=== design 1 ===
<file path="src/rtl/ping_pong_ctrl_if.sv">
// Producer/consumer handshake and dual-bank buffer control bundle
// shared by the ping-pong controller and whatever sits around it.
interface ping_pong_ctrl_if #(
  parameter int AW = 4
);
  logic          in_valid;
  logic          in_ready;
  logic [AW-1:0] addr1w;
  logic          we1;
  logic [AW-1:0] addr1r;
  logic [AW-1:0] addr2;
  logic          we2;
  logic          ping_pong;
  logic          out_valid;
  logic          out_ready;
  logic          out_last;
  logic          bank_swap;

  modport master (
    input  in_valid,
    input  out_ready,
    output in_ready,
    output addr1w,
    output we1,
    output addr1r,
    output addr2,
    output we2,
    output ping_pong,
    output out_valid,
    output out_last,
    output bank_swap
  );

  modport slave (
    output in_valid,
    output out_ready,
    input  in_ready,
    input  addr1w,
    input  we1,
    input  addr1r,
    input  addr2,
    input  we2,
    input  ping_pong,
    input  out_valid,
    input  out_last,
    input  bank_swap
  );
endinterface

</file>
<file path="src/rtl/ping_pong_ctrl.sv">
// Ping-pong frame buffer controller: producer fills one bank while
// the consumer drains the other; banks swap on whole frames only.
module ping_pong_ctrl #(
  parameter int DEPTH = 16,
  parameter int LEN   = 16
) (
  input  logic             clk,
  input  logic             rst,
  ping_pong_ctrl_if.master bus
);
  localparam int AW = (DEPTH > 1) ? $clog2(DEPTH) : 1;
  localparam int PW = AW + 1;
  localparam logic [AW-1:0] WR_LAST = AW'(LEN - 1);
  localparam logic [PW-1:0] RD_LAST = PW'(LEN - 1);
  localparam logic [PW-1:0] RD_END  = PW'(LEN);

  typedef enum logic {
    IDLE  = 1'b0,
    DRAIN = 1'b1
  } rd_state_t;

  rd_state_t     state_q;
  rd_state_t     state_d;
  logic          wr_full;
  logic [AW-1:0] wr_ptr;
  logic [PW-1:0] rd_ptr;
  logic [AW-1:0] iss_ptr;
  logic          rd_full;
  logic          advance;
  logic          swap;
  logic          out_done;
  logic [AW-1:0] addr2_d;
  logic          ping_pong_q;
  logic          out_valid_q;
  logic          out_last_q;
  logic          bank_swap_q;

  assign rd_full  = (state_q == DRAIN);
  assign swap     = wr_full && !rd_full && !out_valid_q;
  assign out_done = out_valid_q && bus.out_ready && out_last_q;

  assign bus.in_ready  = !wr_full && !rst;
  assign bus.we1       = bus.in_valid && bus.in_ready;
  assign bus.addr1w    = wr_ptr;
  assign bus.addr1r    = '0;
  assign bus.we2       = 1'b0;
  assign bus.addr2     = addr2_d;
  assign bus.ping_pong = ping_pong_q;
  assign bus.out_valid = out_valid_q;
  assign bus.out_last  = out_last_q;
  assign bus.bank_swap = bank_swap_q;

  always_ff @(posedge clk or posedge rst) begin
    if (rst) begin
      wr_ptr  <= '0;
      wr_full <= 1'b0;
    end else if (swap) begin
      wr_ptr  <= '0;
      wr_full <= 1'b0;
    end else if (bus.we1) begin
      if (wr_ptr == WR_LAST) begin
        wr_ptr  <= '0;
        wr_full <= 1'b1;
      end else begin
        wr_ptr <= wr_ptr + 1'b1;
      end
    end
  end

  always_ff @(posedge clk or posedge rst) begin
    if (rst) state_q <= IDLE;
    else     state_q <= state_d;
  end

  always_comb begin
    state_d = state_q;
    unique case (state_q)
      IDLE:  if (swap)     state_d = DRAIN;
      DRAIN: if (out_done) state_d = IDLE;
    endcase
  end

  // A stalled word keeps its own address so dout2 stays put.
  always_comb begin
    advance = 1'b0;
    addr2_d = iss_ptr;
    if (rd_full && (rd_ptr != RD_END) &&
        (!out_valid_q || bus.out_ready)) begin
      advance = 1'b1;
    end
    if (advance) addr2_d = rd_ptr[AW-1:0];
  end

  always_ff @(posedge clk or posedge rst) begin
    if (rst) begin
      rd_ptr      <= '0;
      iss_ptr     <= '0;
      out_valid_q <= 1'b0;
      out_last_q  <= 1'b0;
    end else begin
      if (swap || out_done) rd_ptr <= '0;
      else if (advance)     rd_ptr <= rd_ptr + 1'b1;
      if (advance) begin
        out_valid_q <= 1'b1;
        iss_ptr     <= rd_ptr[AW-1:0];
        out_last_q  <= (rd_ptr == RD_LAST);
      end else if (out_valid_q && bus.out_ready) begin
        out_valid_q <= 1'b0;
        out_last_q  <= 1'b0;
      end
    end
  end

  always_ff @(posedge clk or posedge rst) begin
    if (rst) begin
      ping_pong_q <= 1'b1;
      bank_swap_q <= 1'b0;
    end else begin
      bank_swap_q <= swap;
      if (swap) ping_pong_q <= !ping_pong_q;
    end
  end
endmodule

</file>
<file path="src/flat_wrapper.sv">
// flat-port wrapper written by rule: the top's interface ports become plain ports
module ping_pong_ctrl_flat 
#(
  parameter int DEPTH = 16,
  parameter int LEN   = 16
)
  (clk, rst, bus_in_valid, bus_out_ready, bus_in_ready, bus_addr1w, bus_we1, bus_addr1r, bus_addr2, bus_we2, bus_ping_pong, bus_out_valid, bus_out_last, bus_bank_swap);
  ping_pong_ctrl_if #(.AW((3))) bus_i ();
  input  logic clk;
  input  logic rst;
  input wire logic [$bits(bus_i.in_valid)-1:0] bus_in_valid;
  input wire logic [$bits(bus_i.out_ready)-1:0] bus_out_ready;
  output wire logic [$bits(bus_i.in_ready)-1:0] bus_in_ready;
  output wire logic [$bits(bus_i.addr1w)-1:0] bus_addr1w;
  output wire logic [$bits(bus_i.we1)-1:0] bus_we1;
  output wire logic [$bits(bus_i.addr1r)-1:0] bus_addr1r;
  output wire logic [$bits(bus_i.addr2)-1:0] bus_addr2;
  output wire logic [$bits(bus_i.we2)-1:0] bus_we2;
  output wire logic [$bits(bus_i.ping_pong)-1:0] bus_ping_pong;
  output wire logic [$bits(bus_i.out_valid)-1:0] bus_out_valid;
  output wire logic [$bits(bus_i.out_last)-1:0] bus_out_last;
  output wire logic [$bits(bus_i.bank_swap)-1:0] bus_bank_swap;
  assign bus_i.in_valid = bus_in_valid;
  assign bus_i.out_ready = bus_out_ready;
  assign bus_in_ready = bus_i.in_ready;
  assign bus_addr1w = bus_i.addr1w;
  assign bus_we1 = bus_i.we1;
  assign bus_addr1r = bus_i.addr1r;
  assign bus_addr2 = bus_i.addr2;
  assign bus_we2 = bus_i.we2;
  assign bus_ping_pong = bus_i.ping_pong;
  assign bus_out_valid = bus_i.out_valid;
  assign bus_out_last = bus_i.out_last;
  assign bus_bank_swap = bus_i.bank_swap;
  ping_pong_ctrl #(.DEPTH(DEPTH), .LEN(LEN)) u_core (.clk(clk), .rst(rst), .bus(bus_i));
endmodule
</file>
<file path="config.mk">
export PLATFORM = sky130hd
export DESIGN_NAME = ping_pong_ctrl_flat
export DESIGN_NICKNAME = d
export VERILOG_FILES = /design/src/rtl/ping_pong_ctrl_if.sv /design/src/rtl/ping_pong_ctrl.sv /design/src/flat_wrapper.sv
export SDC_FILE = /design/constraint.sdc
export NUM_CORES = 1
export LEC_CHECK = 0
export CORE_MARGIN = 1
export CORE_UTILIZATION = 54
export DETAILED_ROUTE_END_ITERATION = 7
export PLACE_DENSITY_LB_ADDON = 0.25
export SYNTH_ARGS = -nofsm -noshare
export SYNTH_HDL_FRONTEND = slang
export SYNTH_SLANG_ARGS = --single-unit
</file>
<file path="constraint.sdc">
create_clock -name clk -period 5.4 [get_ports clk]
set_input_delay 1.08 -clock clk [delete_from_list [all_inputs] [get_ports clk]]
set_output_delay 1.08 -clock clk [all_outputs]
set_load 0.05 [all_outputs]
</file>
=== design 2 ===
===== config.mk =====
export PLATFORM = sky130hd
export DESIGN_NAME = tt_um_mux_rr_arbiter
export DESIGN_NICKNAME = d
export VERILOG_FILES = /design/src/rtl/tt_um_mux_rr_arbiter.sv
export SDC_FILE = /design/constraint.sdc
export NUM_CORES = 1
export LEC_CHECK = 0
export ABC_AREA = 1
export CORE_MARGIN = 2
export CORE_UTILIZATION = 45
export CTS_CLUSTER_SIZE = 16
export DETAILED_ROUTE_END_ITERATION = 8
export HOLD_SLACK_MARGIN = 0.06
export PLACE_DENSITY = 0.81
export SLEW_MARGIN = 10
export SYNTH_ARGS = -nofsm -noshare
export SYNTH_HDL_FRONTEND = slang
export SYNTH_SLANG_ARGS = --single-unit

===== constraint.sdc =====
create_clock -name clk -period 2.4 [get_ports clk]
set_input_delay 0.24 -clock clk [delete_from_list [all_inputs] [get_ports clk]]
set_output_delay 0.24 -clock clk [all_outputs]
set_load 0.01 [all_outputs]

===== src/rtl/tt_um_mux_rr_arbiter.sv =====
// tt_um_mux_rr_arbiter: four-way round-robin arbiter that shares a 2-bit data mux.
// Ownership is fair and bounded: a contested owner holds the grant for MAX_HOLD cycles.
// Every hand-off is separated by GAP_CYCLES cycles with grant low.
//
// Ports:
//   clk     - single clock, rising edge
//   rst_n   - synchronous active-low reset
//   ena     - unused (tile always powered)
//   ui_in   - [3:0] level-sensitive requests, [7:4] unused
//   uio_in  - four 2-bit data lanes, lane k = uio_in[2k+1:2k]
//   uio_out - constant 0
//   uio_oe  - constant 0 (all uio pins are inputs)
//   uo_out  - [3:0] one-hot grant, [4] busy, [6:5] owner data, [7] preempt pulse
module tt_um_mux_rr_arbiter #(
  parameter int unsigned MAX_HOLD   = 8,
  parameter int unsigned GAP_CYCLES = 1
) (
  input  logic       clk,
  input  logic       rst_n,
  input  logic       ena,
  input  logic [7:0] ui_in,
  input  logic [7:0] uio_in,
  output logic [7:0] uio_out,
  output logic [7:0] uio_oe,
  output logic [7:0] uo_out
);

  localparam int unsigned HoldW = $clog2(MAX_HOLD + 1);
  localparam int unsigned GapW  = $clog2(GAP_CYCLES + 1);

  typedef enum logic [1:0] {StIdle, StGrant, StGap} state_e;

  state_e           state_q, state_d;
  logic [3:0]       grant_q, grant_d;
  logic [1:0]       ptr_q, ptr_d;
  logic [HoldW-1:0] hold_q, hold_d;
  logic [GapW-1:0]  gap_q, gap_d;
  logic             preempt_q, preempt_d;

  logic [3:0] req;
  logic       pick_valid;
  logic [1:0] pick_idx;
  logic [1:0] scan_idx;
  logic [1:0] owner_idx;
  logic       busy;
  logic [1:0] data;
  logic       unused;

  assign req    = ui_in[3:0];
  assign unused = ^{ena, ui_in[7:4]};

  // Scan from the farthest offset down to ptr so the nearest requester wins.
  always_comb begin
    pick_valid = 1'b0;
    pick_idx   = 2'd0;
    scan_idx   = 2'd0;
    for (int i = 3; i >= 0; i--) begin
      scan_idx = ptr_q + 2'(i);
      if (req[scan_idx]) begin
        pick_valid = 1'b1;
        pick_idx   = scan_idx;
      end
    end
  end

  always_comb begin
    state_d   = state_q;
    grant_d   = grant_q;
    ptr_d     = ptr_q;
    hold_d    = hold_q;
    gap_d     = gap_q;
    preempt_d = 1'b0;
    unique case (state_q)
      StIdle: begin
        if (pick_valid) begin
          grant_d = 4'b0001 << pick_idx;
          hold_d  = HoldW'(1);
          ptr_d   = pick_idx + 2'd1;
          state_d = StGrant;
        end
      end
      StGrant: begin
        // Release takes precedence over expiry, so a same-edge drop never flags preempt.
        if ((req & grant_q) == 4'b0000) begin
          grant_d = 4'b0000;
          gap_d   = GapW'(1);
          state_d = StGap;
        end else if (hold_q == HoldW'(MAX_HOLD) && |(req & ~grant_q)) begin
          grant_d   = 4'b0000;
          gap_d     = GapW'(1);
          preempt_d = 1'b1;
          state_d   = StGap;
        end else if (hold_q != HoldW'(MAX_HOLD)) begin
          hold_d = hold_q + HoldW'(1);
        end
      end
      StGap: begin
        if (gap_q == GapW'(GAP_CYCLES)) begin
          if (pick_valid) begin
            grant_d = 4'b0001 << pick_idx;
            hold_d  = HoldW'(1);
            ptr_d   = pick_idx + 2'd1;
            state_d = StGrant;
          end else begin
            state_d = StIdle;
          end
        end else begin
          gap_d = gap_q + GapW'(1);
        end
      end
      default: begin
        grant_d = 4'b0000;
        state_d = StIdle;
      end
    endcase
  end

  always_ff @(posedge clk) begin
    if (!rst_n) begin
      state_q   <= StIdle;
      grant_q   <= 4'b0000;
      ptr_q     <= 2'd0;
      hold_q    <= '0;
      gap_q     <= '0;
      preempt_q <= 1'b0;
    end else begin
      state_q   <= state_d;
      grant_q   <= grant_d;
      ptr_q     <= ptr_d;
      hold_q    <= hold_d;
      gap_q     <= gap_d;
      preempt_q <= preempt_d;
    end
  end

  always_comb begin
    owner_idx = 2'd0;
    case (grant_q)
      4'b0010: owner_idx = 2'd1;
      4'b0100: owner_idx = 2'd2;
      4'b1000: owner_idx = 2'd3;
      default: owner_idx = 2'd0;
    endcase
  end

  assign busy = |grant_q;

  always_comb begin
    data = 2'b00;
    if (busy) begin
      unique case (owner_idx)
        2'd0: data = uio_in[1:0];
        2'd1: data = uio_in[3:2];
        2'd2: data = uio_in[5:4];
        2'd3: data = uio_in[7:6];
        default: data = 2'b00;
      endcase
    end
  end

  assign uo_out  = {preempt_q, data, busy, grant_q};
  assign uio_out = 8'h00;
  assign uio_oe  = 8'h00;

endmodule



==> gallery <==
Cell placement.
panel A
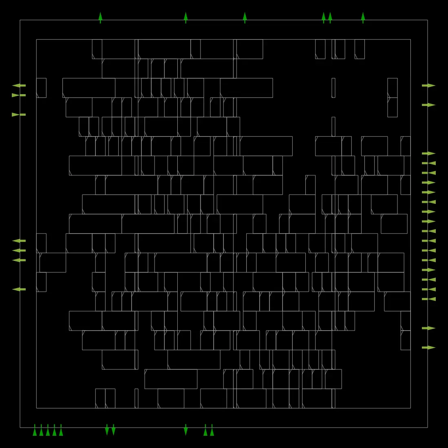
panel B
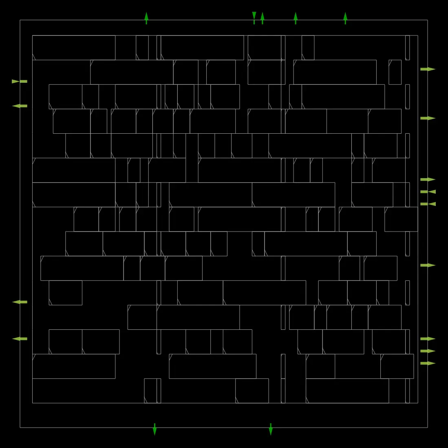
For design 1, see panel B.
For design 2, see panel A.

Fig. 1: design 2, local utilization
The die is cut into 11 by 11 equal tiles; white is low, dark blue is high, 0 to 100% covered.
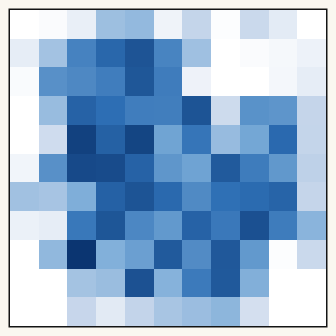
nearly empty tiles: 15%
densest ninth of the die: middle
fullest tile: 98%

==> qor.txt, design 2 <==
Critical path depth in cells - 7
Routed WL - 2.37 mm
Vias/cell - 4.86
Largest logic family - simple AND/OR/NAND/NOR gates
Max cap viols - 0
Setup TNS - 0 ns
Final hold vios - 0
Tcrit/Tclk final - 0.925
CTS buffer count - 3
Share of layout cells above drive strength 1 - 0.164
Status - completed
Pin count of the biggest net entering global routing - 9
Comb pwr share - 0.691
Clock Sinks - 14
Top Consumer - combinational cells
Top cell area share - 0.221
Worst EP arrival - 1.98 ns
==> design 2: worst min-delay path: stages (launching register included) <==
cell	delay [ns]
dfxtp_1	0.35
nand2_1	0.07
a21oi_1	0.05
==> design 2: metrics by stage <==
stage / utilization / instances / instance area [um^2] / total power [mW]
2_1_floorplan: - / 207 / 1330 / 1.46
3_3_place_gp: 0.527 / 240 / 1430 / 1.71
3_5_place_dp: 0.527 / 240 / 1430 / 1.73
4_1_cts: 0.541 / 244 / 1470 / 1.91
5_1_grt: 0.542 / 244 / 1470 / 2.11
6_report: 0.542 / 244 / 1470 / 1.89
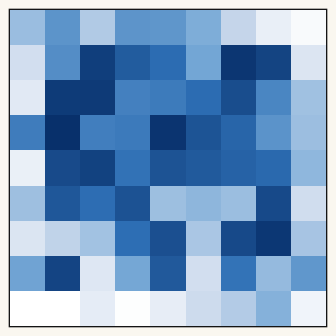
Fig. 2. Local utilization (design 1).
The die is cut into 9 by 9 equal tiles; white is low, dark blue is high, 0 to 100% covered.
fullest tile: 100%
mean over tiles: 55%
tiles over 75% full: 36%
emptiest ninth of the die: bottom left
nearly empty tiles: 3.7%

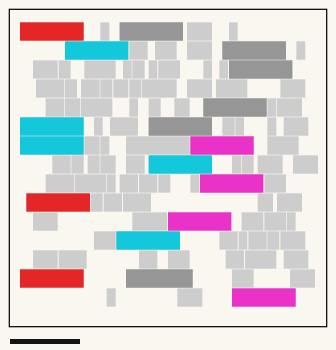
Fig. 3. Where the registers sit (design 1).
Bar = 10 um.
| colour | netlist name | placed flops |
|---|---|---|
| red | u_core.iss_ptr | 3 |
| magenta | u_core.wr_ptr | 4 |
| cyan | u_core.rd_ptr | 5 |

==> qor.txt, design 1 <==
FILL cells - 151
Top Consumer - combinational cells
Commonest cells post-synth - dfrtp_1 (17), buf_4 (7), a21oi_1 (6)
Worst Path Max Fanout - 6
Post-synth top flop - dfrtp_1
Largest reg by FF count - u_core.rd_ptr
Setup crit end - bus_addr2[0]
Non-Filler Instances - 131
Simple Share, Synth - 0.234
Hold worst-path end - u_core.iss_ptr[2]$_DFF_PP0_
Cell taking the most area after synthesis - dfrtp_1
CTS tree - done
Critical path cell sequence - clkdlybuf4s50_1, nand2b_1, nand3_1, mux2_2, clkdlybuf4s50_1
CP Launch Type - primary input
Status - completed
R2R depth - 5
Final hold vios - 0
Hpwl dp - 1.17 mm
Share of layout cells above drive strength 1 - 0.151
Post-Syn Area - 1010 um^2
Tcrit/Tclk final - 0.778
Area of the die - 2050 um^2
Area fraction in xor and xnor cells - 0.0173
Pre-CTS setup slack - 1.21 ns
Tot Pwr - 711 uW
==> design 1: layer usage <==
layer  vias up  share of wire  global-route usage  routed length, um
li1        353              -                   -                  -
met1       347           0.47               0.219                766
met2        15           0.49               0.319                811
met3         4          0.026              0.0240                 42
met4         0          0.015               0.109                 24
met5         -              0                   0                  0
==> design 1: layout make-up <==
type | instances | area [um^2] | area share
Inverter | 5 | 18.8 | 0.0162
Clock buffer | 4 | 36.3 | 0.0313
Tap cell | 25 | 31.3 | 0.0269
Sequential cell | 18 | 452 | 0.389
Multi-Input combinational cell | 64 | 473 | 0.407
Timing Repair Buffer | 15 | 150 | 0.129

=== design 3 ===
Fig. 4: design 3, local utilization
The die is cut into 12 by 12 equal tiles; white is low, dark blue is high, 0 to 100% covered.
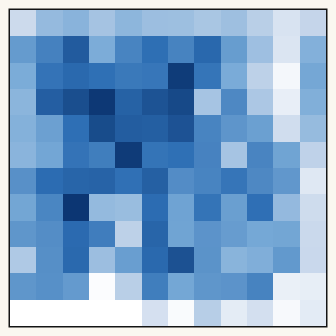

File: src/rtl/regfile_wb_arbiter.sv
// Register-file write-port arbiter between pipeline WB and a long-latency unit, with LU result FIFO and busy scoreboard.
// Define REGFILE_BYPASS_EN to forward the committing write to decode operands instead of stalling one extra cycle.
module regfile_wb_arbiter #(
  parameter int XLEN       = 32,
  parameter int NREG       = 32,
  parameter int AW         = 5,
  parameter int FIFO_DEPTH = 2,
  parameter int STARVE_MAX = 4
) (
  input  logic            clk,
  input  logic            rst_n,
  input  logic            wb_we,
  input  logic [AW-1:0]   wb_rd,
  input  logic [XLEN-1:0] wb_data,
  output logic            wb_hold,
  input  logic            lu_issue,
  input  logic [AW-1:0]   lu_issue_rd,
  input  logic            lu_valid,
  input  logic [AW-1:0]   lu_rd,
  input  logic [XLEN-1:0] lu_data,
  output logic            lu_ready,
  input  logic [AW-1:0]   dec_rs1,
  input  logic [AW-1:0]   dec_rs2,
  input  logic [AW-1:0]   dec_rd,
  output logic            raw_stall,
  input  logic [XLEN-1:0] rd1_in,
  input  logic [XLEN-1:0] rd2_in,
  output logic [XLEN-1:0] rd1_out,
  output logic [XLEN-1:0] rd2_out,
  output logic            rf_we,
  output logic [AW-1:0]   rf_a3,
  output logic [XLEN-1:0] rf_wd
);

  localparam int PW = (FIFO_DEPTH > 1) ? $clog2(FIFO_DEPTH) : 1;
  localparam int CW = $clog2(FIFO_DEPTH + 1);
  localparam int SW = $clog2(STARVE_MAX + 1);
  localparam logic [CW-1:0] FULL_CNT   = CW'(FIFO_DEPTH);
  localparam logic [PW-1:0] LAST_PTR   = PW'(FIFO_DEPTH - 1);
  localparam logic [SW-1:0] STARVE_LIM = SW'(STARVE_MAX);

  logic [AW-1:0]   fifo_rd_mem   [FIFO_DEPTH];
  logic [XLEN-1:0] fifo_data_mem [FIFO_DEPTH];
  logic [PW-1:0]   wr_ptr_reg, rd_ptr_reg;
  logic [CW-1:0]   count_reg, count_next;
  logic [SW-1:0]   starve_reg, starve_next;
  logic [NREG-1:0] busy_reg, busy_next, busy_eff;

  logic            empty, full, push, pop;
  logic            wb_req, starve_force, grant_fifo, grant_wb;
  logic [AW-1:0]   head_rd;
  logic [XLEN-1:0] head_data;
  logic            issue_nz;
  logic            we_int, commit_match, raw_stall_int;
  logic [AW-1:0]   a3_int;
  logic [XLEN-1:0] wd_int, rd1_int, rd2_int;

  function automatic logic [PW-1:0] ptr_inc(input logic [PW-1:0] p);
    return (p == LAST_PTR) ? '0 : p + 1'b1;
  endfunction

  assign empty     = (count_reg == '0);
  assign full      = (count_reg == FULL_CNT);
  assign head_rd   = fifo_rd_mem[rd_ptr_reg];
  assign head_data = fifo_data_mem[rd_ptr_reg];

  // Results aimed at x0 complete the handshake but never occupy a slot.
  assign push = lu_valid & !full & (lu_rd != '0);

  assign wb_req       = wb_we & (wb_rd != '0);
  assign starve_force = (starve_reg == STARVE_LIM) & !empty;
  assign grant_fifo   = starve_force | (!wb_req & !empty);
  assign grant_wb     = wb_req & !starve_force;
  assign pop          = grant_fifo;

  assign we_int = grant_fifo | grant_wb;
  assign a3_int = grant_fifo ? head_rd   : (grant_wb ? wb_rd   : '0);
  assign wd_int = grant_fifo ? head_data : (grant_wb ? wb_data : '0);

  always_comb begin
    count_next = count_reg;
    case ({push, pop})
      2'b10:   count_next = count_reg + 1'b1;
      2'b01:   count_next = count_reg - 1'b1;
      default: count_next = count_reg;
    endcase
  end

  always_comb begin
    starve_next = starve_reg;
    if (empty || pop)
      starve_next = '0;
    else if (starve_reg != STARVE_LIM)
      starve_next = starve_reg + 1'b1;
  end

  assign issue_nz = lu_issue & (lu_issue_rd != '0);

  genvar gi;
  generate
    for (gi = 0; gi < NREG; gi++) begin : g_busy
      logic set_bit, clr_bit;
      assign set_bit = issue_nz & (lu_issue_rd == AW'(gi));
      assign clr_bit = pop & (head_rd == AW'(gi));
      // A new issue to the register that is committing keeps it busy.
      assign busy_next[gi] = set_bit | (busy_reg[gi] & !clr_bit);
`ifdef REGFILE_BYPASS_EN
      assign busy_eff[gi] = busy_reg[gi] & !clr_bit;
`else
      assign busy_eff[gi] = busy_reg[gi];
`endif
    end
  endgenerate

`ifdef REGFILE_BYPASS_EN
  assign commit_match = 1'b0;
  assign rd1_int = (we_int && (a3_int == dec_rs1) && (dec_rs1 != '0)) ? wd_int : rd1_in;
  assign rd2_int = (we_int && (a3_int == dec_rs2) && (dec_rs2 != '0)) ? wd_int : rd2_in;
`else
  // Without forwarding, any source written this cycle is only readable next cycle.
  assign commit_match = we_int & (a3_int != '0) & ((a3_int == dec_rs1) | (a3_int == dec_rs2));
  assign rd1_int = rd1_in;
  assign rd2_int = rd2_in;
`endif

  assign raw_stall_int = busy_eff[dec_rs1] | busy_eff[dec_rs2] | busy_eff[dec_rd] | commit_match;

  always_ff @(posedge clk) begin
    if (push) begin
      fifo_rd_mem[wr_ptr_reg]   <= lu_rd;
      fifo_data_mem[wr_ptr_reg] <= lu_data;
    end
  end

  always_ff @(posedge clk or negedge rst_n) begin
    if (!rst_n) begin
      wr_ptr_reg <= '0;
      rd_ptr_reg <= '0;
      count_reg  <= '0;
      starve_reg <= '0;
      busy_reg   <= '0;
    end else begin
      if (push) wr_ptr_reg <= ptr_inc(wr_ptr_reg);
      if (pop)  rd_ptr_reg <= ptr_inc(rd_ptr_reg);
      count_reg  <= count_next;
      starve_reg <= starve_next;
      busy_reg   <= busy_next;
    end
  end

  // All outputs are held at zero while reset is asserted.
  assign wb_hold   = rst_n & starve_force;
  assign lu_ready  = rst_n & !full;
  assign raw_stall = rst_n & raw_stall_int;
  assign rf_we     = rst_n & we_int;
  assign rf_a3     = rst_n ? a3_int  : '0;
  assign rf_wd     = rst_n ? wd_int  : '0;
  assign rd1_out   = rst_n ? rd1_int : '0;
  assign rd2_out   = rst_n ? rd2_int : '0;

endmodule

File: config.mk
export PLATFORM = sky130hd
export DESIGN_NAME = regfile_wb_arbiter
export DESIGN_NICKNAME = d
export VERILOG_FILES = /design/src/rtl/regfile_wb_arbiter.sv
export SDC_FILE = /design/constraint.sdc
export NUM_CORES = 1
export LEC_CHECK = 0
export ABC_AREA = 1
export CAP_MARGIN = 25
export CORE_MARGIN = 3
export CORE_UTILIZATION = 50
export DETAILED_ROUTE_END_ITERATION = 10
export DONT_BUFFER_PORTS = 1
export GPL_TIMING_DRIVEN = 1
export PLACE_DENSITY = 0.67
export SYNTH_ARGS = -nofsm -noshare
export SYNTH_HDL_FRONTEND = slang
export SYNTH_SLANG_ARGS = --single-unit
File: constraint.sdc
create_clock -name clk -period 7.05 [get_ports clk]
set_input_delay 2.115 -clock clk [delete_from_list [all_inputs] [get_ports clk]]
set_output_delay 2.115 -clock clk [all_outputs]
set_load 0.1 [all_outputs]
=== design 4 ===
$ cat src/rtl/hp2vga_pkg.sv
// Shared definitions for the video test-pattern path: pattern encodings,
// default luma levels and the ramp helper.
package hp2vga_pkg;

  typedef enum logic [1:0] {
    PAT_SOLID = 2'd0,
    PAT_BARS  = 2'd1,
    PAT_CHECK = 2'd2,
    PAT_RAMP  = 2'd3
  } pattern_e;

  localparam logic [9:0] DEF_LVL_BLANK = 10'h000;
  localparam logic [9:0] DEF_LVL_BLACK = 10'h040;
  localparam logic [9:0] DEF_LVL_WHITE = 10'h3C0;

  // Ramp advances by 4 codes per frame and wraps naturally at 10 bits.
  function automatic logic [9:0] ramp_value(input logic [9:0] xpos, input logic [7:0] frame);
    return xpos + {frame, 2'b00};
  endfunction

endpackage

$ cat src/rtl/tvp_pattern_gen_timing.sv
// video_timing_gen: raster h/v counters with sync, active-window decode and
// window-relative x/y coordinates. Reusable by TX-side test logic.
module video_timing_gen #(
  parameter int H_TOTAL  = 1040,
  parameter int H_SYNC   = 80,
  parameter int H_BP     = 120,
  parameter int H_ACTIVE = 640,
  parameter int V_TOTAL  = 400,
  parameter int V_SYNC   = 3,
  parameter int V_BP     = 20,
  parameter int V_ACTIVE = 368
) (
  input  logic       clk,
  input  logic       rst_n,
  input  logic       enable,
  output logic       hsync_act,
  output logic       vsync_act,
  output logic       active,
  output logic       origin,
  output logic       frame_end,
  output logic [9:0] x,
  output logic [9:0] y
);

  localparam int HW = $clog2(H_TOTAL);
  localparam int VW = $clog2(V_TOTAL);

  localparam logic [HW-1:0] H_LAST     = HW'(H_TOTAL - 1);
  localparam logic [HW-1:0] H_SYNC_END = HW'(H_SYNC);
  localparam logic [HW-1:0] H_START    = HW'(H_SYNC + H_BP);
  localparam logic [HW-1:0] H_END      = HW'(H_SYNC + H_BP + H_ACTIVE);
  localparam logic [VW-1:0] V_LAST     = VW'(V_TOTAL - 1);
  localparam logic [VW-1:0] V_SYNC_END = VW'(V_SYNC);
  localparam logic [VW-1:0] V_START    = VW'(V_SYNC + V_BP);
  localparam logic [VW-1:0] V_END      = VW'(V_SYNC + V_BP + V_ACTIVE);

  logic [HW-1:0] h_cnt;
  logic [VW-1:0] v_cnt;
  logic          line_end;
  logic          h_act;
  logic          v_act;

  // Disabled counts as reset so the first running cycle is always h=0, v=0.
  always_ff @(posedge clk) begin
    if (!rst_n || !enable) begin
      h_cnt <= '0;
      v_cnt <= '0;
    end else if (line_end) begin
      h_cnt <= '0;
      v_cnt <= (v_cnt == V_LAST) ? '0 : v_cnt + 1'b1;
    end else begin
      h_cnt <= h_cnt + 1'b1;
    end
  end

  assign line_end  = (h_cnt == H_LAST);
  assign frame_end = line_end && (v_cnt == V_LAST);
  assign origin    = (h_cnt == '0) && (v_cnt == '0);

  assign hsync_act = (h_cnt < H_SYNC_END);
  assign vsync_act = (v_cnt < V_SYNC_END);

  assign h_act  = (h_cnt >= H_START) && (h_cnt < H_END);
  assign v_act  = (v_cnt >= V_START) && (v_cnt < V_END);
  assign active = h_act && v_act;

  assign x = h_act ? 10'(h_cnt - H_START) : '0;
  assign y = v_act ? 10'(v_cnt - V_START) : '0;

endmodule

$ cat src/rtl/tvp_pattern_gen.sv
// Synthetic TVP source: registered HS/VS/luma with selectable test patterns.
// Define PATTERN_GEN_NOISE_EN to add LFSR noise on VIDEO[1:0] in active pixels.
module tvp_pattern_gen
  import hp2vga_pkg::*;
#(
  parameter int         H_TOTAL   = 1040,
  parameter int         H_SYNC    = 80,
  parameter int         H_BP      = 120,
  parameter int         H_ACTIVE  = 640,
  parameter int         V_TOTAL   = 400,
  parameter int         V_SYNC    = 3,
  parameter int         V_BP      = 20,
  parameter int         V_ACTIVE  = 368,
  parameter logic [9:0] LVL_BLANK = DEF_LVL_BLANK,
  parameter logic [9:0] LVL_BLACK = DEF_LVL_BLACK,
  parameter logic [9:0] LVL_WHITE = DEF_LVL_WHITE
) (
  input  logic       CLK,
  input  logic       RESET_N,
  input  logic       ENABLE,
  input  logic [1:0] MODE,
  output logic       O_HS,
  output logic       O_VS,
  output logic [9:0] VIDEO,
  output logic       O_VISIBLE,
  output logic       FRAME_START
);

  logic       hsync_act;
  logic       vsync_act;
  logic       active;
  logic       origin;
  logic       frame_end;
  logic [9:0] x;
  logic [9:0] y;
  logic [7:0] frame_cnt;
  pattern_e   mode_q;
  logic [9:0] pixel;
  logic [9:0] shaded;
  logic       clear;
  logic       unused_bits;

  assign clear       = !RESET_N || !ENABLE;
  assign unused_bits = ^{y[9:4], y[2:0]};

  video_timing_gen #(
    .H_TOTAL (H_TOTAL),
    .H_SYNC  (H_SYNC),
    .H_BP    (H_BP),
    .H_ACTIVE(H_ACTIVE),
    .V_TOTAL (V_TOTAL),
    .V_SYNC  (V_SYNC),
    .V_BP    (V_BP),
    .V_ACTIVE(V_ACTIVE)
  ) u_timing (
    .clk      (CLK),
    .rst_n    (RESET_N),
    .enable   (ENABLE),
    .hsync_act(hsync_act),
    .vsync_act(vsync_act),
    .active   (active),
    .origin   (origin),
    .frame_end(frame_end),
    .x        (x),
    .y        (y)
  );

  always_comb begin
    pixel = LVL_WHITE;
    case (mode_q)
      PAT_SOLID: pixel = LVL_WHITE;
      PAT_BARS:  pixel = x[3] ? LVL_BLACK : LVL_WHITE;
      PAT_CHECK: pixel = (x[3] ^ y[3]) ? LVL_BLACK : LVL_WHITE;
      PAT_RAMP:  pixel = ramp_value(x, frame_cnt);
      default:   pixel = LVL_WHITE;
    endcase
  end

`ifdef PATTERN_GEN_NOISE_EN
  logic [15:0] lfsr;

  // Fibonacci form of x^16+x^14+x^13+x^11+1, free-running while enabled.
  always_ff @(posedge CLK) begin
    if (clear) begin
      lfsr <= 16'hACE1;
    end else begin
      lfsr <= {lfsr[14:0], lfsr[15] ^ lfsr[13] ^ lfsr[12] ^ lfsr[10]};
    end
  end

  assign shaded = {pixel[9:2], pixel[1:0] ^ lfsr[1:0]};
`else
  assign shaded = pixel;
`endif

  // Mode is latched at the frame origin so a frame never mixes patterns.
  always_ff @(posedge CLK) begin
    if (clear) begin
      O_HS        <= 1'b1;
      O_VS        <= 1'b1;
      VIDEO       <= LVL_BLANK;
      O_VISIBLE   <= 1'b0;
      FRAME_START <= 1'b0;
      frame_cnt   <= '0;
      mode_q      <= PAT_SOLID;
    end else begin
      O_HS        <= ~hsync_act;
      O_VS        <= ~vsync_act;
      VIDEO       <= active ? shaded : LVL_BLANK;
      O_VISIBLE   <= active;
      FRAME_START <= origin;
      if (origin) begin
        mode_q <= pattern_e'(MODE);
      end
      if (frame_end) begin
        frame_cnt <= frame_cnt + 8'd1;
      end
    end
  end

endmodule
$ cat config.mk
export PLATFORM = sky130hd
export DESIGN_NAME = tvp_pattern_gen
export DESIGN_NICKNAME = d
export VERILOG_FILES = /design/src/rtl/hp2vga_pkg.sv /design/src/rtl/tvp_pattern_gen_timing.sv /design/src/rtl/tvp_pattern_gen.sv
export SDC_FILE = /design/constraint.sdc
export NUM_CORES = 1
export LEC_CHECK = 0
export CAP_MARGIN = 10
export CORE_MARGIN = 2
export CORE_UTILIZATION = 40
export CTS_BUF_LIST = sky130_fd_sc_hd__clkbuf_2 sky130_fd_sc_hd__clkbuf_4 sky130_fd_sc_hd__clkbuf_8
export DETAILED_ROUTE_END_ITERATION = 16
export GPL_TIMING_DRIVEN = 0
export HOLD_SLACK_MARGIN = 0.15
export SYNTH_ARGS = -nofsm -noshare
export SYNTH_HDL_FRONTEND = slang
export SYNTH_SLANG_ARGS = --single-unit
$ cat constraint.sdc
create_clock -name CLK -period 3.01 [get_ports CLK]
set_input_delay 0.602 -clock CLK [delete_from_list [all_inputs] [get_ports CLK]]
set_output_delay 0.602 -clock CLK [all_outputs]
set_load 0.1 [all_outputs]

==> layout pictures side by side <==
Placed cells, one colour a class.
image #1
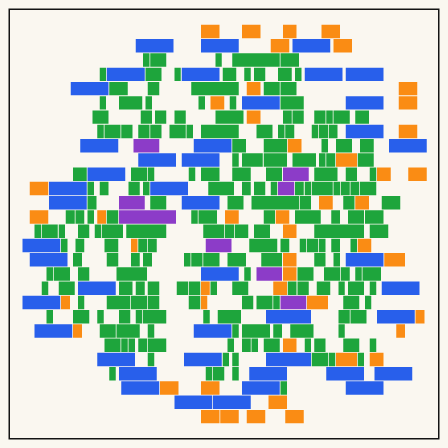
image #2
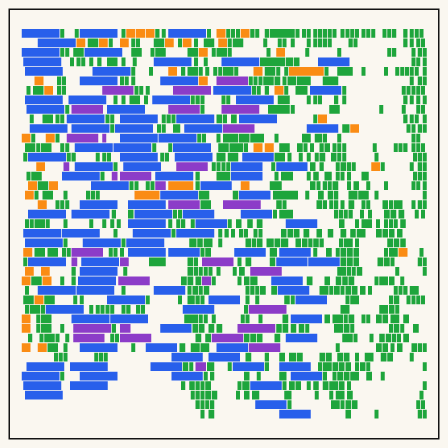
image #1 -> design 4
image #2 -> design 3

Key to image #2:
| colour | class | cells | share of their area |
|---|---|---|---|
| purple | clock drivers and dummy loads | 32 | 8.6% |
| green | all other logic | 746 | 45% |
| blue | flops | 113 | 41% |
| orange | other buffers and delay cells | 46 | 5.0% |

Fig. 5: design 4, cell placement
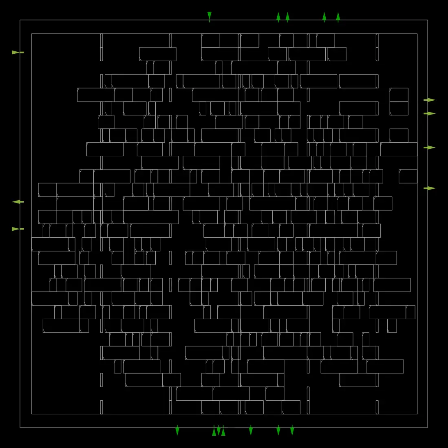
# Taps: 75
Final Util: 0.516
Non-Filler Instances: 391

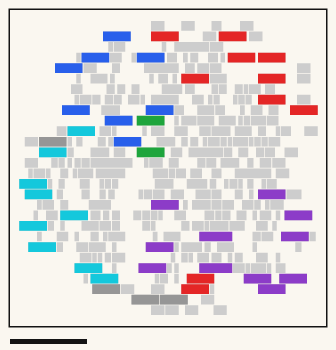
Fig. 6. Where the registers sit (design 4).
Bar = 20 um.
| colour | netlist name | placed flops |
|---|---|---|
| green | mode_q | 2 |
| cyan | u_timing.v_cnt | 9 |
| purple | u_timing.h_cnt | 11 |
| red | VIDEO | 10 |
| blue | frame_cnt | 8 |
not coloured: 4

==> qor.txt, design 4 <==
Top Consumer - sequential cells
Status - completed
Worst Min Path Start - u_timing.h_cnt[0]$_SDFF_PP0_
Clock group share of total power - 0.431
Worst-path clk slew - 0.09 ns
Flip-flops with a built-in enable - 0
CP Launch Type - flop
P_clk - 483 uW
Worst Path Buf+Inv - 2
Die W - 81.6 um
Nets - 336
CP Data Required Time - 3.21 ns
Postcts setup bufs - 4
Reg2reg start - u_timing.h_cnt[3]$_SDFF_PP0_
Comb pwr share - 0.044
Fmax - 334 MHz
Post-CTS Hold Buffers - 0
Pwr Density - 369 nW/um^2
Adder share - 0.0861
Multi-input gates - 205
## design 4: registers in the layout, indices dropped and copies added, names as in the netlist
register,cells
O_VS,1
mode_q,2
frame_cnt,8
O_VISIBLE,1
u_timing.h_cnt,11
FRAME_START,1
u_timing.v_cnt,9
O_HS,1
VIDEO,10
## design 4: stage by stage
step | setup TNS, ns | cells
2_1_floorplan | -0.0395 | 272
6_report | 0 | 391
5_1_grt | -0.202 | 391
4_1_cts | -0.0741 | 377
3_3_place_gp | -0.256 | 365
3_5_place_dp | -0.246 | 365
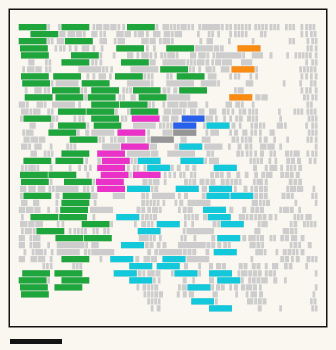
Fig. 7. Where the registers sit (design 3).
Bar = 20 um.
| colour | netlist name | placed flops |
|---|---|---|
| magenta | fifo_rd_mem | 10 |
| blue | count_reg | 2 |
| cyan | busy_eff | 32 |
| green | fifo_data_mem | 64 |
| orange | starve_reg | 3 |
not coloured: 2

Notes on Fig. 4 above:
nearly empty tiles: 4.2%
tiles over 75% full: 18%
fullest tile: 97%

==> qor.txt, design 3 <==
Status - completed
Hpwl dp - 15.8 mm
Vias/cell - 5.65
Commonest non-fill, non-tap cell in the layout - nand2_1
Critical path depth in cells - 14
Flops after synth - 113
Synth Seq Share - 0.473
Count leader, synth - nand2_1
GRT overflow - 0
Worst hold path depth - 1
Worst Min Path Start - starve_reg[0]$_DFFE_PN0P_
Vias in the first global route - 6141
Final setup margin - 0.744 ns
Tot Pwr - 3.45 mW
Post-synth top flop - edfxtp_1
Family with the most delay on the worst path - simple AND/OR/NAND/NOR gates
Postcts setup bufs - 0
design 3: where the power goes:
part           total, mW  internal, mW  leakage (nW)  switching (mW)
sequential          1.06         0.927          1.14           0.130
clock              0.954         0.660         0.320           0.295
combinational       1.44         0.338          2.31            1.10
total               3.45          1.92          3.77            1.52
design 3: cell type report:
cell class | count | area share
Antenna cell | 5 | 0.00156
Clock buffer | 17 | 0.0531
Clock inverter | 15 | 0.0300
Inverter | 117 | 0.0572
Multi-Input combinational cell | 629 | 0.383
Sequential cell | 113 | 0.399
Tap cell | 172 | 0.0269
Timing Repair Buffer | 46 | 0.0487

=== design 5 ===
Fig. 8: design 5, met3 routing
Bar = 100 um.
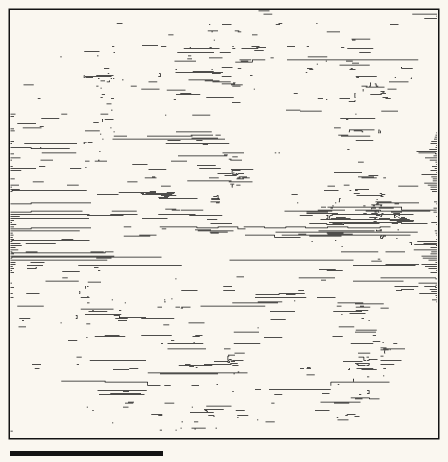

--- config.mk ---
export PLATFORM = sky130hd
export DESIGN_NAME = csum_array
export DESIGN_NICKNAME = d
export VERILOG_FILES = /design/src/rtl/csum_array_pkg.sv /design/src/rtl/csum_array_lane.sv /design/src/rtl/csum_array.sv
export SDC_FILE = /design/constraint.sdc
export NUM_CORES = 2
export LEC_CHECK = 0
export ABC_CLOCK_PERIOD_IN_PS = 4180
export CORE_MARGIN = 1
export CORE_UTILIZATION = 45
export DETAILED_ROUTE_END_ITERATION = 16
export MAX_ROUTING_LAYER = met4
export PLACE_DENSITY_LB_ADDON = 0.25
export SYNTH_ARGS = -nofsm -noshare
export SYNTH_HDL_FRONTEND = slang
export SYNTH_HIERARCHICAL = 1
export SYNTH_SLANG_ARGS = --single-unit
--- constraint.sdc ---
create_clock -name clk -period 4.18 [get_ports clk]
set_input_delay 1.254 -clock clk [delete_from_list [all_inputs] [get_ports clk]]
set_output_delay 1.254 -clock clk [all_outputs]
set_load 0.005 [all_outputs]
--- src/rtl/csum_array_pkg.sv ---
// csum_array_pkg: shared definitions for the multi-lane group summer.
//   Default widths, the shift-amount width and the controller state encoding.
package csum_array_pkg;

  localparam int N_CH_DEF   = 8;
  localparam int DATA_W_DEF = 16;
  localparam int CNT_W_DEF  = 8;
  localparam int SHIFT_W    = 4;

  typedef enum logic [1:0] {
    ST_IDLE = 2'd0,
    ST_ACC  = 2'd1,
    ST_OUT  = 2'd2
  } state_t;

endpackage

--- src/rtl/csum_array_lane.sv ---
// csum_lane: one lane of csum_array.
//   Holds an ACC_W signed accumulator (wide enough that 2^CNT_W-1 words cannot
//   overflow it). The accumulator can be cleared or can add one sign-extended
//   word. The result is optionally arithmetic-right-shifted, which rounds
//   toward minus infinity, and is then clamped to the DATA_W signed range.
// Ports:
//   clk, rst   clock, async active-high reset
//   clr        zero the accumulator
//   en         add din to the accumulator
//   din        signed input word
//   avg/shift  when avg is set, the result is acc >>> shift
//   dout/sat   clamped result and a flag that the clamp was applied
module csum_lane
  import csum_array_pkg::*;
#(
  parameter int DATA_W = DATA_W_DEF,
  parameter int CNT_W  = CNT_W_DEF,
  parameter int ACC_W  = DATA_W + CNT_W
) (
  input  logic               clk,
  input  logic               rst,
  input  logic               clr,
  input  logic               en,
  input  logic [DATA_W-1:0]  din,
  input  logic               avg,
  input  logic [SHIFT_W-1:0] shift,
  output logic [DATA_W-1:0]  dout,
  output logic               sat
);

  localparam logic signed [ACC_W-1:0] MAX_V =
    {{(ACC_W-DATA_W+1){1'b0}}, {(DATA_W-1){1'b1}}};
  localparam logic signed [ACC_W-1:0] MIN_V =
    {{(ACC_W-DATA_W+1){1'b1}}, {(DATA_W-1){1'b0}}};

  logic signed [ACC_W-1:0] acc;
  logic signed [ACC_W-1:0] res;

  always_ff @(posedge clk or posedge rst) begin
    if (rst)
      acc <= '0;
    else if (clr)
      acc <= '0;
    else if (en)
      acc <= acc + {{(ACC_W-DATA_W){din[DATA_W-1]}}, din};
  end

  always_comb begin
    res  = avg ? (acc >>> shift) : acc;
    sat  = 1'b0;
    dout = res[DATA_W-1:0];
    if (res > MAX_V) begin
      sat  = 1'b1;
      dout = MAX_V[DATA_W-1:0];
    end else if (res < MIN_V) begin
      sat  = 1'b1;
      dout = MIN_V[DATA_W-1:0];
    end
  end

endmodule

--- src/rtl/csum_array.sv ---
// csum_array: sums cfg_len consecutive FIFO word-vectors on N_CH independent
// lanes and presents one saturated result per lane, which can optionally be
// averaged by a power-of-two shift.
// Ports:
//   clk, rst            clock, async active-high reset
//   fifo_empty, rd_en   input FIFO status and read strobe (one vector per rd_en)
//   rd_data, rd_valid   FIFO read return, any fixed latency >= 1
//   cfg_len/avg/shift   group configuration, captured when a group starts
//   out_data, out_sat   per-lane result and clamp flags, valid in OUT only
//   out_valid/out_ready result handshake; the result is held until accepted
//   busy                a group is in progress
//
// state   | meaning
// IDLE    | waiting for data (or a zero-length group); clears the lanes
// ACC     | issuing reads and accumulating returned words
// OUT     | result presented, waiting for out_ready
module csum_array
  import csum_array_pkg::*;
#(
  parameter int N_CH   = N_CH_DEF,
  parameter int DATA_W = DATA_W_DEF,
  parameter int CNT_W  = CNT_W_DEF,
  parameter int ACC_W  = DATA_W + CNT_W
) (
  input  logic                   clk,
  input  logic                   rst,
  input  logic                   fifo_empty,
  output logic                   rd_en,
  input  logic [N_CH*DATA_W-1:0] rd_data,
  input  logic                   rd_valid,
  input  logic [CNT_W-1:0]       cfg_len,
  input  logic                   cfg_avg,
  input  logic [SHIFT_W-1:0]     cfg_shift,
  output logic [N_CH*DATA_W-1:0] out_data,
  output logic [N_CH-1:0]        out_sat,
  output logic                   out_valid,
  input  logic                   out_ready,
  output logic                   busy
);

  state_t               state, state_nx;
  logic [CNT_W-1:0]     len_q, issued, recvd, recvd_nx;
  logic                 avg_q;
  logic [SHIFT_W-1:0]   shift_q;
  logic                 acc_fire;
  logic [N_CH*DATA_W-1:0] lane_data;
  logic [N_CH-1:0]      lane_sat;

  // Reads are gated by the live fifo_empty so that rd_en is never high while
  // the FIFO is empty. Returns are only counted up to len, so a stray
  // rd_valid cannot push recvd beyond the group.
  assign rd_en    = (state == ST_ACC) && !fifo_empty && (issued < len_q);
  assign acc_fire = (state == ST_ACC) && rd_valid && (recvd < len_q);
  assign recvd_nx = recvd + CNT_W'(acc_fire);
  assign busy     = (state != ST_IDLE);
  assign out_valid = (state == ST_OUT);

  always_comb begin
    state_nx = state;
    case (state)
      ST_IDLE: if (!fifo_empty || (cfg_len == '0)) state_nx = ST_ACC;
      // Leave on the same cycle as the last return; the lane adds it at this edge.
      ST_ACC:  if (recvd_nx == len_q) state_nx = ST_OUT;
      ST_OUT:  if (out_ready) state_nx = ST_IDLE;
      default: state_nx = ST_IDLE;
    endcase
  end

  always_ff @(posedge clk or posedge rst) begin
    if (rst) begin
      state   <= ST_IDLE;
      len_q   <= '0;
      avg_q   <= 1'b0;
      shift_q <= '0;
      issued  <= '0;
      recvd   <= '0;
    end else begin
      state <= state_nx;
      case (state)
        ST_IDLE: begin
          issued <= '0;
          recvd  <= '0;
          if (state_nx == ST_ACC) begin
            len_q   <= cfg_len;
            avg_q   <= cfg_avg;
            shift_q <= cfg_shift;
          end
        end
        ST_ACC: begin
          issued <= issued + CNT_W'(rd_en);
          recvd  <= recvd_nx;
        end
        default: ;
      endcase
    end
  end

  genvar gi;
  generate
    for (gi = 0; gi < N_CH; gi++) begin : g_lane
      csum_lane #(
        .DATA_W (DATA_W),
        .CNT_W  (CNT_W),
        .ACC_W  (ACC_W)
      ) u_lane (
        .clk   (clk),
        .rst   (rst),
        .clr   (state == ST_IDLE),
        .en    (acc_fire),
        .din   (rd_data[gi*DATA_W +: DATA_W]),
        .avg   (avg_q),
        .shift (shift_q),
        .dout  (lane_data[gi*DATA_W +: DATA_W]),
        .sat   (lane_sat[gi])
      );
    end
  endgenerate

  // The accumulators and configuration are frozen in OUT, so the lane results
  // are stable there; outside OUT the outputs read as zero.
  always_comb begin
    out_data = '0;
    out_sat  = '0;
    if (state == ST_OUT) begin
      out_data = lane_data;
      out_sat  = lane_sat;
    end
  end

endmodule

=== design 6 ===
`src/rtl/maquina_maluca_monitor.sv`:
```
// Passive monitor for the coffee-machine controller state bus: checks each observed
// transition, latches the first violation, and reports completed brews.
module maquina_maluca_monitor #(
    parameter int unsigned CNT_W = 8
) (
    input  logic             clk,
    input  logic             rst_n,
    input  logic             start,
    input  logic [3:0]       state,
    input  logic             clear_err,
    output logic             cafe_pronto,
    output logic [CNT_W-1:0] cafe_count,
    output logic [3:0]       brew_len,
    output logic             busy,
    output logic             erro,
    output logic [2:0]       erro_code
);

    typedef enum logic [3:0] {
        StIdle     = 4'd1,
        StLigar    = 4'd2,
        StVerif    = 4'd3,
        StEncher   = 4'd4,
        StMoer     = 4'd5,
        StColocar  = 4'd6,
        StPassar   = 4'd7,
        StTampear  = 4'd8,
        StExtracao = 4'd9
    } ctrl_state_e;

    logic [3:0]       prev_state_q, prev_state_d;
    logic             start_q, start_d;
    logic             agua_ok_q, agua_ok_d;
    logic [3:0]       len_cnt_q, len_cnt_d;
    logic             cafe_pronto_q, cafe_pronto_d;
    logic [CNT_W-1:0] cafe_count_q, cafe_count_d;
    logic [3:0]       brew_len_q, brew_len_d;
    logic             busy_q, busy_d;
    logic             erro_q, erro_d;
    logic [2:0]       erro_code_q, erro_code_d;

    logic [3:0] exp_next;
    logic [2:0] cause;
    logic       illegal;
    logic       brew_start;
    logic       brew_done;

    // Only one successor is legal from any state; IDLE and VERIF depend on start/agua.
    always_comb begin
        exp_next = 4'd0;
        case (prev_state_q)
            StIdle:     exp_next = start_q ? StLigar : StIdle;
            StLigar:    exp_next = StVerif;
            StVerif:    exp_next = agua_ok_q ? StMoer : StEncher;
            StEncher:   exp_next = StVerif;
            StMoer:     exp_next = StColocar;
            StColocar:  exp_next = StPassar;
            StPassar:   exp_next = StTampear;
            StTampear:  exp_next = StExtracao;
            StExtracao: exp_next = StIdle;
            default:    exp_next = 4'd0;
        endcase

        illegal = (state == 4'd0) || (state > 4'd9);
        cause   = 3'd0;
        if (illegal) begin
            cause = 3'd1;
        end else if (state != exp_next) begin
            if (prev_state_q == StIdle && (state == StIdle || state == StLigar)) begin
                cause = 3'd3;
            end else if (prev_state_q == StVerif && (state == StEncher || state == StMoer)) begin
                cause = 3'd4;
            end else begin
                cause = 3'd2;
            end
        end

        brew_start = (prev_state_q == StIdle) && (state == StLigar) && start_q;
        brew_done  = (prev_state_q == StExtracao) && (state == StIdle);
    end

    always_comb begin
        prev_state_d  = state;
        start_d       = start;
        agua_ok_d     = agua_ok_q | (state == StEncher);
        busy_d        = (state != StIdle);
        cafe_pronto_d = brew_done;
        brew_len_d    = brew_done ? len_cnt_q : brew_len_q;

        cafe_count_d = cafe_count_q;
        if (brew_done && cafe_count_q != {CNT_W{1'b1}}) begin
            cafe_count_d = cafe_count_q + CNT_W'(1);
        end

        len_cnt_d = len_cnt_q;
        if (brew_start) begin
            len_cnt_d = 4'd1;
        end else if (state != StIdle && len_cnt_q != 4'd15) begin
            len_cnt_d = len_cnt_q + 4'd1;
        end

        // A violation on a clearing edge re-latches rather than being lost.
        erro_d      = erro_q;
        erro_code_d = erro_code_q;
        if (cause != 3'd0 && (!erro_q || clear_err)) begin
            erro_d      = 1'b1;
            erro_code_d = cause;
        end else if (clear_err) begin
            erro_d      = 1'b0;
            erro_code_d = 3'd0;
        end
    end

    always_ff @(posedge clk or negedge rst_n) begin
        if (!rst_n) begin
            prev_state_q  <= StIdle;
            start_q       <= 1'b0;
            agua_ok_q     <= 1'b0;
            len_cnt_q     <= 4'd0;
            cafe_pronto_q <= 1'b0;
            cafe_count_q  <= '0;
            brew_len_q    <= 4'd0;
            busy_q        <= 1'b0;
            erro_q        <= 1'b0;
            erro_code_q   <= 3'd0;
        end else begin
            prev_state_q  <= prev_state_d;
            start_q       <= start_d;
            agua_ok_q     <= agua_ok_d;
            len_cnt_q     <= len_cnt_d;
            cafe_pronto_q <= cafe_pronto_d;
            cafe_count_q  <= cafe_count_d;
            brew_len_q    <= brew_len_d;
            busy_q        <= busy_d;
            erro_q        <= erro_d;
            erro_code_q   <= erro_code_d;
        end
    end

    assign cafe_pronto = cafe_pronto_q;
    assign cafe_count  = cafe_count_q;
    assign brew_len    = brew_len_q;
    assign busy        = busy_q;
    assign erro        = erro_q;
    assign erro_code   = erro_code_q;

endmodule
```
`config.mk`:
```
export PLATFORM = sky130hd
export DESIGN_NAME = maquina_maluca_monitor
export DESIGN_NICKNAME = d
export VERILOG_FILES = /design/src/rtl/maquina_maluca_monitor.sv
export SDC_FILE = /design/constraint.sdc
export NUM_CORES = 1
export LEC_CHECK = 0
export CAP_MARGIN = 20
export CELL_PAD_IN_SITES_DETAIL_PLACEMENT = 2
export CELL_PAD_IN_SITES_GLOBAL_PLACEMENT = 2
export CORE_UTILIZATION = 30
export CTS_BUF_LIST = sky130_fd_sc_hd__clkbuf_16
export CTS_CLUSTER_SIZE = 14
export DETAILED_ROUTE_END_ITERATION = 7
export GPL_TIMING_DRIVEN = 0
export PLACE_DENSITY_LB_ADDON = 0.12
export SLEW_MARGIN = 40
export SYNTH_ARGS = -nofsm -noshare
export SYNTH_HDL_FRONTEND = slang
export SYNTH_SLANG_ARGS = --single-unit
```
`constraint.sdc`:
```
create_clock -name clk -period 2.3 [get_ports clk]
set_input_delay 0.46 -clock clk [delete_from_list [all_inputs] [get_ports clk]]
set_output_delay 0.46 -clock clk [all_outputs]
set_load 0.02 [all_outputs]
```
Fig. 9: design 5, cell placement
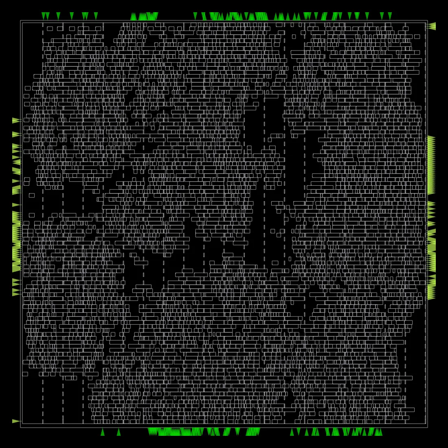
registers: 223
Non-Filler Instances: 5908

About Fig. 8:
wire length on this layer: 6510 um
nets with wire on the layer: 519
main direction: horizontal
longest straight run: 97.5 um
share of all routed wire: 5.5%

==> qor.txt, design 5 <==
Fmax - 200 MHz
Setup TNS - -86.54 ns
Multi-input gates - 3382
Design area - 46700 um^2
Status - finished with violations
Worst Path Buf+Inv - 5
Pin count of the biggest net entering global routing - 158
HP Class - reg -> reg
Count of final setup violators - 128
Share of layout cells above drive strength 1 - 0.324
Tcrit/Tclk final - 1.20
Initial DRC Count - 2999
Final setup margin - -0.821 ns
Family with the most delay on the worst path - simple AND/OR/NAND/NOR gates
Area of the multi-input gates - 28500 um^2
Top area cell types - dfrtp_1 (16%), mux4_2 (9.4%), mux2i_1 (8.5%)
Failing checks - negative setup slack
Area fraction in compound gates - 0.251
Die W - 279 um
Flops after synth - 223
Peak VDD IR - 336 uV
Largest logic family - AND-OR/OR-AND gates
FILL cells - 6450
Row count - 101
Simple Share, Synth - 0.206
Crit path time final - 5.00 ns
[design 5: power breakdown]
| part | internal, mW | total, mW | switching [mW] |
|---|---|---|---|
| Combinational | 0.316 | 0.674 | 0.359 |
| Clock | 1.43 | 2.54 | 1.11 |
| Sequential | 2.16 | 2.16 | 0 |
[design 5: state kept, by name, indices dropped and copies added (netlist names)]
| register | flops |
|---|---|
| recvd | 8 |
| issued | 8 |
| shift_q | 4 |
| state | 2 |
| len_q | 8 |
| g_lane.u_lane/acc | 192 |
| avg_q | 1 |
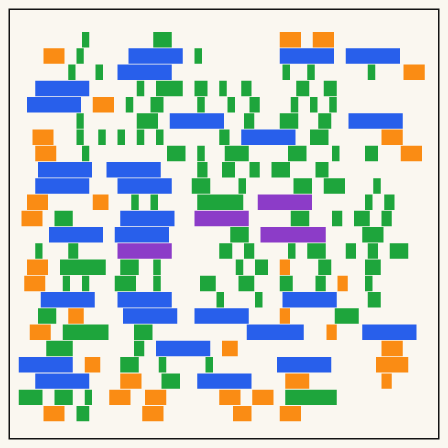
Fig. 10. Placed cells, one colour a class (design 6).
| colour | class | cells | share of their area |
|---|---|---|---|
| green | all other logic | 108 | 39% |
| purple | clock drivers and dummy loads | 4 | 5.7% |
| blue | flops | 28 | 38% |
| orange | other buffers and delay cells | 35 | 17% |

==> qor.txt, design 6 <==
CP startpoint - state[2]
Initial DRC Count - 24
Setup slack, reg-to-reg - 0.38 ns
Met2 WL post-DR - 1.95 mm
Init Core Util - 0.323
Worst Path Buf+Inv - 3
Synth unique cells - 40
Reg2reg start - prev_state_q[0]$_DFF_PN1_
CP Launch Type - primary input
Largest cell class - sequential cells
Status - completed
DRT Pass-1 Iters - 2
Row count - 24
Final hold vios - 0
# DRC - 0
Invs w/o clock - 7
Critical path cell sequence - clkdlybuf4s50_1, buf_8, nor4b_4, nand4_4, a31oi_4, buf_4, mux2_2
Chip area in the Yosys report - 1450 um^2
Final Util - 0.422
# clk buffers - 3
==> design 6: what timing repair did <==
action                                 CTS  global route
gates resized                            1             2
endpoints found under the hold margin    0             0
pin swaps                                0             2
setup buffers                            1             3
setup endpoints to repair                3             6
==> design 6: worst reg2reg max path, cell delays in order, from the launching register on <==
cell,delay (ns)
dfstp_2,0.55
buf_2,0.23
nand2_1,0.10
a221oi_1,0.32
xnor2_1,0.15
a41oi_1,0.33
o22ai_1,0.12

==> layout pictures side by side <==
Where the registers sit.
picture 1
Bar = 20 um.
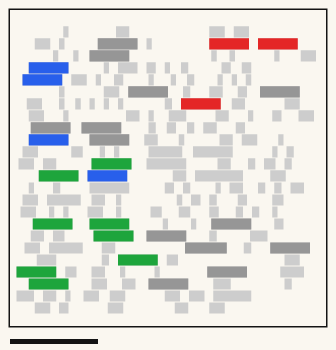
picture 2
Bar = 100 um.
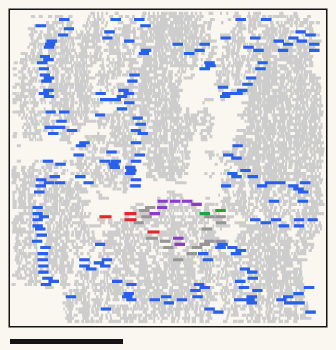
Picture 2 is design 5.
Picture 1 is design 6.
- largest die: picture 2
- most cells: picture 2

Key to picture 2:
| colour | netlist name | placed flops |
|---|---|---|
| blue | g_lane.u_lane/acc | 192 |
| purple | recvd | 8 |
| green | state | 2 |
| red | shift_q | 4 |


=== design 7 ===
[src/rtl/sum_stage_pkg.sv]
// Shared types and widths for the sum stage: control words, pipe words and
// the per-row partial-sum fitting rule (saturate or wrap).
package sum_stage_pkg;

   localparam int PEROW   = 8;
   localparam int PSUMDWD = 16;
   localparam int ASUMDWD = 12;
   localparam int CNTW    = 4;
   localparam int PPCTLW  = 4;

   // acc_len holds (beats - 1) so a group of one beat is encoded as zero
   typedef struct packed {
      logic [CNTW-1:0] acc_len;
      logic            psum_sel;
      logic            sat_en;
   } ssctl_t;

   typedef logic [PPCTLW-1:0] ppctl_t;

   typedef struct packed {
      ssctl_t ssctl;
      ppctl_t ssppctl;
   } mspipe_t;

   typedef struct packed {
      logic [PSUMDWD-1:0] psum_ms;
      logic [ASUMDWD-1:0] sum_ms;
   } msout_t;

   localparam int MSOUTW  = $bits(msout_t);
   localparam int MSPIPEW = $bits(mspipe_t);

   typedef enum logic {ACC_FIRST, ACC_REST} ss_state_t;

   // Bring a PSUMDWD+1 bit sum back to PSUMDWD bits: clamp when the two top
   // bits disagree and saturation is on, otherwise just drop the MSB.
   function automatic logic [PSUMDWD-1:0] fit_psum(input logic [PSUMDWD:0] s,
                                                    input logic sat_en);
      logic [PSUMDWD-1:0] r;
      r = s[PSUMDWD-1:0];
      if (sat_en && (s[PSUMDWD] != s[PSUMDWD-1]))
         r = s[PSUMDWD] ? {1'b1, {(PSUMDWD-1){1'b0}}} : {1'b0, {(PSUMDWD-1){1'b1}}};
      return r;
   endfunction

endpackage

[src/rtl/sum_stage_acc.sv]
// One PE row of the sum stage: picks the accumulation base, sign-extends the
// MS sum, adds one bit wide and fits the result back to PSUMDWD bits.
module ss_acc_unit
   import sum_stage_pkg::*;
(
   input  logic               first,
   input  logic               psum_sel,
   input  logic               sat_en,
   input  logic [PSUMDWD-1:0] acc,
   input  logic [PSUMDWD-1:0] psum_ms,
   input  logic [ASUMDWD-1:0] sum_ms,
   output logic [PSUMDWD-1:0] acc_nxt
);

   logic [PSUMDWD-1:0] base;
   logic [PSUMDWD:0]   sum_wide;

   // First beat starts from Psum_MS or zero; later beats build on the row accumulator
   always_comb begin
      base     = first ? (psum_sel ? psum_ms : '0) : acc;
      sum_wide = {base[PSUMDWD-1], base}
               + {{(PSUMDWD+1-ASUMDWD){sum_ms[ASUMDWD-1]}}, sum_ms};
      acc_nxt  = fit_psum(sum_wide, sat_en);
   end

endmodule

[src/rtl/sum_stage.sv]
// Sum stage: accumulates the MS adder-tree sums of every PE row over a group
// of beats and hands one partial sum per group to PP over rdy/ack. Holds one
// finished group in the output register while the next group accumulates.
module sum_stage
   import sum_stage_pkg::*;
(
   input  logic                            i_clk,
   input  logic                            i_rst,
   input  logic                            MS_rdy,
   output logic                            MS_ack,
   input  logic [PEROW-1:0][MSOUTW-1:0]    i_data,
   input  logic [MSPIPEW-1:0]              i_MSpipe,
   output logic                            SS_rdy,
   input  logic                            SS_ack,
   output logic [PEROW-1:0][PSUMDWD-1:0]   o_data,
   output logic [PPCTLW-1:0]               o_ppctl
);

   ss_state_t                   state, state_nxt;
   mspipe_t                     pipe;
   ssctl_t                      ctl_q, ctl_cur;
   logic [CNTW-1:0]             cnt;
   logic [PEROW-1:0][PSUMDWD-1:0] acc_q, acc_nxt;
   logic                        first, is_last, beat;

   // Decode the beat: which control applies, whether it closes the group, and
   // whether it must wait for the previous result to drain
   always_comb begin
      pipe      = i_MSpipe;
      first     = (state == ACC_FIRST);
      ctl_cur   = first ? pipe.ssctl : ctl_q;
      is_last   = first ? (pipe.ssctl.acc_len == '0) : (cnt == ctl_q.acc_len);
      MS_ack    = MS_rdy && !(is_last && SS_rdy && !SS_ack);
      beat      = MS_rdy && MS_ack;
      state_nxt = state;
      if (beat)
         state_nxt = is_last ? ACC_FIRST : ACC_REST;
   end

   for (genvar r = 0; r < PEROW; r++) begin : g_row
      msout_t din;
      assign din = i_data[r];
      ss_acc_unit u_acc (
         .first   (first),
         .psum_sel(ctl_cur.psum_sel),
         .sat_en  (ctl_cur.sat_en),
         .acc     (acc_q[r]),
         .psum_ms (din.psum_ms),
         .sum_ms  (din.sum_ms),
         .acc_nxt (acc_nxt[r])
      );
   end

   // Group FSM state register
   always_ff @(posedge i_clk) begin
      if (i_rst) state <= ACC_FIRST;
      else       state <= state_nxt;
   end

   // Accumulators, beat counter and the control latched on a group's first beat
   always_ff @(posedge i_clk) begin
      if (i_rst) begin
         acc_q <= '0;
         cnt   <= '0;
         ctl_q <= '0;
      end else if (beat) begin
         acc_q <= acc_nxt;
         if (first) begin
            ctl_q <= pipe.ssctl;
            cnt   <= CNTW'(1);
         end else begin
            cnt   <= cnt + CNTW'(1);
         end
      end
   end

   // Result register: loads on a group's last beat, otherwise holds and only
   // drops valid once PP has taken it
   always_ff @(posedge i_clk) begin
      if (i_rst) begin
         SS_rdy  <= 1'b0;
         o_data  <= '0;
         o_ppctl <= '0;
      end else if (beat && is_last) begin
         SS_rdy  <= 1'b1;
         o_data  <= acc_nxt;
         o_ppctl <= pipe.ssppctl;
      end else if (SS_ack) begin
         SS_rdy  <= 1'b0;
      end
   end

endmodule

[config.mk]
export PLATFORM = sky130hd
export DESIGN_NAME = sum_stage
export DESIGN_NICKNAME = d
export VERILOG_FILES = /design/src/rtl/sum_stage_pkg.sv /design/src/rtl/sum_stage_acc.sv /design/src/rtl/sum_stage.sv
export SDC_FILE = /design/constraint.sdc
export NUM_CORES = 1
export LEC_CHECK = 0
export CAP_MARGIN = 40
export CORE_MARGIN = 1
export CORE_UTILIZATION = 57
export DETAILED_ROUTE_END_ITERATION = 12
export GPL_ROUTABILITY_DRIVEN = 0
export HOLD_SLACK_MARGIN = 0.06
export PLACE_DENSITY = 0.85
export SYNTH_ARGS = -nofsm -noshare
export SYNTH_HDL_FRONTEND = slang
export SYNTH_HIERARCHICAL = 1
export SYNTH_SLANG_ARGS = --single-unit
[constraint.sdc]
create_clock -name i_clk -period 7.65 [get_ports i_clk]
set_input_delay 1.1475 -clock i_clk [delete_from_list [all_inputs] [get_ports i_clk]]
set_output_delay 1.1475 -clock i_clk [all_outputs]
set_load 0.005 [all_outputs]
=== design 8 ===
### src/rtl/rmt_cmd_issuer.sv
// Command issuer on the remote-controller side of the quadcopter link.
// Takes one command (opcode + 16-bit data), sends it to a UART transmitter
// as three bytes (opcode, data high, data low), then waits for a single
// response byte from a UART receiver. The wait is bounded by a timer whose
// limit depends on the opcode: calibration gets a much longer window because
// the airframe spins the motors up before answering.
module rmt_cmd_issuer #(
    parameter int RESP_TMO = 1_000_000,   // response window, normal opcodes
    parameter int CAL_TMO  = 100_000_000, // response window, CALIBRATE
    parameter int TMR_W    = 27           // must hold max(RESP_TMO, CAL_TMO)
) (
    input  logic        clk,
    input  logic        rst,
    // command request from the remote's control logic
    input  logic        snd_cmd,
    input  logic [7:0]  cmd,
    input  logic [15:0] data,
    // UART transmitter side
    output logic [7:0]  tx_data,
    output logic        trmt,
    input  logic        tx_done,
    // UART receiver side
    input  logic        rx_rdy,
    input  logic [7:0]  rx_data,
    output logic        clr_rx_rdy,
    // response / status
    output logic [7:0]  resp,
    output logic        resp_rdy,
    output logic        ack_err,
    output logic        timeout,
    output logic        busy
);

    localparam logic [7:0] OP_REQ_BATT = 8'h01;
    localparam logic [7:0] OP_CAL      = 8'h06;
    localparam logic [7:0] ACK_BYTE    = 8'hA5;

    // Last timer value that still counts as "in time"; the state is left on
    // the cycle the timer reaches it, so the timeout pulse lands exactly
    // <limit> cycles after the response window opens.
    localparam logic [TMR_W-1:0] RESP_LAST = TMR_W'(RESP_TMO - 1);
    localparam logic [TMR_W-1:0] CAL_LAST  = TMR_W'(CAL_TMO - 1);
    localparam logic [TMR_W-1:0] TMR_ONE   = TMR_W'(1);

    typedef enum logic [2:0] {
        IDLE      = 3'd0,
        TX_CMD    = 3'd1,
        TX_HI     = 3'd2,
        TX_LO     = 3'd3,
        WAIT_RESP = 3'd4
    } state_t;

    state_t            state_q,    state_d;
    logic [7:0]        cmd_q,      cmd_d;
    logic [15:0]       data_q,     data_d;
    logic [7:0]        tx_data_q,  tx_data_d;
    logic              trmt_q,     trmt_d;
    logic [7:0]        resp_q,     resp_d;
    logic              resp_rdy_q, resp_rdy_d;
    logic              ack_err_q,  ack_err_d;
    logic              timeout_q,  timeout_d;
    logic [TMR_W-1:0]  timer_q,    timer_d;

    logic [TMR_W-1:0]  tmr_last;
    logic              tmr_expired;
    logic              clr_rx;

    // Response window end chosen from the latched opcode, not the live input.
    always_comb begin
        tmr_last    = (cmd_q == OP_CAL) ? CAL_LAST : RESP_LAST;
        tmr_expired = (timer_q >= tmr_last);
    end

    // Next-state and output decode for the issue/wait sequence.
    always_comb begin
        state_d    = state_q;
        cmd_d      = cmd_q;
        data_d     = data_q;
        tx_data_d  = tx_data_q;
        trmt_d     = 1'b0;
        resp_d     = resp_q;
        resp_rdy_d = 1'b0;
        ack_err_d  = ack_err_q;
        timeout_d  = 1'b0;
        timer_d    = timer_q;
        clr_rx     = 1'b0;

        case (state_q)
            IDLE: begin
                // Anything sitting in the receiver while idle is a leftover
                // from an earlier exchange; drop it.
                if (rx_rdy) begin
                    clr_rx = 1'b1;
                end
                if (snd_cmd) begin
                    cmd_d     = cmd;
                    data_d    = data;
                    ack_err_d = 1'b0;
                    tx_data_d = cmd;
                    trmt_d    = 1'b1;
                    state_d   = TX_CMD;
                end
            end

            TX_CMD: begin
                if (tx_done) begin
                    tx_data_d = data_q[15:8];
                    trmt_d    = 1'b1;
                    state_d   = TX_HI;
                end
            end

            TX_HI: begin
                if (tx_done) begin
                    tx_data_d = data_q[7:0];
                    trmt_d    = 1'b1;
                    state_d   = TX_LO;
                end
            end

            TX_LO: begin
                // The response window opens once the last byte is out.
                if (tx_done) begin
                    timer_d = '0;
                    state_d = WAIT_RESP;
                end
            end

            WAIT_RESP: begin
                // A byte arriving on the final cycle still counts: the
                // response check has priority over expiry.
                if (rx_rdy) begin
                    clr_rx     = 1'b1;
                    resp_d     = rx_data;
                    resp_rdy_d = 1'b1;
                    ack_err_d  = (cmd_q != OP_REQ_BATT) && (rx_data != ACK_BYTE);
                    state_d    = IDLE;
                end else if (tmr_expired) begin
                    timeout_d = 1'b1;
                    state_d   = IDLE;
                end else begin
                    timer_d = timer_q + TMR_ONE;
                end
            end

            default: begin
                state_d = IDLE;
            end
        endcase
    end

    // State and registered outputs; reset drops any exchange in progress.
    always_ff @(posedge clk) begin
        if (rst) begin
            state_q    <= IDLE;
            cmd_q      <= 8'h00;
            data_q     <= 16'h0000;
            tx_data_q  <= 8'h00;
            trmt_q     <= 1'b0;
            resp_q     <= 8'h00;
            resp_rdy_q <= 1'b0;
            ack_err_q  <= 1'b0;
            timeout_q  <= 1'b0;
            timer_q    <= '0;
        end else begin
            state_q    <= state_d;
            cmd_q      <= cmd_d;
            data_q     <= data_d;
            tx_data_q  <= tx_data_d;
            trmt_q     <= trmt_d;
            resp_q     <= resp_d;
            resp_rdy_q <= resp_rdy_d;
            ack_err_q  <= ack_err_d;
            timeout_q  <= timeout_d;
            timer_q    <= timer_d;
        end
    end

    assign tx_data    = tx_data_q;
    assign trmt       = trmt_q;
    assign resp       = resp_q;
    assign resp_rdy   = resp_rdy_q;
    assign ack_err    = ack_err_q;
    assign timeout    = timeout_q;
    assign clr_rx_rdy = clr_rx;
    assign busy       = (state_q != IDLE);

endmodule

### config.mk
export PLATFORM = sky130hd
export DESIGN_NAME = rmt_cmd_issuer
export DESIGN_NICKNAME = d
export VERILOG_FILES = /design/src/rtl/rmt_cmd_issuer.sv
export SDC_FILE = /design/constraint.sdc
export NUM_CORES = 1
export LEC_CHECK = 0
export CORE_MARGIN = 2
export CORE_UTILIZATION = 45
export DETAILED_ROUTE_END_ITERATION = 8
export PLACE_DENSITY_LB_ADDON = 0.1
export SLEW_MARGIN = 5
export SYNTH_ARGS = -nofsm -noshare
export SYNTH_HDL_FRONTEND = slang
export SYNTH_SLANG_ARGS = --single-unit
### constraint.sdc
create_clock -name clk -period 4.28 [get_ports clk]
set_input_delay 0.428 -clock clk [delete_from_list [all_inputs] [get_ports clk]]
set_output_delay 0.428 -clock clk [all_outputs]
set_load 0.01 [all_outputs]
=== design 9 ===
--- src/rtl/lfsr_galois_param.sv ---
// Parametrised Galois LFSR with seed load, zero-load protection, multi-step advance
// and on-line period measurement (wrap pulse + period register).
module lfsr_galois_param #(
   parameter int                WIDTH = 5,
   parameter logic [WIDTH-1:0]  TAPS  = 5'h14,
   parameter logic [WIDTH-1:0]  SEED  = {{(WIDTH-1){1'b0}}, 1'b1},
   parameter int                STEPS = 1,
   parameter int                CNT_W = 16
) (
   input  logic             clk,
   input  logic             reset_n,
   input  logic             en,
   input  logic             load,
   input  logic [WIDTH-1:0] load_data,
   output logic [WIDTH-1:0] lfsr_out,
   output logic             wrap,
   output logic [CNT_W-1:0] period,
   output logic             period_valid,
   output logic             lock_err
);

   logic [WIDTH-1:0] lfsr_q, lfsr_d;
   logic [CNT_W-1:0] adv_cnt_q, adv_cnt_d;
   logic [CNT_W-1:0] period_q, period_d;
   logic             wrap_q, wrap_d;
   logic             period_valid_q, period_valid_d;
   logic             lock_err_q, lock_err_d;

   logic [WIDTH-1:0] step_state;
   logic [CNT_W-1:0] cnt_inc;

   function automatic logic [WIDTH-1:0] galois_step(input logic [WIDTH-1:0] s);
      return (s >> 1) ^ (s[0] ? TAPS : '0);
   endfunction

   // STEPS single steps chained combinationally into one register update
   always_comb begin
      step_state = lfsr_q;
      for (int i = 0; i < STEPS; i++) begin
         step_state = galois_step(step_state);
      end
   end

   assign cnt_inc = (adv_cnt_q == {CNT_W{1'b1}}) ? adv_cnt_q : adv_cnt_q + 1'b1;

   always_comb begin
      lfsr_d         = lfsr_q;
      adv_cnt_d      = adv_cnt_q;
      period_d       = period_q;
      wrap_d         = 1'b0;
      period_valid_d = period_valid_q;
      lock_err_d     = lock_err_q;
      if (load) begin
         adv_cnt_d = '0;
         if (load_data != '0) begin
            lfsr_d     = load_data;
            lock_err_d = 1'b0;
         end else begin
            lfsr_d     = SEED;
            lock_err_d = 1'b1;
         end
      end else if (en) begin
         lfsr_d = step_state;
         // only the final state of a multi-step advance is compared with SEED
         if (step_state == SEED) begin
            wrap_d         = 1'b1;
            period_d       = cnt_inc;
            period_valid_d = 1'b1;
            adv_cnt_d      = '0;
         end else begin
            adv_cnt_d = cnt_inc;
         end
      end
   end

   always_ff @(posedge clk or negedge reset_n) begin
      if (!reset_n) begin
         lfsr_q         <= SEED;
         adv_cnt_q      <= '0;
         period_q       <= '0;
         wrap_q         <= 1'b0;
         period_valid_q <= 1'b0;
         lock_err_q     <= 1'b0;
      end else begin
         lfsr_q         <= lfsr_d;
         adv_cnt_q      <= adv_cnt_d;
         period_q       <= period_d;
         wrap_q         <= wrap_d;
         period_valid_q <= period_valid_d;
         lock_err_q     <= lock_err_d;
      end
   end

   assign lfsr_out     = lfsr_q;
   assign wrap         = wrap_q;
   assign period       = period_q;
   assign period_valid = period_valid_q;
   assign lock_err     = lock_err_q;

endmodule

--- config.mk ---
export PLATFORM = sky130hd
export DESIGN_NAME = lfsr_galois_param
export DESIGN_NICKNAME = d
export VERILOG_FILES = /design/src/rtl/lfsr_galois_param.sv
export SDC_FILE = /design/constraint.sdc
export NUM_CORES = 1
export LEC_CHECK = 0
export ABC_CLOCK_PERIOD_IN_PS = 1700
export CAP_MARGIN = 5
export CORE_MARGIN = 3
export CORE_UTILIZATION = 48
export CTS_CLUSTER_SIZE = 12
export DETAILED_ROUTE_END_ITERATION = 6
export GPL_TIMING_DRIVEN = 0
export PLACE_DENSITY = 0.83
export SYNTH_ARGS = -nofsm -noshare
export SYNTH_HDL_FRONTEND = slang
export SYNTH_SLANG_ARGS = --single-unit
--- constraint.sdc ---
create_clock -name clk -period 1.7 [get_ports clk]
set_input_delay 0.34 -clock clk [delete_from_list [all_inputs] [get_ports clk]]
set_output_delay 0.34 -clock clk [all_outputs]
set_load 0.01 [all_outputs]
Fig. 11: design 7, met3 routing
Bar = 50 um.
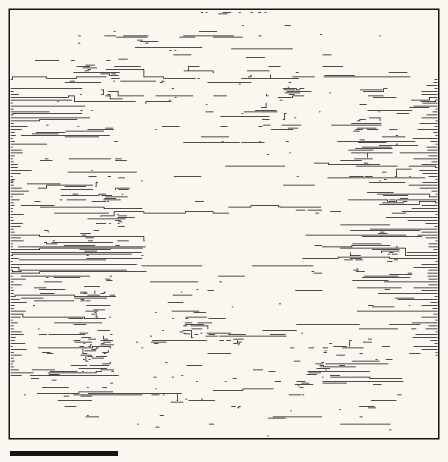
main direction: horizontal
longest straight run: 60.5 um
wire length on this layer: 6000 um
nets with wire on the layer: 504
share of all routed wire: 9.0%

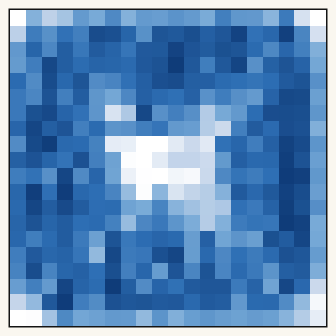
Fig. 12. Local utilization (design 7).
The die is cut into 20 by 20 equal tiles; white is low, dark blue is high, 0 to 100% covered.
emptiest ninth of the die: middle
fullest tile: 95%
tiles over 75% full: 45%

==> qor.txt, design 7 <==
Hpwl dp - 46.9 mm
Cell taking the most area after synthesis - dfxtp_1
Log Warnings - 32
Met2 WL post-DR - 30.9 mm
Most numerous logic cells after layout - nand2_1 (476), clkdlybuf4s50_1 (370), a21oi_1 (295), nand2b_1 (273), dfxtp_1 (272)
CP Data Required Time - 8.08 ns
Design area - 26700 um^2
Worst Path Buf+Inv - 2
Flip-flops with a built-in enable - 0
Pwr Density - 208 nW/um^2
P_clk - 1.65 mW
# Cells Yosys - 2932
Sequential power - 1.64 mW
Final Util - 0.706
Comb pwr share - 0.408
First-pass GRT wire length - 105 mm
Comb group - 2.27 mW
Top area cell types - dfxtp_1 (25%), nand2_1 (8.1%), nand2b_1 (7.8%)
Non-Filler Instances - 3710
DRT Pass-1 Iters - 7
Status - completed
Clock group share of total power - 0.297
Vias in the first global route - 21.9k
Synth unique cells - 90
[design 7: sequential cells by signal, indices dropped and copies added, names as in the netlist]
name / cells
SS_rdy: 1
acc_q: 128
cnt: 4
ctl_q: 6
o_ppctl: 4
state: 1
o_data: 128
[design 7: cell type report]
cell class	count	area, um^2	area share
Tap cell	511	639	0.0239
Inverter	161	609	0.0228
Sequential cell	272	5450	0.204
Multi-Input combinational cell	2326	15000	0.562
Antenna cell	3	7.51	0.000281
Clock inverter	15	236	0.00886
Clock buffer	41	893	0.0335
Timing Repair Buffer	381	3860	0.145
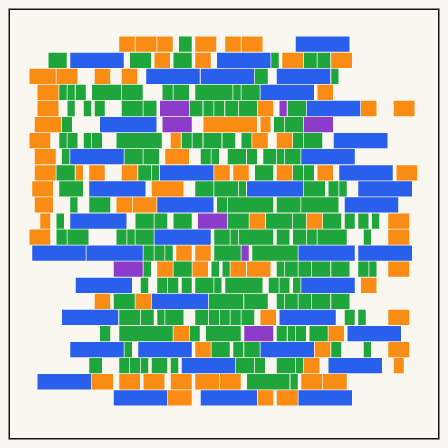
Fig. 13. Placed cells, one colour a class (design 9).
| colour | class | cells | share of their area |
|---|---|---|---|
| blue | flops | 40 | 34% |
| green | all other logic | 169 | 40% |
| orange | other buffers and delay cells | 79 | 23% |
| purple | clock drivers and dummy loads | 8 | 3.0% |

==> qor.txt, design 9 <==
Final setup margin - -0.0850 ns
YS warnings - 0
Reg2reg start - adv_cnt_q[0]$_DFFE_PN0P_
Total global-route track usage - 0.203
Tot Pwr - 2.17 mW
First-pass GRT wire length - 8.31 mm
Hpwl dp - 3.18 mm
Area fraction in xor and xnor cells - 0.0455
Wire length per cell - 16.9 um
Area fraction in compound gates - 0.202
Port-buffer cells - 31
Leak Pwr - 1.33 nW
Status - finished with violations
Count of final setup violators - 12
Failing checks - negative setup slack
# clk buffers - 8
Setup crit end - period[9]$_DFFE_PN0P_
Clk cell area share - 0.0293
Worst-margin pin slew - 0.889 ns
design 9: where the power goes:
group	switching, mW	internal [mW]
sequential	0.0507	1.03
combinational	0.194	0.243
clock	0.326	0.331
total	0.571	1.60
design 9: routing by layer:
layer,GRT usage,wire [um],up-vias
met3,0.0485,346,14
met4,0.0738,133,0
met1,0.244,2410,990
met5,0,0,-
met2,0.351,2960,81
li1,-,-,944
design 9: flip-flops by register name, summed over array words and instances (netlist names):
signal	count
period_valid	1
period	16
lock_err	1
adv_cnt_q	16
wrap	1
lfsr_out	5
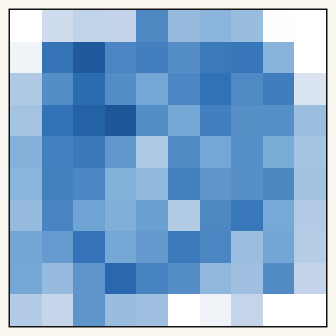
Fig. 14. Local utilization (design 8).
The die is cut into 10 by 10 equal tiles; white is low, dark blue is high, 0 to 100% covered.
tiles over 75% full: 5.0%
fullest tile: 85%
mean over tiles: 49%
nearly empty tiles: 7.0%
emptiest ninth of the die: bottom right

==> qor.txt, design 8 <==
Status - completed
Reg2reg start - cmd_q[7]$_SDFFE_PP0P_
HP Class - reg -> reg
Signal buf overhead - 0.133
Crit end category - flop
Reg power frac - 0.484
Largest cell class - combinational gates
Final Util - 0.562
Clk cell area share - 0.0479
First-pass GRT wire length - 16.3 mm
Worst EP arrival - 3.93 ns
Vias/cell - 5.77
Initial antenna violation count - 0
Largest logic family - simple AND/OR/NAND/NOR gates
Asr flop ratio synth - 0
Vias - 3600
# DRC - 0
Registers - 74
Chip area in the Yosys report - 3750 um^2
Worst Path Max Fanout - 38
Cell count after placement - 608
CTS buffer count - 9
CTS tree - done
Synth unique cells - 54
Count leader, synth - nand2_1
Count of final setup violators - 0
Routed WL - 10.0 mm
Pwr Density - 333 nW/um^2
Commonest cells post-synth - nand2_1 (96), dfxtp_1 (74), a21oi_1 (60)
design 8: registers in the layout, summed over array words and instances, names as in the netlist:
signal    cells
timeout       1
state_q       3
resp          8
trmt          1
resp_rdy      1
tx_data       8
data_q       16
cmd_q         8
timer_q      27
ack_err       1
design 8: worst max-delay path, stage by stage, from the launching register on:
cell and delay, ns:
dfxtp_1 0.33, or4_4 0.57, or2_4 0.33, ha_1 0.33, or4bb_1 0.47, or3_1 0.33, nor3b_1 0.15, a211o_1 0.33
a21oi_4 0.29, buf_12 0.23, or4_1 0.15, a21oi_1 0.06

## Gallery

Where the registers sit.
shot_01.png
Bar = 20 um.
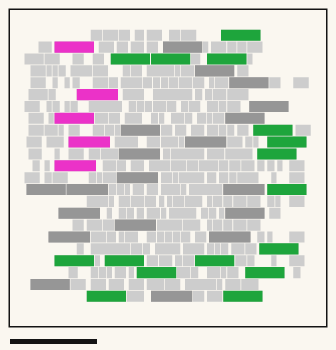
shot_02.png
Bar = 20 um.
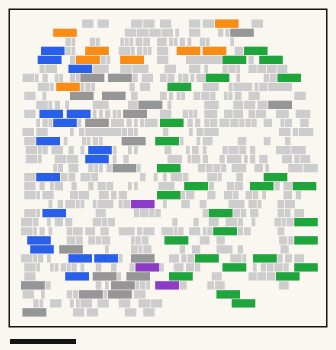
shot_03.png
Bar = 50 um.
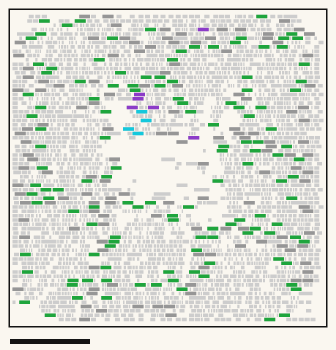
- shot_03.png = design 7
- shot_01.png = design 9
- shot_02.png = design 8
Of these, smallest die: shot_01.png

Key to shot_03.png:
| colour | netlist name | placed flops |
|---|---|---|
| purple | ctl_q | 6 |
| green | acc_q | 128 |
| cyan | cnt | 4 |
not coloured: 134


=== design 10 ===
Fig. 15: design 10, where the registers sit
Bar = 50 um.
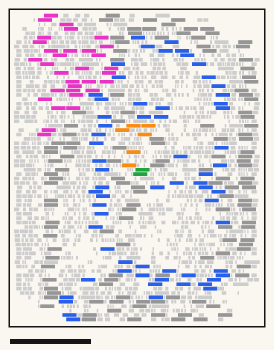

$ cat src/rtl/multiplication_signed_32_pkg.sv
// rtl/multiplication_signed_32_pkg.sv - shared FSM state type and width constants for the signed multiplier
package multiplication_signed_32_pkg;

   localparam int OPERAND_WIDTH    = 32;
   localparam int PRODUCT_WIDTH    = 64;
   localparam int MULT_STEPS       = 32;
   localparam int STEP_COUNT_WIDTH = 6;

   typedef enum logic [1:0] {
      IDLE = 2'd0,
      CALC = 2'd1,
      DONE = 2'd2
   } mult_state_t;

endpackage

$ cat src/rtl/abs_signed_32.sv
// rtl/abs_signed_32.sv - combinational 32-bit two's-complement magnitude
module abs_signed_32
   import multiplication_signed_32_pkg::*;
(
   input  logic [OPERAND_WIDTH-1:0] value,
   output logic [OPERAND_WIDTH-1:0] magnitude
);

   // The most negative input maps to 32'h80000000, which reads correctly as unsigned 2^31.
   assign magnitude = value[OPERAND_WIDTH-1] ? (~value + 1'b1) : value;

endmodule

$ cat src/rtl/multiplication_signed_32.sv
// rtl/multiplication_signed_32.sv - sequential 32x32 signed shift-add multiplier, 33-cycle latency
module multiplication_signed_32
   import multiplication_signed_32_pkg::*;
(
   input  logic                       clock,
   input  logic                       reset,
   input  logic                       start,
   input  logic [OPERAND_WIDTH-1:0]   operand1,
   input  logic [OPERAND_WIDTH-1:0]   operand2,
   output logic [PRODUCT_WIDTH-1:0]   result,
   output logic                       finish,
   output logic                       busy
);

   mult_state_t                  state;
   mult_state_t                  next_state;
   logic [PRODUCT_WIDTH-1:0]     multiplicand;
   logic [OPERAND_WIDTH-1:0]     multiplier;
   logic [PRODUCT_WIDTH-1:0]     accumulator;
   logic [STEP_COUNT_WIDTH-1:0]  step_count;
   logic                         product_sign;
   logic [OPERAND_WIDTH-1:0]     magnitude1;
   logic [OPERAND_WIDTH-1:0]     magnitude2;
   logic                         start_accept;
   logic                         steps_done;

   abs_signed_32 abs_operand1 (
      .value     (operand1),
      .magnitude (magnitude1)
   );

   abs_signed_32 abs_operand2 (
      .value     (operand2),
      .magnitude (magnitude2)
   );

   assign start_accept = start && (state != CALC);
   assign steps_done   = (step_count == STEP_COUNT_WIDTH'(MULT_STEPS));

   always_ff @(posedge clock or posedge reset) begin
      if (reset) begin
         state <= IDLE;
      end else begin
         state <= next_state;
      end
   end

   always_comb begin
      next_state = state;
      case (state)
         IDLE, DONE: if (start) next_state = CALC;
         CALC:       if (steps_done) next_state = DONE;
         default:    next_state = IDLE;
      endcase
   end

   always_ff @(posedge clock or posedge reset) begin
      if (reset) begin
         multiplicand <= '0;
         multiplier   <= '0;
         accumulator  <= '0;
         step_count   <= '0;
         product_sign <= 1'b0;
         result       <= '0;
         finish       <= 1'b0;
         busy         <= 1'b0;
      end else if (start_accept) begin
         multiplicand <= {{(PRODUCT_WIDTH-OPERAND_WIDTH){1'b0}}, magnitude1};
         multiplier   <= magnitude2;
         product_sign <= operand1[OPERAND_WIDTH-1] ^ operand2[OPERAND_WIDTH-1];
         accumulator  <= '0;
         step_count   <= '0;
         finish       <= 1'b0;
         busy         <= 1'b1;
      end else if (state == CALC) begin
         if (steps_done) begin
            // Negating a zero accumulator yields zero, so no negative-zero special case is needed.
            result <= product_sign ? (~accumulator + 1'b1) : accumulator;
            finish <= 1'b1;
            busy   <= 1'b0;
         end else begin
            if (multiplier[0]) begin
               accumulator <= accumulator + multiplicand;
            end
            multiplicand <= multiplicand << 1;
            multiplier   <= multiplier >> 1;
            step_count   <= step_count + 1'b1;
         end
      end
   end

endmodule
$ cat config.mk
export PLATFORM = sky130hd
export DESIGN_NAME = multiplication_signed_32
export DESIGN_NICKNAME = d
export VERILOG_FILES = /design/src/rtl/multiplication_signed_32_pkg.sv /design/src/rtl/abs_signed_32.sv /design/src/rtl/multiplication_signed_32.sv
export SDC_FILE = /design/constraint.sdc
export NUM_CORES = 1
export LEC_CHECK = 0
export CORE_ASPECT_RATIO = 1.25
export CORE_MARGIN = 2
export CORE_UTILIZATION = 53
export DETAILED_ROUTE_END_ITERATION = 10
export GPL_TIMING_DRIVEN = 0
export PLACE_DENSITY = 0.76
export SLEW_MARGIN = 15
export SYNTH_ARGS = -nofsm -noshare
export SYNTH_HDL_FRONTEND = slang
export SYNTH_HIERARCHICAL = 1
export SYNTH_SLANG_ARGS = --single-unit
$ cat constraint.sdc
create_clock -name clock -period 9.65 [get_ports clock]
set_clock_uncertainty 0.2 [all_clocks]
set_input_delay 1.93 -clock clock [delete_from_list [all_inputs] [get_ports clock]]
set_output_delay 1.93 -clock clock [all_outputs]
set_load 0.01 [all_outputs]
=== design 11 ===
`src/rtl/awgn_pkg.sv`:
```
// awgn_pkg: shared constants, types and helpers for the AWGN core.
//   SQRT_IN_W / SQRT_OUT_W : radicand / root widths of the shared sqrt unit
//   SQRT_LAT_DFLT          : default sqrt pipeline latency (clock edges)
//   tag_t                  : in-flight operand tag {valid, id}
//   isqrt()                : floor integer square root, bit-serial form
package awgn_pkg;

  localparam int SQRT_IN_W     = 31;
  localparam int SQRT_OUT_W    = 17;
  localparam int SQRT_LAT_DFLT = 5;
  // Wide enough for the largest supported requester count (8).
  localparam int TAG_IDW       = 3;

  typedef struct packed {
    logic               valid;
    logic [TAG_IDW-1:0] id;
  } tag_t;

  // Classic restoring square root: one result bit per iteration,
  // starting from the highest even power of two in the radicand range.
  function automatic logic [SQRT_OUT_W-1:0] isqrt(input logic [SQRT_IN_W-1:0] x);
    logic [31:0] rem, root, bitv;
    rem  = {1'b0, x};
    root = '0;
    bitv = 32'h4000_0000;
    for (int i = 0; i < 16; i++) begin
      if (rem >= root + bitv) begin
        rem  = rem - (root + bitv);
        root = (root >> 1) + bitv;
      end else begin
        root = root >> 1;
      end
      bitv = bitv >> 2;
    end
    return root[SQRT_OUT_W-1:0];
  endfunction

endpackage

```
`src/rtl/sqrt.sv`:
```
// sqrt: fixed-latency integer square root, out = floor(sqrt(in)).
//   clk : rising-edge clock
//   in  : SQRT_IN_W-bit radicand
//   out : SQRT_OUT_W-bit root, valid LAT edges after 'in'
// No reset: the owner masks stale contents with its own tags.
module sqrt
  import awgn_pkg::*;
#(
  parameter int LAT = SQRT_LAT_DFLT
) (
  input  logic                  clk,
  input  logic [SQRT_IN_W-1:0]  in,
  output logic [SQRT_OUT_W-1:0] out
);

  // Root is resolved in the first stage; the remaining stages only
  // carry it so the unit presents the fixed latency its users expect.
  logic [LAT-1:0][SQRT_OUT_W-1:0] pipe;

  always_ff @(posedge clk) begin
    pipe[0] <= isqrt(in);
    for (int s = 1; s < LAT; s++) pipe[s] <= pipe[s-1];
  end

  assign out = pipe[LAT-1];

endmodule

```
`src/rtl/sqrt_arbiter.sv`:
```
// sqrt_arbiter: round-robin sharing of one pipelined sqrt among N requesters.
//   clk, rst   : clock, synchronous active-high reset
//   req_valid  : per-requester operand valid
//   req_data   : operands, requester i at [31*i +: 31]
//   req_ready  : one-hot/zero grant, combinational from req_valid and last
//   res_valid  : one-hot/zero result strobe for the owning requester
//   res_data   : root from sqrt
//   res_id     : index of the requester owning res_data
//   idle       : no operand in the input register or sqrt pipeline
module sqrt_arbiter
  import awgn_pkg::*;
#(
  parameter int N        = 2,
  parameter int SQRT_LAT = SQRT_LAT_DFLT,
  parameter int IDW      = (N > 1) ? $clog2(N) : 1
) (
  input  logic                   clk,
  input  logic                   rst,
  input  logic [N-1:0]           req_valid,
  input  logic [SQRT_IN_W*N-1:0] req_data,
  output logic [N-1:0]           req_ready,
  output logic [N-1:0]           res_valid,
  output logic [SQRT_OUT_W-1:0]  res_data,
  output logic [IDW-1:0]         res_id,
  output logic                   idle
);

  logic [IDW-1:0]        last;
  logic                  acc;
  logic [IDW-1:0]        gnt_id;
  logic [N-1:0]          gnt;
  logic [SQRT_IN_W-1:0]  sq_in;
  logic [SQRT_OUT_W-1:0] sq_out;
  logic                  res_vld;

  // tag_pipe[0] travels with sq_in; tag_pipe[SQRT_LAT] lines up with sq_out.
  tag_t [SQRT_LAT:0] tag_pipe;

  // Returns {found, id}. Offsets are scanned from far to near so the
  // nearest valid requester after 'l' is the last (winning) assignment.
  function automatic logic [IDW:0] rr_pick(input logic [N-1:0] v, input logic [IDW-1:0] l);
    logic [IDW:0] r;
    int idx;
    r = '0;
    for (int o = N; o >= 1; o--) begin
      idx = (int'(l) + o) % N;
      if (v[idx]) r = {1'b1, IDW'(idx)};
    end
    return r;
  endfunction

  always_comb begin
    {acc, gnt_id} = rst ? '0 : rr_pick(req_valid, last);
    gnt = '0;
    if (acc) gnt[gnt_id] = 1'b1;
  end

  assign req_ready = gnt;

  always_ff @(posedge clk) begin
    if (rst) begin
      last     <= IDW'(N-1);
      tag_pipe <= '0;
      sq_in    <= '0;
      res_data <= '0;
      res_id   <= '0;
      res_vld  <= 1'b0;
    end else begin
      tag_pipe[0] <= '{valid: acc, id: TAG_IDW'(gnt_id)};
      for (int s = 1; s <= SQRT_LAT; s++) tag_pipe[s] <= tag_pipe[s-1];
      // sq_in only moves on accept so the sqrt input stays quiet in bubbles.
      if (acc) begin
        sq_in <= req_data[SQRT_IN_W*gnt_id +: SQRT_IN_W];
        last  <= gnt_id;
      end
      res_data <= sq_out;
      res_id   <= tag_pipe[SQRT_LAT].id[IDW-1:0];
      res_vld  <= tag_pipe[SQRT_LAT].valid;
    end
  end

  sqrt #(.LAT(SQRT_LAT)) u_sqrt (
    .clk (clk),
    .in  (sq_in),
    .out (sq_out)
  );

  always_comb begin
    res_valid = '0;
    if (res_vld) res_valid[res_id] = 1'b1;
  end

  always_comb begin
    idle = 1'b1;
    for (int s = 0; s <= SQRT_LAT; s++)
      if (tag_pipe[s].valid) idle = 1'b0;
  end

endmodule
```
`config.mk`:
```
export PLATFORM = sky130hd
export DESIGN_NAME = sqrt_arbiter
export DESIGN_NICKNAME = d
export VERILOG_FILES = /design/src/rtl/awgn_pkg.sv /design/src/rtl/sqrt.sv /design/src/rtl/sqrt_arbiter.sv
export SDC_FILE = /design/constraint.sdc
export NUM_CORES = 1
export LEC_CHECK = 0
export ABC_CLOCK_PERIOD_IN_PS = 34700
export CAP_MARGIN = 10
export CORE_UTILIZATION = 45
export DETAILED_ROUTE_END_ITERATION = 8
export PLACE_DENSITY = 0.62
export SLEW_MARGIN = 25
export SYNTH_ARGS = -nofsm -noshare
export SYNTH_HDL_FRONTEND = slang
export SYNTH_SLANG_ARGS = --single-unit
```
`constraint.sdc`:
```
create_clock -name clk -period 34.7 [get_ports clk]
set_input_delay 8.675 -clock clk [delete_from_list [all_inputs] [get_ports clk]]
set_output_delay 8.675 -clock clk [all_outputs]
set_load 0.005 [all_outputs]
```
=== design 12 ===
===== config.mk =====
export PLATFORM = sky130hd
export DESIGN_NAME = dds_param_scheduler
export DESIGN_NICKNAME = d
export VERILOG_FILES = /design/src/rtl/dds_param_scheduler.sv
export SDC_FILE = /design/constraint.sdc
export NUM_CORES = 1
export LEC_CHECK = 0
export CORE_AREA = 2 2 182 229
export DETAILED_ROUTE_END_ITERATION = 10
export DIE_AREA = 0 0 184 231
export PLACE_DENSITY = 0.78
export SKIP_LAST_GASP = 1
export SYNTH_ARGS = -nofsm -noshare
export SYNTH_HDL_FRONTEND = slang
export SYNTH_SLANG_ARGS = --single-unit

===== constraint.sdc =====
create_clock -name clk -period 8.3 [get_ports clk]
set_clock_uncertainty 0.15 [all_clocks]
set_input_delay 2.075 -clock clk [delete_from_list [all_inputs] [get_ports clk]]
set_output_delay 2.075 -clock clk [all_outputs]
set_load 0.01 [all_outputs]

===== src/rtl/dds_param_scheduler.sv =====
// DDS parameter scheduler: accepts timed 128-bit commands on an AXI-Stream
// style port and applies each one to the DDS control registers on the first
// clock edge at which the sample timestamp reaches the command's target time.
module dds_param_scheduler #(
    parameter int unsigned TS_STEP = 16
) (
    input  logic         clk,
    input  logic         reset,
    input  logic         run,
    input  logic [127:0] s_axis_tdata,
    input  logic         s_axis_tvalid,
    output logic         s_axis_tready,
    input  logic         late_clear,
    output logic [47:0]  freq,
    output logic [13:0]  amp,
    output logic [13:0]  phase,
    output logic [13:0]  amp_offset,
    output logic [63:0]  timestamp,
    output logic [63:0]  time_offset,
    output logic         late,
    output logic [31:0]  applied_count
);

    typedef enum logic [0:0] {
        S_IDLE = 1'b0,
        S_WAIT = 1'b1
    } state_t;

    localparam logic [1:0] CMD_FREQ  = 2'b00;
    localparam logic [1:0] CMD_AMP   = 2'b01;
    localparam logic [1:0] CMD_PHASE = 2'b10;
    localparam logic [1:0] CMD_TOFS  = 2'b11;

    localparam logic [63:0] TS_INC = 64'(TS_STEP);

    state_t        state_r;
    logic [127:0]  cmd_r;        // held command while waiting for its time
    logic          pend_late_r;  // held command was already due at acceptance

    logic [63:0]   next_ts_s;
    logic [63:0]   in_ta_s;
    logic [63:0]   held_ta_s;
    logic          in_late_s;
    logic          due_s;
    logic          late_kept_s;

    // Handshake is a pure decode of the FSM state register.
    assign s_axis_tready = (state_r == S_IDLE);

    // Timestamp the counter will hold after this edge, plus target-time compares.
    always_comb begin
        next_ts_s   = timestamp;
        in_ta_s     = {s_axis_tdata[127:68], 4'b0000};
        held_ta_s   = {cmd_r[127:68], 4'b0000};
        in_late_s   = 1'b0;
        due_s       = 1'b0;
        late_kept_s = late & ~late_clear;
        if (run) begin
            next_ts_s = timestamp + TS_INC;
        end else begin
            next_ts_s = timestamp;
        end
        in_late_s = (in_ta_s < next_ts_s);
        // A command found late at acceptance is forced through on the next
        // edge even if the timestamp wraps below its target in between.
        due_s     = (next_ts_s >= held_ta_s) || pend_late_r;
    end

    // Accept/wait FSM, timestamp counter and registered DDS parameters.
    always_ff @(posedge clk) begin
        if (reset) begin
            state_r       <= S_IDLE;
            cmd_r         <= 128'd0;
            pend_late_r   <= 1'b0;
            freq          <= 48'd0;
            amp           <= 14'd0;
            phase         <= 14'd0;
            amp_offset    <= 14'd0;
            timestamp     <= 64'd0;
            time_offset   <= 64'd0;
            late          <= 1'b0;
            applied_count <= 32'd0;
        end else begin
            timestamp <= next_ts_s;
            case (state_r)
                S_IDLE: begin
                    late <= late_kept_s;
                    if (s_axis_tvalid) begin
                        cmd_r       <= s_axis_tdata;
                        pend_late_r <= in_late_s;
                        state_r     <= S_WAIT;
                    end else begin
                        state_r     <= S_IDLE;
                    end
                end
                S_WAIT: begin
                    if (due_s) begin
                        case (cmd_r[63:62])
                            CMD_FREQ:  freq        <= cmd_r[47:0];
                            CMD_AMP: begin
                                amp        <= cmd_r[13:0];
                                amp_offset <= cmd_r[29:16];
                            end
                            CMD_PHASE: phase       <= cmd_r[13:0];
                            CMD_TOFS:  time_offset <= next_ts_s;
                            default:   freq        <= freq;
                        endcase
                        late          <= pend_late_r | late_kept_s;
                        applied_count <= applied_count + 32'd1;
                        pend_late_r   <= 1'b0;
                        state_r       <= S_IDLE;
                    end else begin
                        late    <= late_kept_s;
                        state_r <= S_WAIT;
                    end
                end
                default: begin
                    late        <= late_kept_s;
                    pend_late_r <= 1'b0;
                    state_r     <= S_IDLE;
                end
            endcase
        end
    end

endmodule


=== design 13 ===
### src/rtl/fifo_ctrl_pkg.sv
// Shared definitions for the FIFO control blocks (write-side arbiter and a
// future read-side scheduler).
//   arb_state_t : arbiter FSM state encoding (ST_IDLE = 0, ST_BURST = 1)
//   cnt_width() : bit width needed to hold a count from 0 up to max inclusive
package fifo_ctrl_pkg;

  typedef enum logic {
    ST_IDLE  = 1'b0,
    ST_BURST = 1'b1
  } arb_state_t;

  // Width of a counter that must reach the value max itself (not max-1).
  function automatic int cnt_width(input int max);
    return (max < 1) ? 1 : $clog2(max + 1);
  endfunction

endpackage

### src/rtl/rr_picker.sv
// Combinational round-robin picker.
//   req    : request vector, one bit per requester
//   ptr    : index where the search starts (highest priority this round)
//   winner : first set request at or above ptr, wrapping past NUM_REQ-1
//   any    : at least one request is set (winner is 0 when clear)
module rr_picker #(
  parameter int NUM_REQ = 4
) (
  input  logic [NUM_REQ-1:0]         req,
  input  logic [$clog2(NUM_REQ)-1:0] ptr,
  output logic [$clog2(NUM_REQ)-1:0] winner,
  output logic                       any
);

  localparam int IW = $clog2(NUM_REQ);

  int            idx;
  logic [IW-1:0] sel;

  // Walk the offsets from farthest to nearest so the requester closest to
  // ptr is the last one written and therefore wins.
  always_comb begin
    winner = '0;
    any    = |req;
    idx    = 0;
    sel    = '0;
    for (int k = NUM_REQ - 1; k >= 0; k--) begin
      idx = int'(ptr) + k;
      if (idx >= NUM_REQ) idx = idx - NUM_REQ;
      sel = IW'(idx);
      if (req[sel]) winner = sel;
    end
  end

endmodule

### src/rtl/fifo_write_arbiter.sv
// Packet-granular round-robin arbiter for the write port of an async FIFO.
// NUM_REQ producers in the write clock domain share one FIFO write port; a
// winner keeps the port until its last beat is written.
//   wclk, wrst : write clock, synchronous active-high reset
//   req_valid  : per-requester beat valid
//   req_last   : per-requester last beat of packet
//   req_data   : flattened data, requester i at [i*DATA_WIDTH +: DATA_WIDTH]
//   req_ready  : per-requester beat accept
//   full       : FIFO full flag (already synchronized to wclk)
//   w_en       : FIFO write enable
//   data_in    : FIFO write data
//   grant      : one-hot current owner, zero when idle (registered)
//   busy       : a packet is in progress (registered, state == BURST)
//   overrun    : sticky, a packet ran past MAX_BEATS beats (registered)
//
// Handshake: a beat from requester i transfers on a cycle where
// req_valid[i] && req_ready[i]; that is exactly the cycle w_en is high.
// ready never depends on the requester's own valid, only on ownership and
// full, and valid may be dropped at any time (the grant is simply held).
module fifo_write_arbiter
  import fifo_ctrl_pkg::*;
#(
  parameter int NUM_REQ    = 4,
  parameter int DATA_WIDTH = 8,
  parameter int MAX_BEATS  = 64
) (
  input  logic                          wclk,
  input  logic                          wrst,
  input  logic [NUM_REQ-1:0]            req_valid,
  input  logic [NUM_REQ-1:0]            req_last,
  input  logic [NUM_REQ*DATA_WIDTH-1:0] req_data,
  output logic [NUM_REQ-1:0]            req_ready,
  input  logic                          full,
  output logic                          w_en,
  output logic [DATA_WIDTH-1:0]         data_in,
  output logic [NUM_REQ-1:0]            grant,
  output logic                          busy,
  output logic                          overrun
);

  localparam int IW = $clog2(NUM_REQ);
  localparam int CW = cnt_width(MAX_BEATS);

  arb_state_t    state;
  logic [IW-1:0] owner;
  logic [IW-1:0] rr_ptr;
  logic [CW-1:0] beat_cnt;

  logic [IW-1:0] pick_idx;
  logic          pick_any;
  logic          in_burst;
  logic          owner_valid;
  logic          owner_last;

  rr_picker #(
    .NUM_REQ (NUM_REQ)
  ) u_picker (
    .req    (req_valid),
    .ptr    (rr_ptr),
    .winner (pick_idx),
    .any    (pick_any)
  );

  assign in_burst    = (state == ST_BURST);
  assign owner_valid = req_valid[owner];
  assign owner_last  = req_last[owner];

  // Only the owner can write, and never into a full FIFO.
  assign w_en = in_burst & owner_valid & ~full;

  // data_in is forced to zero outside a burst so the FIFO data bus is quiet
  // while idle and after reset.
  always_comb begin
    req_ready = '0;
    data_in   = '0;
    if (in_burst) begin
      req_ready[owner] = ~full;
      data_in          = req_data[int'(owner)*DATA_WIDTH +: DATA_WIDTH];
    end
  end

  always_ff @(posedge wclk) begin
    if (wrst) begin
      state    <= ST_IDLE;
      owner    <= '0;
      rr_ptr   <= '0;
      beat_cnt <= '0;
      overrun  <= 1'b0;
      grant    <= '0;
      busy     <= 1'b0;
    end else begin
      case (state)
        ST_IDLE: begin
          if (pick_any) begin
            state <= ST_BURST;
            owner <= pick_idx;
            grant <= NUM_REQ'(1) << pick_idx;
            busy  <= 1'b1;
          end
        end
        ST_BURST: begin
          if (w_en) begin
            if (owner_last) begin
              state    <= ST_IDLE;
              grant    <= '0;
              busy     <= 1'b0;
              beat_cnt <= '0;
              // Next search starts just past the requester that was served.
              rr_ptr   <= (owner == IW'(NUM_REQ - 1)) ? '0 : owner + IW'(1);
            end else if (beat_cnt == CW'(MAX_BEATS)) begin
              // Packet is longer than allowed: flag it, keep the grant and
              // hold the counter at its limit.
              overrun <= 1'b1;
            end else begin
              beat_cnt <= beat_cnt + CW'(1);
            end
          end
        end
        default: state <= ST_IDLE;
      endcase
    end
  end

endmodule

### config.mk
export PLATFORM = sky130hd
export DESIGN_NAME = fifo_write_arbiter
export DESIGN_NICKNAME = d
export VERILOG_FILES = /design/src/rtl/fifo_ctrl_pkg.sv /design/src/rtl/rr_picker.sv /design/src/rtl/fifo_write_arbiter.sv
export SDC_FILE = /design/constraint.sdc
export NUM_CORES = 1
export LEC_CHECK = 0
export ABC_AREA = 1
export CAP_MARGIN = 15
export CORE_MARGIN = 4
export CORE_UTILIZATION = 35
export CTS_CLUSTER_SIZE = 20
export DETAILED_ROUTE_END_ITERATION = 12
export PLACE_DENSITY_LB_ADDON = 0.1
export SETUP_SLACK_MARGIN = 0.15
export SLEW_MARGIN = 20
export SYNTH_ARGS = -nofsm -noshare
export SYNTH_HDL_FRONTEND = slang
export SYNTH_SLANG_ARGS = --single-unit
export TNS_END_PERCENT = 10
### constraint.sdc
create_clock -name wclk -period 2.4 [get_ports wclk]
set_input_delay 0.24 -clock wclk [delete_from_list [all_inputs] [get_ports wclk]]
set_output_delay 0.24 -clock wclk [all_outputs]
set_load 0.05 [all_outputs]
=== design 14 ===
## config.mk

```make
export PLATFORM = sky130hd
export DESIGN_NAME = alu_arbiter
export DESIGN_NICKNAME = d
export VERILOG_FILES = /design/src/rtl/alu_arbiter.sv
export SDC_FILE = /design/constraint.sdc
export NUM_CORES = 1
export LEC_CHECK = 0
export CAP_MARGIN = 25
export CORE_AREA = 2 2 121 123
export DETAILED_ROUTE_END_ITERATION = 16
export DIE_AREA = 0 0 123 125
export DONT_BUFFER_PORTS = 1
export GPL_TIMING_DRIVEN = 0
export SYNTH_ARGS = -nofsm -noshare
export SYNTH_HDL_FRONTEND = slang
export SYNTH_SLANG_ARGS = --single-unit
```

## constraint.sdc

```tcl
create_clock -name clk -period 2.1 [get_ports clk]
set_input_delay 0.42 -clock clk [delete_from_list [all_inputs] [get_ports clk]]
set_output_delay 0.42 -clock clk [all_outputs]
set_load 0.01 [all_outputs]
```

## src/rtl/alu_arbiter.sv

```systemverilog
// Two-port round-robin front end for the shared combinational ALU.
// Issue stage S1 drives the ALU, result stage S2 returns the result to its owner.
`ifndef DATA_WIDTH_GPR
`define DATA_WIDTH_GPR 32
`endif
`ifndef DATA_WIDTH_ALU_OP
`define DATA_WIDTH_ALU_OP 4
`endif

module alu_arbiter #(
   parameter int unsigned DATA_W = `DATA_WIDTH_GPR,
   parameter int unsigned OP_W   = `DATA_WIDTH_ALU_OP
) (
   input  logic              clk,
   input  logic              rst,
   input  logic              flush,
   input  logic              req0_valid,
   input  logic              req1_valid,
   output logic              req0_ready,
   output logic              req1_ready,
   input  logic [OP_W-1:0]   req0_op,
   input  logic [OP_W-1:0]   req1_op,
   input  logic [DATA_W-1:0] req0_in_0,
   input  logic [DATA_W-1:0] req0_in_1,
   input  logic [DATA_W-1:0] req1_in_0,
   input  logic [DATA_W-1:0] req1_in_1,
   output logic [OP_W-1:0]   alu_op,
   output logic [DATA_W-1:0] alu_in_0,
   output logic [DATA_W-1:0] alu_in_1,
   input  logic [DATA_W-1:0] alu_out,
   output logic              rsp0_valid,
   output logic              rsp1_valid,
   input  logic              rsp0_ready,
   input  logic              rsp1_ready,
   output logic [DATA_W-1:0] rsp0_data,
   output logic [DATA_W-1:0] rsp1_data
);

   logic              s1_v_q, s1_v_d;
   logic              s1_id_q, s1_id_d;
   logic [OP_W-1:0]   s1_op_q, s1_op_d;
   logic [DATA_W-1:0] s1_a_q, s1_a_d;
   logic [DATA_W-1:0] s1_b_q, s1_b_d;
   logic              s2_v_q, s2_v_d;
   logic              s2_id_q, s2_id_d;
   logic [DATA_W-1:0] s2_data_q, s2_data_d;
   logic              last_q, last_d;

   logic drain, s2_free, s1_move, s1_free;
   logic elig0, elig1, grant0, grant1;

   // Response channel, with port-0 results hidden while a flush is in progress.
   always_comb begin
      rsp0_valid = s2_v_q & ~s2_id_q & ~flush;
      rsp1_valid = s2_v_q & s2_id_q;
      rsp0_data  = s2_data_q;
      rsp1_data  = s2_data_q;
      alu_op     = s1_v_q ? s1_op_q : '0;
      alu_in_0   = s1_v_q ? s1_a_q  : '0;
      alu_in_1   = s1_v_q ? s1_b_q  : '0;
   end

   // Pipeline advance and round-robin grant; last_q=1 lets port 0 win first.
   always_comb begin
      drain      = (rsp0_valid & rsp0_ready) | (rsp1_valid & rsp1_ready);
      s2_free    = ~s2_v_q | drain;
      s1_move    = s1_v_q & s2_free;
      s1_free    = ~s1_v_q | s1_move;
      elig0      = req0_valid & ~flush;
      elig1      = req1_valid;
      grant0     = elig0 & (~elig1 | last_q);
      grant1     = elig1 & (~elig0 | ~last_q);
      req0_ready = ~rst & s1_free & grant0;
      req1_ready = ~rst & s1_free & grant1;
   end

   // Next-state for both stages and the arbiter history.
   always_comb begin
      s1_v_d    = s1_v_q;
      s1_id_d   = s1_id_q;
      s1_op_d   = s1_op_q;
      s1_a_d    = s1_a_q;
      s1_b_d    = s1_b_q;
      s2_v_d    = s2_v_q;
      s2_id_d   = s2_id_q;
      s2_data_d = s2_data_q;
      last_d    = last_q;

      if (s1_move) begin
         s2_v_d    = ~(flush & ~s1_id_q);
         s2_id_d   = s1_id_q;
         s2_data_d = alu_out;
      end else if (drain || (flush && !s2_id_q)) begin
         s2_v_d = 1'b0;
      end

      if (req0_ready) begin
         s1_v_d  = 1'b1;
         s1_id_d = 1'b0;
         s1_op_d = req0_op;
         s1_a_d  = req0_in_0;
         s1_b_d  = req0_in_1;
         last_d  = 1'b0;
      end else if (req1_ready) begin
         s1_v_d  = 1'b1;
         s1_id_d = 1'b1;
         s1_op_d = req1_op;
         s1_a_d  = req1_in_0;
         s1_b_d  = req1_in_1;
         last_d  = 1'b1;
      end else if (s1_move || (flush && !s1_id_q)) begin
         s1_v_d = 1'b0;
      end
   end

   always_ff @(posedge clk) begin
      if (rst) begin
         s1_v_q    <= 1'b0;
         s1_id_q   <= 1'b0;
         s1_op_q   <= '0;
         s1_a_q    <= '0;
         s1_b_q    <= '0;
         s2_v_q    <= 1'b0;
         s2_id_q   <= 1'b0;
         s2_data_q <= '0;
         last_q    <= 1'b1;
      end else begin
         s1_v_q    <= s1_v_d;
         s1_id_q   <= s1_id_d;
         s1_op_q   <= s1_op_d;
         s1_a_q    <= s1_a_d;
         s1_b_q    <= s1_b_d;
         s2_v_q    <= s2_v_d;
         s2_id_q   <= s2_id_d;
         s2_data_q <= s2_data_d;
         last_q    <= last_d;
      end
   end

endmodule

```

Fig. 16: design 14, cell placement
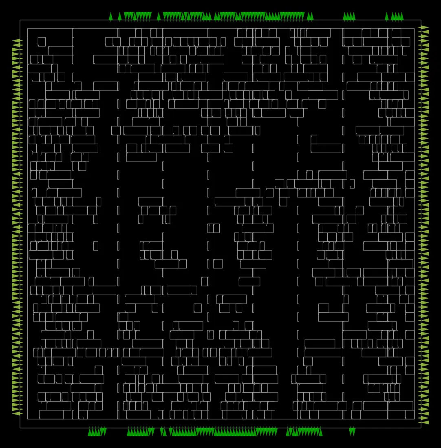
Non-Filler Instances: 887
row count: 44
FILL cells: 1460

==> qor.txt, design 14 <==
Crit path time final - 2.12 ns
Largest cell class - combinational gates
Slowest stage delay, CP - 0.44 ns
Registers - 105
CP max-delay cell - or3b_4
RSZ-0062 raised after global routing - yes
GRT overflow - 0
Simple Share, Synth - 0.195
Postcts setup bufs - 9
Commonest cells post-synth - nand2_1 (134), dfxtp_1 (105), a21oi_1 (102)
Count of final setup violators - 2
Tcrit/Tclk final - 1.01
Seq/total area - 0.357
Worst-path clk slew - 0.07 ns
Max cap viols - 0
Status - finished with violations
Vias/cell - 5.73
Pin count of the biggest net entering global routing - 18
Failing checks - negative setup slack
# Taps - 184
Final setup margin - -0.0246 ns
Clk cell area share - 0.0517
M2 GR Usage - 0.401
Area of the die - 15400 um^2
design 14: cell usage in the layout (no fill, tap or decap), types with 9 or more instances in the layout:
cell type,Yosys,routed
buf_4,34,40
clkbuf_2,0,11
and2_1,71,71
dfxtp_1,105,103
buf_2,17,11
a21oi_1,102,102
nand2_1,134,134
clkbuf_16,0,9
o21ai_0,68,68
clkbuf_1,54,38
a311oi_1,68,68
design 14: sequential cells by signal, indices dropped and copies added, names as in the netlist:
name and count:
s1_id_q 1, rsp0_data 32, s1_v_q 1, s1_a_q 32
s1_b_q 32, last_q 1, s2_v_q 1, s1_op_q 4
s2_id_q 1
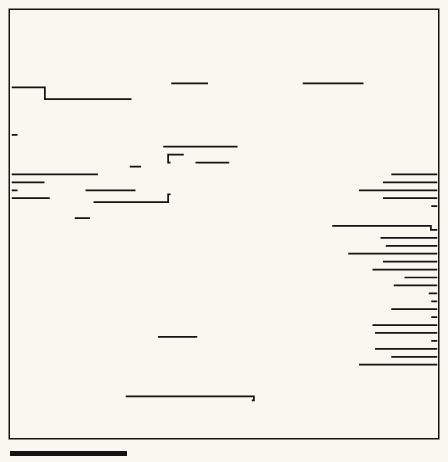
Fig. 17. Met3 routing (design 13).
Bar = 20 um.
main direction: horizontal
nets with wire on the layer: 38
longest straight run: 21.8 um

==> qor.txt, design 13 <==
Status - completed
Postcts setup bufs - 0
Vias in the first global route - 1581
Final Util - 0.540
Setup TNS - 0 ns
Max_slew headroom - 0.664
First-pass GRT wire length - 7.36 mm
# H-tree levels - 1
Cell count after placement - 361
Share of layout cells above drive strength 1 - 0.133
Synthesized area per cell - 5.92 um^2
Hold WS - 0.466 ns
Flip-flops with a built-in enable - 0
Final Skew - 0.00132 ns
Initial antenna violation count - 0
Final hold vios - 0
Total placed instance area - 2140 um^2
CP max-delay cell - dfxtp_1
## design 13: final cells by class
cell class              instances  area [um^2]  area share
clock buffers                   4         55.1      0.0251
flip-flops and latches         18          360       0.164
repair buffers                 66          628       0.287
well taps                      50         62.6      0.0285
inverters                      33          126      0.0576
multi-input cells             194          960       0.438
## design 13: path summary, 6_finish.rpt
check	endpoint	slack, ns	depth (start not counted)
max	req_ready[0]	0.61	6
min	grant[3]$_SDFFE_PP0P_	0.47	2
max reg2reg	beat_cnt[2]$_SDFFE_PP0P_	0.77	9
min reg2reg	grant[3]$_SDFFE_PP0P_	0.47	2
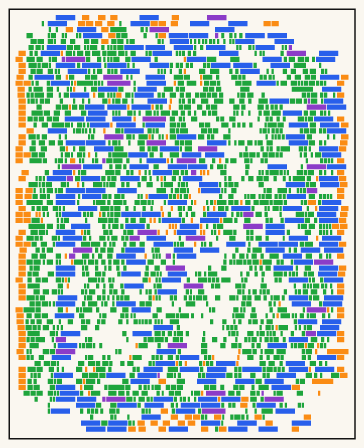
Fig. 18. Placed cells, one colour a class (design 10).
| colour | class | cells | share of their area |
|---|---|---|---|
| purple | clock drivers and dummy loads | 45 | 4.8% |
| blue | flops | 235 | 33% |
| orange | other buffers and delay cells | 239 | 10% |
| green | all other logic | 1493 | 52% |

Notes on Fig. 15 above:
| colour | netlist name | placed flops |
|---|---|---|
| magenta | multiplier | 32 |
| green | state | 2 |
| orange | step_count | 6 |
| blue | accumulator | 64 |
not coloured: 131

==> qor.txt, design 10 <==
FF+latch area - 5880 um^2
Registers - 235
RD Place Congestion - 0.992
Die W - 157 um
Log Warnings - 31
Slew Limit Fails - 0
Status - completed
Area of the die - 30700 um^2
GRT overflow - 0
Max_slew headroom - 0.330
Invs w/o clock - 24
# Cells Yosys - 1833
Setup TNS - 0 ns
CP max-delay cell - a2111oi_0
Seq/total area - 0.322
Vias - 14.5k
Multi-input gates - 1469
Clock Sinks - 235
Antenna-violating nets left - 0
GR Util met1 - 0.377
Grt met3 use - 0.0320
Asr flop ratio synth - 1.00
-- design 10: kinds of logic after synthesis --
kind of cell	share of synthesized area
buffers and inverters	0.0327
AND-OR/OR-AND	0.208
flip-flops	0.379
XOR/XNOR	0.103
multiplexers	0.00266
AND/OR/NAND/NOR	0.218
adder cells (fa/ha/maj)	0.0561
-- design 10: worst reg2reg max path, stage by stage, from the launching register on --
cell	delay (ns)
dfrtp_1	0.46
ha_1	0.37
nand2_1	0.10
o31ai_1	0.76
a211oi_1	0.21
a2111oi_0	0.90
o21ai_0	0.49
o21ai_0	0.70
a21boi_0	0.24
xor2_1	0.20
o21ai_0	0.16
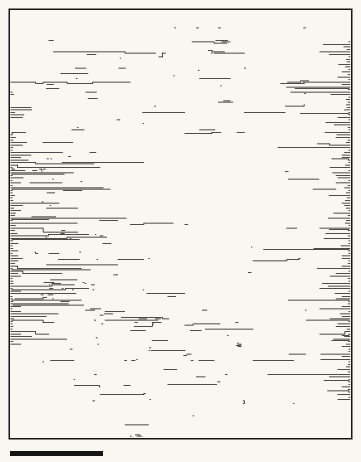
Fig. 19. Met3 routing (design 12).
Bar = 50 um.
share of all routed wire: 7.1%
wire length on this layer: 3540 um
nets with wire on the layer: 315
longest straight run: 62.3 um
main direction: horizontal

==> qor.txt, design 12 <==
Status - completed
Largest reg by FF count - cmd_r
Die Span Y - 231 um
Setup crit end - freq[36]$_SDFFE_PP0P_
Family with the most delay on the worst path - simple AND/OR/NAND/NOR gates
Synth Seq Share - 0.395
Slowest stage delay, CP - 0.60 ns
Max_slew headroom - 0.402
Adder share - 0.0808
FILL cells - 3491
Vias - 15.1k
CP Launch Type - primary input
Asr flop ratio synth - 0
WL met3 - 3.54 mm
Max layer used - met5
Fmax - 133 MHz
Crit path time final - 7.50 ns
Worst Path Buf+Inv - 4
## design 12: cell type report
cell class,count,share of cell area
clock buffer,51,0.0475
inverter,130,0.0210
antenna,1,0.000108
tap,510,0.0275
timing repair buffer,375,0.163
multi-input combinational,1434,0.426
clock inverter,15,0.00895
sequential,355,0.306
## design 12: worst min-delay path: stages, from the launching register on
cell and delay, ns:
dfxtp_1 0.31, nand2_1 0.05, a21oi_1 0.05
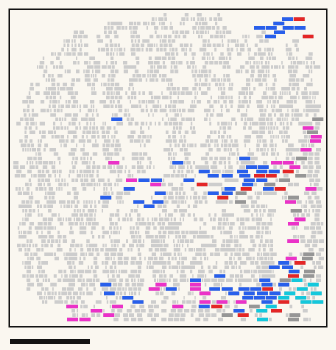
Fig. 20. Where the registers sit (design 11).
Bar = 50 um.
| colour | netlist name | placed flops |
|---|---|---|
| magenta | sq_in | 31 |
| red | u_sqrt.out | 16 |
| blue | u_sqrt.pipe | 64 |
| cyan | tag_pipe | 12 |
not coloured: 19

==> qor.txt, design 11 <==
Clock Sinks - 142
Ports - 89
Initial DRC Count - 1415
Vias in the first global route - 16.6k
Post-CTS Hold Buffers - 0
Final setup margin - 1.91 ns
Status - completed
Area of the multi-input gates - 13700 um^2
Worst Min Path Start - u_sqrt.pipe[52]$_DFF_P_
Fmax - 30.5 MHz
Final hold vios - 0
Post-Syn Area - 17200 um^2
CTS tree - done
Signal buffers - 180
Worst Path Max Fanout - 18
Area fraction in compound gates - 0.275
Clk Latency, worst-skew pair - 0.44 ns
Reg2reg end - u_sqrt.pipe[0]$_SDFF_PN0_
Flip-flops with a built-in enable - 0
Crit path kind - reg -> reg
Most numerous logic cells after layout - nor2_1 (211), a21oi_1 (152), nand2_1 (149), ha_1 (144), dfxtp_1 (139)
Area Growth Syn to Fin - 14.7%
design 11: sequential cells by signal, indices dropped and copies added (netlist names):
register     flops
last             1
res_data        16
res_id           1
res_vld          1
sq_in           31
tag_pipe        12
u_sqrt.out      16
u_sqrt.pipe     64

==> layout pictures side by side <==
Local utilization.
(a)
The die is cut into 16 by 20 equal tiles; white is low, dark blue is high, 0 to 100% covered.
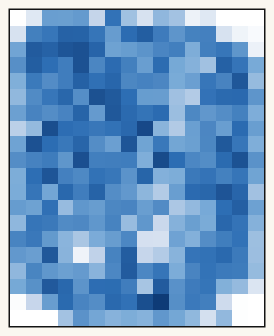
(b)
The die is cut into 12 by 12 equal tiles; white is low, dark blue is high, 0 to 100% covered.
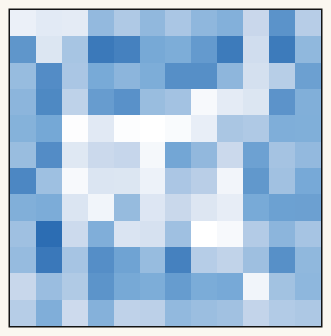
(c)
The die is cut into 20 by 20 equal tiles; white is low, dark blue is high, 0 to 100% covered.
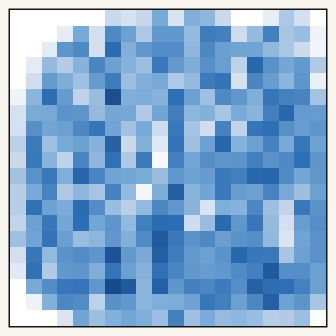
(d)
The die is cut into 7 by 7 equal tiles; white is low, dark blue is high, 0 to 100% covered.
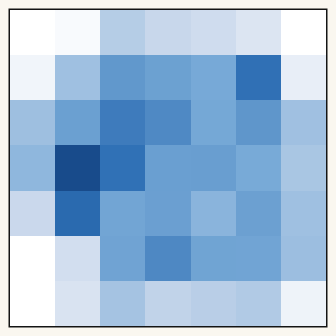
(e)
The die is cut into 18 by 23 equal tiles; white is low, dark blue is high, 0 to 100% covered.
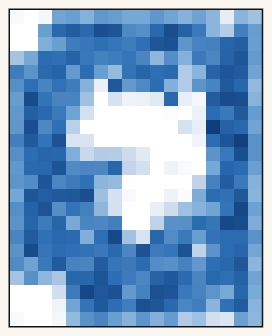
(b): design 14
(e): design 12
(d): design 13
(a): design 10
(c): design 11
Of these, lowest utilization: (b)


=== design 15 ===
Fig. 21: design 15, cell placement
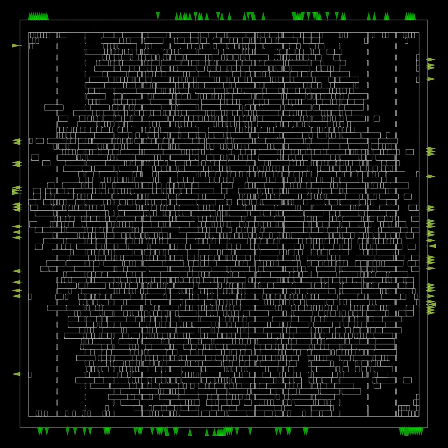

<file path="config.mk">
export PLATFORM = sky130hd
export DESIGN_NAME = buffer_route_scheduler
export DESIGN_NICKNAME = d
export VERILOG_FILES = /design/src/rtl/buffer_route_scheduler.sv
export SDC_FILE = /design/constraint.sdc
export NUM_CORES = 1
export LEC_CHECK = 0
export CORE_MARGIN = 4
export CORE_UTILIZATION = 54
export DETAILED_ROUTE_END_ITERATION = 16
export PLACE_DENSITY = 0.81
export SYNTH_ARGS = -nofsm -noshare
export SYNTH_HDL_FRONTEND = slang
export SYNTH_SLANG_ARGS = --single-unit
</file>
<file path="constraint.sdc">
create_clock -name clk -period 11.7 [get_ports clk]
set_input_delay 1.755 -clock clk [delete_from_list [all_inputs] [get_ports clk]]
set_output_delay 1.755 -clock clk [all_outputs]
set_load 0.01 [all_outputs]
</file>
<file path="src/rtl/buffer_route_scheduler.sv">
// Route scheduler driving module_select/slot_select of the buffer interconnect.
// Define ROUTE_STATS_EN to build the saturating accept/stall counters.
module buffer_route_tracker #(
    parameter int LEN_W        = 16,
    parameter int DRAIN_CYCLES = 4,
    parameter int SEL_W        = 3,
    parameter int IDLE_SEL     = 0,
    parameter bit HOLD_IDLE    = 1'b0
) (
    input  logic             clk,
    input  logic             rst,
    input  logic             start_i,
    input  logic [SEL_W-1:0] sel_i,
    input  logic [LEN_W-1:0] len_i,
    output logic             busy_o,
    output logic             fin_o,
    output logic [SEL_W-1:0] sel_o
);
    localparam int DW = (DRAIN_CYCLES > 0) ? $clog2(DRAIN_CYCLES + 1) : 1;
    localparam logic [1:0] ST_IDLE = 2'd0, ST_ACTIVE = 2'd1, ST_DRAIN = 2'd2;
    localparam logic [SEL_W-1:0] IDLE_V = SEL_W'(IDLE_SEL);
    localparam logic [SEL_W-1:0] RST_V  = HOLD_IDLE ? '0 : IDLE_V;

    logic [1:0]       state_q, state_d;
    logic [LEN_W-1:0] cnt_q, cnt_d;
    logic [DW-1:0]    dcnt_q, dcnt_d;
    logic [SEL_W-1:0] sel_q, sel_d;

    always_comb begin
        state_d = state_q;
        cnt_d   = cnt_q;
        dcnt_d  = dcnt_q;
        sel_d   = sel_q;
        case (state_q)
            ST_IDLE: if (start_i) begin
                state_d = ST_ACTIVE;
                cnt_d   = len_i;
                sel_d   = sel_i;
            end
            ST_ACTIVE: begin
                cnt_d = cnt_q - LEN_W'(1);
                if (cnt_q == LEN_W'(1)) begin
                    if (DRAIN_CYCLES == 0) state_d = ST_IDLE;
                    else begin
                        state_d = ST_DRAIN;
                        dcnt_d  = DW'(DRAIN_CYCLES);
                    end
                end
            end
            ST_DRAIN: begin
                dcnt_d = dcnt_q - DW'(1);
                if (dcnt_q == DW'(1)) state_d = ST_IDLE;
            end
            default: state_d = ST_IDLE;
        endcase
        // non-power-of-two counts park the select on the zero-tied input
        if (state_q != ST_IDLE && state_d == ST_IDLE && !HOLD_IDLE) sel_d = IDLE_V;
    end

    always_ff @(posedge clk or posedge rst) begin
        if (rst) begin
            state_q <= ST_IDLE;
            cnt_q   <= '0;
            dcnt_q  <= '0;
            sel_q   <= RST_V;
        end else begin
            state_q <= state_d;
            cnt_q   <= cnt_d;
            dcnt_q  <= dcnt_d;
            sel_q   <= sel_d;
        end
    end

    assign busy_o = (state_q != ST_IDLE);
    assign fin_o  = (state_q != ST_IDLE) && (state_d == ST_IDLE);
    assign sel_o  = sel_q;
endmodule

module buffer_route_scheduler #(
    parameter int SLOT_NUM     = 8,
    parameter int MODULE_NUM   = 6,
    parameter int DRAIN_CYCLES = 4,
    parameter int LEN_W        = 16,
    localparam int MW = $clog2(MODULE_NUM),
    localparam int SW = $clog2(SLOT_NUM),
    localparam int IW = $clog2((SLOT_NUM > MODULE_NUM) ? SLOT_NUM : MODULE_NUM)
) (
    input  logic                          clk,
    input  logic                          rst,
    input  logic                          req_valid,
    output logic                          req_ready,
    input  logic                          req_dir,
    input  logic [MW-1:0]                 req_module,
    input  logic [SW-1:0]                 req_slot,
    input  logic [LEN_W-1:0]              req_len,
    output logic [SLOT_NUM-1:0][MW-1:0]   module_select,
    output logic [MODULE_NUM-1:0][SW-1:0] slot_select,
    output logic [SLOT_NUM-1:0]           slot_wr_busy,
    output logic [MODULE_NUM-1:0]         module_rd_busy,
    output logic                          done_valid,
    output logic                          done_dir,
    output logic [IW-1:0]                 done_id,
    output logic                          err,
    output logic [31:0]                   stat_accept,
    output logic [31:0]                   stat_stall
);
    localparam int  PN     = SLOT_NUM + MODULE_NUM;
    localparam bit  M_POW2 = (MODULE_NUM & (MODULE_NUM - 1)) == 0;
    localparam bit  S_POW2 = (SLOT_NUM & (SLOT_NUM - 1)) == 0;

    logic [2**SW-1:0]     wr_busy_ext;
    logic [2**MW-1:0]     rd_busy_ext;
    logic                 oor, illegal, hs, err_q;
    logic [SLOT_NUM-1:0]  wr_fin;
    logic [MODULE_NUM-1:0] rd_fin;
    logic [PN-1:0]        pend_q, pend_d, issue;

    assign wr_busy_ext = (2**SW)'(slot_wr_busy);
    assign rd_busy_ext = (2**MW)'(module_rd_busy);
    assign oor       = (32'(req_module) >= MODULE_NUM) || (32'(req_slot) >= SLOT_NUM);
    assign illegal   = oor || (req_len == '0);
    assign req_ready = oor ? 1'b1 : (req_dir ? !rd_busy_ext[req_module] : !wr_busy_ext[req_slot]);
    assign hs        = req_valid && req_ready;

    for (genvar s = 0; s < SLOT_NUM; s++) begin : g_wr
        buffer_route_tracker #(
            .LEN_W(LEN_W), .DRAIN_CYCLES(DRAIN_CYCLES), .SEL_W(MW),
            .IDLE_SEL(MODULE_NUM), .HOLD_IDLE(M_POW2)
        ) u_trk (
            .clk(clk), .rst(rst),
            .start_i(hs && !illegal && !req_dir && (32'(req_slot) == s)),
            .sel_i(req_module), .len_i(req_len),
            .busy_o(slot_wr_busy[s]), .fin_o(wr_fin[s]), .sel_o(module_select[s])
        );
    end

    for (genvar m = 0; m < MODULE_NUM; m++) begin : g_rd
        buffer_route_tracker #(
            .LEN_W(LEN_W), .DRAIN_CYCLES(DRAIN_CYCLES), .SEL_W(SW),
            .IDLE_SEL(SLOT_NUM), .HOLD_IDLE(S_POW2)
        ) u_trk (
            .clk(clk), .rst(rst),
            .start_i(hs && !illegal && req_dir && (32'(req_module) == m)),
            .sel_i(req_slot), .len_i(req_len),
            .busy_o(module_rd_busy[m]), .fin_o(rd_fin[m]), .sel_o(slot_select[m])
        );
    end

    // write bits occupy the low end, so lowest-set-bit gives write-first order
    always_comb begin
        int idx;
        idx        = 0;
        issue      = pend_q & (~pend_q + PN'(1));
        for (int i = PN - 1; i >= 0; i--) if (pend_q[i]) idx = i;
        done_valid = |pend_q;
        done_dir   = (idx >= SLOT_NUM);
        done_id    = done_dir ? IW'(idx - SLOT_NUM) : IW'(idx);
        pend_d     = (pend_q & ~issue) | {rd_fin, wr_fin};
    end

    always_ff @(posedge clk or posedge rst) begin
        if (rst) begin
            pend_q <= '0;
            err_q  <= 1'b0;
        end else begin
            pend_q <= pend_d;
            err_q  <= hs && illegal;
        end
    end
    assign err = err_q;

`ifdef ROUTE_STATS_EN
    logic [31:0] acc_q, stl_q;
    always_ff @(posedge clk or posedge rst) begin
        if (rst) begin
            acc_q <= '0;
            stl_q <= '0;
        end else begin
            if (hs && acc_q != '1) acc_q <= acc_q + 32'd1;
            if (req_valid && !req_ready && stl_q != '1) stl_q <= stl_q + 32'd1;
        end
    end
    assign stat_accept = acc_q;
    assign stat_stall  = stl_q;
`else
    assign stat_accept = '0;
    assign stat_stall  = '0;
`endif
endmodule

</file>
=== design 16 ===
## src/rtl/sram_mem_ctrl_if.sv

```systemverilog
// sram_mem_ctrl_if: bundles the pipeline request/response signals and the
// external 16-bit SRAM pins used by sram_mem_ctrl.
// slave  = controller side, master = pipeline/pad side.
`timescale 1ns/1ps
interface sram_mem_ctrl_if #(
    parameter int SRAM_AW = 18
);
    logic               mem_read;
    logic               mem_write;
    logic [31:0]        addr;
    logic [31:0]        wdata;
    logic [31:0]        rdata;
    logic               ready;
    logic [SRAM_AW-1:0] sram_addr;
    logic [15:0]        sram_dq_out;
    logic [15:0]        sram_dq_in;
    logic               sram_dq_oe;
    logic               sram_we_n;

    modport slave (
        input  mem_read, mem_write, addr, wdata, sram_dq_in,
        output rdata, ready, sram_addr, sram_dq_out, sram_dq_oe, sram_we_n
    );

    modport master (
        output mem_read, mem_write, addr, wdata, sram_dq_in,
        input  rdata, ready, sram_addr, sram_dq_out, sram_dq_oe, sram_we_n
    );
endinterface

```

## src/rtl/sram_mem_ctrl.sv

```systemverilog
// sram_mem_ctrl: sequences one 32-bit data-memory access as two half-word
// phases on a 16-bit asynchronous SRAM, holding each phase WAIT_CYCLES
// cycles and holding ready low (pipeline freeze) until the word is done.
// Optional feature macro SRAM_ADDR_OFFSET_EN: when defined, data memory is
// mapped at byte address 1024, i.e. the SRAM sees (addr - 1024).
//
// state  | meaning
// IDLE   | waiting for mem_read/mem_write, latches the request
// LOW    | low half-word on the bus (sram_addr LSB = 0)
// HIGH   | high half-word on the bus (sram_addr LSB = 1)
// DONE   | access complete, ready = 1, rdata valid after a read
`timescale 1ns/1ps
module sram_mem_ctrl #(
    parameter int WAIT_CYCLES = 5,
    parameter int SRAM_AW     = 18
) (
    input  logic            clk,
    input  logic            rst,
    sram_mem_ctrl_if.slave  bus
);
    typedef enum logic [1:0] {
        S_IDLE = 2'd0,
        S_LOW  = 2'd1,
        S_HIGH = 2'd2,
        S_DONE = 2'd3
    } state_t;

    localparam logic [3:0] CNT_LAST = 4'(WAIT_CYCLES - 1);

    state_t             state;
    state_t             state_nxt;
    logic [3:0]         cnt;
    logic [3:0]         cnt_nxt;
    logic               req;
    logic               phase_end;
    logic               busy;
    logic [31:0]        addr_eff;
    logic [SRAM_AW-2:0] word_addr;

    logic               is_write_q;
    logic [15:0]        wdata_hi_q;
    logic [SRAM_AW-1:0] sram_addr_q;
    logic [15:0]        sram_dq_out_q;
    logic [31:0]        rdata_q;

    assign req       = bus.mem_read | bus.mem_write;
    assign phase_end = (cnt == CNT_LAST);
    assign busy      = (state == S_LOW) || (state == S_HIGH);

`ifdef SRAM_ADDR_OFFSET_EN
    assign addr_eff = bus.addr - 32'd1024;
`else
    assign addr_eff = bus.addr;
`endif

    // Byte offset bits are dropped and the word index is truncated to fit.
    assign word_addr = (SRAM_AW-1)'(addr_eff >> 2);

    // State register and phase wait counter.
    always_ff @(posedge clk or posedge rst) begin
        if (rst) begin
            state <= S_IDLE;
            cnt   <= 4'd0;
        end else begin
            state <= state_nxt;
            cnt   <= cnt_nxt;
        end
    end

    // Next-state logic and phase counting.
    always_comb begin
        state_nxt = state;
        cnt_nxt   = cnt;
        case (state)
            S_IDLE: begin
                if (req) begin
                    state_nxt = S_LOW;
                    cnt_nxt   = 4'd0;
                end
            end
            S_LOW: begin
                if (phase_end) begin
                    state_nxt = S_HIGH;
                    cnt_nxt   = 4'd0;
                end else begin
                    cnt_nxt = cnt + 4'd1;
                end
            end
            S_HIGH: begin
                if (phase_end) begin
                    state_nxt = S_DONE;
                    cnt_nxt   = 4'd0;
                end else begin
                    cnt_nxt = cnt + 4'd1;
                end
            end
            S_DONE: begin
                state_nxt = S_IDLE;
            end
            default: begin
                state_nxt = S_IDLE;
                cnt_nxt   = 4'd0;
            end
        endcase
    end

    // Handshake and pad control decoded from state; a request waiting in
    // IDLE already freezes the pipeline.
    always_comb begin
        bus.ready      = 1'b0;
        bus.sram_dq_oe = 1'b0;
        bus.sram_we_n  = 1'b1;
        if (state == S_DONE || (state == S_IDLE && !req)) begin
            bus.ready = 1'b1;
        end
        if (busy && is_write_q) begin
            bus.sram_dq_oe = 1'b1;
            bus.sram_we_n  = 1'b0;
        end
    end

    // Request latch, SRAM address/data registers and read-data capture.
    // Inputs are only sampled in IDLE, so changes while busy are ignored.
    always_ff @(posedge clk or posedge rst) begin
        if (rst) begin
            is_write_q    <= 1'b0;
            wdata_hi_q    <= 16'd0;
            sram_addr_q   <= '0;
            sram_dq_out_q <= 16'd0;
            rdata_q       <= 32'd0;
        end else begin
            case (state)
                S_IDLE: begin
                    if (req) begin
                        is_write_q    <= bus.mem_write;
                        wdata_hi_q    <= bus.wdata[31:16];
                        sram_addr_q   <= {word_addr, 1'b0};
                        sram_dq_out_q <= bus.wdata[15:0];
                    end
                end
                S_LOW: begin
                    if (phase_end) begin
                        sram_addr_q[0] <= 1'b1;
                        sram_dq_out_q  <= wdata_hi_q;
                        if (!is_write_q) begin
                            rdata_q[15:0] <= bus.sram_dq_in;
                        end
                    end
                end
                S_HIGH: begin
                    if (phase_end && !is_write_q) begin
                        rdata_q[31:16] <= bus.sram_dq_in;
                    end
                end
                default: begin
                end
            endcase
        end
    end

    assign bus.sram_addr   = sram_addr_q;
    assign bus.sram_dq_out = sram_dq_out_q;
    assign bus.rdata       = rdata_q;

endmodule
```

## src/flat_wrapper.sv

```systemverilog
// flat-port wrapper written by rule: the top's interface ports become plain ports
module sram_mem_ctrl_flat 
#(
    parameter int WAIT_CYCLES = 5,
    parameter int SRAM_AW     = 18
)
  (clk, rst, bus_mem_read, bus_mem_write, bus_addr, bus_wdata, bus_sram_dq_in, bus_rdata, bus_ready, bus_sram_addr, bus_sram_dq_out, bus_sram_dq_oe, bus_sram_we_n);
  sram_mem_ctrl_if #(.SRAM_AW(SRAM_AW)) bus_i ();
  input  logic clk;
  input  logic rst;
  input wire logic [$bits(bus_i.mem_read)-1:0] bus_mem_read;
  input wire logic [$bits(bus_i.mem_write)-1:0] bus_mem_write;
  input wire logic [$bits(bus_i.addr)-1:0] bus_addr;
  input wire logic [$bits(bus_i.wdata)-1:0] bus_wdata;
  input wire logic [$bits(bus_i.sram_dq_in)-1:0] bus_sram_dq_in;
  output wire logic [$bits(bus_i.rdata)-1:0] bus_rdata;
  output wire logic [$bits(bus_i.ready)-1:0] bus_ready;
  output wire logic [$bits(bus_i.sram_addr)-1:0] bus_sram_addr;
  output wire logic [$bits(bus_i.sram_dq_out)-1:0] bus_sram_dq_out;
  output wire logic [$bits(bus_i.sram_dq_oe)-1:0] bus_sram_dq_oe;
  output wire logic [$bits(bus_i.sram_we_n)-1:0] bus_sram_we_n;
  assign bus_i.mem_read = bus_mem_read;
  assign bus_i.mem_write = bus_mem_write;
  assign bus_i.addr = bus_addr;
  assign bus_i.wdata = bus_wdata;
  assign bus_i.sram_dq_in = bus_sram_dq_in;
  assign bus_rdata = bus_i.rdata;
  assign bus_ready = bus_i.ready;
  assign bus_sram_addr = bus_i.sram_addr;
  assign bus_sram_dq_out = bus_i.sram_dq_out;
  assign bus_sram_dq_oe = bus_i.sram_dq_oe;
  assign bus_sram_we_n = bus_i.sram_we_n;
  sram_mem_ctrl #(.WAIT_CYCLES(WAIT_CYCLES), .SRAM_AW(SRAM_AW)) u_core (.clk(clk), .rst(rst), .bus(bus_i));
endmodule
```

## config.mk

```make
export PLATFORM = sky130hd
export DESIGN_NAME = sram_mem_ctrl_flat
export DESIGN_NICKNAME = d
export VERILOG_FILES = /design/src/rtl/sram_mem_ctrl_if.sv /design/src/rtl/sram_mem_ctrl.sv /design/src/flat_wrapper.sv
export SDC_FILE = /design/constraint.sdc
export NUM_CORES = 1
export LEC_CHECK = 0
export CAP_MARGIN = 10
export CELL_PAD_IN_SITES_DETAIL_PLACEMENT = 1
export CELL_PAD_IN_SITES_GLOBAL_PLACEMENT = 2
export CORE_ASPECT_RATIO = 0.75
export CORE_MARGIN = 10
export CORE_UTILIZATION = 28
export CTS_CLUSTER_SIZE = 24
export DETAILED_ROUTE_END_ITERATION = 12
export PLACE_DENSITY = 0.77
export RECOVER_POWER = 50
export SYNTH_ARGS = -nofsm -noshare
export SYNTH_HDL_FRONTEND = slang
export SYNTH_SLANG_ARGS = --single-unit
```

## constraint.sdc

```tcl
create_clock -name clk -period 3.3 [get_ports clk]
set_input_delay 0.66 -clock clk [delete_from_list [all_inputs] [get_ports clk]]
set_output_delay 0.66 -clock clk [all_outputs]
set_load 0.02 [all_outputs]
```

=== design 17 ===
$ cat config.mk
export PLATFORM = sky130hd
export DESIGN_NAME = alu_cmd_sequencer_flat
export DESIGN_NICKNAME = d
export VERILOG_FILES = /design/src/rtl/alu_cmd_sequencer_if.sv /design/src/rtl/alu_cmd_sequencer.sv /design/src/flat_wrapper.sv
export SDC_FILE = /design/constraint.sdc
export NUM_CORES = 1
export LEC_CHECK = 0
export CAP_MARGIN = 40
export CELL_PAD_IN_SITES_DETAIL_PLACEMENT = 1
export CELL_PAD_IN_SITES_GLOBAL_PLACEMENT = 1
export CORE_MARGIN = 4
export CORE_UTILIZATION = 35
export CTS_CLUSTER_DIAMETER = 60
export DETAILED_ROUTE_END_ITERATION = 12
export PLACE_DENSITY = 0.81
export SETUP_SLACK_MARGIN = 0.05
export SYNTH_ARGS = -nofsm -noshare
export SYNTH_HDL_FRONTEND = slang
export SYNTH_SLANG_ARGS = --single-unit
$ cat constraint.sdc
create_clock -name clock -period 1.9 [get_ports clock]
set_input_delay 0.19 -clock clock [delete_from_list [all_inputs] [get_ports clock]]
set_output_delay 0.19 -clock clock [all_outputs]
set_load 0.05 [all_outputs]
$ cat src/rtl/alu_cmd_sequencer_if.sv
// Byte-stream and ALU bus bundle between the command sequencer and its
// surroundings (UART RX/TX paths and the combinational ALU).
interface alu_cmd_sequencer_if #(
  parameter int NB_DATA    = 8,
  parameter int NB_OP_CODE = 6
);
  // UART RX stream into the sequencer
  logic [NB_DATA-1:0]    i_rx_data;
  logic                  i_rx_valid;
  logic                  o_rx_ready;
  // UART TX stream out of the sequencer
  logic [NB_DATA-1:0]    o_tx_data;
  logic                  o_tx_valid;
  logic                  i_tx_ready;
  // ALU operands out, ALU results back
  logic [NB_DATA-1:0]    o_alu_data_a;
  logic [NB_DATA-1:0]    o_alu_data_b;
  logic [NB_OP_CODE-1:0] o_alu_op_code;
  logic [NB_DATA-1:0]    i_alu_result;
  logic                  i_alu_zero;
  logic                  i_alu_carry;
  // Status
  logic                  o_busy;
  logic                  o_op_error;

  // Sequencer side
  modport master (
    input  i_rx_data, i_rx_valid, i_tx_ready,
    input  i_alu_result, i_alu_zero, i_alu_carry,
    output o_rx_ready, o_tx_data, o_tx_valid,
    output o_alu_data_a, o_alu_data_b, o_alu_op_code,
    output o_busy, o_op_error
  );

  // UART / ALU side
  modport slave (
    output i_rx_data, i_rx_valid, i_tx_ready,
    output i_alu_result, i_alu_zero, i_alu_carry,
    input  o_rx_ready, o_tx_data, o_tx_valid,
    input  o_alu_data_a, o_alu_data_b, o_alu_op_code,
    input  o_busy, o_op_error
  );
endinterface

$ cat src/rtl/alu_cmd_sequencer.sv
// Command front-end for the combinational ALU: collects A, B and op code
// from the RX byte stream, runs one ALU evaluation and returns the result
// byte followed by a flags byte {0.., carry, zero} on the TX stream.
module alu_cmd_sequencer #(
  parameter int NB_DATA    = 8,
  parameter int NB_OP_CODE = 6
) (
  input  logic             clock,
  input  logic             i_reset_n,
  alu_cmd_sequencer_if.master bus
);

  typedef enum logic [2:0] {
    GET_A, GET_B, GET_OP, EXEC, SEND_RES, SEND_FLAGS
  } state_t;

  localparam logic [NB_OP_CODE-1:0] OP_ADD = NB_OP_CODE'(6'b100000);
  localparam logic [NB_OP_CODE-1:0] OP_SUB = NB_OP_CODE'(6'b100010);
  localparam logic [NB_OP_CODE-1:0] OP_AND = NB_OP_CODE'(6'b100100);
  localparam logic [NB_OP_CODE-1:0] OP_OR  = NB_OP_CODE'(6'b100101);
  localparam logic [NB_OP_CODE-1:0] OP_XOR = NB_OP_CODE'(6'b100110);
  localparam logic [NB_OP_CODE-1:0] OP_SRA = NB_OP_CODE'(6'b000011);
  localparam logic [NB_OP_CODE-1:0] OP_SRL = NB_OP_CODE'(6'b000010);
  localparam logic [NB_OP_CODE-1:0] OP_NOR = NB_OP_CODE'(6'b100111);

  state_t                state_reg, state_next;
  logic [NB_DATA-1:0]    data_a_reg, data_a_next;
  logic [NB_DATA-1:0]    data_b_reg, data_b_next;
  logic [NB_OP_CODE-1:0] op_code_reg, op_code_next;
  logic [NB_DATA-1:0]    tx_data_reg, tx_data_next;
  logic                  tx_valid_reg, tx_valid_next;
  logic                  zero_reg, zero_next;
  logic                  carry_reg, carry_next;
  logic                  op_error_reg, op_error_next;

  logic                  rx_ready;
  logic                  rx_accept;
  logic                  tx_accept;
  logic [NB_OP_CODE-1:0] op_in;

  function automatic logic op_supported(input logic [NB_OP_CODE-1:0] op);
    case (op)
      OP_ADD, OP_SUB, OP_AND, OP_OR,
      OP_XOR, OP_SRA, OP_SRL, OP_NOR: return 1'b1;
      default:                        return 1'b0;
    endcase
  endfunction

  // Handshake qualifiers; only the op-code bits of the third byte are used
  always_comb begin
    rx_ready  = (state_reg == GET_A) || (state_reg == GET_B) || (state_reg == GET_OP);
    rx_accept = bus.i_rx_valid & rx_ready;
    tx_accept = tx_valid_reg & bus.i_tx_ready;
    op_in     = bus.i_rx_data[NB_OP_CODE-1:0];
  end

  // Next-state and datapath update for the command FSM
  always_comb begin
    state_next    = state_reg;
    data_a_next   = data_a_reg;
    data_b_next   = data_b_reg;
    op_code_next  = op_code_reg;
    tx_data_next  = tx_data_reg;
    tx_valid_next = tx_valid_reg;
    zero_next     = zero_reg;
    carry_next    = carry_reg;
    op_error_next = 1'b0;
    case (state_reg)
      GET_A: begin
        if (rx_accept) begin
          data_a_next = bus.i_rx_data;
          state_next  = GET_B;
        end
      end
      GET_B: begin
        if (rx_accept) begin
          data_b_next = bus.i_rx_data;
          state_next  = GET_OP;
        end
      end
      GET_OP: begin
        if (rx_accept) begin
          if (op_supported(op_in)) begin
            op_code_next = op_in;
            state_next   = EXEC;
          end else begin
            // Drop the command silently apart from the error pulse
            op_error_next = 1'b1;
            state_next    = GET_A;
          end
        end
      end
      EXEC: begin
        // Operands have been stable for a full cycle; sample the ALU now
        zero_next     = bus.i_alu_zero;
        carry_next    = bus.i_alu_carry;
        tx_data_next  = bus.i_alu_result;
        tx_valid_next = 1'b1;
        state_next    = SEND_RES;
      end
      SEND_RES: begin
        if (tx_accept) begin
          // Valid stays high so the flags byte follows without a bubble
          tx_data_next = {{(NB_DATA-2){1'b0}}, carry_reg, zero_reg};
          state_next   = SEND_FLAGS;
        end
      end
      SEND_FLAGS: begin
        if (tx_accept) begin
          tx_valid_next = 1'b0;
          state_next    = GET_A;
        end
      end
      default: state_next = GET_A;
    endcase
  end

  // State and datapath registers; reset discards any partial command
  always_ff @(posedge clock or negedge i_reset_n) begin
    if (!i_reset_n) begin
      state_reg    <= GET_A;
      data_a_reg   <= '0;
      data_b_reg   <= '0;
      op_code_reg  <= '0;
      tx_data_reg  <= '0;
      tx_valid_reg <= 1'b0;
      zero_reg     <= 1'b0;
      carry_reg    <= 1'b0;
      op_error_reg <= 1'b0;
    end else begin
      state_reg    <= state_next;
      data_a_reg   <= data_a_next;
      data_b_reg   <= data_b_next;
      op_code_reg  <= op_code_next;
      tx_data_reg  <= tx_data_next;
      tx_valid_reg <= tx_valid_next;
      zero_reg     <= zero_next;
      carry_reg    <= carry_next;
      op_error_reg <= op_error_next;
    end
  end

  // Output drive; ready is held low while reset is asserted
  always_comb begin
    bus.o_rx_ready    = rx_ready & i_reset_n;
    bus.o_tx_data     = tx_data_reg;
    bus.o_tx_valid    = tx_valid_reg;
    bus.o_alu_data_a  = data_a_reg;
    bus.o_alu_data_b  = data_b_reg;
    bus.o_alu_op_code = op_code_reg;
    bus.o_busy        = (state_reg != GET_A);
    bus.o_op_error    = op_error_reg;
  end

endmodule

$ cat src/flat_wrapper.sv
// flat-port wrapper written by rule: the top's interface ports become plain ports
module alu_cmd_sequencer_flat 
#(
  parameter int NB_DATA    = 8,
  parameter int NB_OP_CODE = 6
)
  (clock, i_reset_n, bus_i_rx_data, bus_i_rx_valid, bus_i_tx_ready, bus_i_alu_result, bus_i_alu_zero, bus_i_alu_carry, bus_o_rx_ready, bus_o_tx_data, bus_o_tx_valid, bus_o_alu_data_a, bus_o_alu_data_b, bus_o_alu_op_code, bus_o_busy, bus_o_op_error);
  alu_cmd_sequencer_if #(.NB_DATA(NB_DATA), .NB_OP_CODE(NB_OP_CODE)) bus_i ();
  input  logic clock;
  input  logic i_reset_n;
  input wire logic [$bits(bus_i.i_rx_data)-1:0] bus_i_rx_data;
  input wire logic [$bits(bus_i.i_rx_valid)-1:0] bus_i_rx_valid;
  input wire logic [$bits(bus_i.i_tx_ready)-1:0] bus_i_tx_ready;
  input wire logic [$bits(bus_i.i_alu_result)-1:0] bus_i_alu_result;
  input wire logic [$bits(bus_i.i_alu_zero)-1:0] bus_i_alu_zero;
  input wire logic [$bits(bus_i.i_alu_carry)-1:0] bus_i_alu_carry;
  output wire logic [$bits(bus_i.o_rx_ready)-1:0] bus_o_rx_ready;
  output wire logic [$bits(bus_i.o_tx_data)-1:0] bus_o_tx_data;
  output wire logic [$bits(bus_i.o_tx_valid)-1:0] bus_o_tx_valid;
  output wire logic [$bits(bus_i.o_alu_data_a)-1:0] bus_o_alu_data_a;
  output wire logic [$bits(bus_i.o_alu_data_b)-1:0] bus_o_alu_data_b;
  output wire logic [$bits(bus_i.o_alu_op_code)-1:0] bus_o_alu_op_code;
  output wire logic [$bits(bus_i.o_busy)-1:0] bus_o_busy;
  output wire logic [$bits(bus_i.o_op_error)-1:0] bus_o_op_error;
  assign bus_i.i_rx_data = bus_i_rx_data;
  assign bus_i.i_rx_valid = bus_i_rx_valid;
  assign bus_i.i_tx_ready = bus_i_tx_ready;
  assign bus_i.i_alu_result = bus_i_alu_result;
  assign bus_i.i_alu_zero = bus_i_alu_zero;
  assign bus_i.i_alu_carry = bus_i_alu_carry;
  assign bus_o_rx_ready = bus_i.o_rx_ready;
  assign bus_o_tx_data = bus_i.o_tx_data;
  assign bus_o_tx_valid = bus_i.o_tx_valid;
  assign bus_o_alu_data_a = bus_i.o_alu_data_a;
  assign bus_o_alu_data_b = bus_i.o_alu_data_b;
  assign bus_o_alu_op_code = bus_i.o_alu_op_code;
  assign bus_o_busy = bus_i.o_busy;
  assign bus_o_op_error = bus_i.o_op_error;
  alu_cmd_sequencer #(.NB_DATA(NB_DATA), .NB_OP_CODE(NB_OP_CODE)) u_core (.clock(clock), .i_reset_n(i_reset_n), .bus(bus_i));
endmodule
=== design 18 ===
==> src/rtl/sort8_ctrl_if.sv <==
// Valid/ready load and unload channels of the batch sorter, plus its status outputs.
interface sort8_ctrl_if;
  logic       in_valid;
  logic [3:0] in_data;
  logic       in_ready;
  logic       out_valid;
  logic [3:0] out_data;
  logic       out_ready;
  logic       busy;
  logic [7:0] swap_cnt;

  // Producer/consumer side.
  modport master (
    output in_valid, in_data, out_ready,
    input  in_ready, out_valid, out_data, busy, swap_cnt
  );

  // Sorter side.
  modport slave (
    input  in_valid, in_data, out_ready,
    output in_ready, out_valid, out_data, busy, swap_cnt
  );
endinterface

==> src/rtl/sort8_ctrl.sv <==
// Batch sorter: loads N 4-bit values, bubble-sorts them ascending with a single
// shared comparator (one compare per cycle, early exit on a swap-free pass),
// then streams them out in order.
module sort8_ctrl #(
  parameter int unsigned N = 8
) (
  input logic         clk,
  input logic         rst_n,
  sort8_ctrl_if.slave bus
);

  localparam int unsigned IdxW = $clog2(N);
  localparam logic [IdxW-1:0] LastIdx = IdxW'(N - 1);
  localparam logic [IdxW-1:0] LastCmp = IdxW'(N - 2);

  typedef enum logic [1:0] {StLoad, StSort, StOut} state_e;

  state_e          state_q, state_d;
  logic [IdxW-1:0] wp_q, wp_d;
  logic [IdxW-1:0] rp_q, rp_d;
  logic [IdxW-1:0] j_q, j_d;
  logic [IdxW-1:0] p_q, p_d;
  logic            sf_q, sf_d;
  logic [7:0]      swap_cnt_q, swap_cnt_d;
  logic [3:0]      mem_q [N];

  logic [IdxW-1:0] j_nxt;
  logic [3:0]      comp_a, comp_b;
  logic            comp_gt;
  logic            load_we, swap_we;

  // The one magnitude comparator, always looking at the adjacent pair mem[j], mem[j+1].
  assign j_nxt   = j_q + IdxW'(1);
  assign comp_a  = mem_q[j_q];
  assign comp_b  = mem_q[j_nxt];
  assign comp_gt = (comp_a > comp_b);

  // State and control register update.
  always_ff @(posedge clk) begin
    if (!rst_n) begin
      state_q    <= StLoad;
      wp_q       <= '0;
      rp_q       <= '0;
      j_q        <= '0;
      p_q        <= '0;
      sf_q       <= 1'b0;
      swap_cnt_q <= '0;
    end else begin
      state_q    <= state_d;
      wp_q       <= wp_d;
      rp_q       <= rp_d;
      j_q        <= j_d;
      p_q        <= p_d;
      sf_q       <= sf_d;
      swap_cnt_q <= swap_cnt_d;
    end
  end

  // Next-state, pointer and swap-count logic.
  always_comb begin
    state_d    = state_q;
    wp_d       = wp_q;
    rp_d       = rp_q;
    j_d        = j_q;
    p_d        = p_q;
    sf_d       = sf_q;
    swap_cnt_d = swap_cnt_q;
    load_we    = 1'b0;
    swap_we    = 1'b0;

    unique case (state_q)
      StLoad: begin
        if (bus.in_valid) begin
          load_we = 1'b1;
          wp_d    = wp_q + IdxW'(1);
          // Count is held from the previous batch until the new batch starts.
          if (wp_q == '0) begin
            swap_cnt_d = '0;
          end
          if (wp_q == LastIdx) begin
            state_d = StSort;
            wp_d    = '0;
            j_d     = '0;
            p_d     = '0;
            sf_d    = 1'b0;
          end
        end
      end

      StSort: begin
        if (comp_gt) begin
          swap_we    = 1'b1;
          sf_d       = 1'b1;
          swap_cnt_d = (swap_cnt_q == 8'hFF) ? swap_cnt_q : swap_cnt_q + 8'd1;
        end
        if (j_q == LastCmp) begin
          // A pass with no swap proves the array sorted; N-1 passes always suffice.
          if ((!sf_q && !comp_gt) || (p_q == LastCmp)) begin
            state_d = StOut;
            rp_d    = '0;
          end else begin
            p_d  = p_q + IdxW'(1);
            j_d  = '0;
            sf_d = 1'b0;
          end
        end else begin
          j_d = j_nxt;
        end
      end

      StOut: begin
        if (bus.out_ready) begin
          rp_d = rp_q + IdxW'(1);
          if (rp_q == LastIdx) begin
            state_d = StLoad;
            wp_d    = '0;
            rp_d    = '0;
          end
        end
      end

      default: begin
        state_d = StLoad;
      end
    endcase
  end

  // Element storage: written by loads and by comparator-driven swaps; not reset.
  always_ff @(posedge clk) begin
    if (load_we) begin
      mem_q[wp_q] <= bus.in_data;
    end else if (swap_we) begin
      mem_q[j_q]   <= comp_b;
      mem_q[j_nxt] <= comp_a;
    end
  end

  assign bus.in_ready  = (state_q == StLoad);
  assign bus.busy      = (state_q == StSort);
  assign bus.out_valid = (state_q == StOut);
  assign bus.out_data  = (state_q == StOut) ? mem_q[rp_q] : 4'd0;
  assign bus.swap_cnt  = swap_cnt_q;

endmodule

==> src/flat_wrapper.sv <==
// flat-port wrapper written by rule: the top's interface ports become plain ports
module sort8_ctrl_flat 
#(
  parameter int unsigned N = 8
)
  (clk, rst_n, bus_in_valid, bus_in_data, bus_out_ready, bus_in_ready, bus_out_valid, bus_out_data, bus_busy, bus_swap_cnt);
  sort8_ctrl_if bus_i ();
  input logic clk;
  input logic rst_n;
  input wire logic [$bits(bus_i.in_valid)-1:0] bus_in_valid;
  input wire logic [$bits(bus_i.in_data)-1:0] bus_in_data;
  input wire logic [$bits(bus_i.out_ready)-1:0] bus_out_ready;
  output wire logic [$bits(bus_i.in_ready)-1:0] bus_in_ready;
  output wire logic [$bits(bus_i.out_valid)-1:0] bus_out_valid;
  output wire logic [$bits(bus_i.out_data)-1:0] bus_out_data;
  output wire logic [$bits(bus_i.busy)-1:0] bus_busy;
  output wire logic [$bits(bus_i.swap_cnt)-1:0] bus_swap_cnt;
  assign bus_i.in_valid = bus_in_valid;
  assign bus_i.in_data = bus_in_data;
  assign bus_i.out_ready = bus_out_ready;
  assign bus_in_ready = bus_i.in_ready;
  assign bus_out_valid = bus_i.out_valid;
  assign bus_out_data = bus_i.out_data;
  assign bus_busy = bus_i.busy;
  assign bus_swap_cnt = bus_i.swap_cnt;
  sort8_ctrl #(.N(N)) u_core (.clk(clk), .rst_n(rst_n), .bus(bus_i));
endmodule
==> config.mk <==
export PLATFORM = sky130hd
export DESIGN_NAME = sort8_ctrl_flat
export DESIGN_NICKNAME = d
export VERILOG_FILES = /design/src/rtl/sort8_ctrl_if.sv /design/src/rtl/sort8_ctrl.sv /design/src/flat_wrapper.sv
export SDC_FILE = /design/constraint.sdc
export NUM_CORES = 1
export LEC_CHECK = 0
export ABC_AREA = 1
export CAP_MARGIN = 20
export CORE_MARGIN = 5
export CORE_UTILIZATION = 60
export DETAILED_ROUTE_END_ITERATION = 12
export GPL_TIMING_DRIVEN = 0
export PLACE_DENSITY = 0.79
export SYNTH_ARGS = -nofsm -noshare
export SYNTH_HDL_FRONTEND = slang
export SYNTH_SLANG_ARGS = --single-unit
==> constraint.sdc <==
create_clock -name clk -period 4.5 [get_ports clk]
set_clock_uncertainty 0.15 [all_clocks]
set_input_delay 0.45 -clock clk [delete_from_list [all_inputs] [get_ports clk]]
set_output_delay 0.45 -clock clk [all_outputs]
set_load 0.01 [all_outputs]

## Gallery

Where the registers sit.
Plate I
Bar = 20 um.
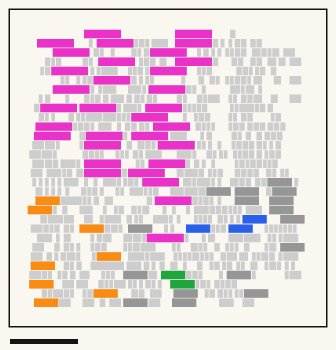
Plate II
Bar = 50 um.
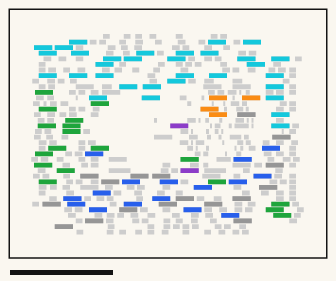
Plate III
Bar = 20 um.
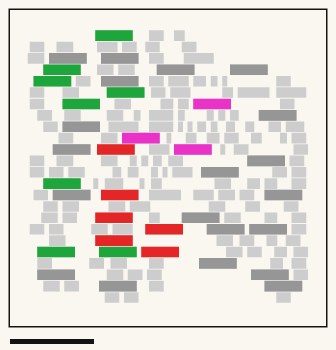
Plate IV
Bar = 50 um.
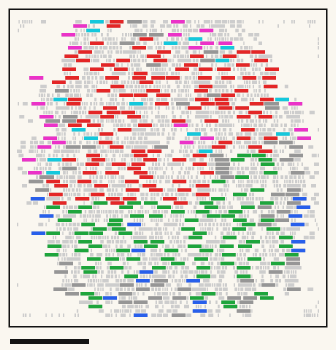
- most cells: Plate IV
design 16: Plate II
design 15: Plate IV
design 18: Plate I
design 17: Plate III

Key to Plate IV:
| colour | netlist name | placed flops |
|---|---|---|
| red | g_wr.u_trk.cnt_q | 128 |
| green | g_rd.u_trk.cnt_q | 96 |
| magenta | g_wr.u_trk.dcnt_q | 24 |
| blue | g_rd.u_trk.sel_o | 18 |
| cyan | g_wr.u_trk.state_q | 16 |
not coloured: 69

Fig. 22: design 18, met3 routing
Bar = 20 um.
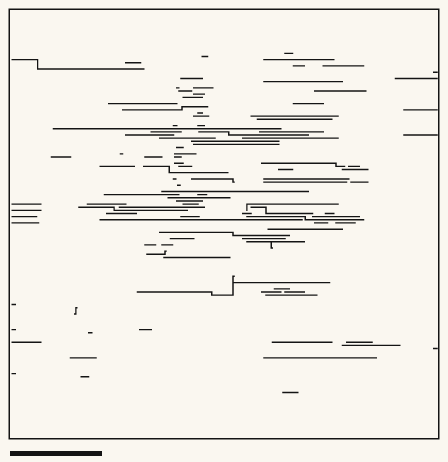
wire length on this layer: 1040 um
nets with wire on the layer: 86
main direction: horizontal
longest straight run: 49.2 um

==> qor.txt, design 18 <==
DRT Pass-1 Iters - 5
First-pass GRT wire length - 17.1 mm
Post-CTS Hold Buffers - 0
Status - completed
Init Core Util - 0.611
CP max-delay cell - o21ai_0
Postcts setup bufs - 0
# H-tree levels - 3
Port-buffer cells - 22
FF+latch area - 1540 um^2
Worst hold path depth - 2
RSZ-0062 raised after global routing - no
Ports - 23
Top Usage Layer GRT - met2
Seq/total area - 0.336
==> design 18: path summary, 6_finish.rpt <==
kind	startpoint	to	slack, ns
worst max-delay path	u_core.j_q[0]$_SDFFE_PN0P_	u_core.mem_q[2][3]$_DFFE_PP_	0.52
worst min-delay path	u_core.bus.swap_cnt[5]$_SDFFE_PN0P_	u_core.bus.swap_cnt[5]$_SDFFE_PN0P_	0.34
worst max register to register	u_core.j_q[0]$_SDFFE_PN0P_	u_core.mem_q[2][3]$_DFFE_PP_	0.52
worst min register to register	u_core.bus.swap_cnt[5]$_SDFFE_PN0P_	u_core.bus.swap_cnt[5]$_SDFFE_PN0P_	0.34
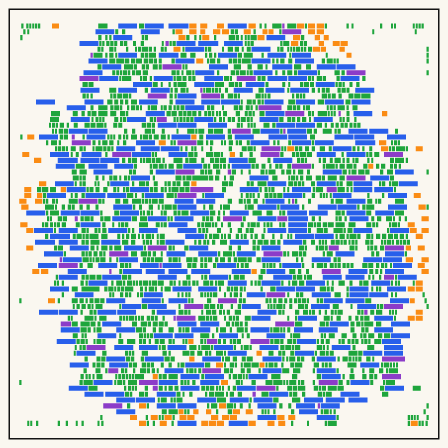
Fig. 23. Placed cells, one colour a class (design 15).
| colour | class | cells | share of their area |
|---|---|---|---|
| green | all other logic | 1837 | 48% |
| blue | flops | 351 | 41% |
| purple | clock drivers and dummy loads | 70 | 6.1% |
| orange | other buffers and delay cells | 115 | 5.1% |

## Picture notes: Fig. 21
core area: 35800 um^2
Final Util: 0.612
Seq/total area: 0.401

==> qor.txt, design 15 <==
Status - completed
Vias in the first global route - 16.5k
Final setup margin - 4.98 ns
Antenna-violating nets left - 0
Reg power frac - 0.458
Nets - 2425
CP Data Required Time - 9.95 ns
Commonest non-fill, non-tap cell in the layout - nand2_1
Hpwl dp - 36.6 mm
Top Usage Layer GRT - met2
Sequential power - 1.70 mW
CTS buffer count - 38
Largest logic family - simple AND/OR/NAND/NOR gates
Antenna diodes - 0
Simple Share, Synth - 0.255
Count of final setup violators - 0
GR Util met1 - 0.380
Adder share - 0.0355
==> design 15: area by class of cell <==
cell class	instances	area, um^2	area share
Timing Repair Buffer	115	1080	0.0494
Clock inverter	10	128	0.00582
Tap cell	461	577	0.0263
Inverter	88	338	0.0154
Multi-Input combinational cell	1749	9830	0.448
Clock buffer	60	1180	0.0537
Sequential cell	351	8800	0.401
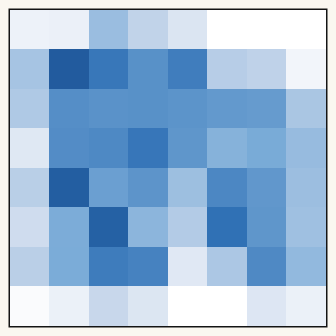
Fig. 24. Local utilization (design 17).
The die is cut into 8 by 8 equal tiles; white is low, dark blue is high, 0 to 100% covered.
nearly empty tiles: 7.8%
fullest tile: 83%
mean over tiles: 40%
emptiest ninth of the die: top right
tiles over 75% full: 4.7%
densest ninth of the die: middle

==> qor.txt, design 17 <==
CP Data Required Time - 2.07 ns
Top Consumer - combinational cells
Comb group - 2.76 mW
Worst Path Max Fanout - 7
Non-Filler Instances - 228
Hold WS - 0.499 ns
Tot Pwr - 4.69 mW
Crit path time final - 1.74 ns
Clk Latency, worst-skew pair - 0.28 ns
Most numerous logic cells after layout - clkdlybuf4s50_1 (51), dfrtp_1 (37), mux2_2 (26)
# DRC - 0
Adder share - 0
P_clk - 554 uW
Flip-flops with a built-in enable - 0
Status - completed
Invs w/o clock - 3
design 17: metal layers:
metal  up-vias  routed length (um)  global-route usage
li1        520                   -                   -
met1       585                1590               0.180
met2        48                2020               0.277
met3         4                 336              0.0462
met4         0                  32              0.0291
met5         -                   0                   0
design 17: synth_stat cells (2+ instances only):
cell type  count  share of area
and2b_1        2         0.0094
nand3_1        4          0.013
nor2_1         5          0.012
inv_1          3         0.0071
a21oi_1        3         0.0094
buf_6          3          0.021
nand2_2        2         0.0078
nor3_4         2          0.020
a22o_1         6          0.033
mux2_2        26           0.18
dfrtp_1       37           0.58
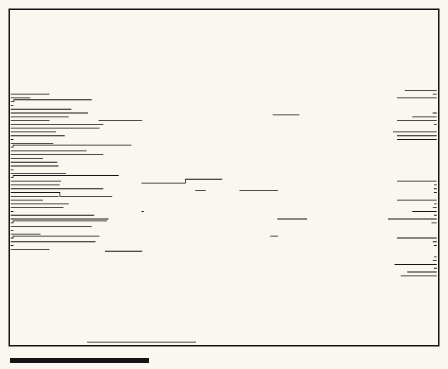
Fig. 25. Met3 routing (design 16).
Bar = 50 um.
longest straight run: 42.3 um
main direction: horizontal
wire length on this layer: 1190 um
share of all routed wire: 12%
nets with wire on the layer: 74

==> qor.txt, design 16 <==
Final Skew - 0.00556 ns
Postcts setup bufs - 0
Crit path time final - 3.01 ns
Pin count of the biggest net entering global routing - 36
WL met3 - 1.19 mm
Max layer used - met4
Post-CTS Hold Buffers - 0
Total global-route track usage - 0.109
Synth unique cells - 27
Routed WL - 10.1 mm
Status - finished with violations
Initial antenna violation count - 0
Failing checks - max-capacitance violations
Log Warnings - 46
Grt met3 use - 0.0666
Family with the most delay on the worst path - buffers and inverters
Crit end category - output pin
Max cap viols - 1
Post-cts gate resize count - 0
Asr flop ratio synth - 1.00
Antenna-violating nets left - 0
Wire length per cell - 17.8 um
Worst Min Path Start - u_core.bus.rdata[16]$_DFFE_PP0P_
Nets - 483
design 16: kinds of logic after synthesis:
logic type | after synthesis | share of synthesized area
buf+inv | 15 | 0.0190
mux | 98 | 0.294
simple gates | 22 | 0.0396
flops | 89 | 0.593
compound gates | 14 | 0.0313
fa+ha+maj | 7 | 0.0233
design 16: cell usage in the layout, fill, tap and decap left out, drive strengths merged, types with 2 or more instances in the layout:
cell	n
clkdlybuf4s50	124
mux2	98
dfrtp	89
nand3	2
a32o	3
nand2	7
inv	5
nand2b	3
nor2	4
a21oi	2
dlygate4sd3	13
bufinv	2
ha	7
clkbuf	18
o21ai	4
buf	3

=== design 19 ===
Fig. 26: design 19, local utilization
The die is cut into 10 by 10 equal tiles; white is low, dark blue is high, 0 to 100% covered.
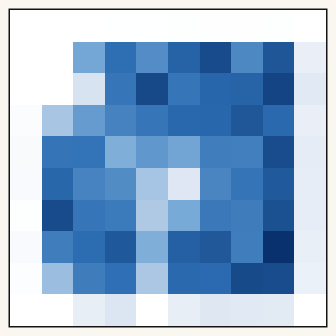

<file path="src/rtl/regfile_wb_arbiter.sv">
// Writeback arbiter for the single register-file write port.
// B (load) has priority; A (ALU) wins after STARVE_LIMIT stalled cycles.
module regfile_wb_arbiter #(
    parameter int DATA_W       = 32,
    parameter int ADDR_W       = 5,
    parameter int STARVE_LIMIT = 4,
    parameter int CNT_W        = 16
) (
    input  logic              clk,
    input  logic              rst,
    input  logic              a_valid,
    input  logic [ADDR_W-1:0] a_addr,
    input  logic [DATA_W-1:0] a_data,
    output logic              a_ready,
    input  logic              b_valid,
    input  logic [ADDR_W-1:0] b_addr,
    input  logic [DATA_W-1:0] b_data,
    output logic              b_ready,
    output logic              RegWrite,
    output logic [ADDR_W-1:0] Wt_addr,
    output logic [DATA_W-1:0] Wt_data,
    output logic [CNT_W-1:0]  conflict_cnt
);

    localparam int WW = $clog2(STARVE_LIMIT + 1);
    localparam logic [WW-1:0] LIMIT = WW'(STARVE_LIMIT);

    logic [WW-1:0] wait_a;
    logic          grant_a;
    logic          grant_b;

    always_comb begin
        grant_a = a_valid & (~b_valid | (wait_a == LIMIT));
        grant_b = b_valid & ~grant_a;
    end

    assign a_ready = grant_a;
    assign b_ready = grant_b;

    // wait_a counts consecutive cycles A was held off
    always_ff @(posedge clk or negedge rst) begin
        if (!rst) begin
            wait_a <= '0;
        end else if (!a_valid || grant_a) begin
            wait_a <= '0;
        end else if (wait_a != LIMIT) begin
            wait_a <= wait_a + 1'b1;
        end
    end

    always_ff @(posedge clk or negedge rst) begin
        if (!rst) begin
            RegWrite <= 1'b0;
            Wt_addr  <= '0;
            Wt_data  <= '0;
        end else if (grant_a) begin
            RegWrite <= (a_addr != '0);
            Wt_addr  <= a_addr;
            Wt_data  <= a_data;
        end else if (grant_b) begin
            RegWrite <= (b_addr != '0);
            Wt_addr  <= b_addr;
            Wt_data  <= b_data;
        end else begin
            RegWrite <= 1'b0;
        end
    end

    always_ff @(posedge clk or negedge rst) begin
        if (!rst) begin
            conflict_cnt <= '0;
        end else if (a_valid && b_valid && conflict_cnt != '1) begin
            conflict_cnt <= conflict_cnt + 1'b1;
        end
    end

endmodule
</file>
<file path="config.mk">
export PLATFORM = sky130hd
export DESIGN_NAME = regfile_wb_arbiter
export DESIGN_NICKNAME = d
export VERILOG_FILES = /design/src/rtl/regfile_wb_arbiter.sv
export SDC_FILE = /design/constraint.sdc
export NUM_CORES = 1
export LEC_CHECK = 0
export ABC_AREA = 1
export CORE_MARGIN = 8
export CORE_UTILIZATION = 42
export CTS_CLUSTER_DIAMETER = 80
export CTS_CLUSTER_SIZE = 14
export DETAILED_ROUTE_END_ITERATION = 6
export PLACE_DENSITY = 0.88
export SLEW_MARGIN = 20
export SYNTH_ARGS = -nofsm -noshare
export SYNTH_HDL_FRONTEND = slang
export SYNTH_SLANG_ARGS = --single-unit
</file>
<file path="constraint.sdc">
create_clock -name clk -period 1.9 [get_ports clk]
set_input_delay 0.38 -clock clk [delete_from_list [all_inputs] [get_ports clk]]
set_output_delay 0.38 -clock clk [all_outputs]
set_load 0.05 [all_outputs]
</file>
=== design 20 ===
### src/rtl/gcd_controller.sv
// gcd_controller
// Control FSM for an 8-bit subtract-and-compare GCD datapath. Runs a
// start/done handshake, steers the datapath register loads and muxes,
// counts subtraction iterations and aborts to an error state on invalid
// input, an illegal comparator code or iteration overrun.
//
// Ports:
//   clk       in   system clock, rising edge
//   rst       in   asynchronous reset, active low
//   start     in   request a run; sampled only in IDLE
//   flag      in   datapath validity, 1 = both operands nonzero
//   a_gt_b    in   comparator A > B
//   a_eq_b    in   comparator A == B
//   a_lt_b    in   comparator A < B
//   a_sel     out  A mux: 1 = external operand, 0 = subtractor output
//   b_sel     out  B mux: 1 = external operand, 0 = subtractor output
//   a_ld      out  A register load enable
//   b_ld      out  B register load enable
//   sub_swap  out  subtractor: 0 = A-B, 1 = B-A
//   ld_out    out  result register load enable
//   busy      out  run in progress
//   done      out  one-cycle completion pulse
//   err       out  run aborted
//   iter_cnt  out  subtractions performed in the current or last run
module gcd_controller #(
    parameter int unsigned W_ITER   = 8,
    parameter int unsigned MAX_ITER = 255
) (
    input  logic              clk,
    input  logic              rst,
    input  logic              start,
    input  logic              flag,
    input  logic              a_gt_b,
    input  logic              a_eq_b,
    input  logic              a_lt_b,
    output logic              a_sel,
    output logic              b_sel,
    output logic              a_ld,
    output logic              b_ld,
    output logic              sub_swap,
    output logic              ld_out,
    output logic              busy,
    output logic              done,
    output logic              err,
    output logic [W_ITER-1:0] iter_cnt
);

    typedef enum logic [7:0] {
        S_IDLE   = 8'b0000_0001,
        S_LOAD   = 8'b0000_0010,
        S_CMP    = 8'b0000_0100,
        S_SUB_A  = 8'b0000_1000,
        S_SUB_B  = 8'b0001_0000,
        S_OUTPUT = 8'b0010_0000,
        S_DONE   = 8'b0100_0000,
        S_ERROR  = 8'b1000_0000
    } state_t;

    localparam logic [W_ITER-1:0] MAX_CNT = W_ITER'(MAX_ITER);

    state_t            state_q, state_d;
    logic [W_ITER-1:0] iter_q, iter_d;
    logic              at_limit;

    assign at_limit = (iter_q == MAX_CNT);

    always_ff @(posedge clk or negedge rst) begin
        if (!rst) begin
            state_q <= S_IDLE;
            iter_q  <= '0;
        end else begin
            state_q <= state_d;
            iter_q  <= iter_d;
        end
    end

    always_comb begin
        state_d  = state_q;
        iter_d   = iter_q;
        a_sel    = 1'b0;
        b_sel    = 1'b0;
        a_ld     = 1'b0;
        b_ld     = 1'b0;
        sub_swap = 1'b0;
        ld_out   = 1'b0;
        busy     = 1'b0;
        done     = 1'b0;
        err      = 1'b0;

        case (state_q)
            S_IDLE: begin
                if (start) state_d = flag ? S_LOAD : S_ERROR;
            end
            S_LOAD: begin
                a_sel   = 1'b1;
                b_sel   = 1'b1;
                a_ld    = 1'b1;
                b_ld    = 1'b1;
                busy    = 1'b1;
                iter_d  = '0;
                state_d = S_CMP;
            end
            S_CMP: begin
                busy = 1'b1;
                // Only one-hot comparator codes are legal; anything else aborts.
                case ({a_gt_b, a_eq_b, a_lt_b})
                    3'b010:  state_d = S_OUTPUT;
                    3'b100:  state_d = at_limit ? S_ERROR : S_SUB_A;
                    3'b001:  state_d = at_limit ? S_ERROR : S_SUB_B;
                    default: state_d = S_ERROR;
                endcase
            end
            S_SUB_A: begin
                a_ld    = 1'b1;
                busy    = 1'b1;
                iter_d  = iter_q + W_ITER'(1);
                state_d = S_CMP;
            end
            S_SUB_B: begin
                b_ld     = 1'b1;
                sub_swap = 1'b1;
                busy     = 1'b1;
                iter_d   = iter_q + W_ITER'(1);
                state_d  = S_CMP;
            end
            S_OUTPUT: begin
                ld_out  = 1'b1;
                busy    = 1'b1;
                state_d = S_DONE;
            end
            S_DONE: begin
                done    = 1'b1;
                state_d = S_IDLE;
            end
            S_ERROR: begin
                err = 1'b1;
                if (!start) state_d = S_IDLE;
            end
            // Non-one-hot encodings are unreachable; fall back to IDLE.
            default: state_d = S_IDLE;
        endcase
    end

    assign iter_cnt = iter_q;

endmodule
### config.mk
export PLATFORM = sky130hd
export DESIGN_NAME = gcd_controller
export DESIGN_NICKNAME = d
export VERILOG_FILES = /design/src/rtl/gcd_controller.sv
export SDC_FILE = /design/constraint.sdc
export NUM_CORES = 1
export LEC_CHECK = 0
export ABC_CLOCK_PERIOD_IN_PS = 2700
export CAP_MARGIN = 20
export CORE_UTILIZATION = 45
export DETAILED_ROUTE_END_ITERATION = 16
export GPL_TIMING_DRIVEN = 0
export MAX_ROUTING_LAYER = met4
export PLACE_DENSITY = 0.74
export SYNTH_ARGS = -nofsm -noshare
export SYNTH_HDL_FRONTEND = slang
export SYNTH_SLANG_ARGS = --single-unit
### constraint.sdc
create_clock -name clk -period 2.7 [get_ports clk]
set_clock_uncertainty 0.05 [all_clocks]
set_input_delay 0.54 -clock clk [delete_from_list [all_inputs] [get_ports clk]]
set_output_delay 0.54 -clock clk [all_outputs]
set_load 0.05 [all_outputs]
=== design 21 ===
[config.mk]
export PLATFORM = sky130hd
export DESIGN_NAME = mem_arbiter_flat
export DESIGN_NICKNAME = d
export VERILOG_FILES = /design/src/rtl/mem_arbiter_if.sv /design/src/rtl/mem_arbiter.sv /design/src/flat_wrapper.sv
export SDC_FILE = /design/constraint.sdc
export NUM_CORES = 1
export LEC_CHECK = 0
export ABC_CLOCK_PERIOD_IN_PS = 5540
export CORE_MARGIN = 3
export CORE_UTILIZATION = 37
export CTS_CLUSTER_DIAMETER = 200
export DETAILED_ROUTE_END_ITERATION = 6
export PLACE_DENSITY = 0.76
export SYNTH_ARGS = -nofsm -noshare
export SYNTH_HDL_FRONTEND = slang
export SYNTH_SLANG_ARGS = --single-unit
[constraint.sdc]
create_clock -name clk -period 5.54 [get_ports clk]
set_input_delay 1.385 -clock clk [delete_from_list [all_inputs] [get_ports clk]]
set_output_delay 1.385 -clock clk [all_outputs]
set_load 0.01 [all_outputs]
[src/rtl/mem_arbiter_if.sv]
// Requester and memory-side signal bundle for mem_arbiter.
// slave = arbiter view, master = requesters + memory model view.
interface mem_arbiter_if #(
    parameter int ADDR_W = 32
);
    // Requesters hold *_req (and its operands) until their *_ack pulse.
    // The ack lasts one cycle and carries rdata/err with it.
    // Memory sees exactly one strobe per access. mem_ready completes the strobe
    // in the cycle it is sampled high.
    logic              if_req;
    logic [ADDR_W-1:0] if_addr;
    logic [31:0]       if_rdata;
    logic              if_ack;

    logic              ls_req;
    logic              ls_we;
    logic [ADDR_W-1:0] ls_addr;
    logic [31:0]       ls_wdata;
    logic [3:0]        ls_be;
    logic [31:0]       ls_rdata;
    logic              ls_ack;

    logic              err;

    logic [ADDR_W-1:0] mem_addr;
    logic [31:0]       mem_wdata;
    logic [3:0]        mem_be;
    logic              mem_ren;
    logic              mem_wen;
    logic [31:0]       mem_rdata;
    logic              mem_ready;

    modport slave (
        input  if_req, if_addr, ls_req, ls_we, ls_addr, ls_wdata, ls_be,
               mem_rdata, mem_ready,
        output if_rdata, if_ack, ls_rdata, ls_ack, err,
               mem_addr, mem_wdata, mem_be, mem_ren, mem_wen
    );

    modport master (
        output if_req, if_addr, ls_req, ls_we, ls_addr, ls_wdata, ls_be,
               mem_rdata, mem_ready,
        input  if_rdata, if_ack, ls_rdata, ls_ack, err,
               mem_addr, mem_wdata, mem_be, mem_ren, mem_wen
    );
endinterface

[src/rtl/mem_arbiter.sv]
// Arbitrates fetch and load/store onto one memory port, with an access watchdog.
// Define MEM_ARB_RR_EN for round-robin arbitration (default: LS over IF).
module mem_arbiter #(
    parameter int ADDR_W  = 32,
    parameter int TIMEOUT = 15
) (
    input  logic         clk,
    input  logic         rst,
    mem_arbiter_if.slave bus,
    output logic [1:0]   dbg_state_o
);
    typedef enum logic [1:0] {
        IDLE   = 2'd0,
        ACCESS = 2'd1,
        RESP   = 2'd2
    } state_t;

    localparam logic [7:0] WD_LAST = 8'(TIMEOUT - 1);

    state_t            state_q, state_d;
    logic              grant_ls_q, grant_ls_d;
    logic              we_q, we_d;
    logic [ADDR_W-1:0] addr_q, addr_d;
    logic [31:0]       wdata_q, wdata_d;
    logic [3:0]        be_q, be_d;
    logic [7:0]        wdog_q, wdog_d;
    logic [31:0]       if_rdata_q, if_rdata_d;
    logic [31:0]       ls_rdata_q, ls_rdata_d;
    logic              err_q, err_d;
    logic              pick_ls;

`ifdef MEM_ARB_RR_EN
    logic last_grant_q, last_grant_d;  // 1 = LS won most recently

    always_ff @(posedge clk or posedge rst) begin
        if (rst) last_grant_q <= 1'b0;
        else     last_grant_q <= last_grant_d;
    end

    assign pick_ls      = bus.ls_req && (!bus.if_req || !last_grant_q);
    assign last_grant_d = (state_q == IDLE && (bus.if_req || bus.ls_req)) ? pick_ls : last_grant_q;
`else
    assign pick_ls = bus.ls_req;
`endif

    always_ff @(posedge clk or posedge rst) begin
        if (rst) begin
            state_q    <= IDLE;
            grant_ls_q <= 1'b0;
            we_q       <= 1'b0;
            addr_q     <= '0;
            wdata_q    <= '0;
            be_q       <= '0;
            wdog_q     <= '0;
            if_rdata_q <= '0;
            ls_rdata_q <= '0;
            err_q      <= 1'b0;
        end else begin
            state_q    <= state_d;
            grant_ls_q <= grant_ls_d;
            we_q       <= we_d;
            addr_q     <= addr_d;
            wdata_q    <= wdata_d;
            be_q       <= be_d;
            wdog_q     <= wdog_d;
            if_rdata_q <= if_rdata_d;
            ls_rdata_q <= ls_rdata_d;
            err_q      <= err_d;
        end
    end

    always_comb begin
        state_d    = state_q;
        grant_ls_d = grant_ls_q;
        we_d       = we_q;
        addr_d     = addr_q;
        wdata_d    = wdata_q;
        be_d       = be_q;
        wdog_d     = wdog_q;
        if_rdata_d = if_rdata_q;
        ls_rdata_d = ls_rdata_q;
        err_d      = err_q;
        case (state_q)
            IDLE: begin
                if (bus.if_req || bus.ls_req) begin
                    grant_ls_d = pick_ls;
                    wdog_d     = '0;
                    state_d    = ACCESS;
                    if (pick_ls) begin
                        addr_d  = bus.ls_addr;
                        we_d    = bus.ls_we;
                        wdata_d = bus.ls_wdata;
                        be_d    = bus.ls_we ? bus.ls_be : 4'hF;
                    end else begin
                        addr_d = bus.if_addr;
                        we_d   = 1'b0;
                        be_d   = 4'hF;
                    end
                end
            end
            ACCESS: begin
                wdog_d = wdog_q + 8'd1;
                // mem_ready wins over the watchdog when both land in the same cycle
                if (bus.mem_ready) begin
                    err_d   = 1'b0;
                    state_d = RESP;
                    if (!we_q) begin
                        if (grant_ls_q) ls_rdata_d = bus.mem_rdata;
                        else            if_rdata_d = bus.mem_rdata;
                    end
                end else if (wdog_q == WD_LAST) begin
                    err_d   = 1'b1;
                    state_d = RESP;
                    if (grant_ls_q) ls_rdata_d = '0;
                    else            if_rdata_d = '0;
                end
            end
            RESP:    state_d = IDLE;
            default: state_d = IDLE;
        endcase
    end

    assign bus.mem_ren   = (state_q == ACCESS) && !we_q;
    assign bus.mem_wen   = (state_q == ACCESS) && we_q;
    assign bus.mem_addr  = addr_q;
    assign bus.mem_wdata = wdata_q;
    assign bus.mem_be    = be_q;
    assign bus.if_ack    = (state_q == RESP) && !grant_ls_q;
    assign bus.ls_ack    = (state_q == RESP) && grant_ls_q;
    assign bus.if_rdata  = if_rdata_q;
    assign bus.ls_rdata  = ls_rdata_q;
    assign bus.err       = err_q;
    assign dbg_state_o   = state_q;
endmodule

[src/flat_wrapper.sv]
// flat-port wrapper written by rule: the top's interface ports become plain ports
module mem_arbiter_flat 
#(
    parameter int ADDR_W  = 32,
    parameter int TIMEOUT = 15
)
  (clk, rst, dbg_state_o, bus_if_req, bus_if_addr, bus_ls_req, bus_ls_we, bus_ls_addr, bus_ls_wdata, bus_ls_be, bus_mem_rdata, bus_mem_ready, bus_if_rdata, bus_if_ack, bus_ls_rdata, bus_ls_ack, bus_err, bus_mem_addr, bus_mem_wdata, bus_mem_be, bus_mem_ren, bus_mem_wen);
  mem_arbiter_if #(.ADDR_W(ADDR_W)) bus_i ();
  input  logic clk;
  input  logic rst;
  output logic [1:0] dbg_state_o;
  input wire logic [$bits(bus_i.if_req)-1:0] bus_if_req;
  input wire logic [$bits(bus_i.if_addr)-1:0] bus_if_addr;
  input wire logic [$bits(bus_i.ls_req)-1:0] bus_ls_req;
  input wire logic [$bits(bus_i.ls_we)-1:0] bus_ls_we;
  input wire logic [$bits(bus_i.ls_addr)-1:0] bus_ls_addr;
  input wire logic [$bits(bus_i.ls_wdata)-1:0] bus_ls_wdata;
  input wire logic [$bits(bus_i.ls_be)-1:0] bus_ls_be;
  input wire logic [$bits(bus_i.mem_rdata)-1:0] bus_mem_rdata;
  input wire logic [$bits(bus_i.mem_ready)-1:0] bus_mem_ready;
  output wire logic [$bits(bus_i.if_rdata)-1:0] bus_if_rdata;
  output wire logic [$bits(bus_i.if_ack)-1:0] bus_if_ack;
  output wire logic [$bits(bus_i.ls_rdata)-1:0] bus_ls_rdata;
  output wire logic [$bits(bus_i.ls_ack)-1:0] bus_ls_ack;
  output wire logic [$bits(bus_i.err)-1:0] bus_err;
  output wire logic [$bits(bus_i.mem_addr)-1:0] bus_mem_addr;
  output wire logic [$bits(bus_i.mem_wdata)-1:0] bus_mem_wdata;
  output wire logic [$bits(bus_i.mem_be)-1:0] bus_mem_be;
  output wire logic [$bits(bus_i.mem_ren)-1:0] bus_mem_ren;
  output wire logic [$bits(bus_i.mem_wen)-1:0] bus_mem_wen;
  assign bus_i.if_req = bus_if_req;
  assign bus_i.if_addr = bus_if_addr;
  assign bus_i.ls_req = bus_ls_req;
  assign bus_i.ls_we = bus_ls_we;
  assign bus_i.ls_addr = bus_ls_addr;
  assign bus_i.ls_wdata = bus_ls_wdata;
  assign bus_i.ls_be = bus_ls_be;
  assign bus_i.mem_rdata = bus_mem_rdata;
  assign bus_i.mem_ready = bus_mem_ready;
  assign bus_if_rdata = bus_i.if_rdata;
  assign bus_if_ack = bus_i.if_ack;
  assign bus_ls_rdata = bus_i.ls_rdata;
  assign bus_ls_ack = bus_i.ls_ack;
  assign bus_err = bus_i.err;
  assign bus_mem_addr = bus_i.mem_addr;
  assign bus_mem_wdata = bus_i.mem_wdata;
  assign bus_mem_be = bus_i.mem_be;
  assign bus_mem_ren = bus_i.mem_ren;
  assign bus_mem_wen = bus_i.mem_wen;
  mem_arbiter #(.ADDR_W(ADDR_W), .TIMEOUT(TIMEOUT)) u_core (.clk(clk), .rst(rst), .bus(bus_i), .dbg_state_o(dbg_state_o));
endmodule
=== design 22 ===
`src/rtl/p_r3_dma_pkg.sv`:
```
// p_r3_dma_pkg: shared types and default widths for the register-3 DMA engine.
package p_r3_dma_pkg;

   localparam int ADDR_W_DEF = 16;
   localparam int LEN_W_DEF  = 16;

   // Controller states. WAIT is spelled S_WAIT to stay clear of the keyword.
   typedef enum logic [2:0] {
      S_IDLE  = 3'd0,
      S_WAIT  = 3'd1,
      S_READ  = 3'd2,
      S_WRITE = 3'd3,
      S_DONE  = 3'd4
   } state_t;

endpackage

```
`src/rtl/p_r3_dma_ctr.sv`:
```
// p_r3_dma_ctr: destination address incrementer and remaining-byte down-counter.
module p_r3_dma_ctr #(
   parameter int ADDR_W = 16,
   parameter int LEN_W  = 16
) (
   input  logic              p_phi2,
   input  logic              h_rst_b,
   input  logic              load,
   input  logic              step,
   input  logic [ADDR_W-1:0] ld_addr,
   input  logic [LEN_W-1:0]  ld_len,
   output logic [ADDR_W-1:0] addr,
   output logic [LEN_W-1:0]  remaining,
   output logic              last
);

   // Exactly one byte left: the next accepted write finishes the transfer.
   assign last = (remaining == LEN_W'(1));

   // Load on start; after each accepted write advance the address (wrapping) and count down.
   always_ff @(posedge p_phi2 or negedge h_rst_b) begin
      if (!h_rst_b) begin
         addr      <= '0;
         remaining <= '0;
      end else if (load) begin
         addr      <= ld_addr;
         remaining <= ld_len;
      end else if (step) begin
         addr      <= addr + ADDR_W'(1);
         remaining <= remaining - LEN_W'(1);
      end
   end

endmodule

```
`src/rtl/p_r3_dma.sv`:
```
// p_r3_dma: drains the host-to-parasite register-3 FIFO into consecutive parasite memory.
module p_r3_dma
   import p_r3_dma_pkg::*;
#(
   parameter int ADDR_W = ADDR_W_DEF,
   parameter int LEN_W  = LEN_W_DEF
) (
   input  logic              p_phi2,
   input  logic              h_rst_b,
   input  logic              start,
   input  logic              abort,
   input  logic [ADDR_W-1:0] cfg_addr,
   input  logic [LEN_W-1:0]  cfg_len,
   input  logic              one_byte_mode,
   input  logic              p_data_available,
   input  logic              p_two_bytes_available,
   input  logic [7:0]        p_data,
   output logic              r3_select,
   output logic              r3_rdnw,
   output logic              mem_req,
   input  logic              mem_ack,
   output logic [ADDR_W-1:0] mem_addr,
   output logic [7:0]        mem_wdata,
   output logic              busy,
   output logic              done,
   output logic [LEN_W-1:0]  remaining
);

   state_t state, state_nxt;
   logic   mode_q;
   logic   pair_phase;
   logic   ld, step;
   logic   last;

   p_r3_dma_ctr #(.ADDR_W(ADDR_W), .LEN_W(LEN_W)) u_ctr (
      .p_phi2    (p_phi2),
      .h_rst_b   (h_rst_b),
      .load      (ld),
      .step      (step),
      .ld_addr   (cfg_addr),
      .ld_len    (cfg_len),
      .addr      (mem_addr),
      .remaining (remaining),
      .last      (last)
   );

   // Next state plus counter load/step strobes; abort overrides everything.
   always_comb begin
      state_nxt = state;
      ld        = 1'b0;
      step      = 1'b0;
      case (state)
         S_IDLE: begin
            if (start) begin
               ld        = 1'b1;
               state_nxt = (cfg_len == '0) ? S_DONE : S_WAIT;
            end
         end
         S_WAIT: begin
            // Two-byte mode waits for a full pair, except for a lone trailing byte.
            if (mode_q ? p_data_available
                       : (p_two_bytes_available || (last && p_data_available)))
               state_nxt = S_READ;
         end
         S_READ:  state_nxt = S_WRITE;
         S_WRITE: begin
            if (mem_ack) begin
               step = 1'b1;
               if (last)
                  state_nxt = S_DONE;
               else if (!mode_q && !pair_phase)
                  state_nxt = S_READ;   // second byte of the pair is already present
               else
                  state_nxt = S_WAIT;
            end
         end
         S_DONE:  state_nxt = S_IDLE;
         default: state_nxt = S_IDLE;
      endcase
      if (abort) begin
         state_nxt = S_IDLE;
         ld        = 1'b0;
         step      = 1'b0;
      end
   end

   // State register.
   always_ff @(posedge p_phi2 or negedge h_rst_b) begin
      if (!h_rst_b) state <= S_IDLE;
      else          state <= state_nxt;
   end

   // Latch the register-3 mode at start and track which half of a pair was just written.
   always_ff @(posedge p_phi2 or negedge h_rst_b) begin
      if (!h_rst_b) begin
         mode_q     <= 1'b0;
         pair_phase <= 1'b0;
      end else if (ld) begin
         mode_q     <= one_byte_mode;
         pair_phase <= 1'b0;
      end else if (step && !mode_q) begin
         pair_phase <= ~pair_phase;
      end
   end

   // Capture the FIFO byte at the end of the read strobe cycle; it is held through WRITE.
   always_ff @(posedge p_phi2 or negedge h_rst_b) begin
      if (!h_rst_b)              mem_wdata <= 8'h00;
      else if (state == S_READ)  mem_wdata <= p_data;
   end

   // Outputs decode straight from the state register, so they are glitch-free.
   assign r3_select = (state == S_READ);
   assign r3_rdnw   = 1'b1;
   assign mem_req   = (state == S_WRITE);
   assign done      = (state == S_DONE);
   assign busy      = (state == S_WAIT) || (state == S_READ) || (state == S_WRITE);

endmodule

```
`config.mk`:
```
export PLATFORM = sky130hd
export DESIGN_NAME = p_r3_dma
export DESIGN_NICKNAME = d
export VERILOG_FILES = /design/src/rtl/p_r3_dma_pkg.sv /design/src/rtl/p_r3_dma_ctr.sv /design/src/rtl/p_r3_dma.sv
export SDC_FILE = /design/constraint.sdc
export NUM_CORES = 1
export LEC_CHECK = 0
export CAP_MARGIN = 20
export CORE_UTILIZATION = 40
export DETAILED_ROUTE_END_ITERATION = 10
export GPL_ROUTABILITY_DRIVEN = 1
export PLACE_DENSITY = 0.76
export SKIP_CTS_REPAIR_TIMING = 1
export SLEW_MARGIN = 20
export SYNTH_ARGS = -nofsm -noshare
export SYNTH_HDL_FRONTEND = slang
export SYNTH_SLANG_ARGS = --single-unit
export TNS_END_PERCENT = 30
```
`constraint.sdc`:
```
create_clock -name p_phi2 -period 2.3 [get_ports p_phi2]
set_input_delay 0.46 -clock p_phi2 [delete_from_list [all_inputs] [get_ports p_phi2]]
set_output_delay 0.46 -clock p_phi2 [all_outputs]
set_load 0.005 [all_outputs]
```
Fig. 27: design 19, placed cells, one colour a class
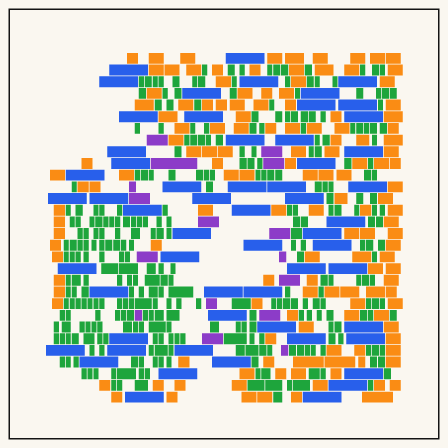
| colour | class | cells | share of their area |
|---|---|---|---|
| orange | other buffers and delay cells | 141 | 30% |
| green | all other logic | 314 | 33% |
| blue | flops | 57 | 32% |
| purple | clock drivers and dummy loads | 16 | 4.4% |

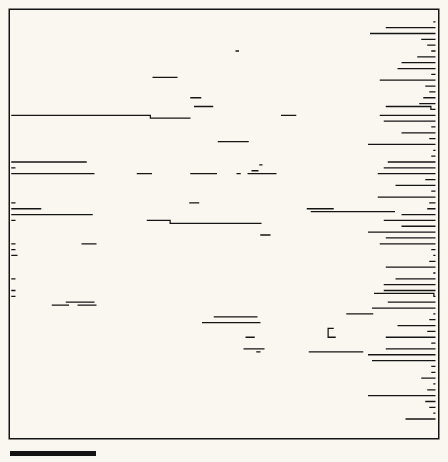
Fig. 28. Met3 routing (design 19).
Bar = 20 um.
wire length on this layer: 727 um
longest straight run: 32.2 um

About Fig. 26:
tiles over 75% full: 25%
nearly empty tiles: 20%
fullest tile: 99%
emptiest ninth of the die: top left

==> qor.txt, design 19 <==
# Cells Yosys - 388
Count of final setup violators - 0
Sw Ratio - 0.362
Total global-route track usage - 0.193
FF+latch area - 1430 um^2
Worst-path clk slew - 0.07 ns
Simple Share, Synth - 0.413
Crit path kind - reg -> out
Wire length per cell - 15.6 um
Multi-input gates - 292
# DRC - 0
CTS buffer count - 9
Max_slew headroom - 0.560
Synthesized area per cell - 7.57 um^2
# H-tree levels - 3
Initial antenna violation count - 0
Worst-margin pin slew - 0.658 ns
Tot Pwr - 3.75 mW
FILL cells - 552
Commonest non-fill, non-tap cell in the layout - nand2_1
Status - completed
Comb group - 1.17 mW
CP max-delay cell - clkdlybuf4s50_1
Setup crit end - Wt_data[27]
Met2 WL post-DR - 4.69 mm
Clk cell area share - 0.0431
Final Util - 0.667
Asr flop ratio synth - 1.00
Init Core Util - 0.433
Initial DRC Count - 115
==> design 19: state kept, by name, summed over array words and instances (netlist names) <==
register      cells
Wt_data          32
conflict_cnt     16
wait_a            3
Wt_addr           5
RegWrite          1
==> design 19: per-layer routing <==
metal  up-vias  global-route usage
li1       1515                   -
met1      1450               0.243
met2       136               0.319
met3         9              0.0524
met4         0              0.0501
met5         -                   0
==> design 19: cells by family after synthesis <==
group / after synthesis
buffers and inverters: 39
AND/OR/NAND/NOR: 279
adder cells (fa/ha/maj): 3
XOR/XNOR: 4
flip-flops: 57
AND-OR/OR-AND: 6
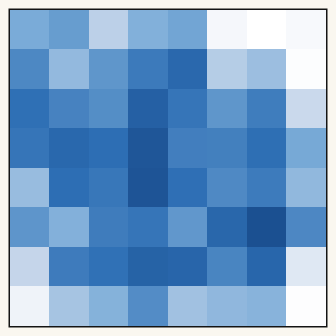
Fig. 29. Local utilization (design 22).
The die is cut into 8 by 8 equal tiles; white is low, dark blue is high, 0 to 100% covered.
emptiest ninth of the die: top right
tiles over 75% full: 17%
densest ninth of the die: middle
mean over tiles: 55%
fullest tile: 87%

==> qor.txt, design 22 <==
Area Growth Syn to Fin - 48.2%
Asr flop ratio synth - 1.00
Share of layout cells above drive strength 1 - 0.120
Syn nets - 321
Most numerous logic cells after layout - clkdlybuf4s50_1 (90), dfrtp_1 (45), nand2_1 (42), o21ai_0 (20), buf_4 (20)
Port-buffer cells - 91
HP Class - in -> async
Post-Syn Area - 2500 um^2
DRT Pass-1 Iters - 4
Total global-route track usage - 0.231
Post-synth top flop - dfrtp_1
Clock Sinks - 45
# H-tree levels - 2
Multi-input gates - 202
Reg2reg start - u_ctr.remaining[9]$_DFFE_PN0P_
Final hold vios - 0
Reg power frac - 0.381
Crit path kind - reg -> reg
Internal Pwr Total - 2.71 mW
CP Data Required Time - 2.53 ns
Flip-flops with a built-in enable - 0
Status - completed
Antenna diodes - 0
==> design 22: per-layer routing <==
metal,global-route usage,up-vias,wire length (um)
met2,0.370,83,3340
li1,-,1212,-
met5,0,-,0
met4,0.0482,0,50
met1,0.322,1206,3190
met3,0.0494,6,498
==> design 22: power groups by stage <==
stage	combinational (mW)	sequential [mW]	clock [mW]
floorplan	0.889	1.53	0
global placement	1.94	1.59	0
detailed placement	1.99	1.60	0
CTS	2.00	1.59	0.620
global route	2.21	1.67	0.652
finish	2.00	1.61	0.604
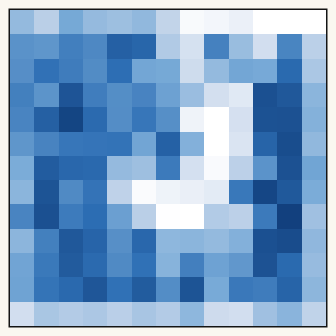
Fig. 30. Local utilization (design 21).
The die is cut into 13 by 13 equal tiles; white is low, dark blue is high, 0 to 100% covered.
tiles over 75% full: 23%
densest ninth of the die: left middle
nearly empty tiles: 4.1%

==> qor.txt, design 21 <==
Status - completed
Signal buffers - 285
Wire length per cell - 18.5 um
Post-Syn Area - 5860 um^2
# clk buffers - 18
HP Class - reg -> reg
Critical path depth in cells - 3
Top cell area share - 0.619
Largest cell class - sequential cells
Synthesized area per cell - 13.1 um^2
Cell count after placement - 906
Signal buf overhead - 0.301
Most numerous logic cells after layout - clkdlybuf4s50_1 (275), dfrtp_1 (145), a32o_1 (65), nand2_1 (43), o21ai_0 (43)
Worst-path clk slew - 0.06 ns
Area fraction in xor and xnor cells - 0
Synth Seq Share - 0.619
Worst Min Path Start - u_core.bus.mem_addr[30]$_DFFE_PP0P_
Pin count of the biggest net entering global routing - 114
Clk Latency, worst-skew pair - 0.42 ns
RD Place Congestion - 0.814
Non-Filler Instances - 938
Fmax - 292 MHz
Worst Path Buf+Inv - 1
Die W - 132 um
Post-CTS Hold Buffers - 0
Commonest non-fill, non-tap cell in the layout - clkdlybuf4s50_1
CTS Root Cell - clkbuf_16
-- design 21: power by group --
part | total (mW) | switching, mW | internal, mW
Combinational | 2.20 | 0.963 | 1.24
Clock | 1.18 | 0.456 | 0.726
Sequential | 1.84 | 0.294 | 1.54
Total | 5.22 | 1.71 | 3.51
-- design 21: state kept, by name, indices dropped and copies added, names as in the netlist --
signal / count
u_core.dbg_state_o: 2
u_core.we_q: 1
u_core.bus.mem_addr: 32
u_core.bus.if_rdata: 32
u_core.bus.mem_be: 4
u_core.bus.err: 1
u_core.grant_ls_q: 1
u_core.bus.mem_wdata: 32
u_core.wdog_q: 8
u_core.bus.ls_rdata: 32
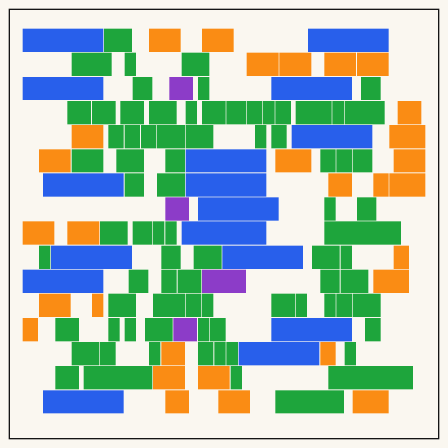
Fig. 31. Placed cells, one colour a class (design 20).
| colour | class | cells | share of their area |
|---|---|---|---|
| orange | other buffers and delay cells | 29 | 21% |
| green | all other logic | 80 | 45% |
| purple | clock drivers and dummy loads | 4 | 2.9% |
| blue | flops | 16 | 32% |

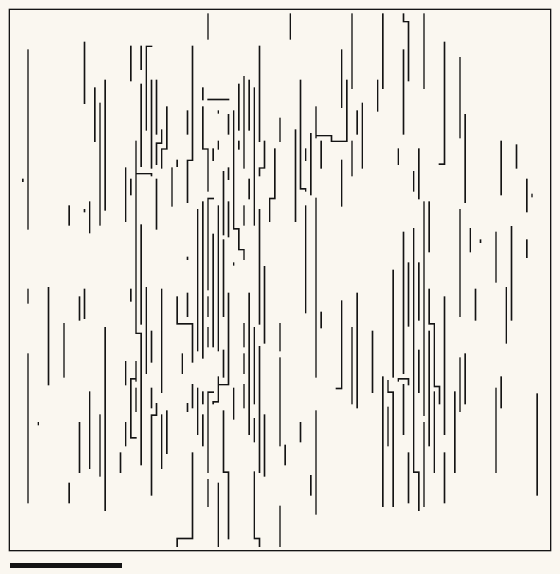
Fig. 32. The metal 2 layer (design 20).
Bar = 10 um.
nets with wire on the layer: 117
longest straight run: 21.8 um
wire length on this layer: 1070 um
main direction: vertical
share of all routed wire: 49%

==> qor.txt, design 20 <==
YS warnings - 0
Fmax - 386 MHz
Status - completed
Invs w/o clock - 8
Most numerous logic cells after layout - dfrtp_1 (15), clkdlybuf4s50_1 (14), inv_1 (8), nor2_1 (7), nand2_1 (7)
FILL cells - 167
Initial antenna violation count - 0
Setup crit end - done
Cell count after placement - 150
Clock Sinks - 16
Hold worst-path end - iter_cnt[6]$_DFFE_PN0P_
Sw Pwr - 278 uW
Area of the die - 2330 um^2
Leak Pwr - 0.583 nW
Syn nets - 108
Post-cts gate resize count - 28
Worst-path clk slew - 0.10 ns
Worst Min Path Start - iter_cnt[6]$_DFFE_PN0P_
Worst Path Max Fanout - 8
Max_slew headroom - 0.527
Crit path kind - reg -> out
# DRC - 0
CP Launch Type - flop
Final hold vios - 0
Core area - 1980 um^2
Setup slack, reg-to-reg - 0.89 ns
Design area - 1300 um^2
Nets - 138
Hold WS - 0.474 ns
-- design 20: critical path, delay by kind of cell, from the launching register on --
kind | cells | cell delay, ns
buf+inv | 2 | 0.68
flops | 1 | 0.36
simple gates | 2 | 0.65
-- design 20: routing by layer --
layer | global-route usage | share of wire | up-vias
met4 | 0.0980 | 0.025 | 0
met3 | 0.0189 | 0.029 | 5
li1 | - | - | 426
met5 | - | 0 | -
met1 | 0.247 | 0.45 | 426
met2 | 0.364 | 0.49 | 23
-- design 20: sequential cells by signal, summed over array words and instances, names as in the netlist --
name	cells
iter_cnt	8
state_q	8

## Gallery

Cell placement.
image #1
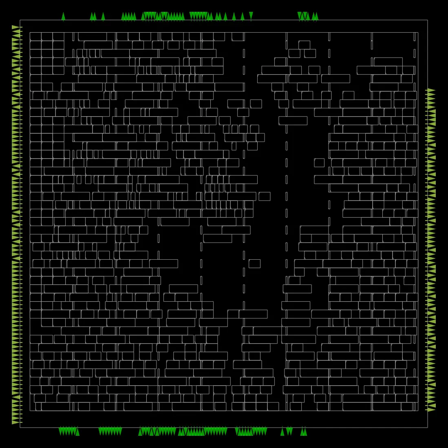
image #2
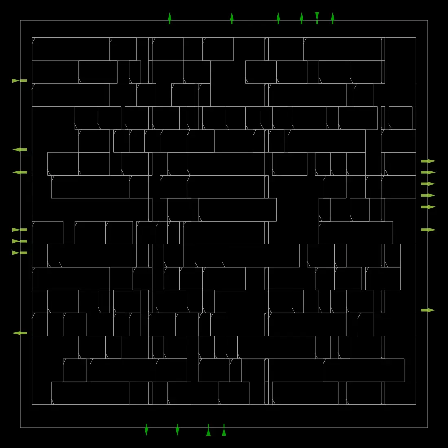
image #3
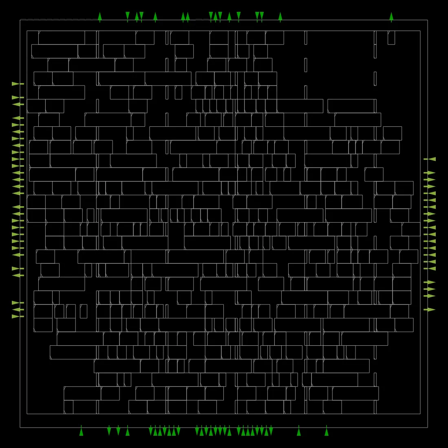
image #4
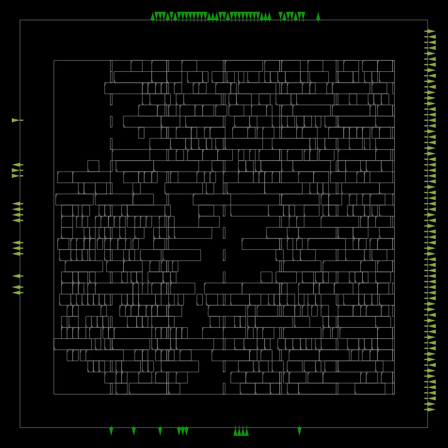
The one with the fewest sequential cells is image #2.
The one with the most sequential cells is image #1.
For design 20, see image #2.
For design 19, see image #4.
For design 22, see image #3.
For design 21, see image #1.


=== design 23 ===
Fig. 33: design 23, where the registers sit
Bar = 50 um.
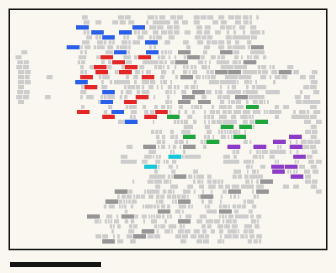

### src/rtl/stair_director.sv
// stair_director: frame-rate controller for the stair field.
// Decides per frame how far the field scrolls, which recycled stairs move or
// carry springs, accumulates score and detects game over.
module stair_director #(
  parameter logic [9:0]  SCROLL_LINE = 10'd160,
  parameter logic [9:0]  MAX_SCROLL  = 10'd4,
  parameter logic [15:0] SEED        = 16'hACE1
) (
  input  logic             Clk,
  input  logic             Reset,
  input  logic             frame_tick,
  input  logic             start,
  input  logic [9:0]       Player_Y,
  input  logic             land,
  input  logic [3:0]       land_idx,
  input  logic [13:0][9:0] Stair_Y,
  output logic [9:0]       distance,
  output logic [13:0]      move_message,
  output logic [13:0]      active_message,
  output logic [13:0]      tool_signal,
  output logic             spring_fire,
  output logic [15:0]      score,
  output logic             game_over
);

  typedef enum logic [1:0] {IDLE, RUN, SCROLL, OVER} state_t;

  localparam logic [9:0] BOTTOM_Y = 10'd479;

  state_t      state_q;
  logic [15:0] lfsr_q;
  logic [9:0]  distance_q;
  logic [13:0] move_q;
  logic [13:0] active_q;
  logic [13:0] tool_q;
  logic        spring_q;
  logic [15:0] score_q;
  logic        over_q;
  logic [7:0]  cnt_q;

  // Combinational helpers feeding the frame FSM.
  logic [13:0] rec_mask;
  logic [13:0] rec_move;
  logic [13:0] rec_tool;
  logic [4:0]  rec_n;
  logic [1:0]  level;
  logic [3:0]  move_thresh;
  logic [8:0]  cnt_sum;
  logic [7:0]  cnt_d;
  logic [9:0]  scroll_diff;
  logic [9:0]  scroll_amt;
  logic [9:0]  scroll_dist;
  logic [16:0] score_sum;
  logic [15:0] score_d;
  logic [15:0] tool_pad;
  logic        spring_d;
  logic [13:0] tool_land;
  logic [13:0] tool_rec_d;
  logic [13:0] move_rec_d;
  logic        lfsr_fb;

  function automatic logic [15:0] rotl16(input logic [15:0] v, input int unsigned n);
    logic [31:0] dbl;
    dbl = {v, v} << n;
    return dbl[31:16];
  endfunction

  // Free-running Fibonacci LFSR, taps 16/14/13/11.
  assign lfsr_fb = lfsr_q[15] ^ lfsr_q[13] ^ lfsr_q[12] ^ lfsr_q[10];

  always_ff @(posedge Clk) begin
    if (Reset) lfsr_q <= SEED;
    else       lfsr_q <= {lfsr_q[14:0], lfsr_fb};
  end

  // Difficulty level derived from how many stairs have been recycled so far.
  always_comb begin
    level = 2'd0;
    if (cnt_q >= 8'd48)      level = 2'd3;
    else if (cnt_q >= 8'd32) level = 2'd2;
    else if (cnt_q >= 8'd16) level = 2'd1;
    move_thresh = {level, 2'b00};
  end

  // Recycle detection: each stair below the screen draws from the LFSR rotated by its index.
  always_comb begin
    logic [15:0] r;
    rec_mask = '0;
    rec_move = '0;
    rec_tool = '0;
    rec_n    = '0;
    r        = '0;
    for (int unsigned i = 0; i < 14; i++) begin
      rec_mask[i] = (Stair_Y[i] > BOTTOM_Y);
      r           = rotl16(lfsr_q, i);
      rec_move[i] = (r[3:0] < move_thresh);
      rec_tool[i] = (r[7:4] < 4'd3);
      rec_n       = rec_n + {4'd0, rec_mask[i]};
    end
    cnt_sum = {1'b0, cnt_q} + {4'd0, rec_n};
    cnt_d   = cnt_sum[8] ? 8'hFF : cnt_sum[7:0];
  end

  // Scroll amount, its negated distance and the saturated score.
  always_comb begin
    scroll_diff = SCROLL_LINE - Player_Y;
    scroll_amt  = (scroll_diff > MAX_SCROLL) ? MAX_SCROLL : scroll_diff;
    scroll_dist = ~scroll_amt + 10'd1;
    score_sum   = {1'b0, score_q} + {7'd0, scroll_amt};
    score_d     = score_sum[16] ? 16'hFFFF : score_sum[15:0];
  end

  // Landing on a spring stair: pulse and consume the spring.
  always_comb begin
    tool_pad  = {2'b00, tool_q};
    spring_d  = land && (land_idx <= 4'd13) && tool_pad[land_idx];
    tool_land = tool_q;
    if (spring_d) tool_land[land_idx] = 1'b0;
    // A recycle on the same index overrides the landing clear.
    tool_rec_d = (tool_land & ~rec_mask) | (rec_tool & rec_mask);
    move_rec_d = (move_q & ~rec_mask) | (rec_move & rec_mask);
  end

  // Frame FSM with all registered outputs; only frame_tick advances it.
  always_ff @(posedge Clk) begin
    if (Reset) begin
      state_q    <= IDLE;
      distance_q <= '0;
      move_q     <= '0;
      active_q   <= '1;
      tool_q     <= '0;
      spring_q   <= 1'b0;
      score_q    <= '0;
      over_q     <= 1'b0;
      cnt_q      <= '0;
    end else begin
      spring_q <= spring_d;
      tool_q   <= tool_land;
      if (frame_tick) begin
        case (state_q)
          IDLE: begin
            distance_q <= '0;
            active_q   <= '1;
            if (start) state_q <= RUN;
          end
          RUN, SCROLL: begin
            move_q <= move_rec_d;
            tool_q <= tool_rec_d;
            cnt_q  <= cnt_d;
            if (Player_Y > BOTTOM_Y) begin
              state_q    <= OVER;
              distance_q <= '0;
              move_q     <= '0;
              active_q   <= '0;
              over_q     <= 1'b1;
            end else if (Player_Y < SCROLL_LINE) begin
              state_q    <= SCROLL;
              distance_q <= scroll_dist;
              score_q    <= score_d;
            end else begin
              state_q    <= RUN;
              distance_q <= '0;
            end
          end
          OVER: begin
            distance_q <= '0;
            move_q     <= '0;
            active_q   <= '0;
            if (start) begin
              state_q  <= IDLE;
              score_q  <= '0;
              cnt_q    <= '0;
              tool_q   <= '0;
              active_q <= '1;
              over_q   <= 1'b0;
            end
          end
          default: state_q <= IDLE;
        endcase
      end
    end
  end

  assign distance       = distance_q;
  assign move_message   = move_q;
  assign active_message = active_q;
  assign tool_signal    = tool_q;
  assign spring_fire    = spring_q;
  assign score          = score_q;
  assign game_over      = over_q;

endmodule

### config.mk
export PLATFORM = sky130hd
export DESIGN_NAME = stair_director
export DESIGN_NICKNAME = d
export VERILOG_FILES = /design/src/rtl/stair_director.sv
export SDC_FILE = /design/constraint.sdc
export NUM_CORES = 1
export LEC_CHECK = 0
export CELL_PAD_IN_SITES_DETAIL_PLACEMENT = 0
export CELL_PAD_IN_SITES_GLOBAL_PLACEMENT = 1
export CORE_ASPECT_RATIO = 0.75
export CORE_MARGIN = 2
export CORE_UTILIZATION = 25
export CTS_BUF_LIST = sky130_fd_sc_hd__clkbuf_16
export CTS_CLUSTER_DIAMETER = 200
export DETAILED_ROUTE_END_ITERATION = 16
export HOLD_SLACK_MARGIN = 0.1
export PLACE_DENSITY = 0.82
export SYNTH_ARGS = -nofsm -noshare
export SYNTH_HDL_FRONTEND = slang
export SYNTH_SLANG_ARGS = --single-unit
### constraint.sdc
create_clock -name Clk -period 4.5 [get_ports Clk]
set_input_delay 0.675 -clock Clk [delete_from_list [all_inputs] [get_ports Clk]]
set_output_delay 0.675 -clock Clk [all_outputs]
set_load 0.02 [all_outputs]
=== design 24 ===
$ cat src/rtl/axis_maxpool_engine_pkg.sv
// Shared definitions for the max-pool stage and the LReLU stage feeding it.
package axis_maxpool_engine_pkg;

  // tuser bit positions on the max-pool input stream
  localparam int I_IS_NOT_MAX            = 0;
  localparam int I_IS_MAX                = 1;
  localparam int TUSER_WIDTH_MAXPOOL_IN  = 1 + I_IS_MAX;

  // pooling window phase: two beats per row pair, H captured on even phases
  typedef enum logic [1:0] {PH0, PH1, PH2, PH3} phase_e;

  // flat word index for copy c, group g, unit u
  function automatic int cgu_idx(input int c, input int g, input int u,
                                 input int groups, input int units);
    return (c * groups + g) * units + u;
  endfunction

endpackage

$ cat src/rtl/axis_maxpool_engine_max2.sv
// Elementwise signed max of two N-word vectors; purely combinational.
module maxpool_max2 #(
  parameter int N          = 4,
  parameter int WORD_WIDTH = 8
) (
  input  logic [N-1:0][WORD_WIDTH-1:0] a,
  input  logic [N-1:0][WORD_WIDTH-1:0] b,
  output logic [N-1:0][WORD_WIDTH-1:0] y
);

  for (genvar i = 0; i < N; i++) begin : g_lane
    // ties pick a; both operands are identical then
    assign y[i] = ($signed(a[i]) >= $signed(b[i])) ? a[i] : b[i];
  end

endmodule

$ cat src/rtl/axis_maxpool_engine.sv
// 2x2 / stride-2 signed max-pool on cgu-packed AXI-stream beats, with
// unpooled pass-through beats and a sticky flag for broken windows.
module axis_maxpool_engine
  import axis_maxpool_engine_pkg::*;
#(
  parameter int WORD_WIDTH   = 8,
  parameter int UNITS        = 8,
  parameter int GROUPS       = 2,
  parameter int COPIES       = 2,
  parameter int I_IS_NOT_MAX = axis_maxpool_engine_pkg::I_IS_NOT_MAX,
  parameter int I_IS_MAX     = axis_maxpool_engine_pkg::I_IS_MAX,
  parameter int TUSER_WIDTH  = 1 + I_IS_MAX
) (
  input  logic                                       aclk,
  input  logic                                       aresetn,
  input  logic                                       s_axis_tvalid,
  output logic                                       s_axis_tready,
  input  logic [COPIES*GROUPS*UNITS*WORD_WIDTH-1:0]  s_axis_tdata,
  input  logic [TUSER_WIDTH-1:0]                     s_axis_tuser,
  output logic                                       m_axis_tvalid,
  input  logic                                       m_axis_tready,
  output logic [COPIES*GROUPS*UNITS*WORD_WIDTH-1:0]  m_axis_tdata,
  output logic                                       m_axis_tuser,
  output logic                                       err_mode_break
);

  localparam int N  = COPIES * GROUPS * UNITS;
  localparam int HU = UNITS / 2;
  localparam int NH = N / 2;

  typedef logic [N-1:0][WORD_WIDTH-1:0]  vec_t;
  typedef logic [NH-1:0][WORD_WIDTH-1:0] hvec_t;

  vec_t   in_w, h_reg, h_max, pool_w;
  hvec_t  p_reg, v_a, v_b, v_max;
  phase_e phase, phase_nxt;

  logic s_fire, is_max, is_pass, pool_fire, pass_fire, win_done;

  assign in_w          = s_axis_tdata;
  assign s_axis_tready = !m_axis_tvalid || m_axis_tready;
  assign s_fire        = s_axis_tvalid && s_axis_tready;
  assign is_max        = s_axis_tuser[I_IS_MAX];
  assign is_pass       = !is_max && s_axis_tuser[I_IS_NOT_MAX];
  assign pool_fire     = s_fire && is_max;
  assign pass_fire     = s_fire && is_pass;
  assign win_done      = pool_fire && (phase == PH3);

  // horizontal max: stored left column against the incoming right column
  maxpool_max2 #(.N(N), .WORD_WIDTH(WORD_WIDTH)) u_hmax (
    .a(h_reg), .b(in_w), .y(h_max)
  );

  // vertical max: unit pairs (2k, 2k+1) of the horizontal result
  maxpool_max2 #(.N(NH), .WORD_WIDTH(WORD_WIDTH)) u_vmax (
    .a(v_a), .b(v_b), .y(v_max)
  );

  for (genvar c = 0; c < COPIES; c++) begin : g_c
    for (genvar g = 0; g < GROUPS; g++) begin : g_g
      for (genvar k = 0; k < HU; k++) begin : g_k
        assign v_a[cgu_idx(c, g, k, GROUPS, HU)] = h_max[cgu_idx(c, g, 2*k,   GROUPS, UNITS)];
        assign v_b[cgu_idx(c, g, k, GROUPS, HU)] = h_max[cgu_idx(c, g, 2*k+1, GROUPS, UNITS)];
        // first row pair fills the low half of each cg, second row pair the high half
        assign pool_w[cgu_idx(c, g, k,      GROUPS, UNITS)] = p_reg[cgu_idx(c, g, k, GROUPS, HU)];
        assign pool_w[cgu_idx(c, g, HU + k, GROUPS, UNITS)] = v_max[cgu_idx(c, g, k, GROUPS, HU)];
      end
    end
  end

  // phase register
  always_ff @(posedge aclk or negedge aresetn) begin
    if (!aresetn) phase <= PH0;
    else          phase <= phase_nxt;
  end

  // next phase: pooled beats advance, a pass-through beat abandons any partial window
  always_comb begin
    phase_nxt = phase;
    if (pass_fire)      phase_nxt = PH0;
    else if (pool_fire) phase_nxt = phase_e'(phase + 2'd1);
  end

  // window state: H on even phases, P after the first row pair
  always_ff @(posedge aclk or negedge aresetn) begin
    if (!aresetn) begin
      h_reg <= '0;
      p_reg <= '0;
    end else if (pool_fire) begin
      if (phase == PH0 || phase == PH2) h_reg <= in_w;
      if (phase == PH1)                 p_reg <= v_max;
    end
  end

  // output register; loads only on an accepted beat, which implies the slot is free
  always_ff @(posedge aclk or negedge aresetn) begin
    if (!aresetn) begin
      m_axis_tvalid <= 1'b0;
      m_axis_tdata  <= '0;
      m_axis_tuser  <= 1'b0;
    end else if (pass_fire) begin
      m_axis_tvalid <= 1'b1;
      m_axis_tdata  <= s_axis_tdata;
      m_axis_tuser  <= 1'b0;
    end else if (win_done) begin
      m_axis_tvalid <= 1'b1;
      m_axis_tdata  <= pool_w;
      m_axis_tuser  <= 1'b1;
    end else if (m_axis_tready) begin
      m_axis_tvalid <= 1'b0;
    end
  end

  // sticky error when a pass-through beat cuts a pooled window short
  always_ff @(posedge aclk or negedge aresetn) begin
    if (!aresetn)                       err_mode_break <= 1'b0;
    else if (pass_fire && phase != PH0) err_mode_break <= 1'b1;
  end

endmodule

$ cat config.mk
export PLATFORM = sky130hd
export DESIGN_NAME = axis_maxpool_engine
export DESIGN_NICKNAME = d
export VERILOG_FILES = /design/src/rtl/axis_maxpool_engine_pkg.sv /design/src/rtl/axis_maxpool_engine_max2.sv /design/src/rtl/axis_maxpool_engine.sv
export SDC_FILE = /design/constraint.sdc
export NUM_CORES = 2
export LEC_CHECK = 0
export CORE_ASPECT_RATIO = 2
export CORE_MARGIN = 2
export CORE_UTILIZATION = 55
export DETAILED_ROUTE_END_ITERATION = 8
export DONT_BUFFER_PORTS = 1
export HOLD_SLACK_MARGIN = 0.02
export PLACE_DENSITY = 0.66
export SLEW_MARGIN = 20
export SYNTH_ARGS = -nofsm -noshare
export SYNTH_HDL_FRONTEND = slang
export SYNTH_SLANG_ARGS = --single-unit
$ cat constraint.sdc
create_clock -name aclk -period 9.53 [get_ports aclk]
set_clock_uncertainty 0.2 [all_clocks]
set_input_delay 0.953 -clock aclk [delete_from_list [all_inputs] [get_ports aclk]]
set_output_delay 0.953 -clock aclk [all_outputs]
set_load 0.02 [all_outputs]
=== design 25 ===
<file path="src/rtl/muldiv_ctrl_pkg.sv">
`default_nettype none
// ============================================================================
//  Module   : muldiv_ctrl_pkg
//  Brief    : Shared opcodes, FSM state codes and helpers for the iterative
//             multiply/divide sequencer.
//  Revision : 1.0  initial release
// ============================================================================
package muldiv_ctrl_pkg;

    // Iteration count of the datapath (one bit of result per step)
    localparam int MD_STEPS = 32;

    // Operation codes, taken from the function field beside ALU control
    typedef enum logic [1:0] {
        MD_MULT  = 2'b00,
        MD_MULTU = 2'b01,
        MD_DIV   = 2'b10,
        MD_DIVU  = 2'b11
    } md_op_t;

    // Sequencer states
    typedef enum logic [1:0] {
        MD_IDLE = 2'b00,
        MD_PREP = 2'b01,
        MD_RUN  = 2'b10,
        MD_FIX  = 2'b11
    } md_state_t;

    // Signed variants need magnitude extraction and sign correction
    function automatic logic md_is_signed(input logic [1:0] op);
        return (op == MD_MULT) || (op == MD_DIV);
    endfunction

    // Divide variants run the restoring-divide step
    function automatic logic md_is_div(input logic [1:0] op);
        return (op == MD_DIV) || (op == MD_DIVU);
    endfunction

endpackage
`default_nettype wire

</file>
<file path="src/rtl/muldiv_ctrl_step.sv">
`default_nettype none
// ============================================================================
//  Module   : muldiv_step
//  Brief    : One combinational iteration of the shared multiply/divide
//             datapath. Multiply: conditional add then 2W-bit right shift.
//             Divide: left shift, trial subtract, quotient bit.
//  Revision : 1.0  initial release
// ============================================================================
module muldiv_step #(
    parameter int WIDTH = 32
) (
    input  logic [2*WIDTH-1:0] i_acc,      // {hi, lo} accumulator
    input  logic [WIDTH-1:0]   i_operand,  // multiplicand or divisor
    input  logic               i_bit,      // multiplier bit or next dividend bit
    input  logic               i_div,      // 1 = divide step, 0 = multiply step
    output logic [2*WIDTH-1:0] o_acc_next,
    output logic               o_q_bit
);

    logic [WIDTH:0]   w_sum;
    logic [WIDTH:0]   w_shift;
    logic [WIDTH-1:0] w_diff;
    logic             w_ge;
    logic [WIDTH-1:0] w_rem;

    // Both step flavours computed in parallel; mode picks the result.
    // For divide the quotient slot (bit 0) is left clear for the caller.
    always_comb begin
        w_sum      = {1'b0, i_acc[2*WIDTH-1:WIDTH]} + (i_bit ? {1'b0, i_operand} : '0);
        w_shift    = {i_acc[2*WIDTH-1:WIDTH], i_bit};
        w_ge       = (w_shift >= {1'b0, i_operand});
        // Only used when w_ge, where the true difference fits in WIDTH bits
        w_diff     = w_shift[WIDTH-1:0] - i_operand;
        w_rem      = w_ge ? w_diff : w_shift[WIDTH-1:0];
        o_q_bit    = i_div & w_ge;
        o_acc_next = {w_sum, i_acc[WIDTH-1:1]};
        if (i_div) begin
            o_acc_next = {w_rem, i_acc[WIDTH-2:0], 1'b0};
        end
    end

endmodule
`default_nettype wire

</file>
<file path="src/rtl/muldiv_ctrl.sv">
`default_nettype none
// ============================================================================
//  Module   : muldiv_ctrl
//  Brief    : Iterative MULT/MULTU/DIV/DIVU sequencer owning HI/LO. Runs
//             IDLE -> PREP -> RUN (WIDTH steps) -> FIX and raises Busy_O so
//             the pipeline stalls HI/LO readers and new mul/div instructions.
//  Revision : 1.0  initial release
// ============================================================================
module muldiv_ctrl
    import muldiv_ctrl_pkg::*;
#(
    parameter int WIDTH = MD_STEPS
) (
    input  logic             clk_I,
    input  logic             rstn_I,
    input  logic             Start_I,
    input  logic [1:0]       Op_I,
    input  logic [WIDTH-1:0] A_I,
    input  logic [WIDTH-1:0] B_I,
    input  logic             Kill_I,
    input  logic             HiWe_I,
    input  logic             LoWe_I,
    input  logic [WIDTH-1:0] WData_I,
    output logic             Busy_O,
    output logic             Done_O,
    output logic [WIDTH-1:0] Hi_O,
    output logic [WIDTH-1:0] Lo_O
);

    localparam int                c_cnt_w = $clog2(WIDTH);
    localparam logic [c_cnt_w-1:0] c_last  = c_cnt_w'(WIDTH - 1);
    localparam logic [c_cnt_w-1:0] c_one   = c_cnt_w'(1);

    md_state_t           r_state;
    md_state_t           w_state_nxt;
    logic [c_cnt_w-1:0]  r_cnt;
    logic [1:0]          r_op;
    logic [WIDTH-1:0]    r_a;        // raw A until PREP, then |A|
    logic [WIDTH-1:0]    r_b;        // raw B until PREP, then |B|
    logic [WIDTH-1:0]    r_a_raw;    // dividend as issued, for divide-by-zero
    logic [2*WIDTH-1:0]  r_acc;
    logic                r_neg_q;    // quotient / product sign
    logic                r_neg_r;    // remainder sign
    logic                r_dz;       // divisor was zero
    logic [WIDTH-1:0]    r_hi;
    logic [WIDTH-1:0]    r_lo;
    logic                r_done;

    logic                w_is_div;
    logic                w_a_neg;
    logic                w_b_neg;
    logic                w_step_bit;
    logic [WIDTH-1:0]    w_step_opnd;
    logic [2*WIDTH-1:0]  w_acc_next;
    logic                w_q_bit;
    logic [2*WIDTH-1:0]  w_acc_step;
    logic [WIDTH-1:0]    w_fix_hi;
    logic [WIDTH-1:0]    w_fix_lo;

    assign Done_O = r_done;
    assign Hi_O   = r_hi;
    assign Lo_O   = r_lo;

    // State register
    always_ff @(posedge clk_I or negedge rstn_I) begin
        if (!rstn_I) begin
            r_state <= MD_IDLE;
        end else begin
            r_state <= w_state_nxt;
        end
    end

    // Next-state and busy decode; a kill drops any active state back to idle
    always_comb begin
        w_state_nxt = r_state;
        Busy_O      = (r_state != MD_IDLE);
        case (r_state)
            MD_IDLE: if (Start_I && !Kill_I) w_state_nxt = MD_PREP;
            MD_PREP: w_state_nxt = Kill_I ? MD_IDLE : MD_RUN;
            MD_RUN: begin
                if (Kill_I)              w_state_nxt = MD_IDLE;
                else if (r_cnt == '0)    w_state_nxt = MD_FIX;
            end
            MD_FIX:  w_state_nxt = MD_IDLE;
            default: w_state_nxt = MD_IDLE;
        endcase
    end

    // Operand signs and per-step bit selection (multiplier LSB-first,
    // dividend MSB-first, both indexed from the down-counter)
    always_comb begin
        w_is_div    = md_is_div(r_op);
        w_a_neg     = md_is_signed(r_op) & r_a[WIDTH-1];
        w_b_neg     = md_is_signed(r_op) & r_b[WIDTH-1];
        w_step_bit  = w_is_div ? r_a[r_cnt] : r_b[c_last - r_cnt];
        w_step_opnd = w_is_div ? r_b : r_a;
        w_acc_step  = {w_acc_next[2*WIDTH-1:1], w_is_div ? w_q_bit : w_acc_next[0]};
    end

    muldiv_step #(
        .WIDTH (WIDTH)
    ) u_step (
        .i_acc      (r_acc),
        .i_operand  (w_step_opnd),
        .i_bit      (w_step_bit),
        .i_div      (w_is_div),
        .o_acc_next (w_acc_next),
        .o_q_bit    (w_q_bit)
    );

    // Sign correction of the raw magnitude result; divide-by-zero bypasses it
    always_comb begin
        w_fix_hi = r_acc[2*WIDTH-1:WIDTH];
        w_fix_lo = r_acc[WIDTH-1:0];
        if (!w_is_div) begin
            if (r_neg_q) {w_fix_hi, w_fix_lo} = -r_acc;
        end else if (r_dz) begin
            w_fix_hi = r_a_raw;
            w_fix_lo = '1;
        end else begin
            if (r_neg_q) w_fix_lo = -r_acc[WIDTH-1:0];
            if (r_neg_r) w_fix_hi = -r_acc[2*WIDTH-1:WIDTH];
        end
    end

    // Operand capture, iteration datapath, HI/LO and done pulse
    always_ff @(posedge clk_I or negedge rstn_I) begin
        if (!rstn_I) begin
            r_cnt   <= '0;
            r_op    <= MD_MULT;
            r_a     <= '0;
            r_b     <= '0;
            r_a_raw <= '0;
            r_acc   <= '0;
            r_neg_q <= 1'b0;
            r_neg_r <= 1'b0;
            r_dz    <= 1'b0;
            r_hi    <= '0;
            r_lo    <= '0;
            r_done  <= 1'b0;
        end else begin
            r_done <= 1'b0;
            case (r_state)
                MD_IDLE: begin
                    if (HiWe_I) r_hi <= WData_I;
                    if (LoWe_I) r_lo <= WData_I;
                    if (Start_I && !Kill_I) begin
                        r_op    <= Op_I;
                        r_a     <= A_I;
                        r_b     <= B_I;
                        r_a_raw <= A_I;
                    end
                end
                MD_PREP: begin
                    r_a     <= w_a_neg ? -r_a : r_a;
                    r_b     <= w_b_neg ? -r_b : r_b;
                    r_neg_q <= w_a_neg ^ w_b_neg;
                    r_neg_r <= w_a_neg;
                    r_dz    <= (r_b == '0);
                    r_cnt   <= c_last;
                    r_acc   <= '0;
                end
                MD_RUN: begin
                    r_acc <= w_acc_step;
                    r_cnt <= r_cnt - c_one;
                end
                MD_FIX: begin
                    if (!Kill_I) begin
                        r_hi   <= w_fix_hi;
                        r_lo   <= w_fix_lo;
                        r_done <= 1'b1;
                    end
                end
                default: ;
            endcase
        end
    end

endmodule
`default_nettype wire

</file>
<file path="config.mk">
export PLATFORM = sky130hd
export DESIGN_NAME = muldiv_ctrl
export DESIGN_NICKNAME = d
export VERILOG_FILES = /design/src/rtl/muldiv_ctrl_pkg.sv /design/src/rtl/muldiv_ctrl_step.sv /design/src/rtl/muldiv_ctrl.sv
export SDC_FILE = /design/constraint.sdc
export NUM_CORES = 1
export LEC_CHECK = 0
export CELL_PAD_IN_SITES_DETAIL_PLACEMENT = 1
export CELL_PAD_IN_SITES_GLOBAL_PLACEMENT = 1
export CORE_MARGIN = 5
export CORE_UTILIZATION = 41
export CTS_BUF_LIST = sky130_fd_sc_hd__clkbuf_4 sky130_fd_sc_hd__clkbuf_8
export CTS_CLUSTER_SIZE = 16
export DETAILED_ROUTE_END_ITERATION = 16
export GPL_TIMING_DRIVEN = 0
export HOLD_SLACK_MARGIN = 0.1
export PLACE_DENSITY_LB_ADDON = 0.25
export SLEW_MARGIN = 10
export SYNTH_ARGS = -nofsm -noshare
export SYNTH_HDL_FRONTEND = slang
export SYNTH_SLANG_ARGS = --single-unit
</file>
<file path="constraint.sdc">
create_clock -name clk_I -period 5.71 [get_ports clk_I]
set_input_delay 0.571 -clock clk_I [delete_from_list [all_inputs] [get_ports clk_I]]
set_output_delay 0.571 -clock clk_I [all_outputs]
set_load 0.02 [all_outputs]
</file>
=== design 26 ===
<file path="src/rtl/display_scan_ctrl.sv">
// display_scan_ctrl: time-multiplexed scan controller for common-anode 7-segment digits sharing one decoder
module display_scan_ctrl #(
    parameter int NUM_DIGITS = 4,
    parameter int SCAN_DIV   = 50000,
    parameter int BLANK_CYC  = 2,
    parameter int CNT_W      = 16
) (
    input  logic                    clk,
    input  logic                    rst_n,
    input  logic                    enable_i,
    input  logic                    load_i,
    input  logic [4*NUM_DIGITS-1:0] digits_i,
    input  logic                    blank_lz_i,
    output logic [3:0]              dec_data_o,
    output logic [NUM_DIGITS-1:0]   digit_sel_o,
    output logic                    pending_o,
    output logic                    frame_done_o
);
    localparam int IW = (NUM_DIGITS > 1) ? $clog2(NUM_DIGITS) : 1;
    localparam int DW = 4 * NUM_DIGITS;
    localparam logic [CNT_W-1:0] P_LAST  = CNT_W'(SCAN_DIV - 1);
    localparam logic [CNT_W-1:0] P_BLANK = CNT_W'(BLANK_CYC);
    localparam logic [IW-1:0]    I_LAST  = IW'(NUM_DIGITS - 1);

    logic [CNT_W-1:0]      p_q, p_d;
    logic [IW-1:0]         idx_q, idx_d;
    logic [DW-1:0]         shadow_q, shadow_d;
    logic [DW-1:0]         active_q, active_d;
    logic                  pending_q, pending_d;
    logic [3:0]            dec_q, dec_d;
    logic [NUM_DIGITS-1:0] sel_q, sel_d;
    logic                  fd_q, fd_d;
    logic [3:0]            code  [NUM_DIGITS];
    logic [3:0]            shown [NUM_DIGITS];
    logic                  run_blank;
    logic                  slot_end, wrap, commit;

    // Map A-E to blank, then blank zeros that have only zeros/blanks above them (never digit 0)
    always_comb begin
        run_blank = 1'b1;
        for (int i = NUM_DIGITS - 1; i >= 0; i--) begin
            code[i]   = (active_q[4*i +: 4] >= 4'hA && active_q[4*i +: 4] <= 4'hE) ? 4'hF : active_q[4*i +: 4];
            shown[i]  = (blank_lz_i && i > 0 && run_blank && code[i] == 4'h0) ? 4'hF : code[i];
            run_blank = run_blank && (code[i] == 4'h0 || code[i] == 4'hF);
        end
    end

    // Prescaler/slot stepping, double-buffer commit at frame wrap or on disable, registered outputs
    always_comb begin
        slot_end  = (p_q == P_LAST);
        wrap      = enable_i && slot_end && (idx_q == I_LAST);
        commit    = !enable_i || wrap;
        p_d       = enable_i ? (slot_end ? '0 : p_q + CNT_W'(1)) : '0;
        idx_d     = !enable_i ? '0 : (slot_end ? ((idx_q == I_LAST) ? '0 : idx_q + IW'(1)) : idx_q);
        dec_d     = (enable_i && p_q >= P_BLANK) ? shown[idx_q] : 4'hF;
        sel_d     = (enable_i && p_q >= P_BLANK) ? ~(NUM_DIGITS'(1) << idx_q) : '1;
        shadow_d  = load_i ? digits_i : shadow_q;
        active_d  = commit ? (load_i ? digits_i : (pending_q ? shadow_q : active_q)) : active_q;
        pending_d = commit ? 1'b0 : (load_i || pending_q);
        fd_d      = wrap;
    end

    // State register with synchronous active-low reset; reset discards any pending data
    always_ff @(posedge clk) begin
        if (!rst_n) begin
            p_q       <= '0;
            idx_q     <= '0;
            shadow_q  <= '1;
            active_q  <= '1;
            pending_q <= 1'b0;
            dec_q     <= 4'hF;
            sel_q     <= '1;
            fd_q      <= 1'b0;
        end else begin
            p_q       <= p_d;
            idx_q     <= idx_d;
            shadow_q  <= shadow_d;
            active_q  <= active_d;
            pending_q <= pending_d;
            dec_q     <= dec_d;
            sel_q     <= sel_d;
            fd_q      <= fd_d;
        end
    end

    assign dec_data_o   = dec_q;
    assign digit_sel_o  = sel_q;
    assign pending_o    = pending_q;
    assign frame_done_o = fd_q;
endmodule

</file>
<file path="config.mk">
export PLATFORM = sky130hd
export DESIGN_NAME = display_scan_ctrl
export DESIGN_NICKNAME = d
export VERILOG_FILES = /design/src/rtl/display_scan_ctrl.sv
export SDC_FILE = /design/constraint.sdc
export NUM_CORES = 1
export LEC_CHECK = 0
export ABC_AREA = 1
export CAP_MARGIN = 10
export CORE_ASPECT_RATIO = 1.2
export CORE_UTILIZATION = 50
export DETAILED_ROUTE_END_ITERATION = 16
export PLACE_DENSITY = 0.78
export SLEW_MARGIN = 20
export SYNTH_ARGS = -nofsm -noshare
export SYNTH_HDL_FRONTEND = slang
export SYNTH_SLANG_ARGS = --single-unit
</file>
<file path="constraint.sdc">
create_clock -name clk -period 3.2 [get_ports clk]
set_input_delay 0.64 -clock clk [delete_from_list [all_inputs] [get_ports clk]]
set_output_delay 0.64 -clock clk [all_outputs]
set_load 0.01 [all_outputs]
</file>
Fig. 34: design 26, cell placement
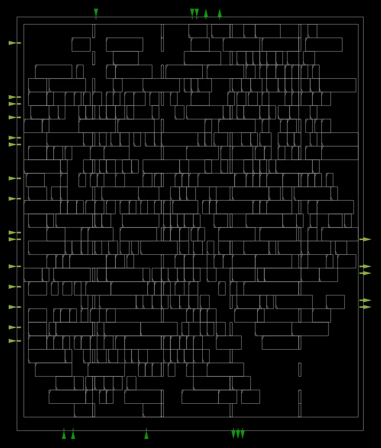
Non-Filler Instances: 475
Final Util: 0.611
# Taps: 62

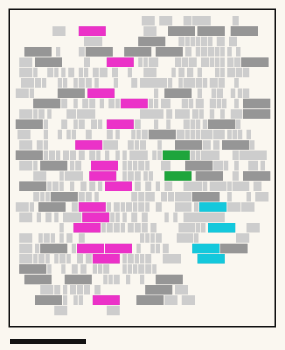
Fig. 35. Where the registers sit (design 26).
Bar = 20 um.
| colour | netlist name | placed flops |
|---|---|---|
| cyan | digit_sel_o | 4 |
| magenta | active_q | 16 |
| green | idx_q | 2 |

==> qor.txt, design 26 <==
Top area cell types - dfxtp_1 (44%), nand2_1 (14%), nand3_1 (14%)
Peak VDD IR - 319 uV
Family with the most delay on the worst path - buffers and inverters
Antenna diodes - 0
Hold worst-path end - shadow_q[6]$_SDFFE_PN1P_
Final Skew - 0.00662 ns
Cell count after placement - 459
First-pass GRT wire length - 9.47 mm
Seq/total area - 0.371
Die Span Y - 83.1 um
Post-synthesis cell count - 379
Init Core Util - 0.517
Post-cts gate resize count - 0
Pre-CTS setup slack - 0.779 ns
Vias in the first global route - 2251
Fmax - 486 MHz
RSZ-0062 raised after global routing - no
Status - completed
[design 26: metal layers]
metal,GRT usage,part of all wire
met5,0,0
met4,0.106,0.014
met3,0.0522,0.038
met2,0.340,0.51
met1,0.237,0.44
[design 26: worst reg2reg max path: cells and delay by family (launching register included)]
family | cells | cell delay [ns]
simple gates | 6 | 0.62
buf+inv | 1 | 0.09
flops | 1 | 0.65
fa+ha+maj | 1 | 0.32
[design 26: flip-flops by register name (all words and copies together) (netlist names)]
register,count
idx_q,2
shadow_q,16
frame_done_o,1
pending_o,1
digit_sel_o,4
active_q,16
dec_data_o,4
p_q,16
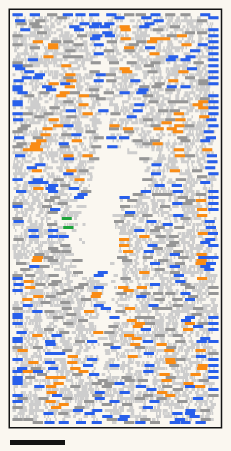
Fig. 36. Where the registers sit (design 24).
Bar = 50 um.
| colour | netlist name | placed flops |
|---|---|---|
| blue | m_axis_tdata | 256 |
| orange | p_reg | 128 |
| green | phase | 2 |
not coloured: 259

==> qor.txt, design 24 <==
Initial DRC Count - 1820
Slew Limit Fails - 320
YS warnings - 0
Chip area in the Yosys report - 38500 um^2
Setup slack, reg-to-reg - 4.93 ns
Antenna-violating nets left - 0
Cell count after placement - 4730
Failing checks - negative hold slack, max-slew violations
Status - finished with violations
Critical path depth in cells - 14
Final hold vios - 66
Pre-CTS setup slack - 4.40 ns
Tcrit/Tclk final - 0.483
Core area - 69600 um^2
HP Class - in -> async
Vias/cell - 6.26
Wl on met1 - 42.3 mm
FILL cells - 6212
GRT overflow - 0
Hpwl dp - 87.1 mm
Count leader, synth - nand2_1
Hold WS - -0.190 ns
CTS Root Cell - clkbuf_16
design 24: logic make-up (layout without fill, tap and decap cells):
group | count (synthesis) | in the layout
AOI/OAI and AO/OA | 1077 | 1077
DFF | 645 | 645
and+or+nand+nor | 993 | 993
adders and majority gates | 388 | 388
muxes | 296 | 296
buffers and inverters | 578 | 532
design 24: power by group:
part	total [mW]	internal (mW)	switching [mW]
sequential	5.70	3.95	1.75
combinational	6.96	2.89	4.06
clock	2.54	1.42	1.12
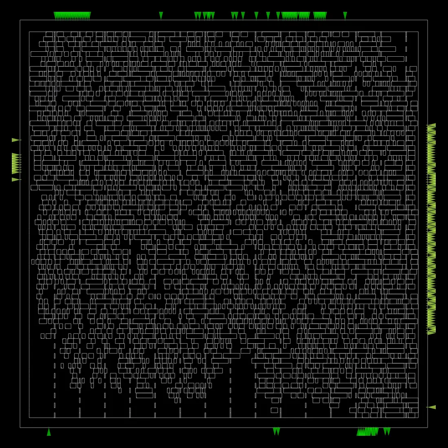
Fig. 37. Cell placement (design 25).
# Taps: 600
row count: 78
FILL cells: 5481
core area: 45400 um^2

==> qor.txt, design 25 <==
Setup TNS - 0 ns
Ports - 170
Postcts setup bufs - 5
Worst hold path depth - 2
Nets - 2694
Vias in the first global route - 20.2k
Total global-route track usage - 0.326
Simple Share, Synth - 0.185
Internal Pwr Total - 6.05 mW
Hold worst-path end - Lo_O[1]$_DFFE_PN0P_
Reg2reg end - r_acc[50]$_DFFE_PN0P_
Port-buffer cells - 169
Clk cell area share - 0.0421
Share of layout cells above drive strength 1 - 0.0719
Status - completed
Invs w/o clock - 58
Cell taking the most area after synthesis - dfrtp_1
Tcrit/Tclk final - 0.967
Top cell area share - 0.316
Chip area in the Yosys report - 18800 um^2
Wire length per cell - 27.2 um
Seq/total area - 0.264
Post-synth top flop - dfrtp_1
Routed WL - 85.5 mm
Post-cts gate resize count - 36
Largest cell class - combinational gates
Worst Path Max Fanout - 10
==> design 25: worst min-delay path, delay by kind of cell, from the launching register on <==
family / cells / cell delay, ns
compound gates: 1 / 0.06
flops: 1 / 0.34
simple gates: 1 / 0.04
==> design 25: layer usage <==
layer / GRT usage / up-vias / share of wire
li1: - / 8864 / -
met1: 0.442 / 9878 / 0.42
met2: 0.514 / 896 / 0.45
met3: 0.0511 / 181 / 0.078
met4: 0.154 / 0 / 0.054
met5: 0 / - / 0
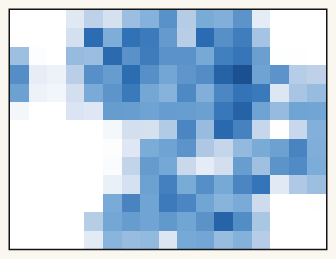
Fig. 38. Local utilization (design 23).
The die is cut into 17 by 13 equal tiles; white is low, dark blue is high, 0 to 100% covered.
fullest tile: 87%
nearly empty tiles: 28%
tiles over 75% full: 4.1%
emptiest ninth of the die: bottom left

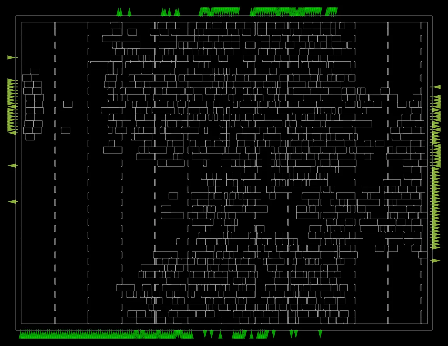
Fig. 39. Cell placement (design 23).
Non-Filler Instances: 1110
registers: 83
FILL cells: 2185
Final Util: 0.374

## Picture notes: Fig. 33
| colour | netlist name | placed flops |
|---|---|---|
| red | lfsr_q | 16 |
| cyan | state_q | 2 |
| green | cnt_q | 8 |
| purple | distance | 10 |
| blue | move_message | 14 |

==> qor.txt, design 23 <==
Max cap viols - 0
Area Growth Syn to Fin - 47.6%
Post-synthesis cell count - 627
Post-synth top flop - dfxtp_1
# DRC - 0
Initial DRC Count - 331
Critical path depth in cells - 17
Status - completed
Seq/total area - 0.211
R2R depth - 16
Log Warnings - 102
Nets - 1025
Slowest stage delay, CP - 0.57 ns
CP max-delay cell - fa_1
M2 GR Usage - 0.216
Antenna diodes - 0
Cell taking the most area after synthesis - dfxtp_1
RD Place Congestion - 0.815
Invs w/o clock - 35
Wl on met1 - 8.74 mm
Worst-path clk slew - 0.07 ns
==> design 23: sequential cells by signal, summed over array words and instances, names as in the netlist <==
register / cells
active_message: 1
cnt_q: 8
distance: 10
game_over: 1
lfsr_q: 16
move_message: 14
score: 16
spring_fire: 1
state_q: 2
tool_signal: 14
==> design 23: timing repair <==
item | 4_1_cts | 5_1_grt
setup buffers | 2 | 1
gates resized | 95 | 25
pin swaps | 19 | 26
endpoints found under the setup margin | 8 | 8

==> notes/layouts.md <==
Pictures saved along the way, in no particular order.

Placed cells, one colour a class.
panel A
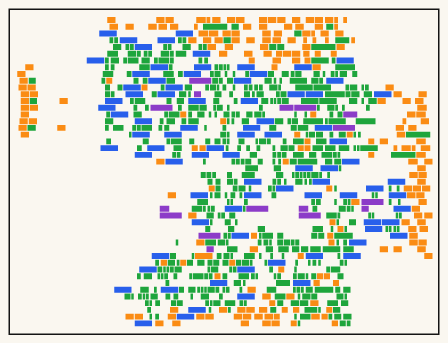
panel B
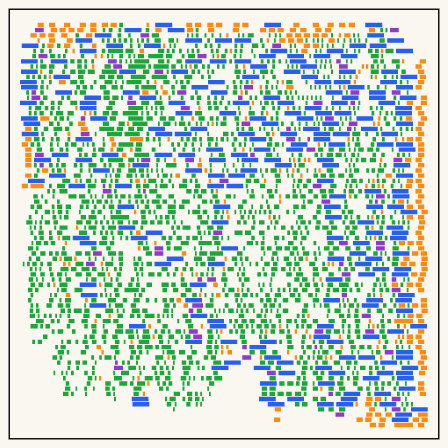
panel C
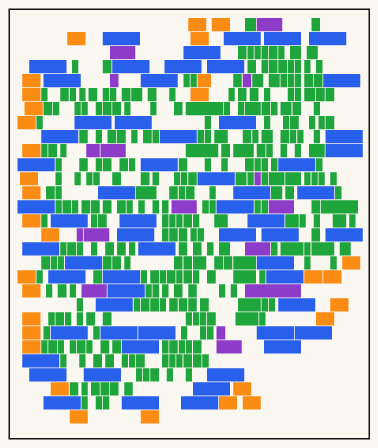
panel D
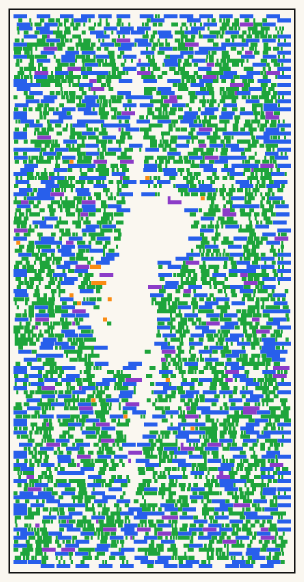
panel A -> design 23
panel D -> design 24
panel C -> design 26
panel B -> design 25


=== design 27 ===
==> src/rtl/eeg_sample_loader_pkg.sv <==
// Shared types and memory-map constants for the EEG front end.
// Holds the loader FSM state type and the sample offset used for sign conversion.
package eeg_sample_loader_pkg;

    localparam int NUM_PATCHES = 60;
    localparam int PATCH_LEN   = 64;

    typedef logic [15:0] AdcData_t;
    typedef logic [15:0] IntResAddr_t;
    typedef logic [15:0] IntResDouble_t;

    typedef enum logic {
        SINGLE_WIDTH = 1'b0,
        DOUBLE_WIDTH = 1'b1
    } DataWidth_t;

    typedef enum logic [1:0] {
        INT_RES_SW_FX = 2'd0,
        INT_RES_DW_FX = 2'd1
    } FxFormatIntRes_t;

    // Base address of each region in the intermediate-result memory.
    localparam int EEG_INPUT_MEM   = 0;
    localparam int NUM_MEM_REGIONS = 2;
    localparam IntResAddr_t mem_map [NUM_MEM_REGIONS] = '{16'h0000, 16'h0F00};

    localparam int EEG_FORMAT  = 0;
    localparam int NUM_FORMATS = 2;
    localparam FxFormatIntRes_t int_res_format [NUM_FORMATS] = '{INT_RES_DW_FX, INT_RES_SW_FX};

    typedef enum logic [1:0] {
        IDLE  = 2'd0,
        LOAD  = 2'd1,
        DRAIN = 2'd2,
        ERR   = 2'd3
    } LoaderState_t;

    // Offset-binary to two's complement is a flip of the MSB.
    localparam AdcData_t EEG_SAMPLE_OFFSET = 16'h8000;

endpackage

==> src/rtl/eeg_sample_loader_sync_fifo.sv <==
// Small synchronous FIFO used as the skid buffer between the ADC and the memory port.
// Storage is reset so the head reads zero after reset.
module sync_fifo #(
    parameter int WIDTH = 16,
    parameter int DEPTH = 2
) (
    input  logic             clk,
    input  logic             rst,
    input  logic             clear,
    input  logic             push,
    input  logic             pop,
    input  logic [WIDTH-1:0] wdata,
    output logic [WIDTH-1:0] rdata,
    output logic             full,
    output logic             empty
);

    localparam int AW = $clog2(DEPTH);

    logic [WIDTH-1:0] mem [DEPTH];
    logic [AW:0]      wr_ptr;
    logic [AW:0]      rd_ptr;

    assign empty = (wr_ptr == rd_ptr);
    assign full  = (wr_ptr[AW] != rd_ptr[AW]) && (wr_ptr[AW-1:0] == rd_ptr[AW-1:0]);
    assign rdata = mem[rd_ptr[AW-1:0]];

    always_ff @(posedge clk or posedge rst) begin
        if (rst) begin
            wr_ptr <= '0;
            rd_ptr <= '0;
            for (int i = 0; i < DEPTH; i++) begin
                mem[i] <= '0;
            end
        end else if (clear) begin
            wr_ptr <= '0;
            rd_ptr <= '0;
        end else begin
            // A push into a full FIFO is only legal when the head leaves this cycle.
            if (push && (!full || pop)) begin
                mem[wr_ptr[AW-1:0]] <= wdata;
                wr_ptr              <= wr_ptr + 1'b1;
            end
            if (pop && !empty) begin
                rd_ptr <= rd_ptr + 1'b1;
            end
        end
    end

endmodule

==> src/rtl/eeg_sample_loader.sv <==
// Streams one epoch of ADC samples, sign-converted, into the intermediate-result memory.
// state | meaning: IDLE wait start | LOAD accept ADC | DRAIN flush FIFO | ERR overflow, wait start
module eeg_sample_loader
    import eeg_sample_loader_pkg::*;
#(
    parameter int NUM_SAMPLES = NUM_PATCHES * PATCH_LEN,
    parameter int FIFO_DEPTH  = 2
) (
    input  logic            clk,
    input  logic            rst,
    input  logic            start,
    input  logic            adc_valid,
    input  AdcData_t        adc_data,
    output logic            mem_wr_req,
    input  logic            mem_wr_gnt,
    output IntResAddr_t     mem_addr,
    output IntResDouble_t   mem_data,
    output DataWidth_t      mem_width,
    output FxFormatIntRes_t mem_format,
    output logic            busy,
    output logic            done,
    output logic            overflow
);

    localparam int            CW   = $clog2(NUM_SAMPLES + 1);
    localparam logic [CW-1:0] LAST = CW'(NUM_SAMPLES - 1);

    LoaderState_t  state;
    logic [CW-1:0] acc_cnt;
    logic [CW-1:0] wr_cnt;
    logic          fifo_full;
    logic          fifo_empty;
    logic          fifo_clear;
    logic          fifo_push;
    logic          push;
    logic          pop;
    logic          drop;
    IntResDouble_t fifo_rdata;

    assign push       = adc_valid && (state == LOAD);
    assign pop        = mem_wr_req && mem_wr_gnt;
    assign drop       = push && fifo_full && !pop;
    assign fifo_push  = push && !drop;
    assign fifo_clear = start && ((state == IDLE) || (state == ERR));

    // Data left behind by an overflow stays parked until the next start clears it.
    assign mem_wr_req = !fifo_empty && (state != ERR);
    assign mem_data   = fifo_rdata;
    assign mem_addr   = mem_map[EEG_INPUT_MEM] + IntResAddr_t'(wr_cnt);
    assign mem_width  = DOUBLE_WIDTH;
    assign mem_format = int_res_format[EEG_FORMAT];

    sync_fifo #(
        .WIDTH ($bits(IntResDouble_t)),
        .DEPTH (FIFO_DEPTH)
    ) u_fifo (
        .clk   (clk),
        .rst   (rst),
        .clear (fifo_clear),
        .push  (fifo_push),
        .pop   (pop),
        .wdata (adc_data ^ EEG_SAMPLE_OFFSET),
        .rdata (fifo_rdata),
        .full  (fifo_full),
        .empty (fifo_empty)
    );

    always_ff @(posedge clk or posedge rst) begin
        if (rst) begin
            state    <= IDLE;
            acc_cnt  <= '0;
            wr_cnt   <= '0;
            busy     <= 1'b0;
            done     <= 1'b0;
            overflow <= 1'b0;
        end else begin
            done <= 1'b0;
            if (pop) begin
                wr_cnt <= wr_cnt + CW'(1);
            end
            case (state)
                IDLE, ERR: begin
                    if (start) begin
                        state    <= LOAD;
                        busy     <= 1'b1;
                        acc_cnt  <= '0;
                        wr_cnt   <= '0;
                        overflow <= 1'b0;
                    end
                end
                LOAD: begin
                    if (drop) begin
                        state    <= ERR;
                        busy     <= 1'b0;
                        overflow <= 1'b1;
                    end else if (push) begin
                        acc_cnt <= acc_cnt + CW'(1);
                        if (acc_cnt == LAST) begin
                            state <= DRAIN;
                        end
                    end
                end
                DRAIN: begin
                    if (pop && (wr_cnt == LAST)) begin
                        state <= IDLE;
                        busy  <= 1'b0;
                        done  <= 1'b1;
                    end
                end
                default: state <= IDLE;
            endcase
        end
    end

endmodule

==> config.mk <==
export PLATFORM = sky130hd
export DESIGN_NAME = eeg_sample_loader
export DESIGN_NICKNAME = d
export VERILOG_FILES = /design/src/rtl/eeg_sample_loader_pkg.sv /design/src/rtl/eeg_sample_loader_sync_fifo.sv /design/src/rtl/eeg_sample_loader.sv
export SDC_FILE = /design/constraint.sdc
export NUM_CORES = 1
export LEC_CHECK = 0
export ABC_AREA = 1
export CAP_MARGIN = 25
export CORE_MARGIN = 10
export CORE_UTILIZATION = 40
export CTS_CLUSTER_SIZE = 20
export DETAILED_ROUTE_END_ITERATION = 10
export HOLD_SLACK_MARGIN = 0.12
export PLACE_DENSITY = 0.6
export SYNTH_ARGS = -nofsm -noshare
export SYNTH_HDL_FRONTEND = slang
export SYNTH_HIERARCHICAL = 1
export SYNTH_SLANG_ARGS = --single-unit
==> constraint.sdc <==
create_clock -name clk -period 2.45 [get_ports clk]
set_input_delay 0.245 -clock clk [delete_from_list [all_inputs] [get_ports clk]]
set_output_delay 0.245 -clock clk [all_outputs]
set_load 0.005 [all_outputs]
==> qor.txt <==
Wl on met1 - 4.12 mm
Status - completed
YS warnings - 6
Asr flop ratio synth - 1.00
Row count - 34
Design area - 4470 um^2
Cell count after placement - 620
# H-tree levels - 3
Tcrit/Tclk final - 0.881
WL met3 - 550 um
DRT Pass-1 Iters - 4
Slew Limit Fails - 0
Worst Path Max Fanout - 4
Signal buffers - 62
Reg2reg start - u_fifo/wr_ptr[1]$_DFFE_PP0P_
Signal buf overhead - 0.133
Setup TNS - 0 ns
Synth unique cells - 33
# DRC - 0
[logic make-up (layout without fill, tap and decap cells)]
family          Yosys count  count (layout)
flops                    65              65
compound gates           26              26
other cells               2               7
xor+xnor                  4               4
buf+inv                  68             123
simple gates            297             297
fa+ha+maj                 6               6
[worst max-delay path: stages (launching register included)]
cell and delay (ns):
dfrtp_1 0.43, inv_1 0.07, nand2_1 0.04, nand2_1 0.13, inv_2 0.05, nand2_1 0.10
inv_1 0.08, nor2_4 0.11, clkdlybuf4s50_1 0.54
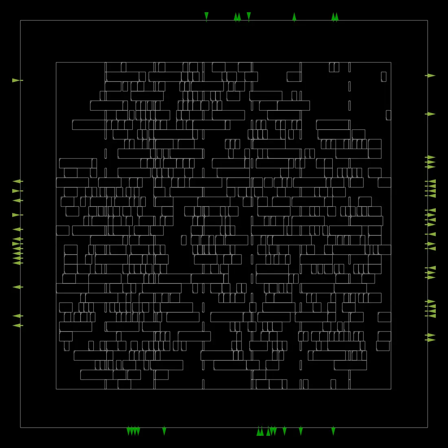
Fig. 40. Cell placement (design 27).
Non-Filler Instances: 636
core area: 8760 um^2

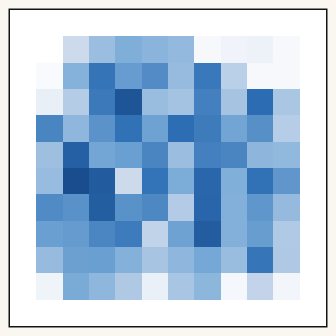
Fig. 41. Local utilization (design 27).
The die is cut into 12 by 12 equal tiles; white is low, dark blue is high, 0 to 100% covered.
fullest tile: 88%
nearly empty tiles: 31%
emptiest ninth of the die: top right

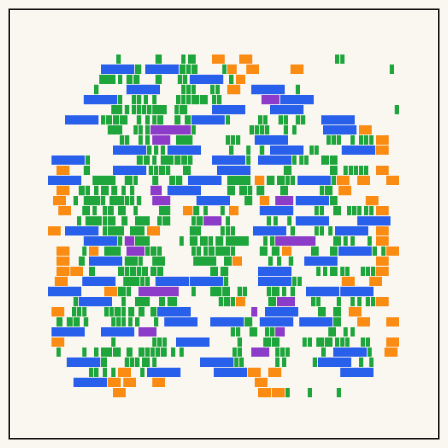
Fig. 42. Placed cells, one colour a class (design 27).
| colour | class | cells | share of their area |
|---|---|---|---|
| blue | flops | 65 | 38% |
| green | all other logic | 385 | 43% |
| purple | clock drivers and dummy loads | 16 | 5.6% |
| orange | other buffers and delay cells | 62 | 14% |



==> screenshots <==
Local utilization.
picture 1
The die is cut into 7 by 7 equal tiles; white is low, dark blue is high, 0 to 100% covered.
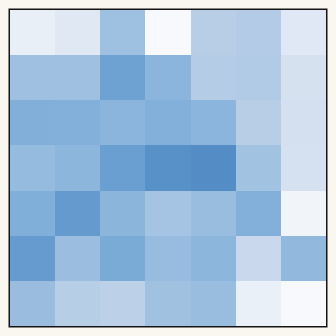
picture 2
The die is cut into 28 by 28 equal tiles; white is low, dark blue is high, 0 to 100% covered.
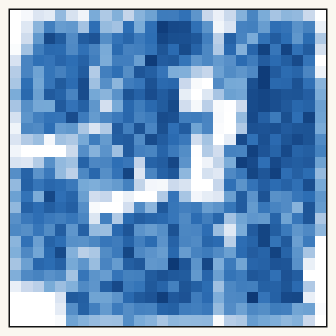
picture 3
The die is cut into 20 by 20 equal tiles; white is low, dark blue is high, 0 to 100% covered.
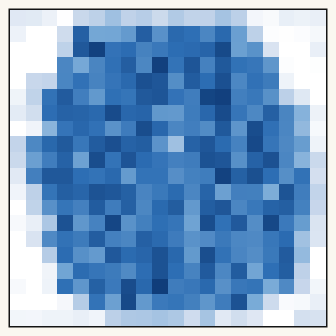
picture 4
The die is cut into 7 by 7 equal tiles; white is low, dark blue is high, 0 to 100% covered.
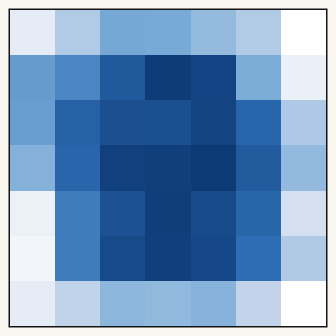
picture 5
The die is cut into 7 by 8 equal tiles; white is low, dark blue is high, 0 to 100% covered.
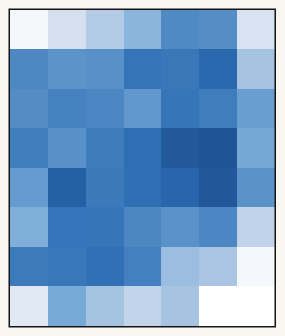
picture 6
The die is cut into 15 by 12 equal tiles; white is low, dark blue is high, 0 to 100% covered.
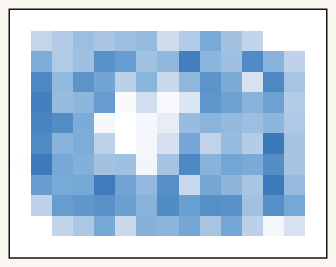
design 16 -> picture 6
design 6 -> picture 1
design 26 -> picture 5
design 9 -> picture 4
design 5 -> picture 2
design 15 -> picture 3
The one with the highest utilization is picture 4.


==> gallery <==
Cell placement.
picture 1
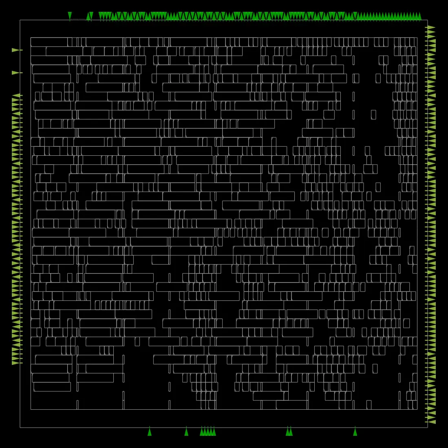
picture 2
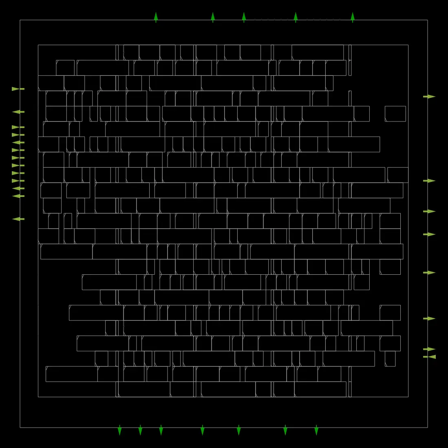
picture 3
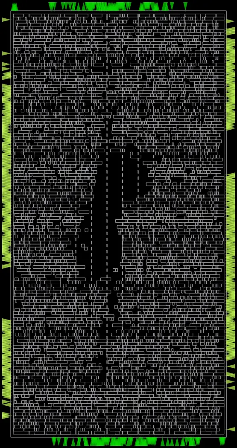
picture 4
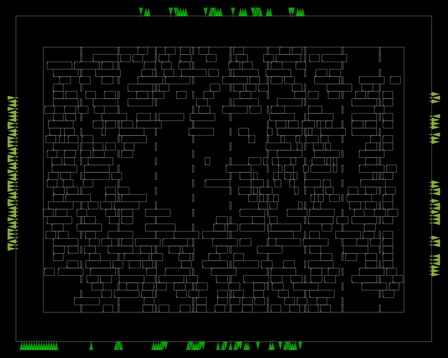
picture 5
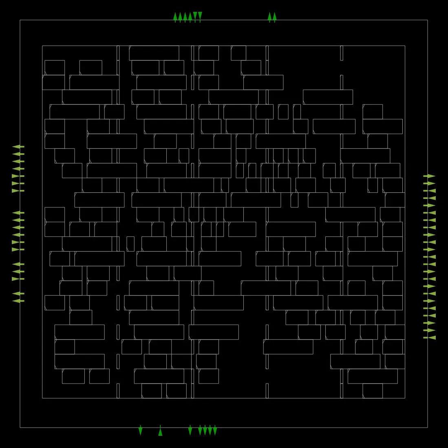
picture 6
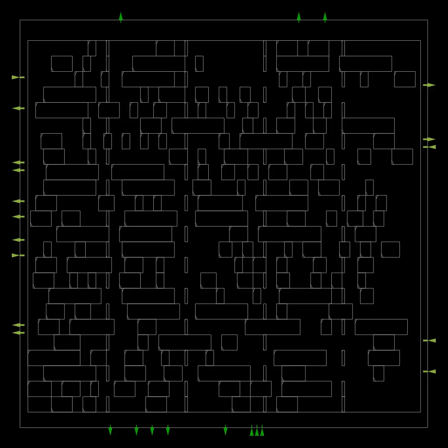
- picture 5 = design 17
- picture 4 = design 16
- picture 2 = design 9
- picture 6 = design 6
- picture 3 = design 24
- picture 1 = design 3

Power is estimated from default activity; no workload was simulated.
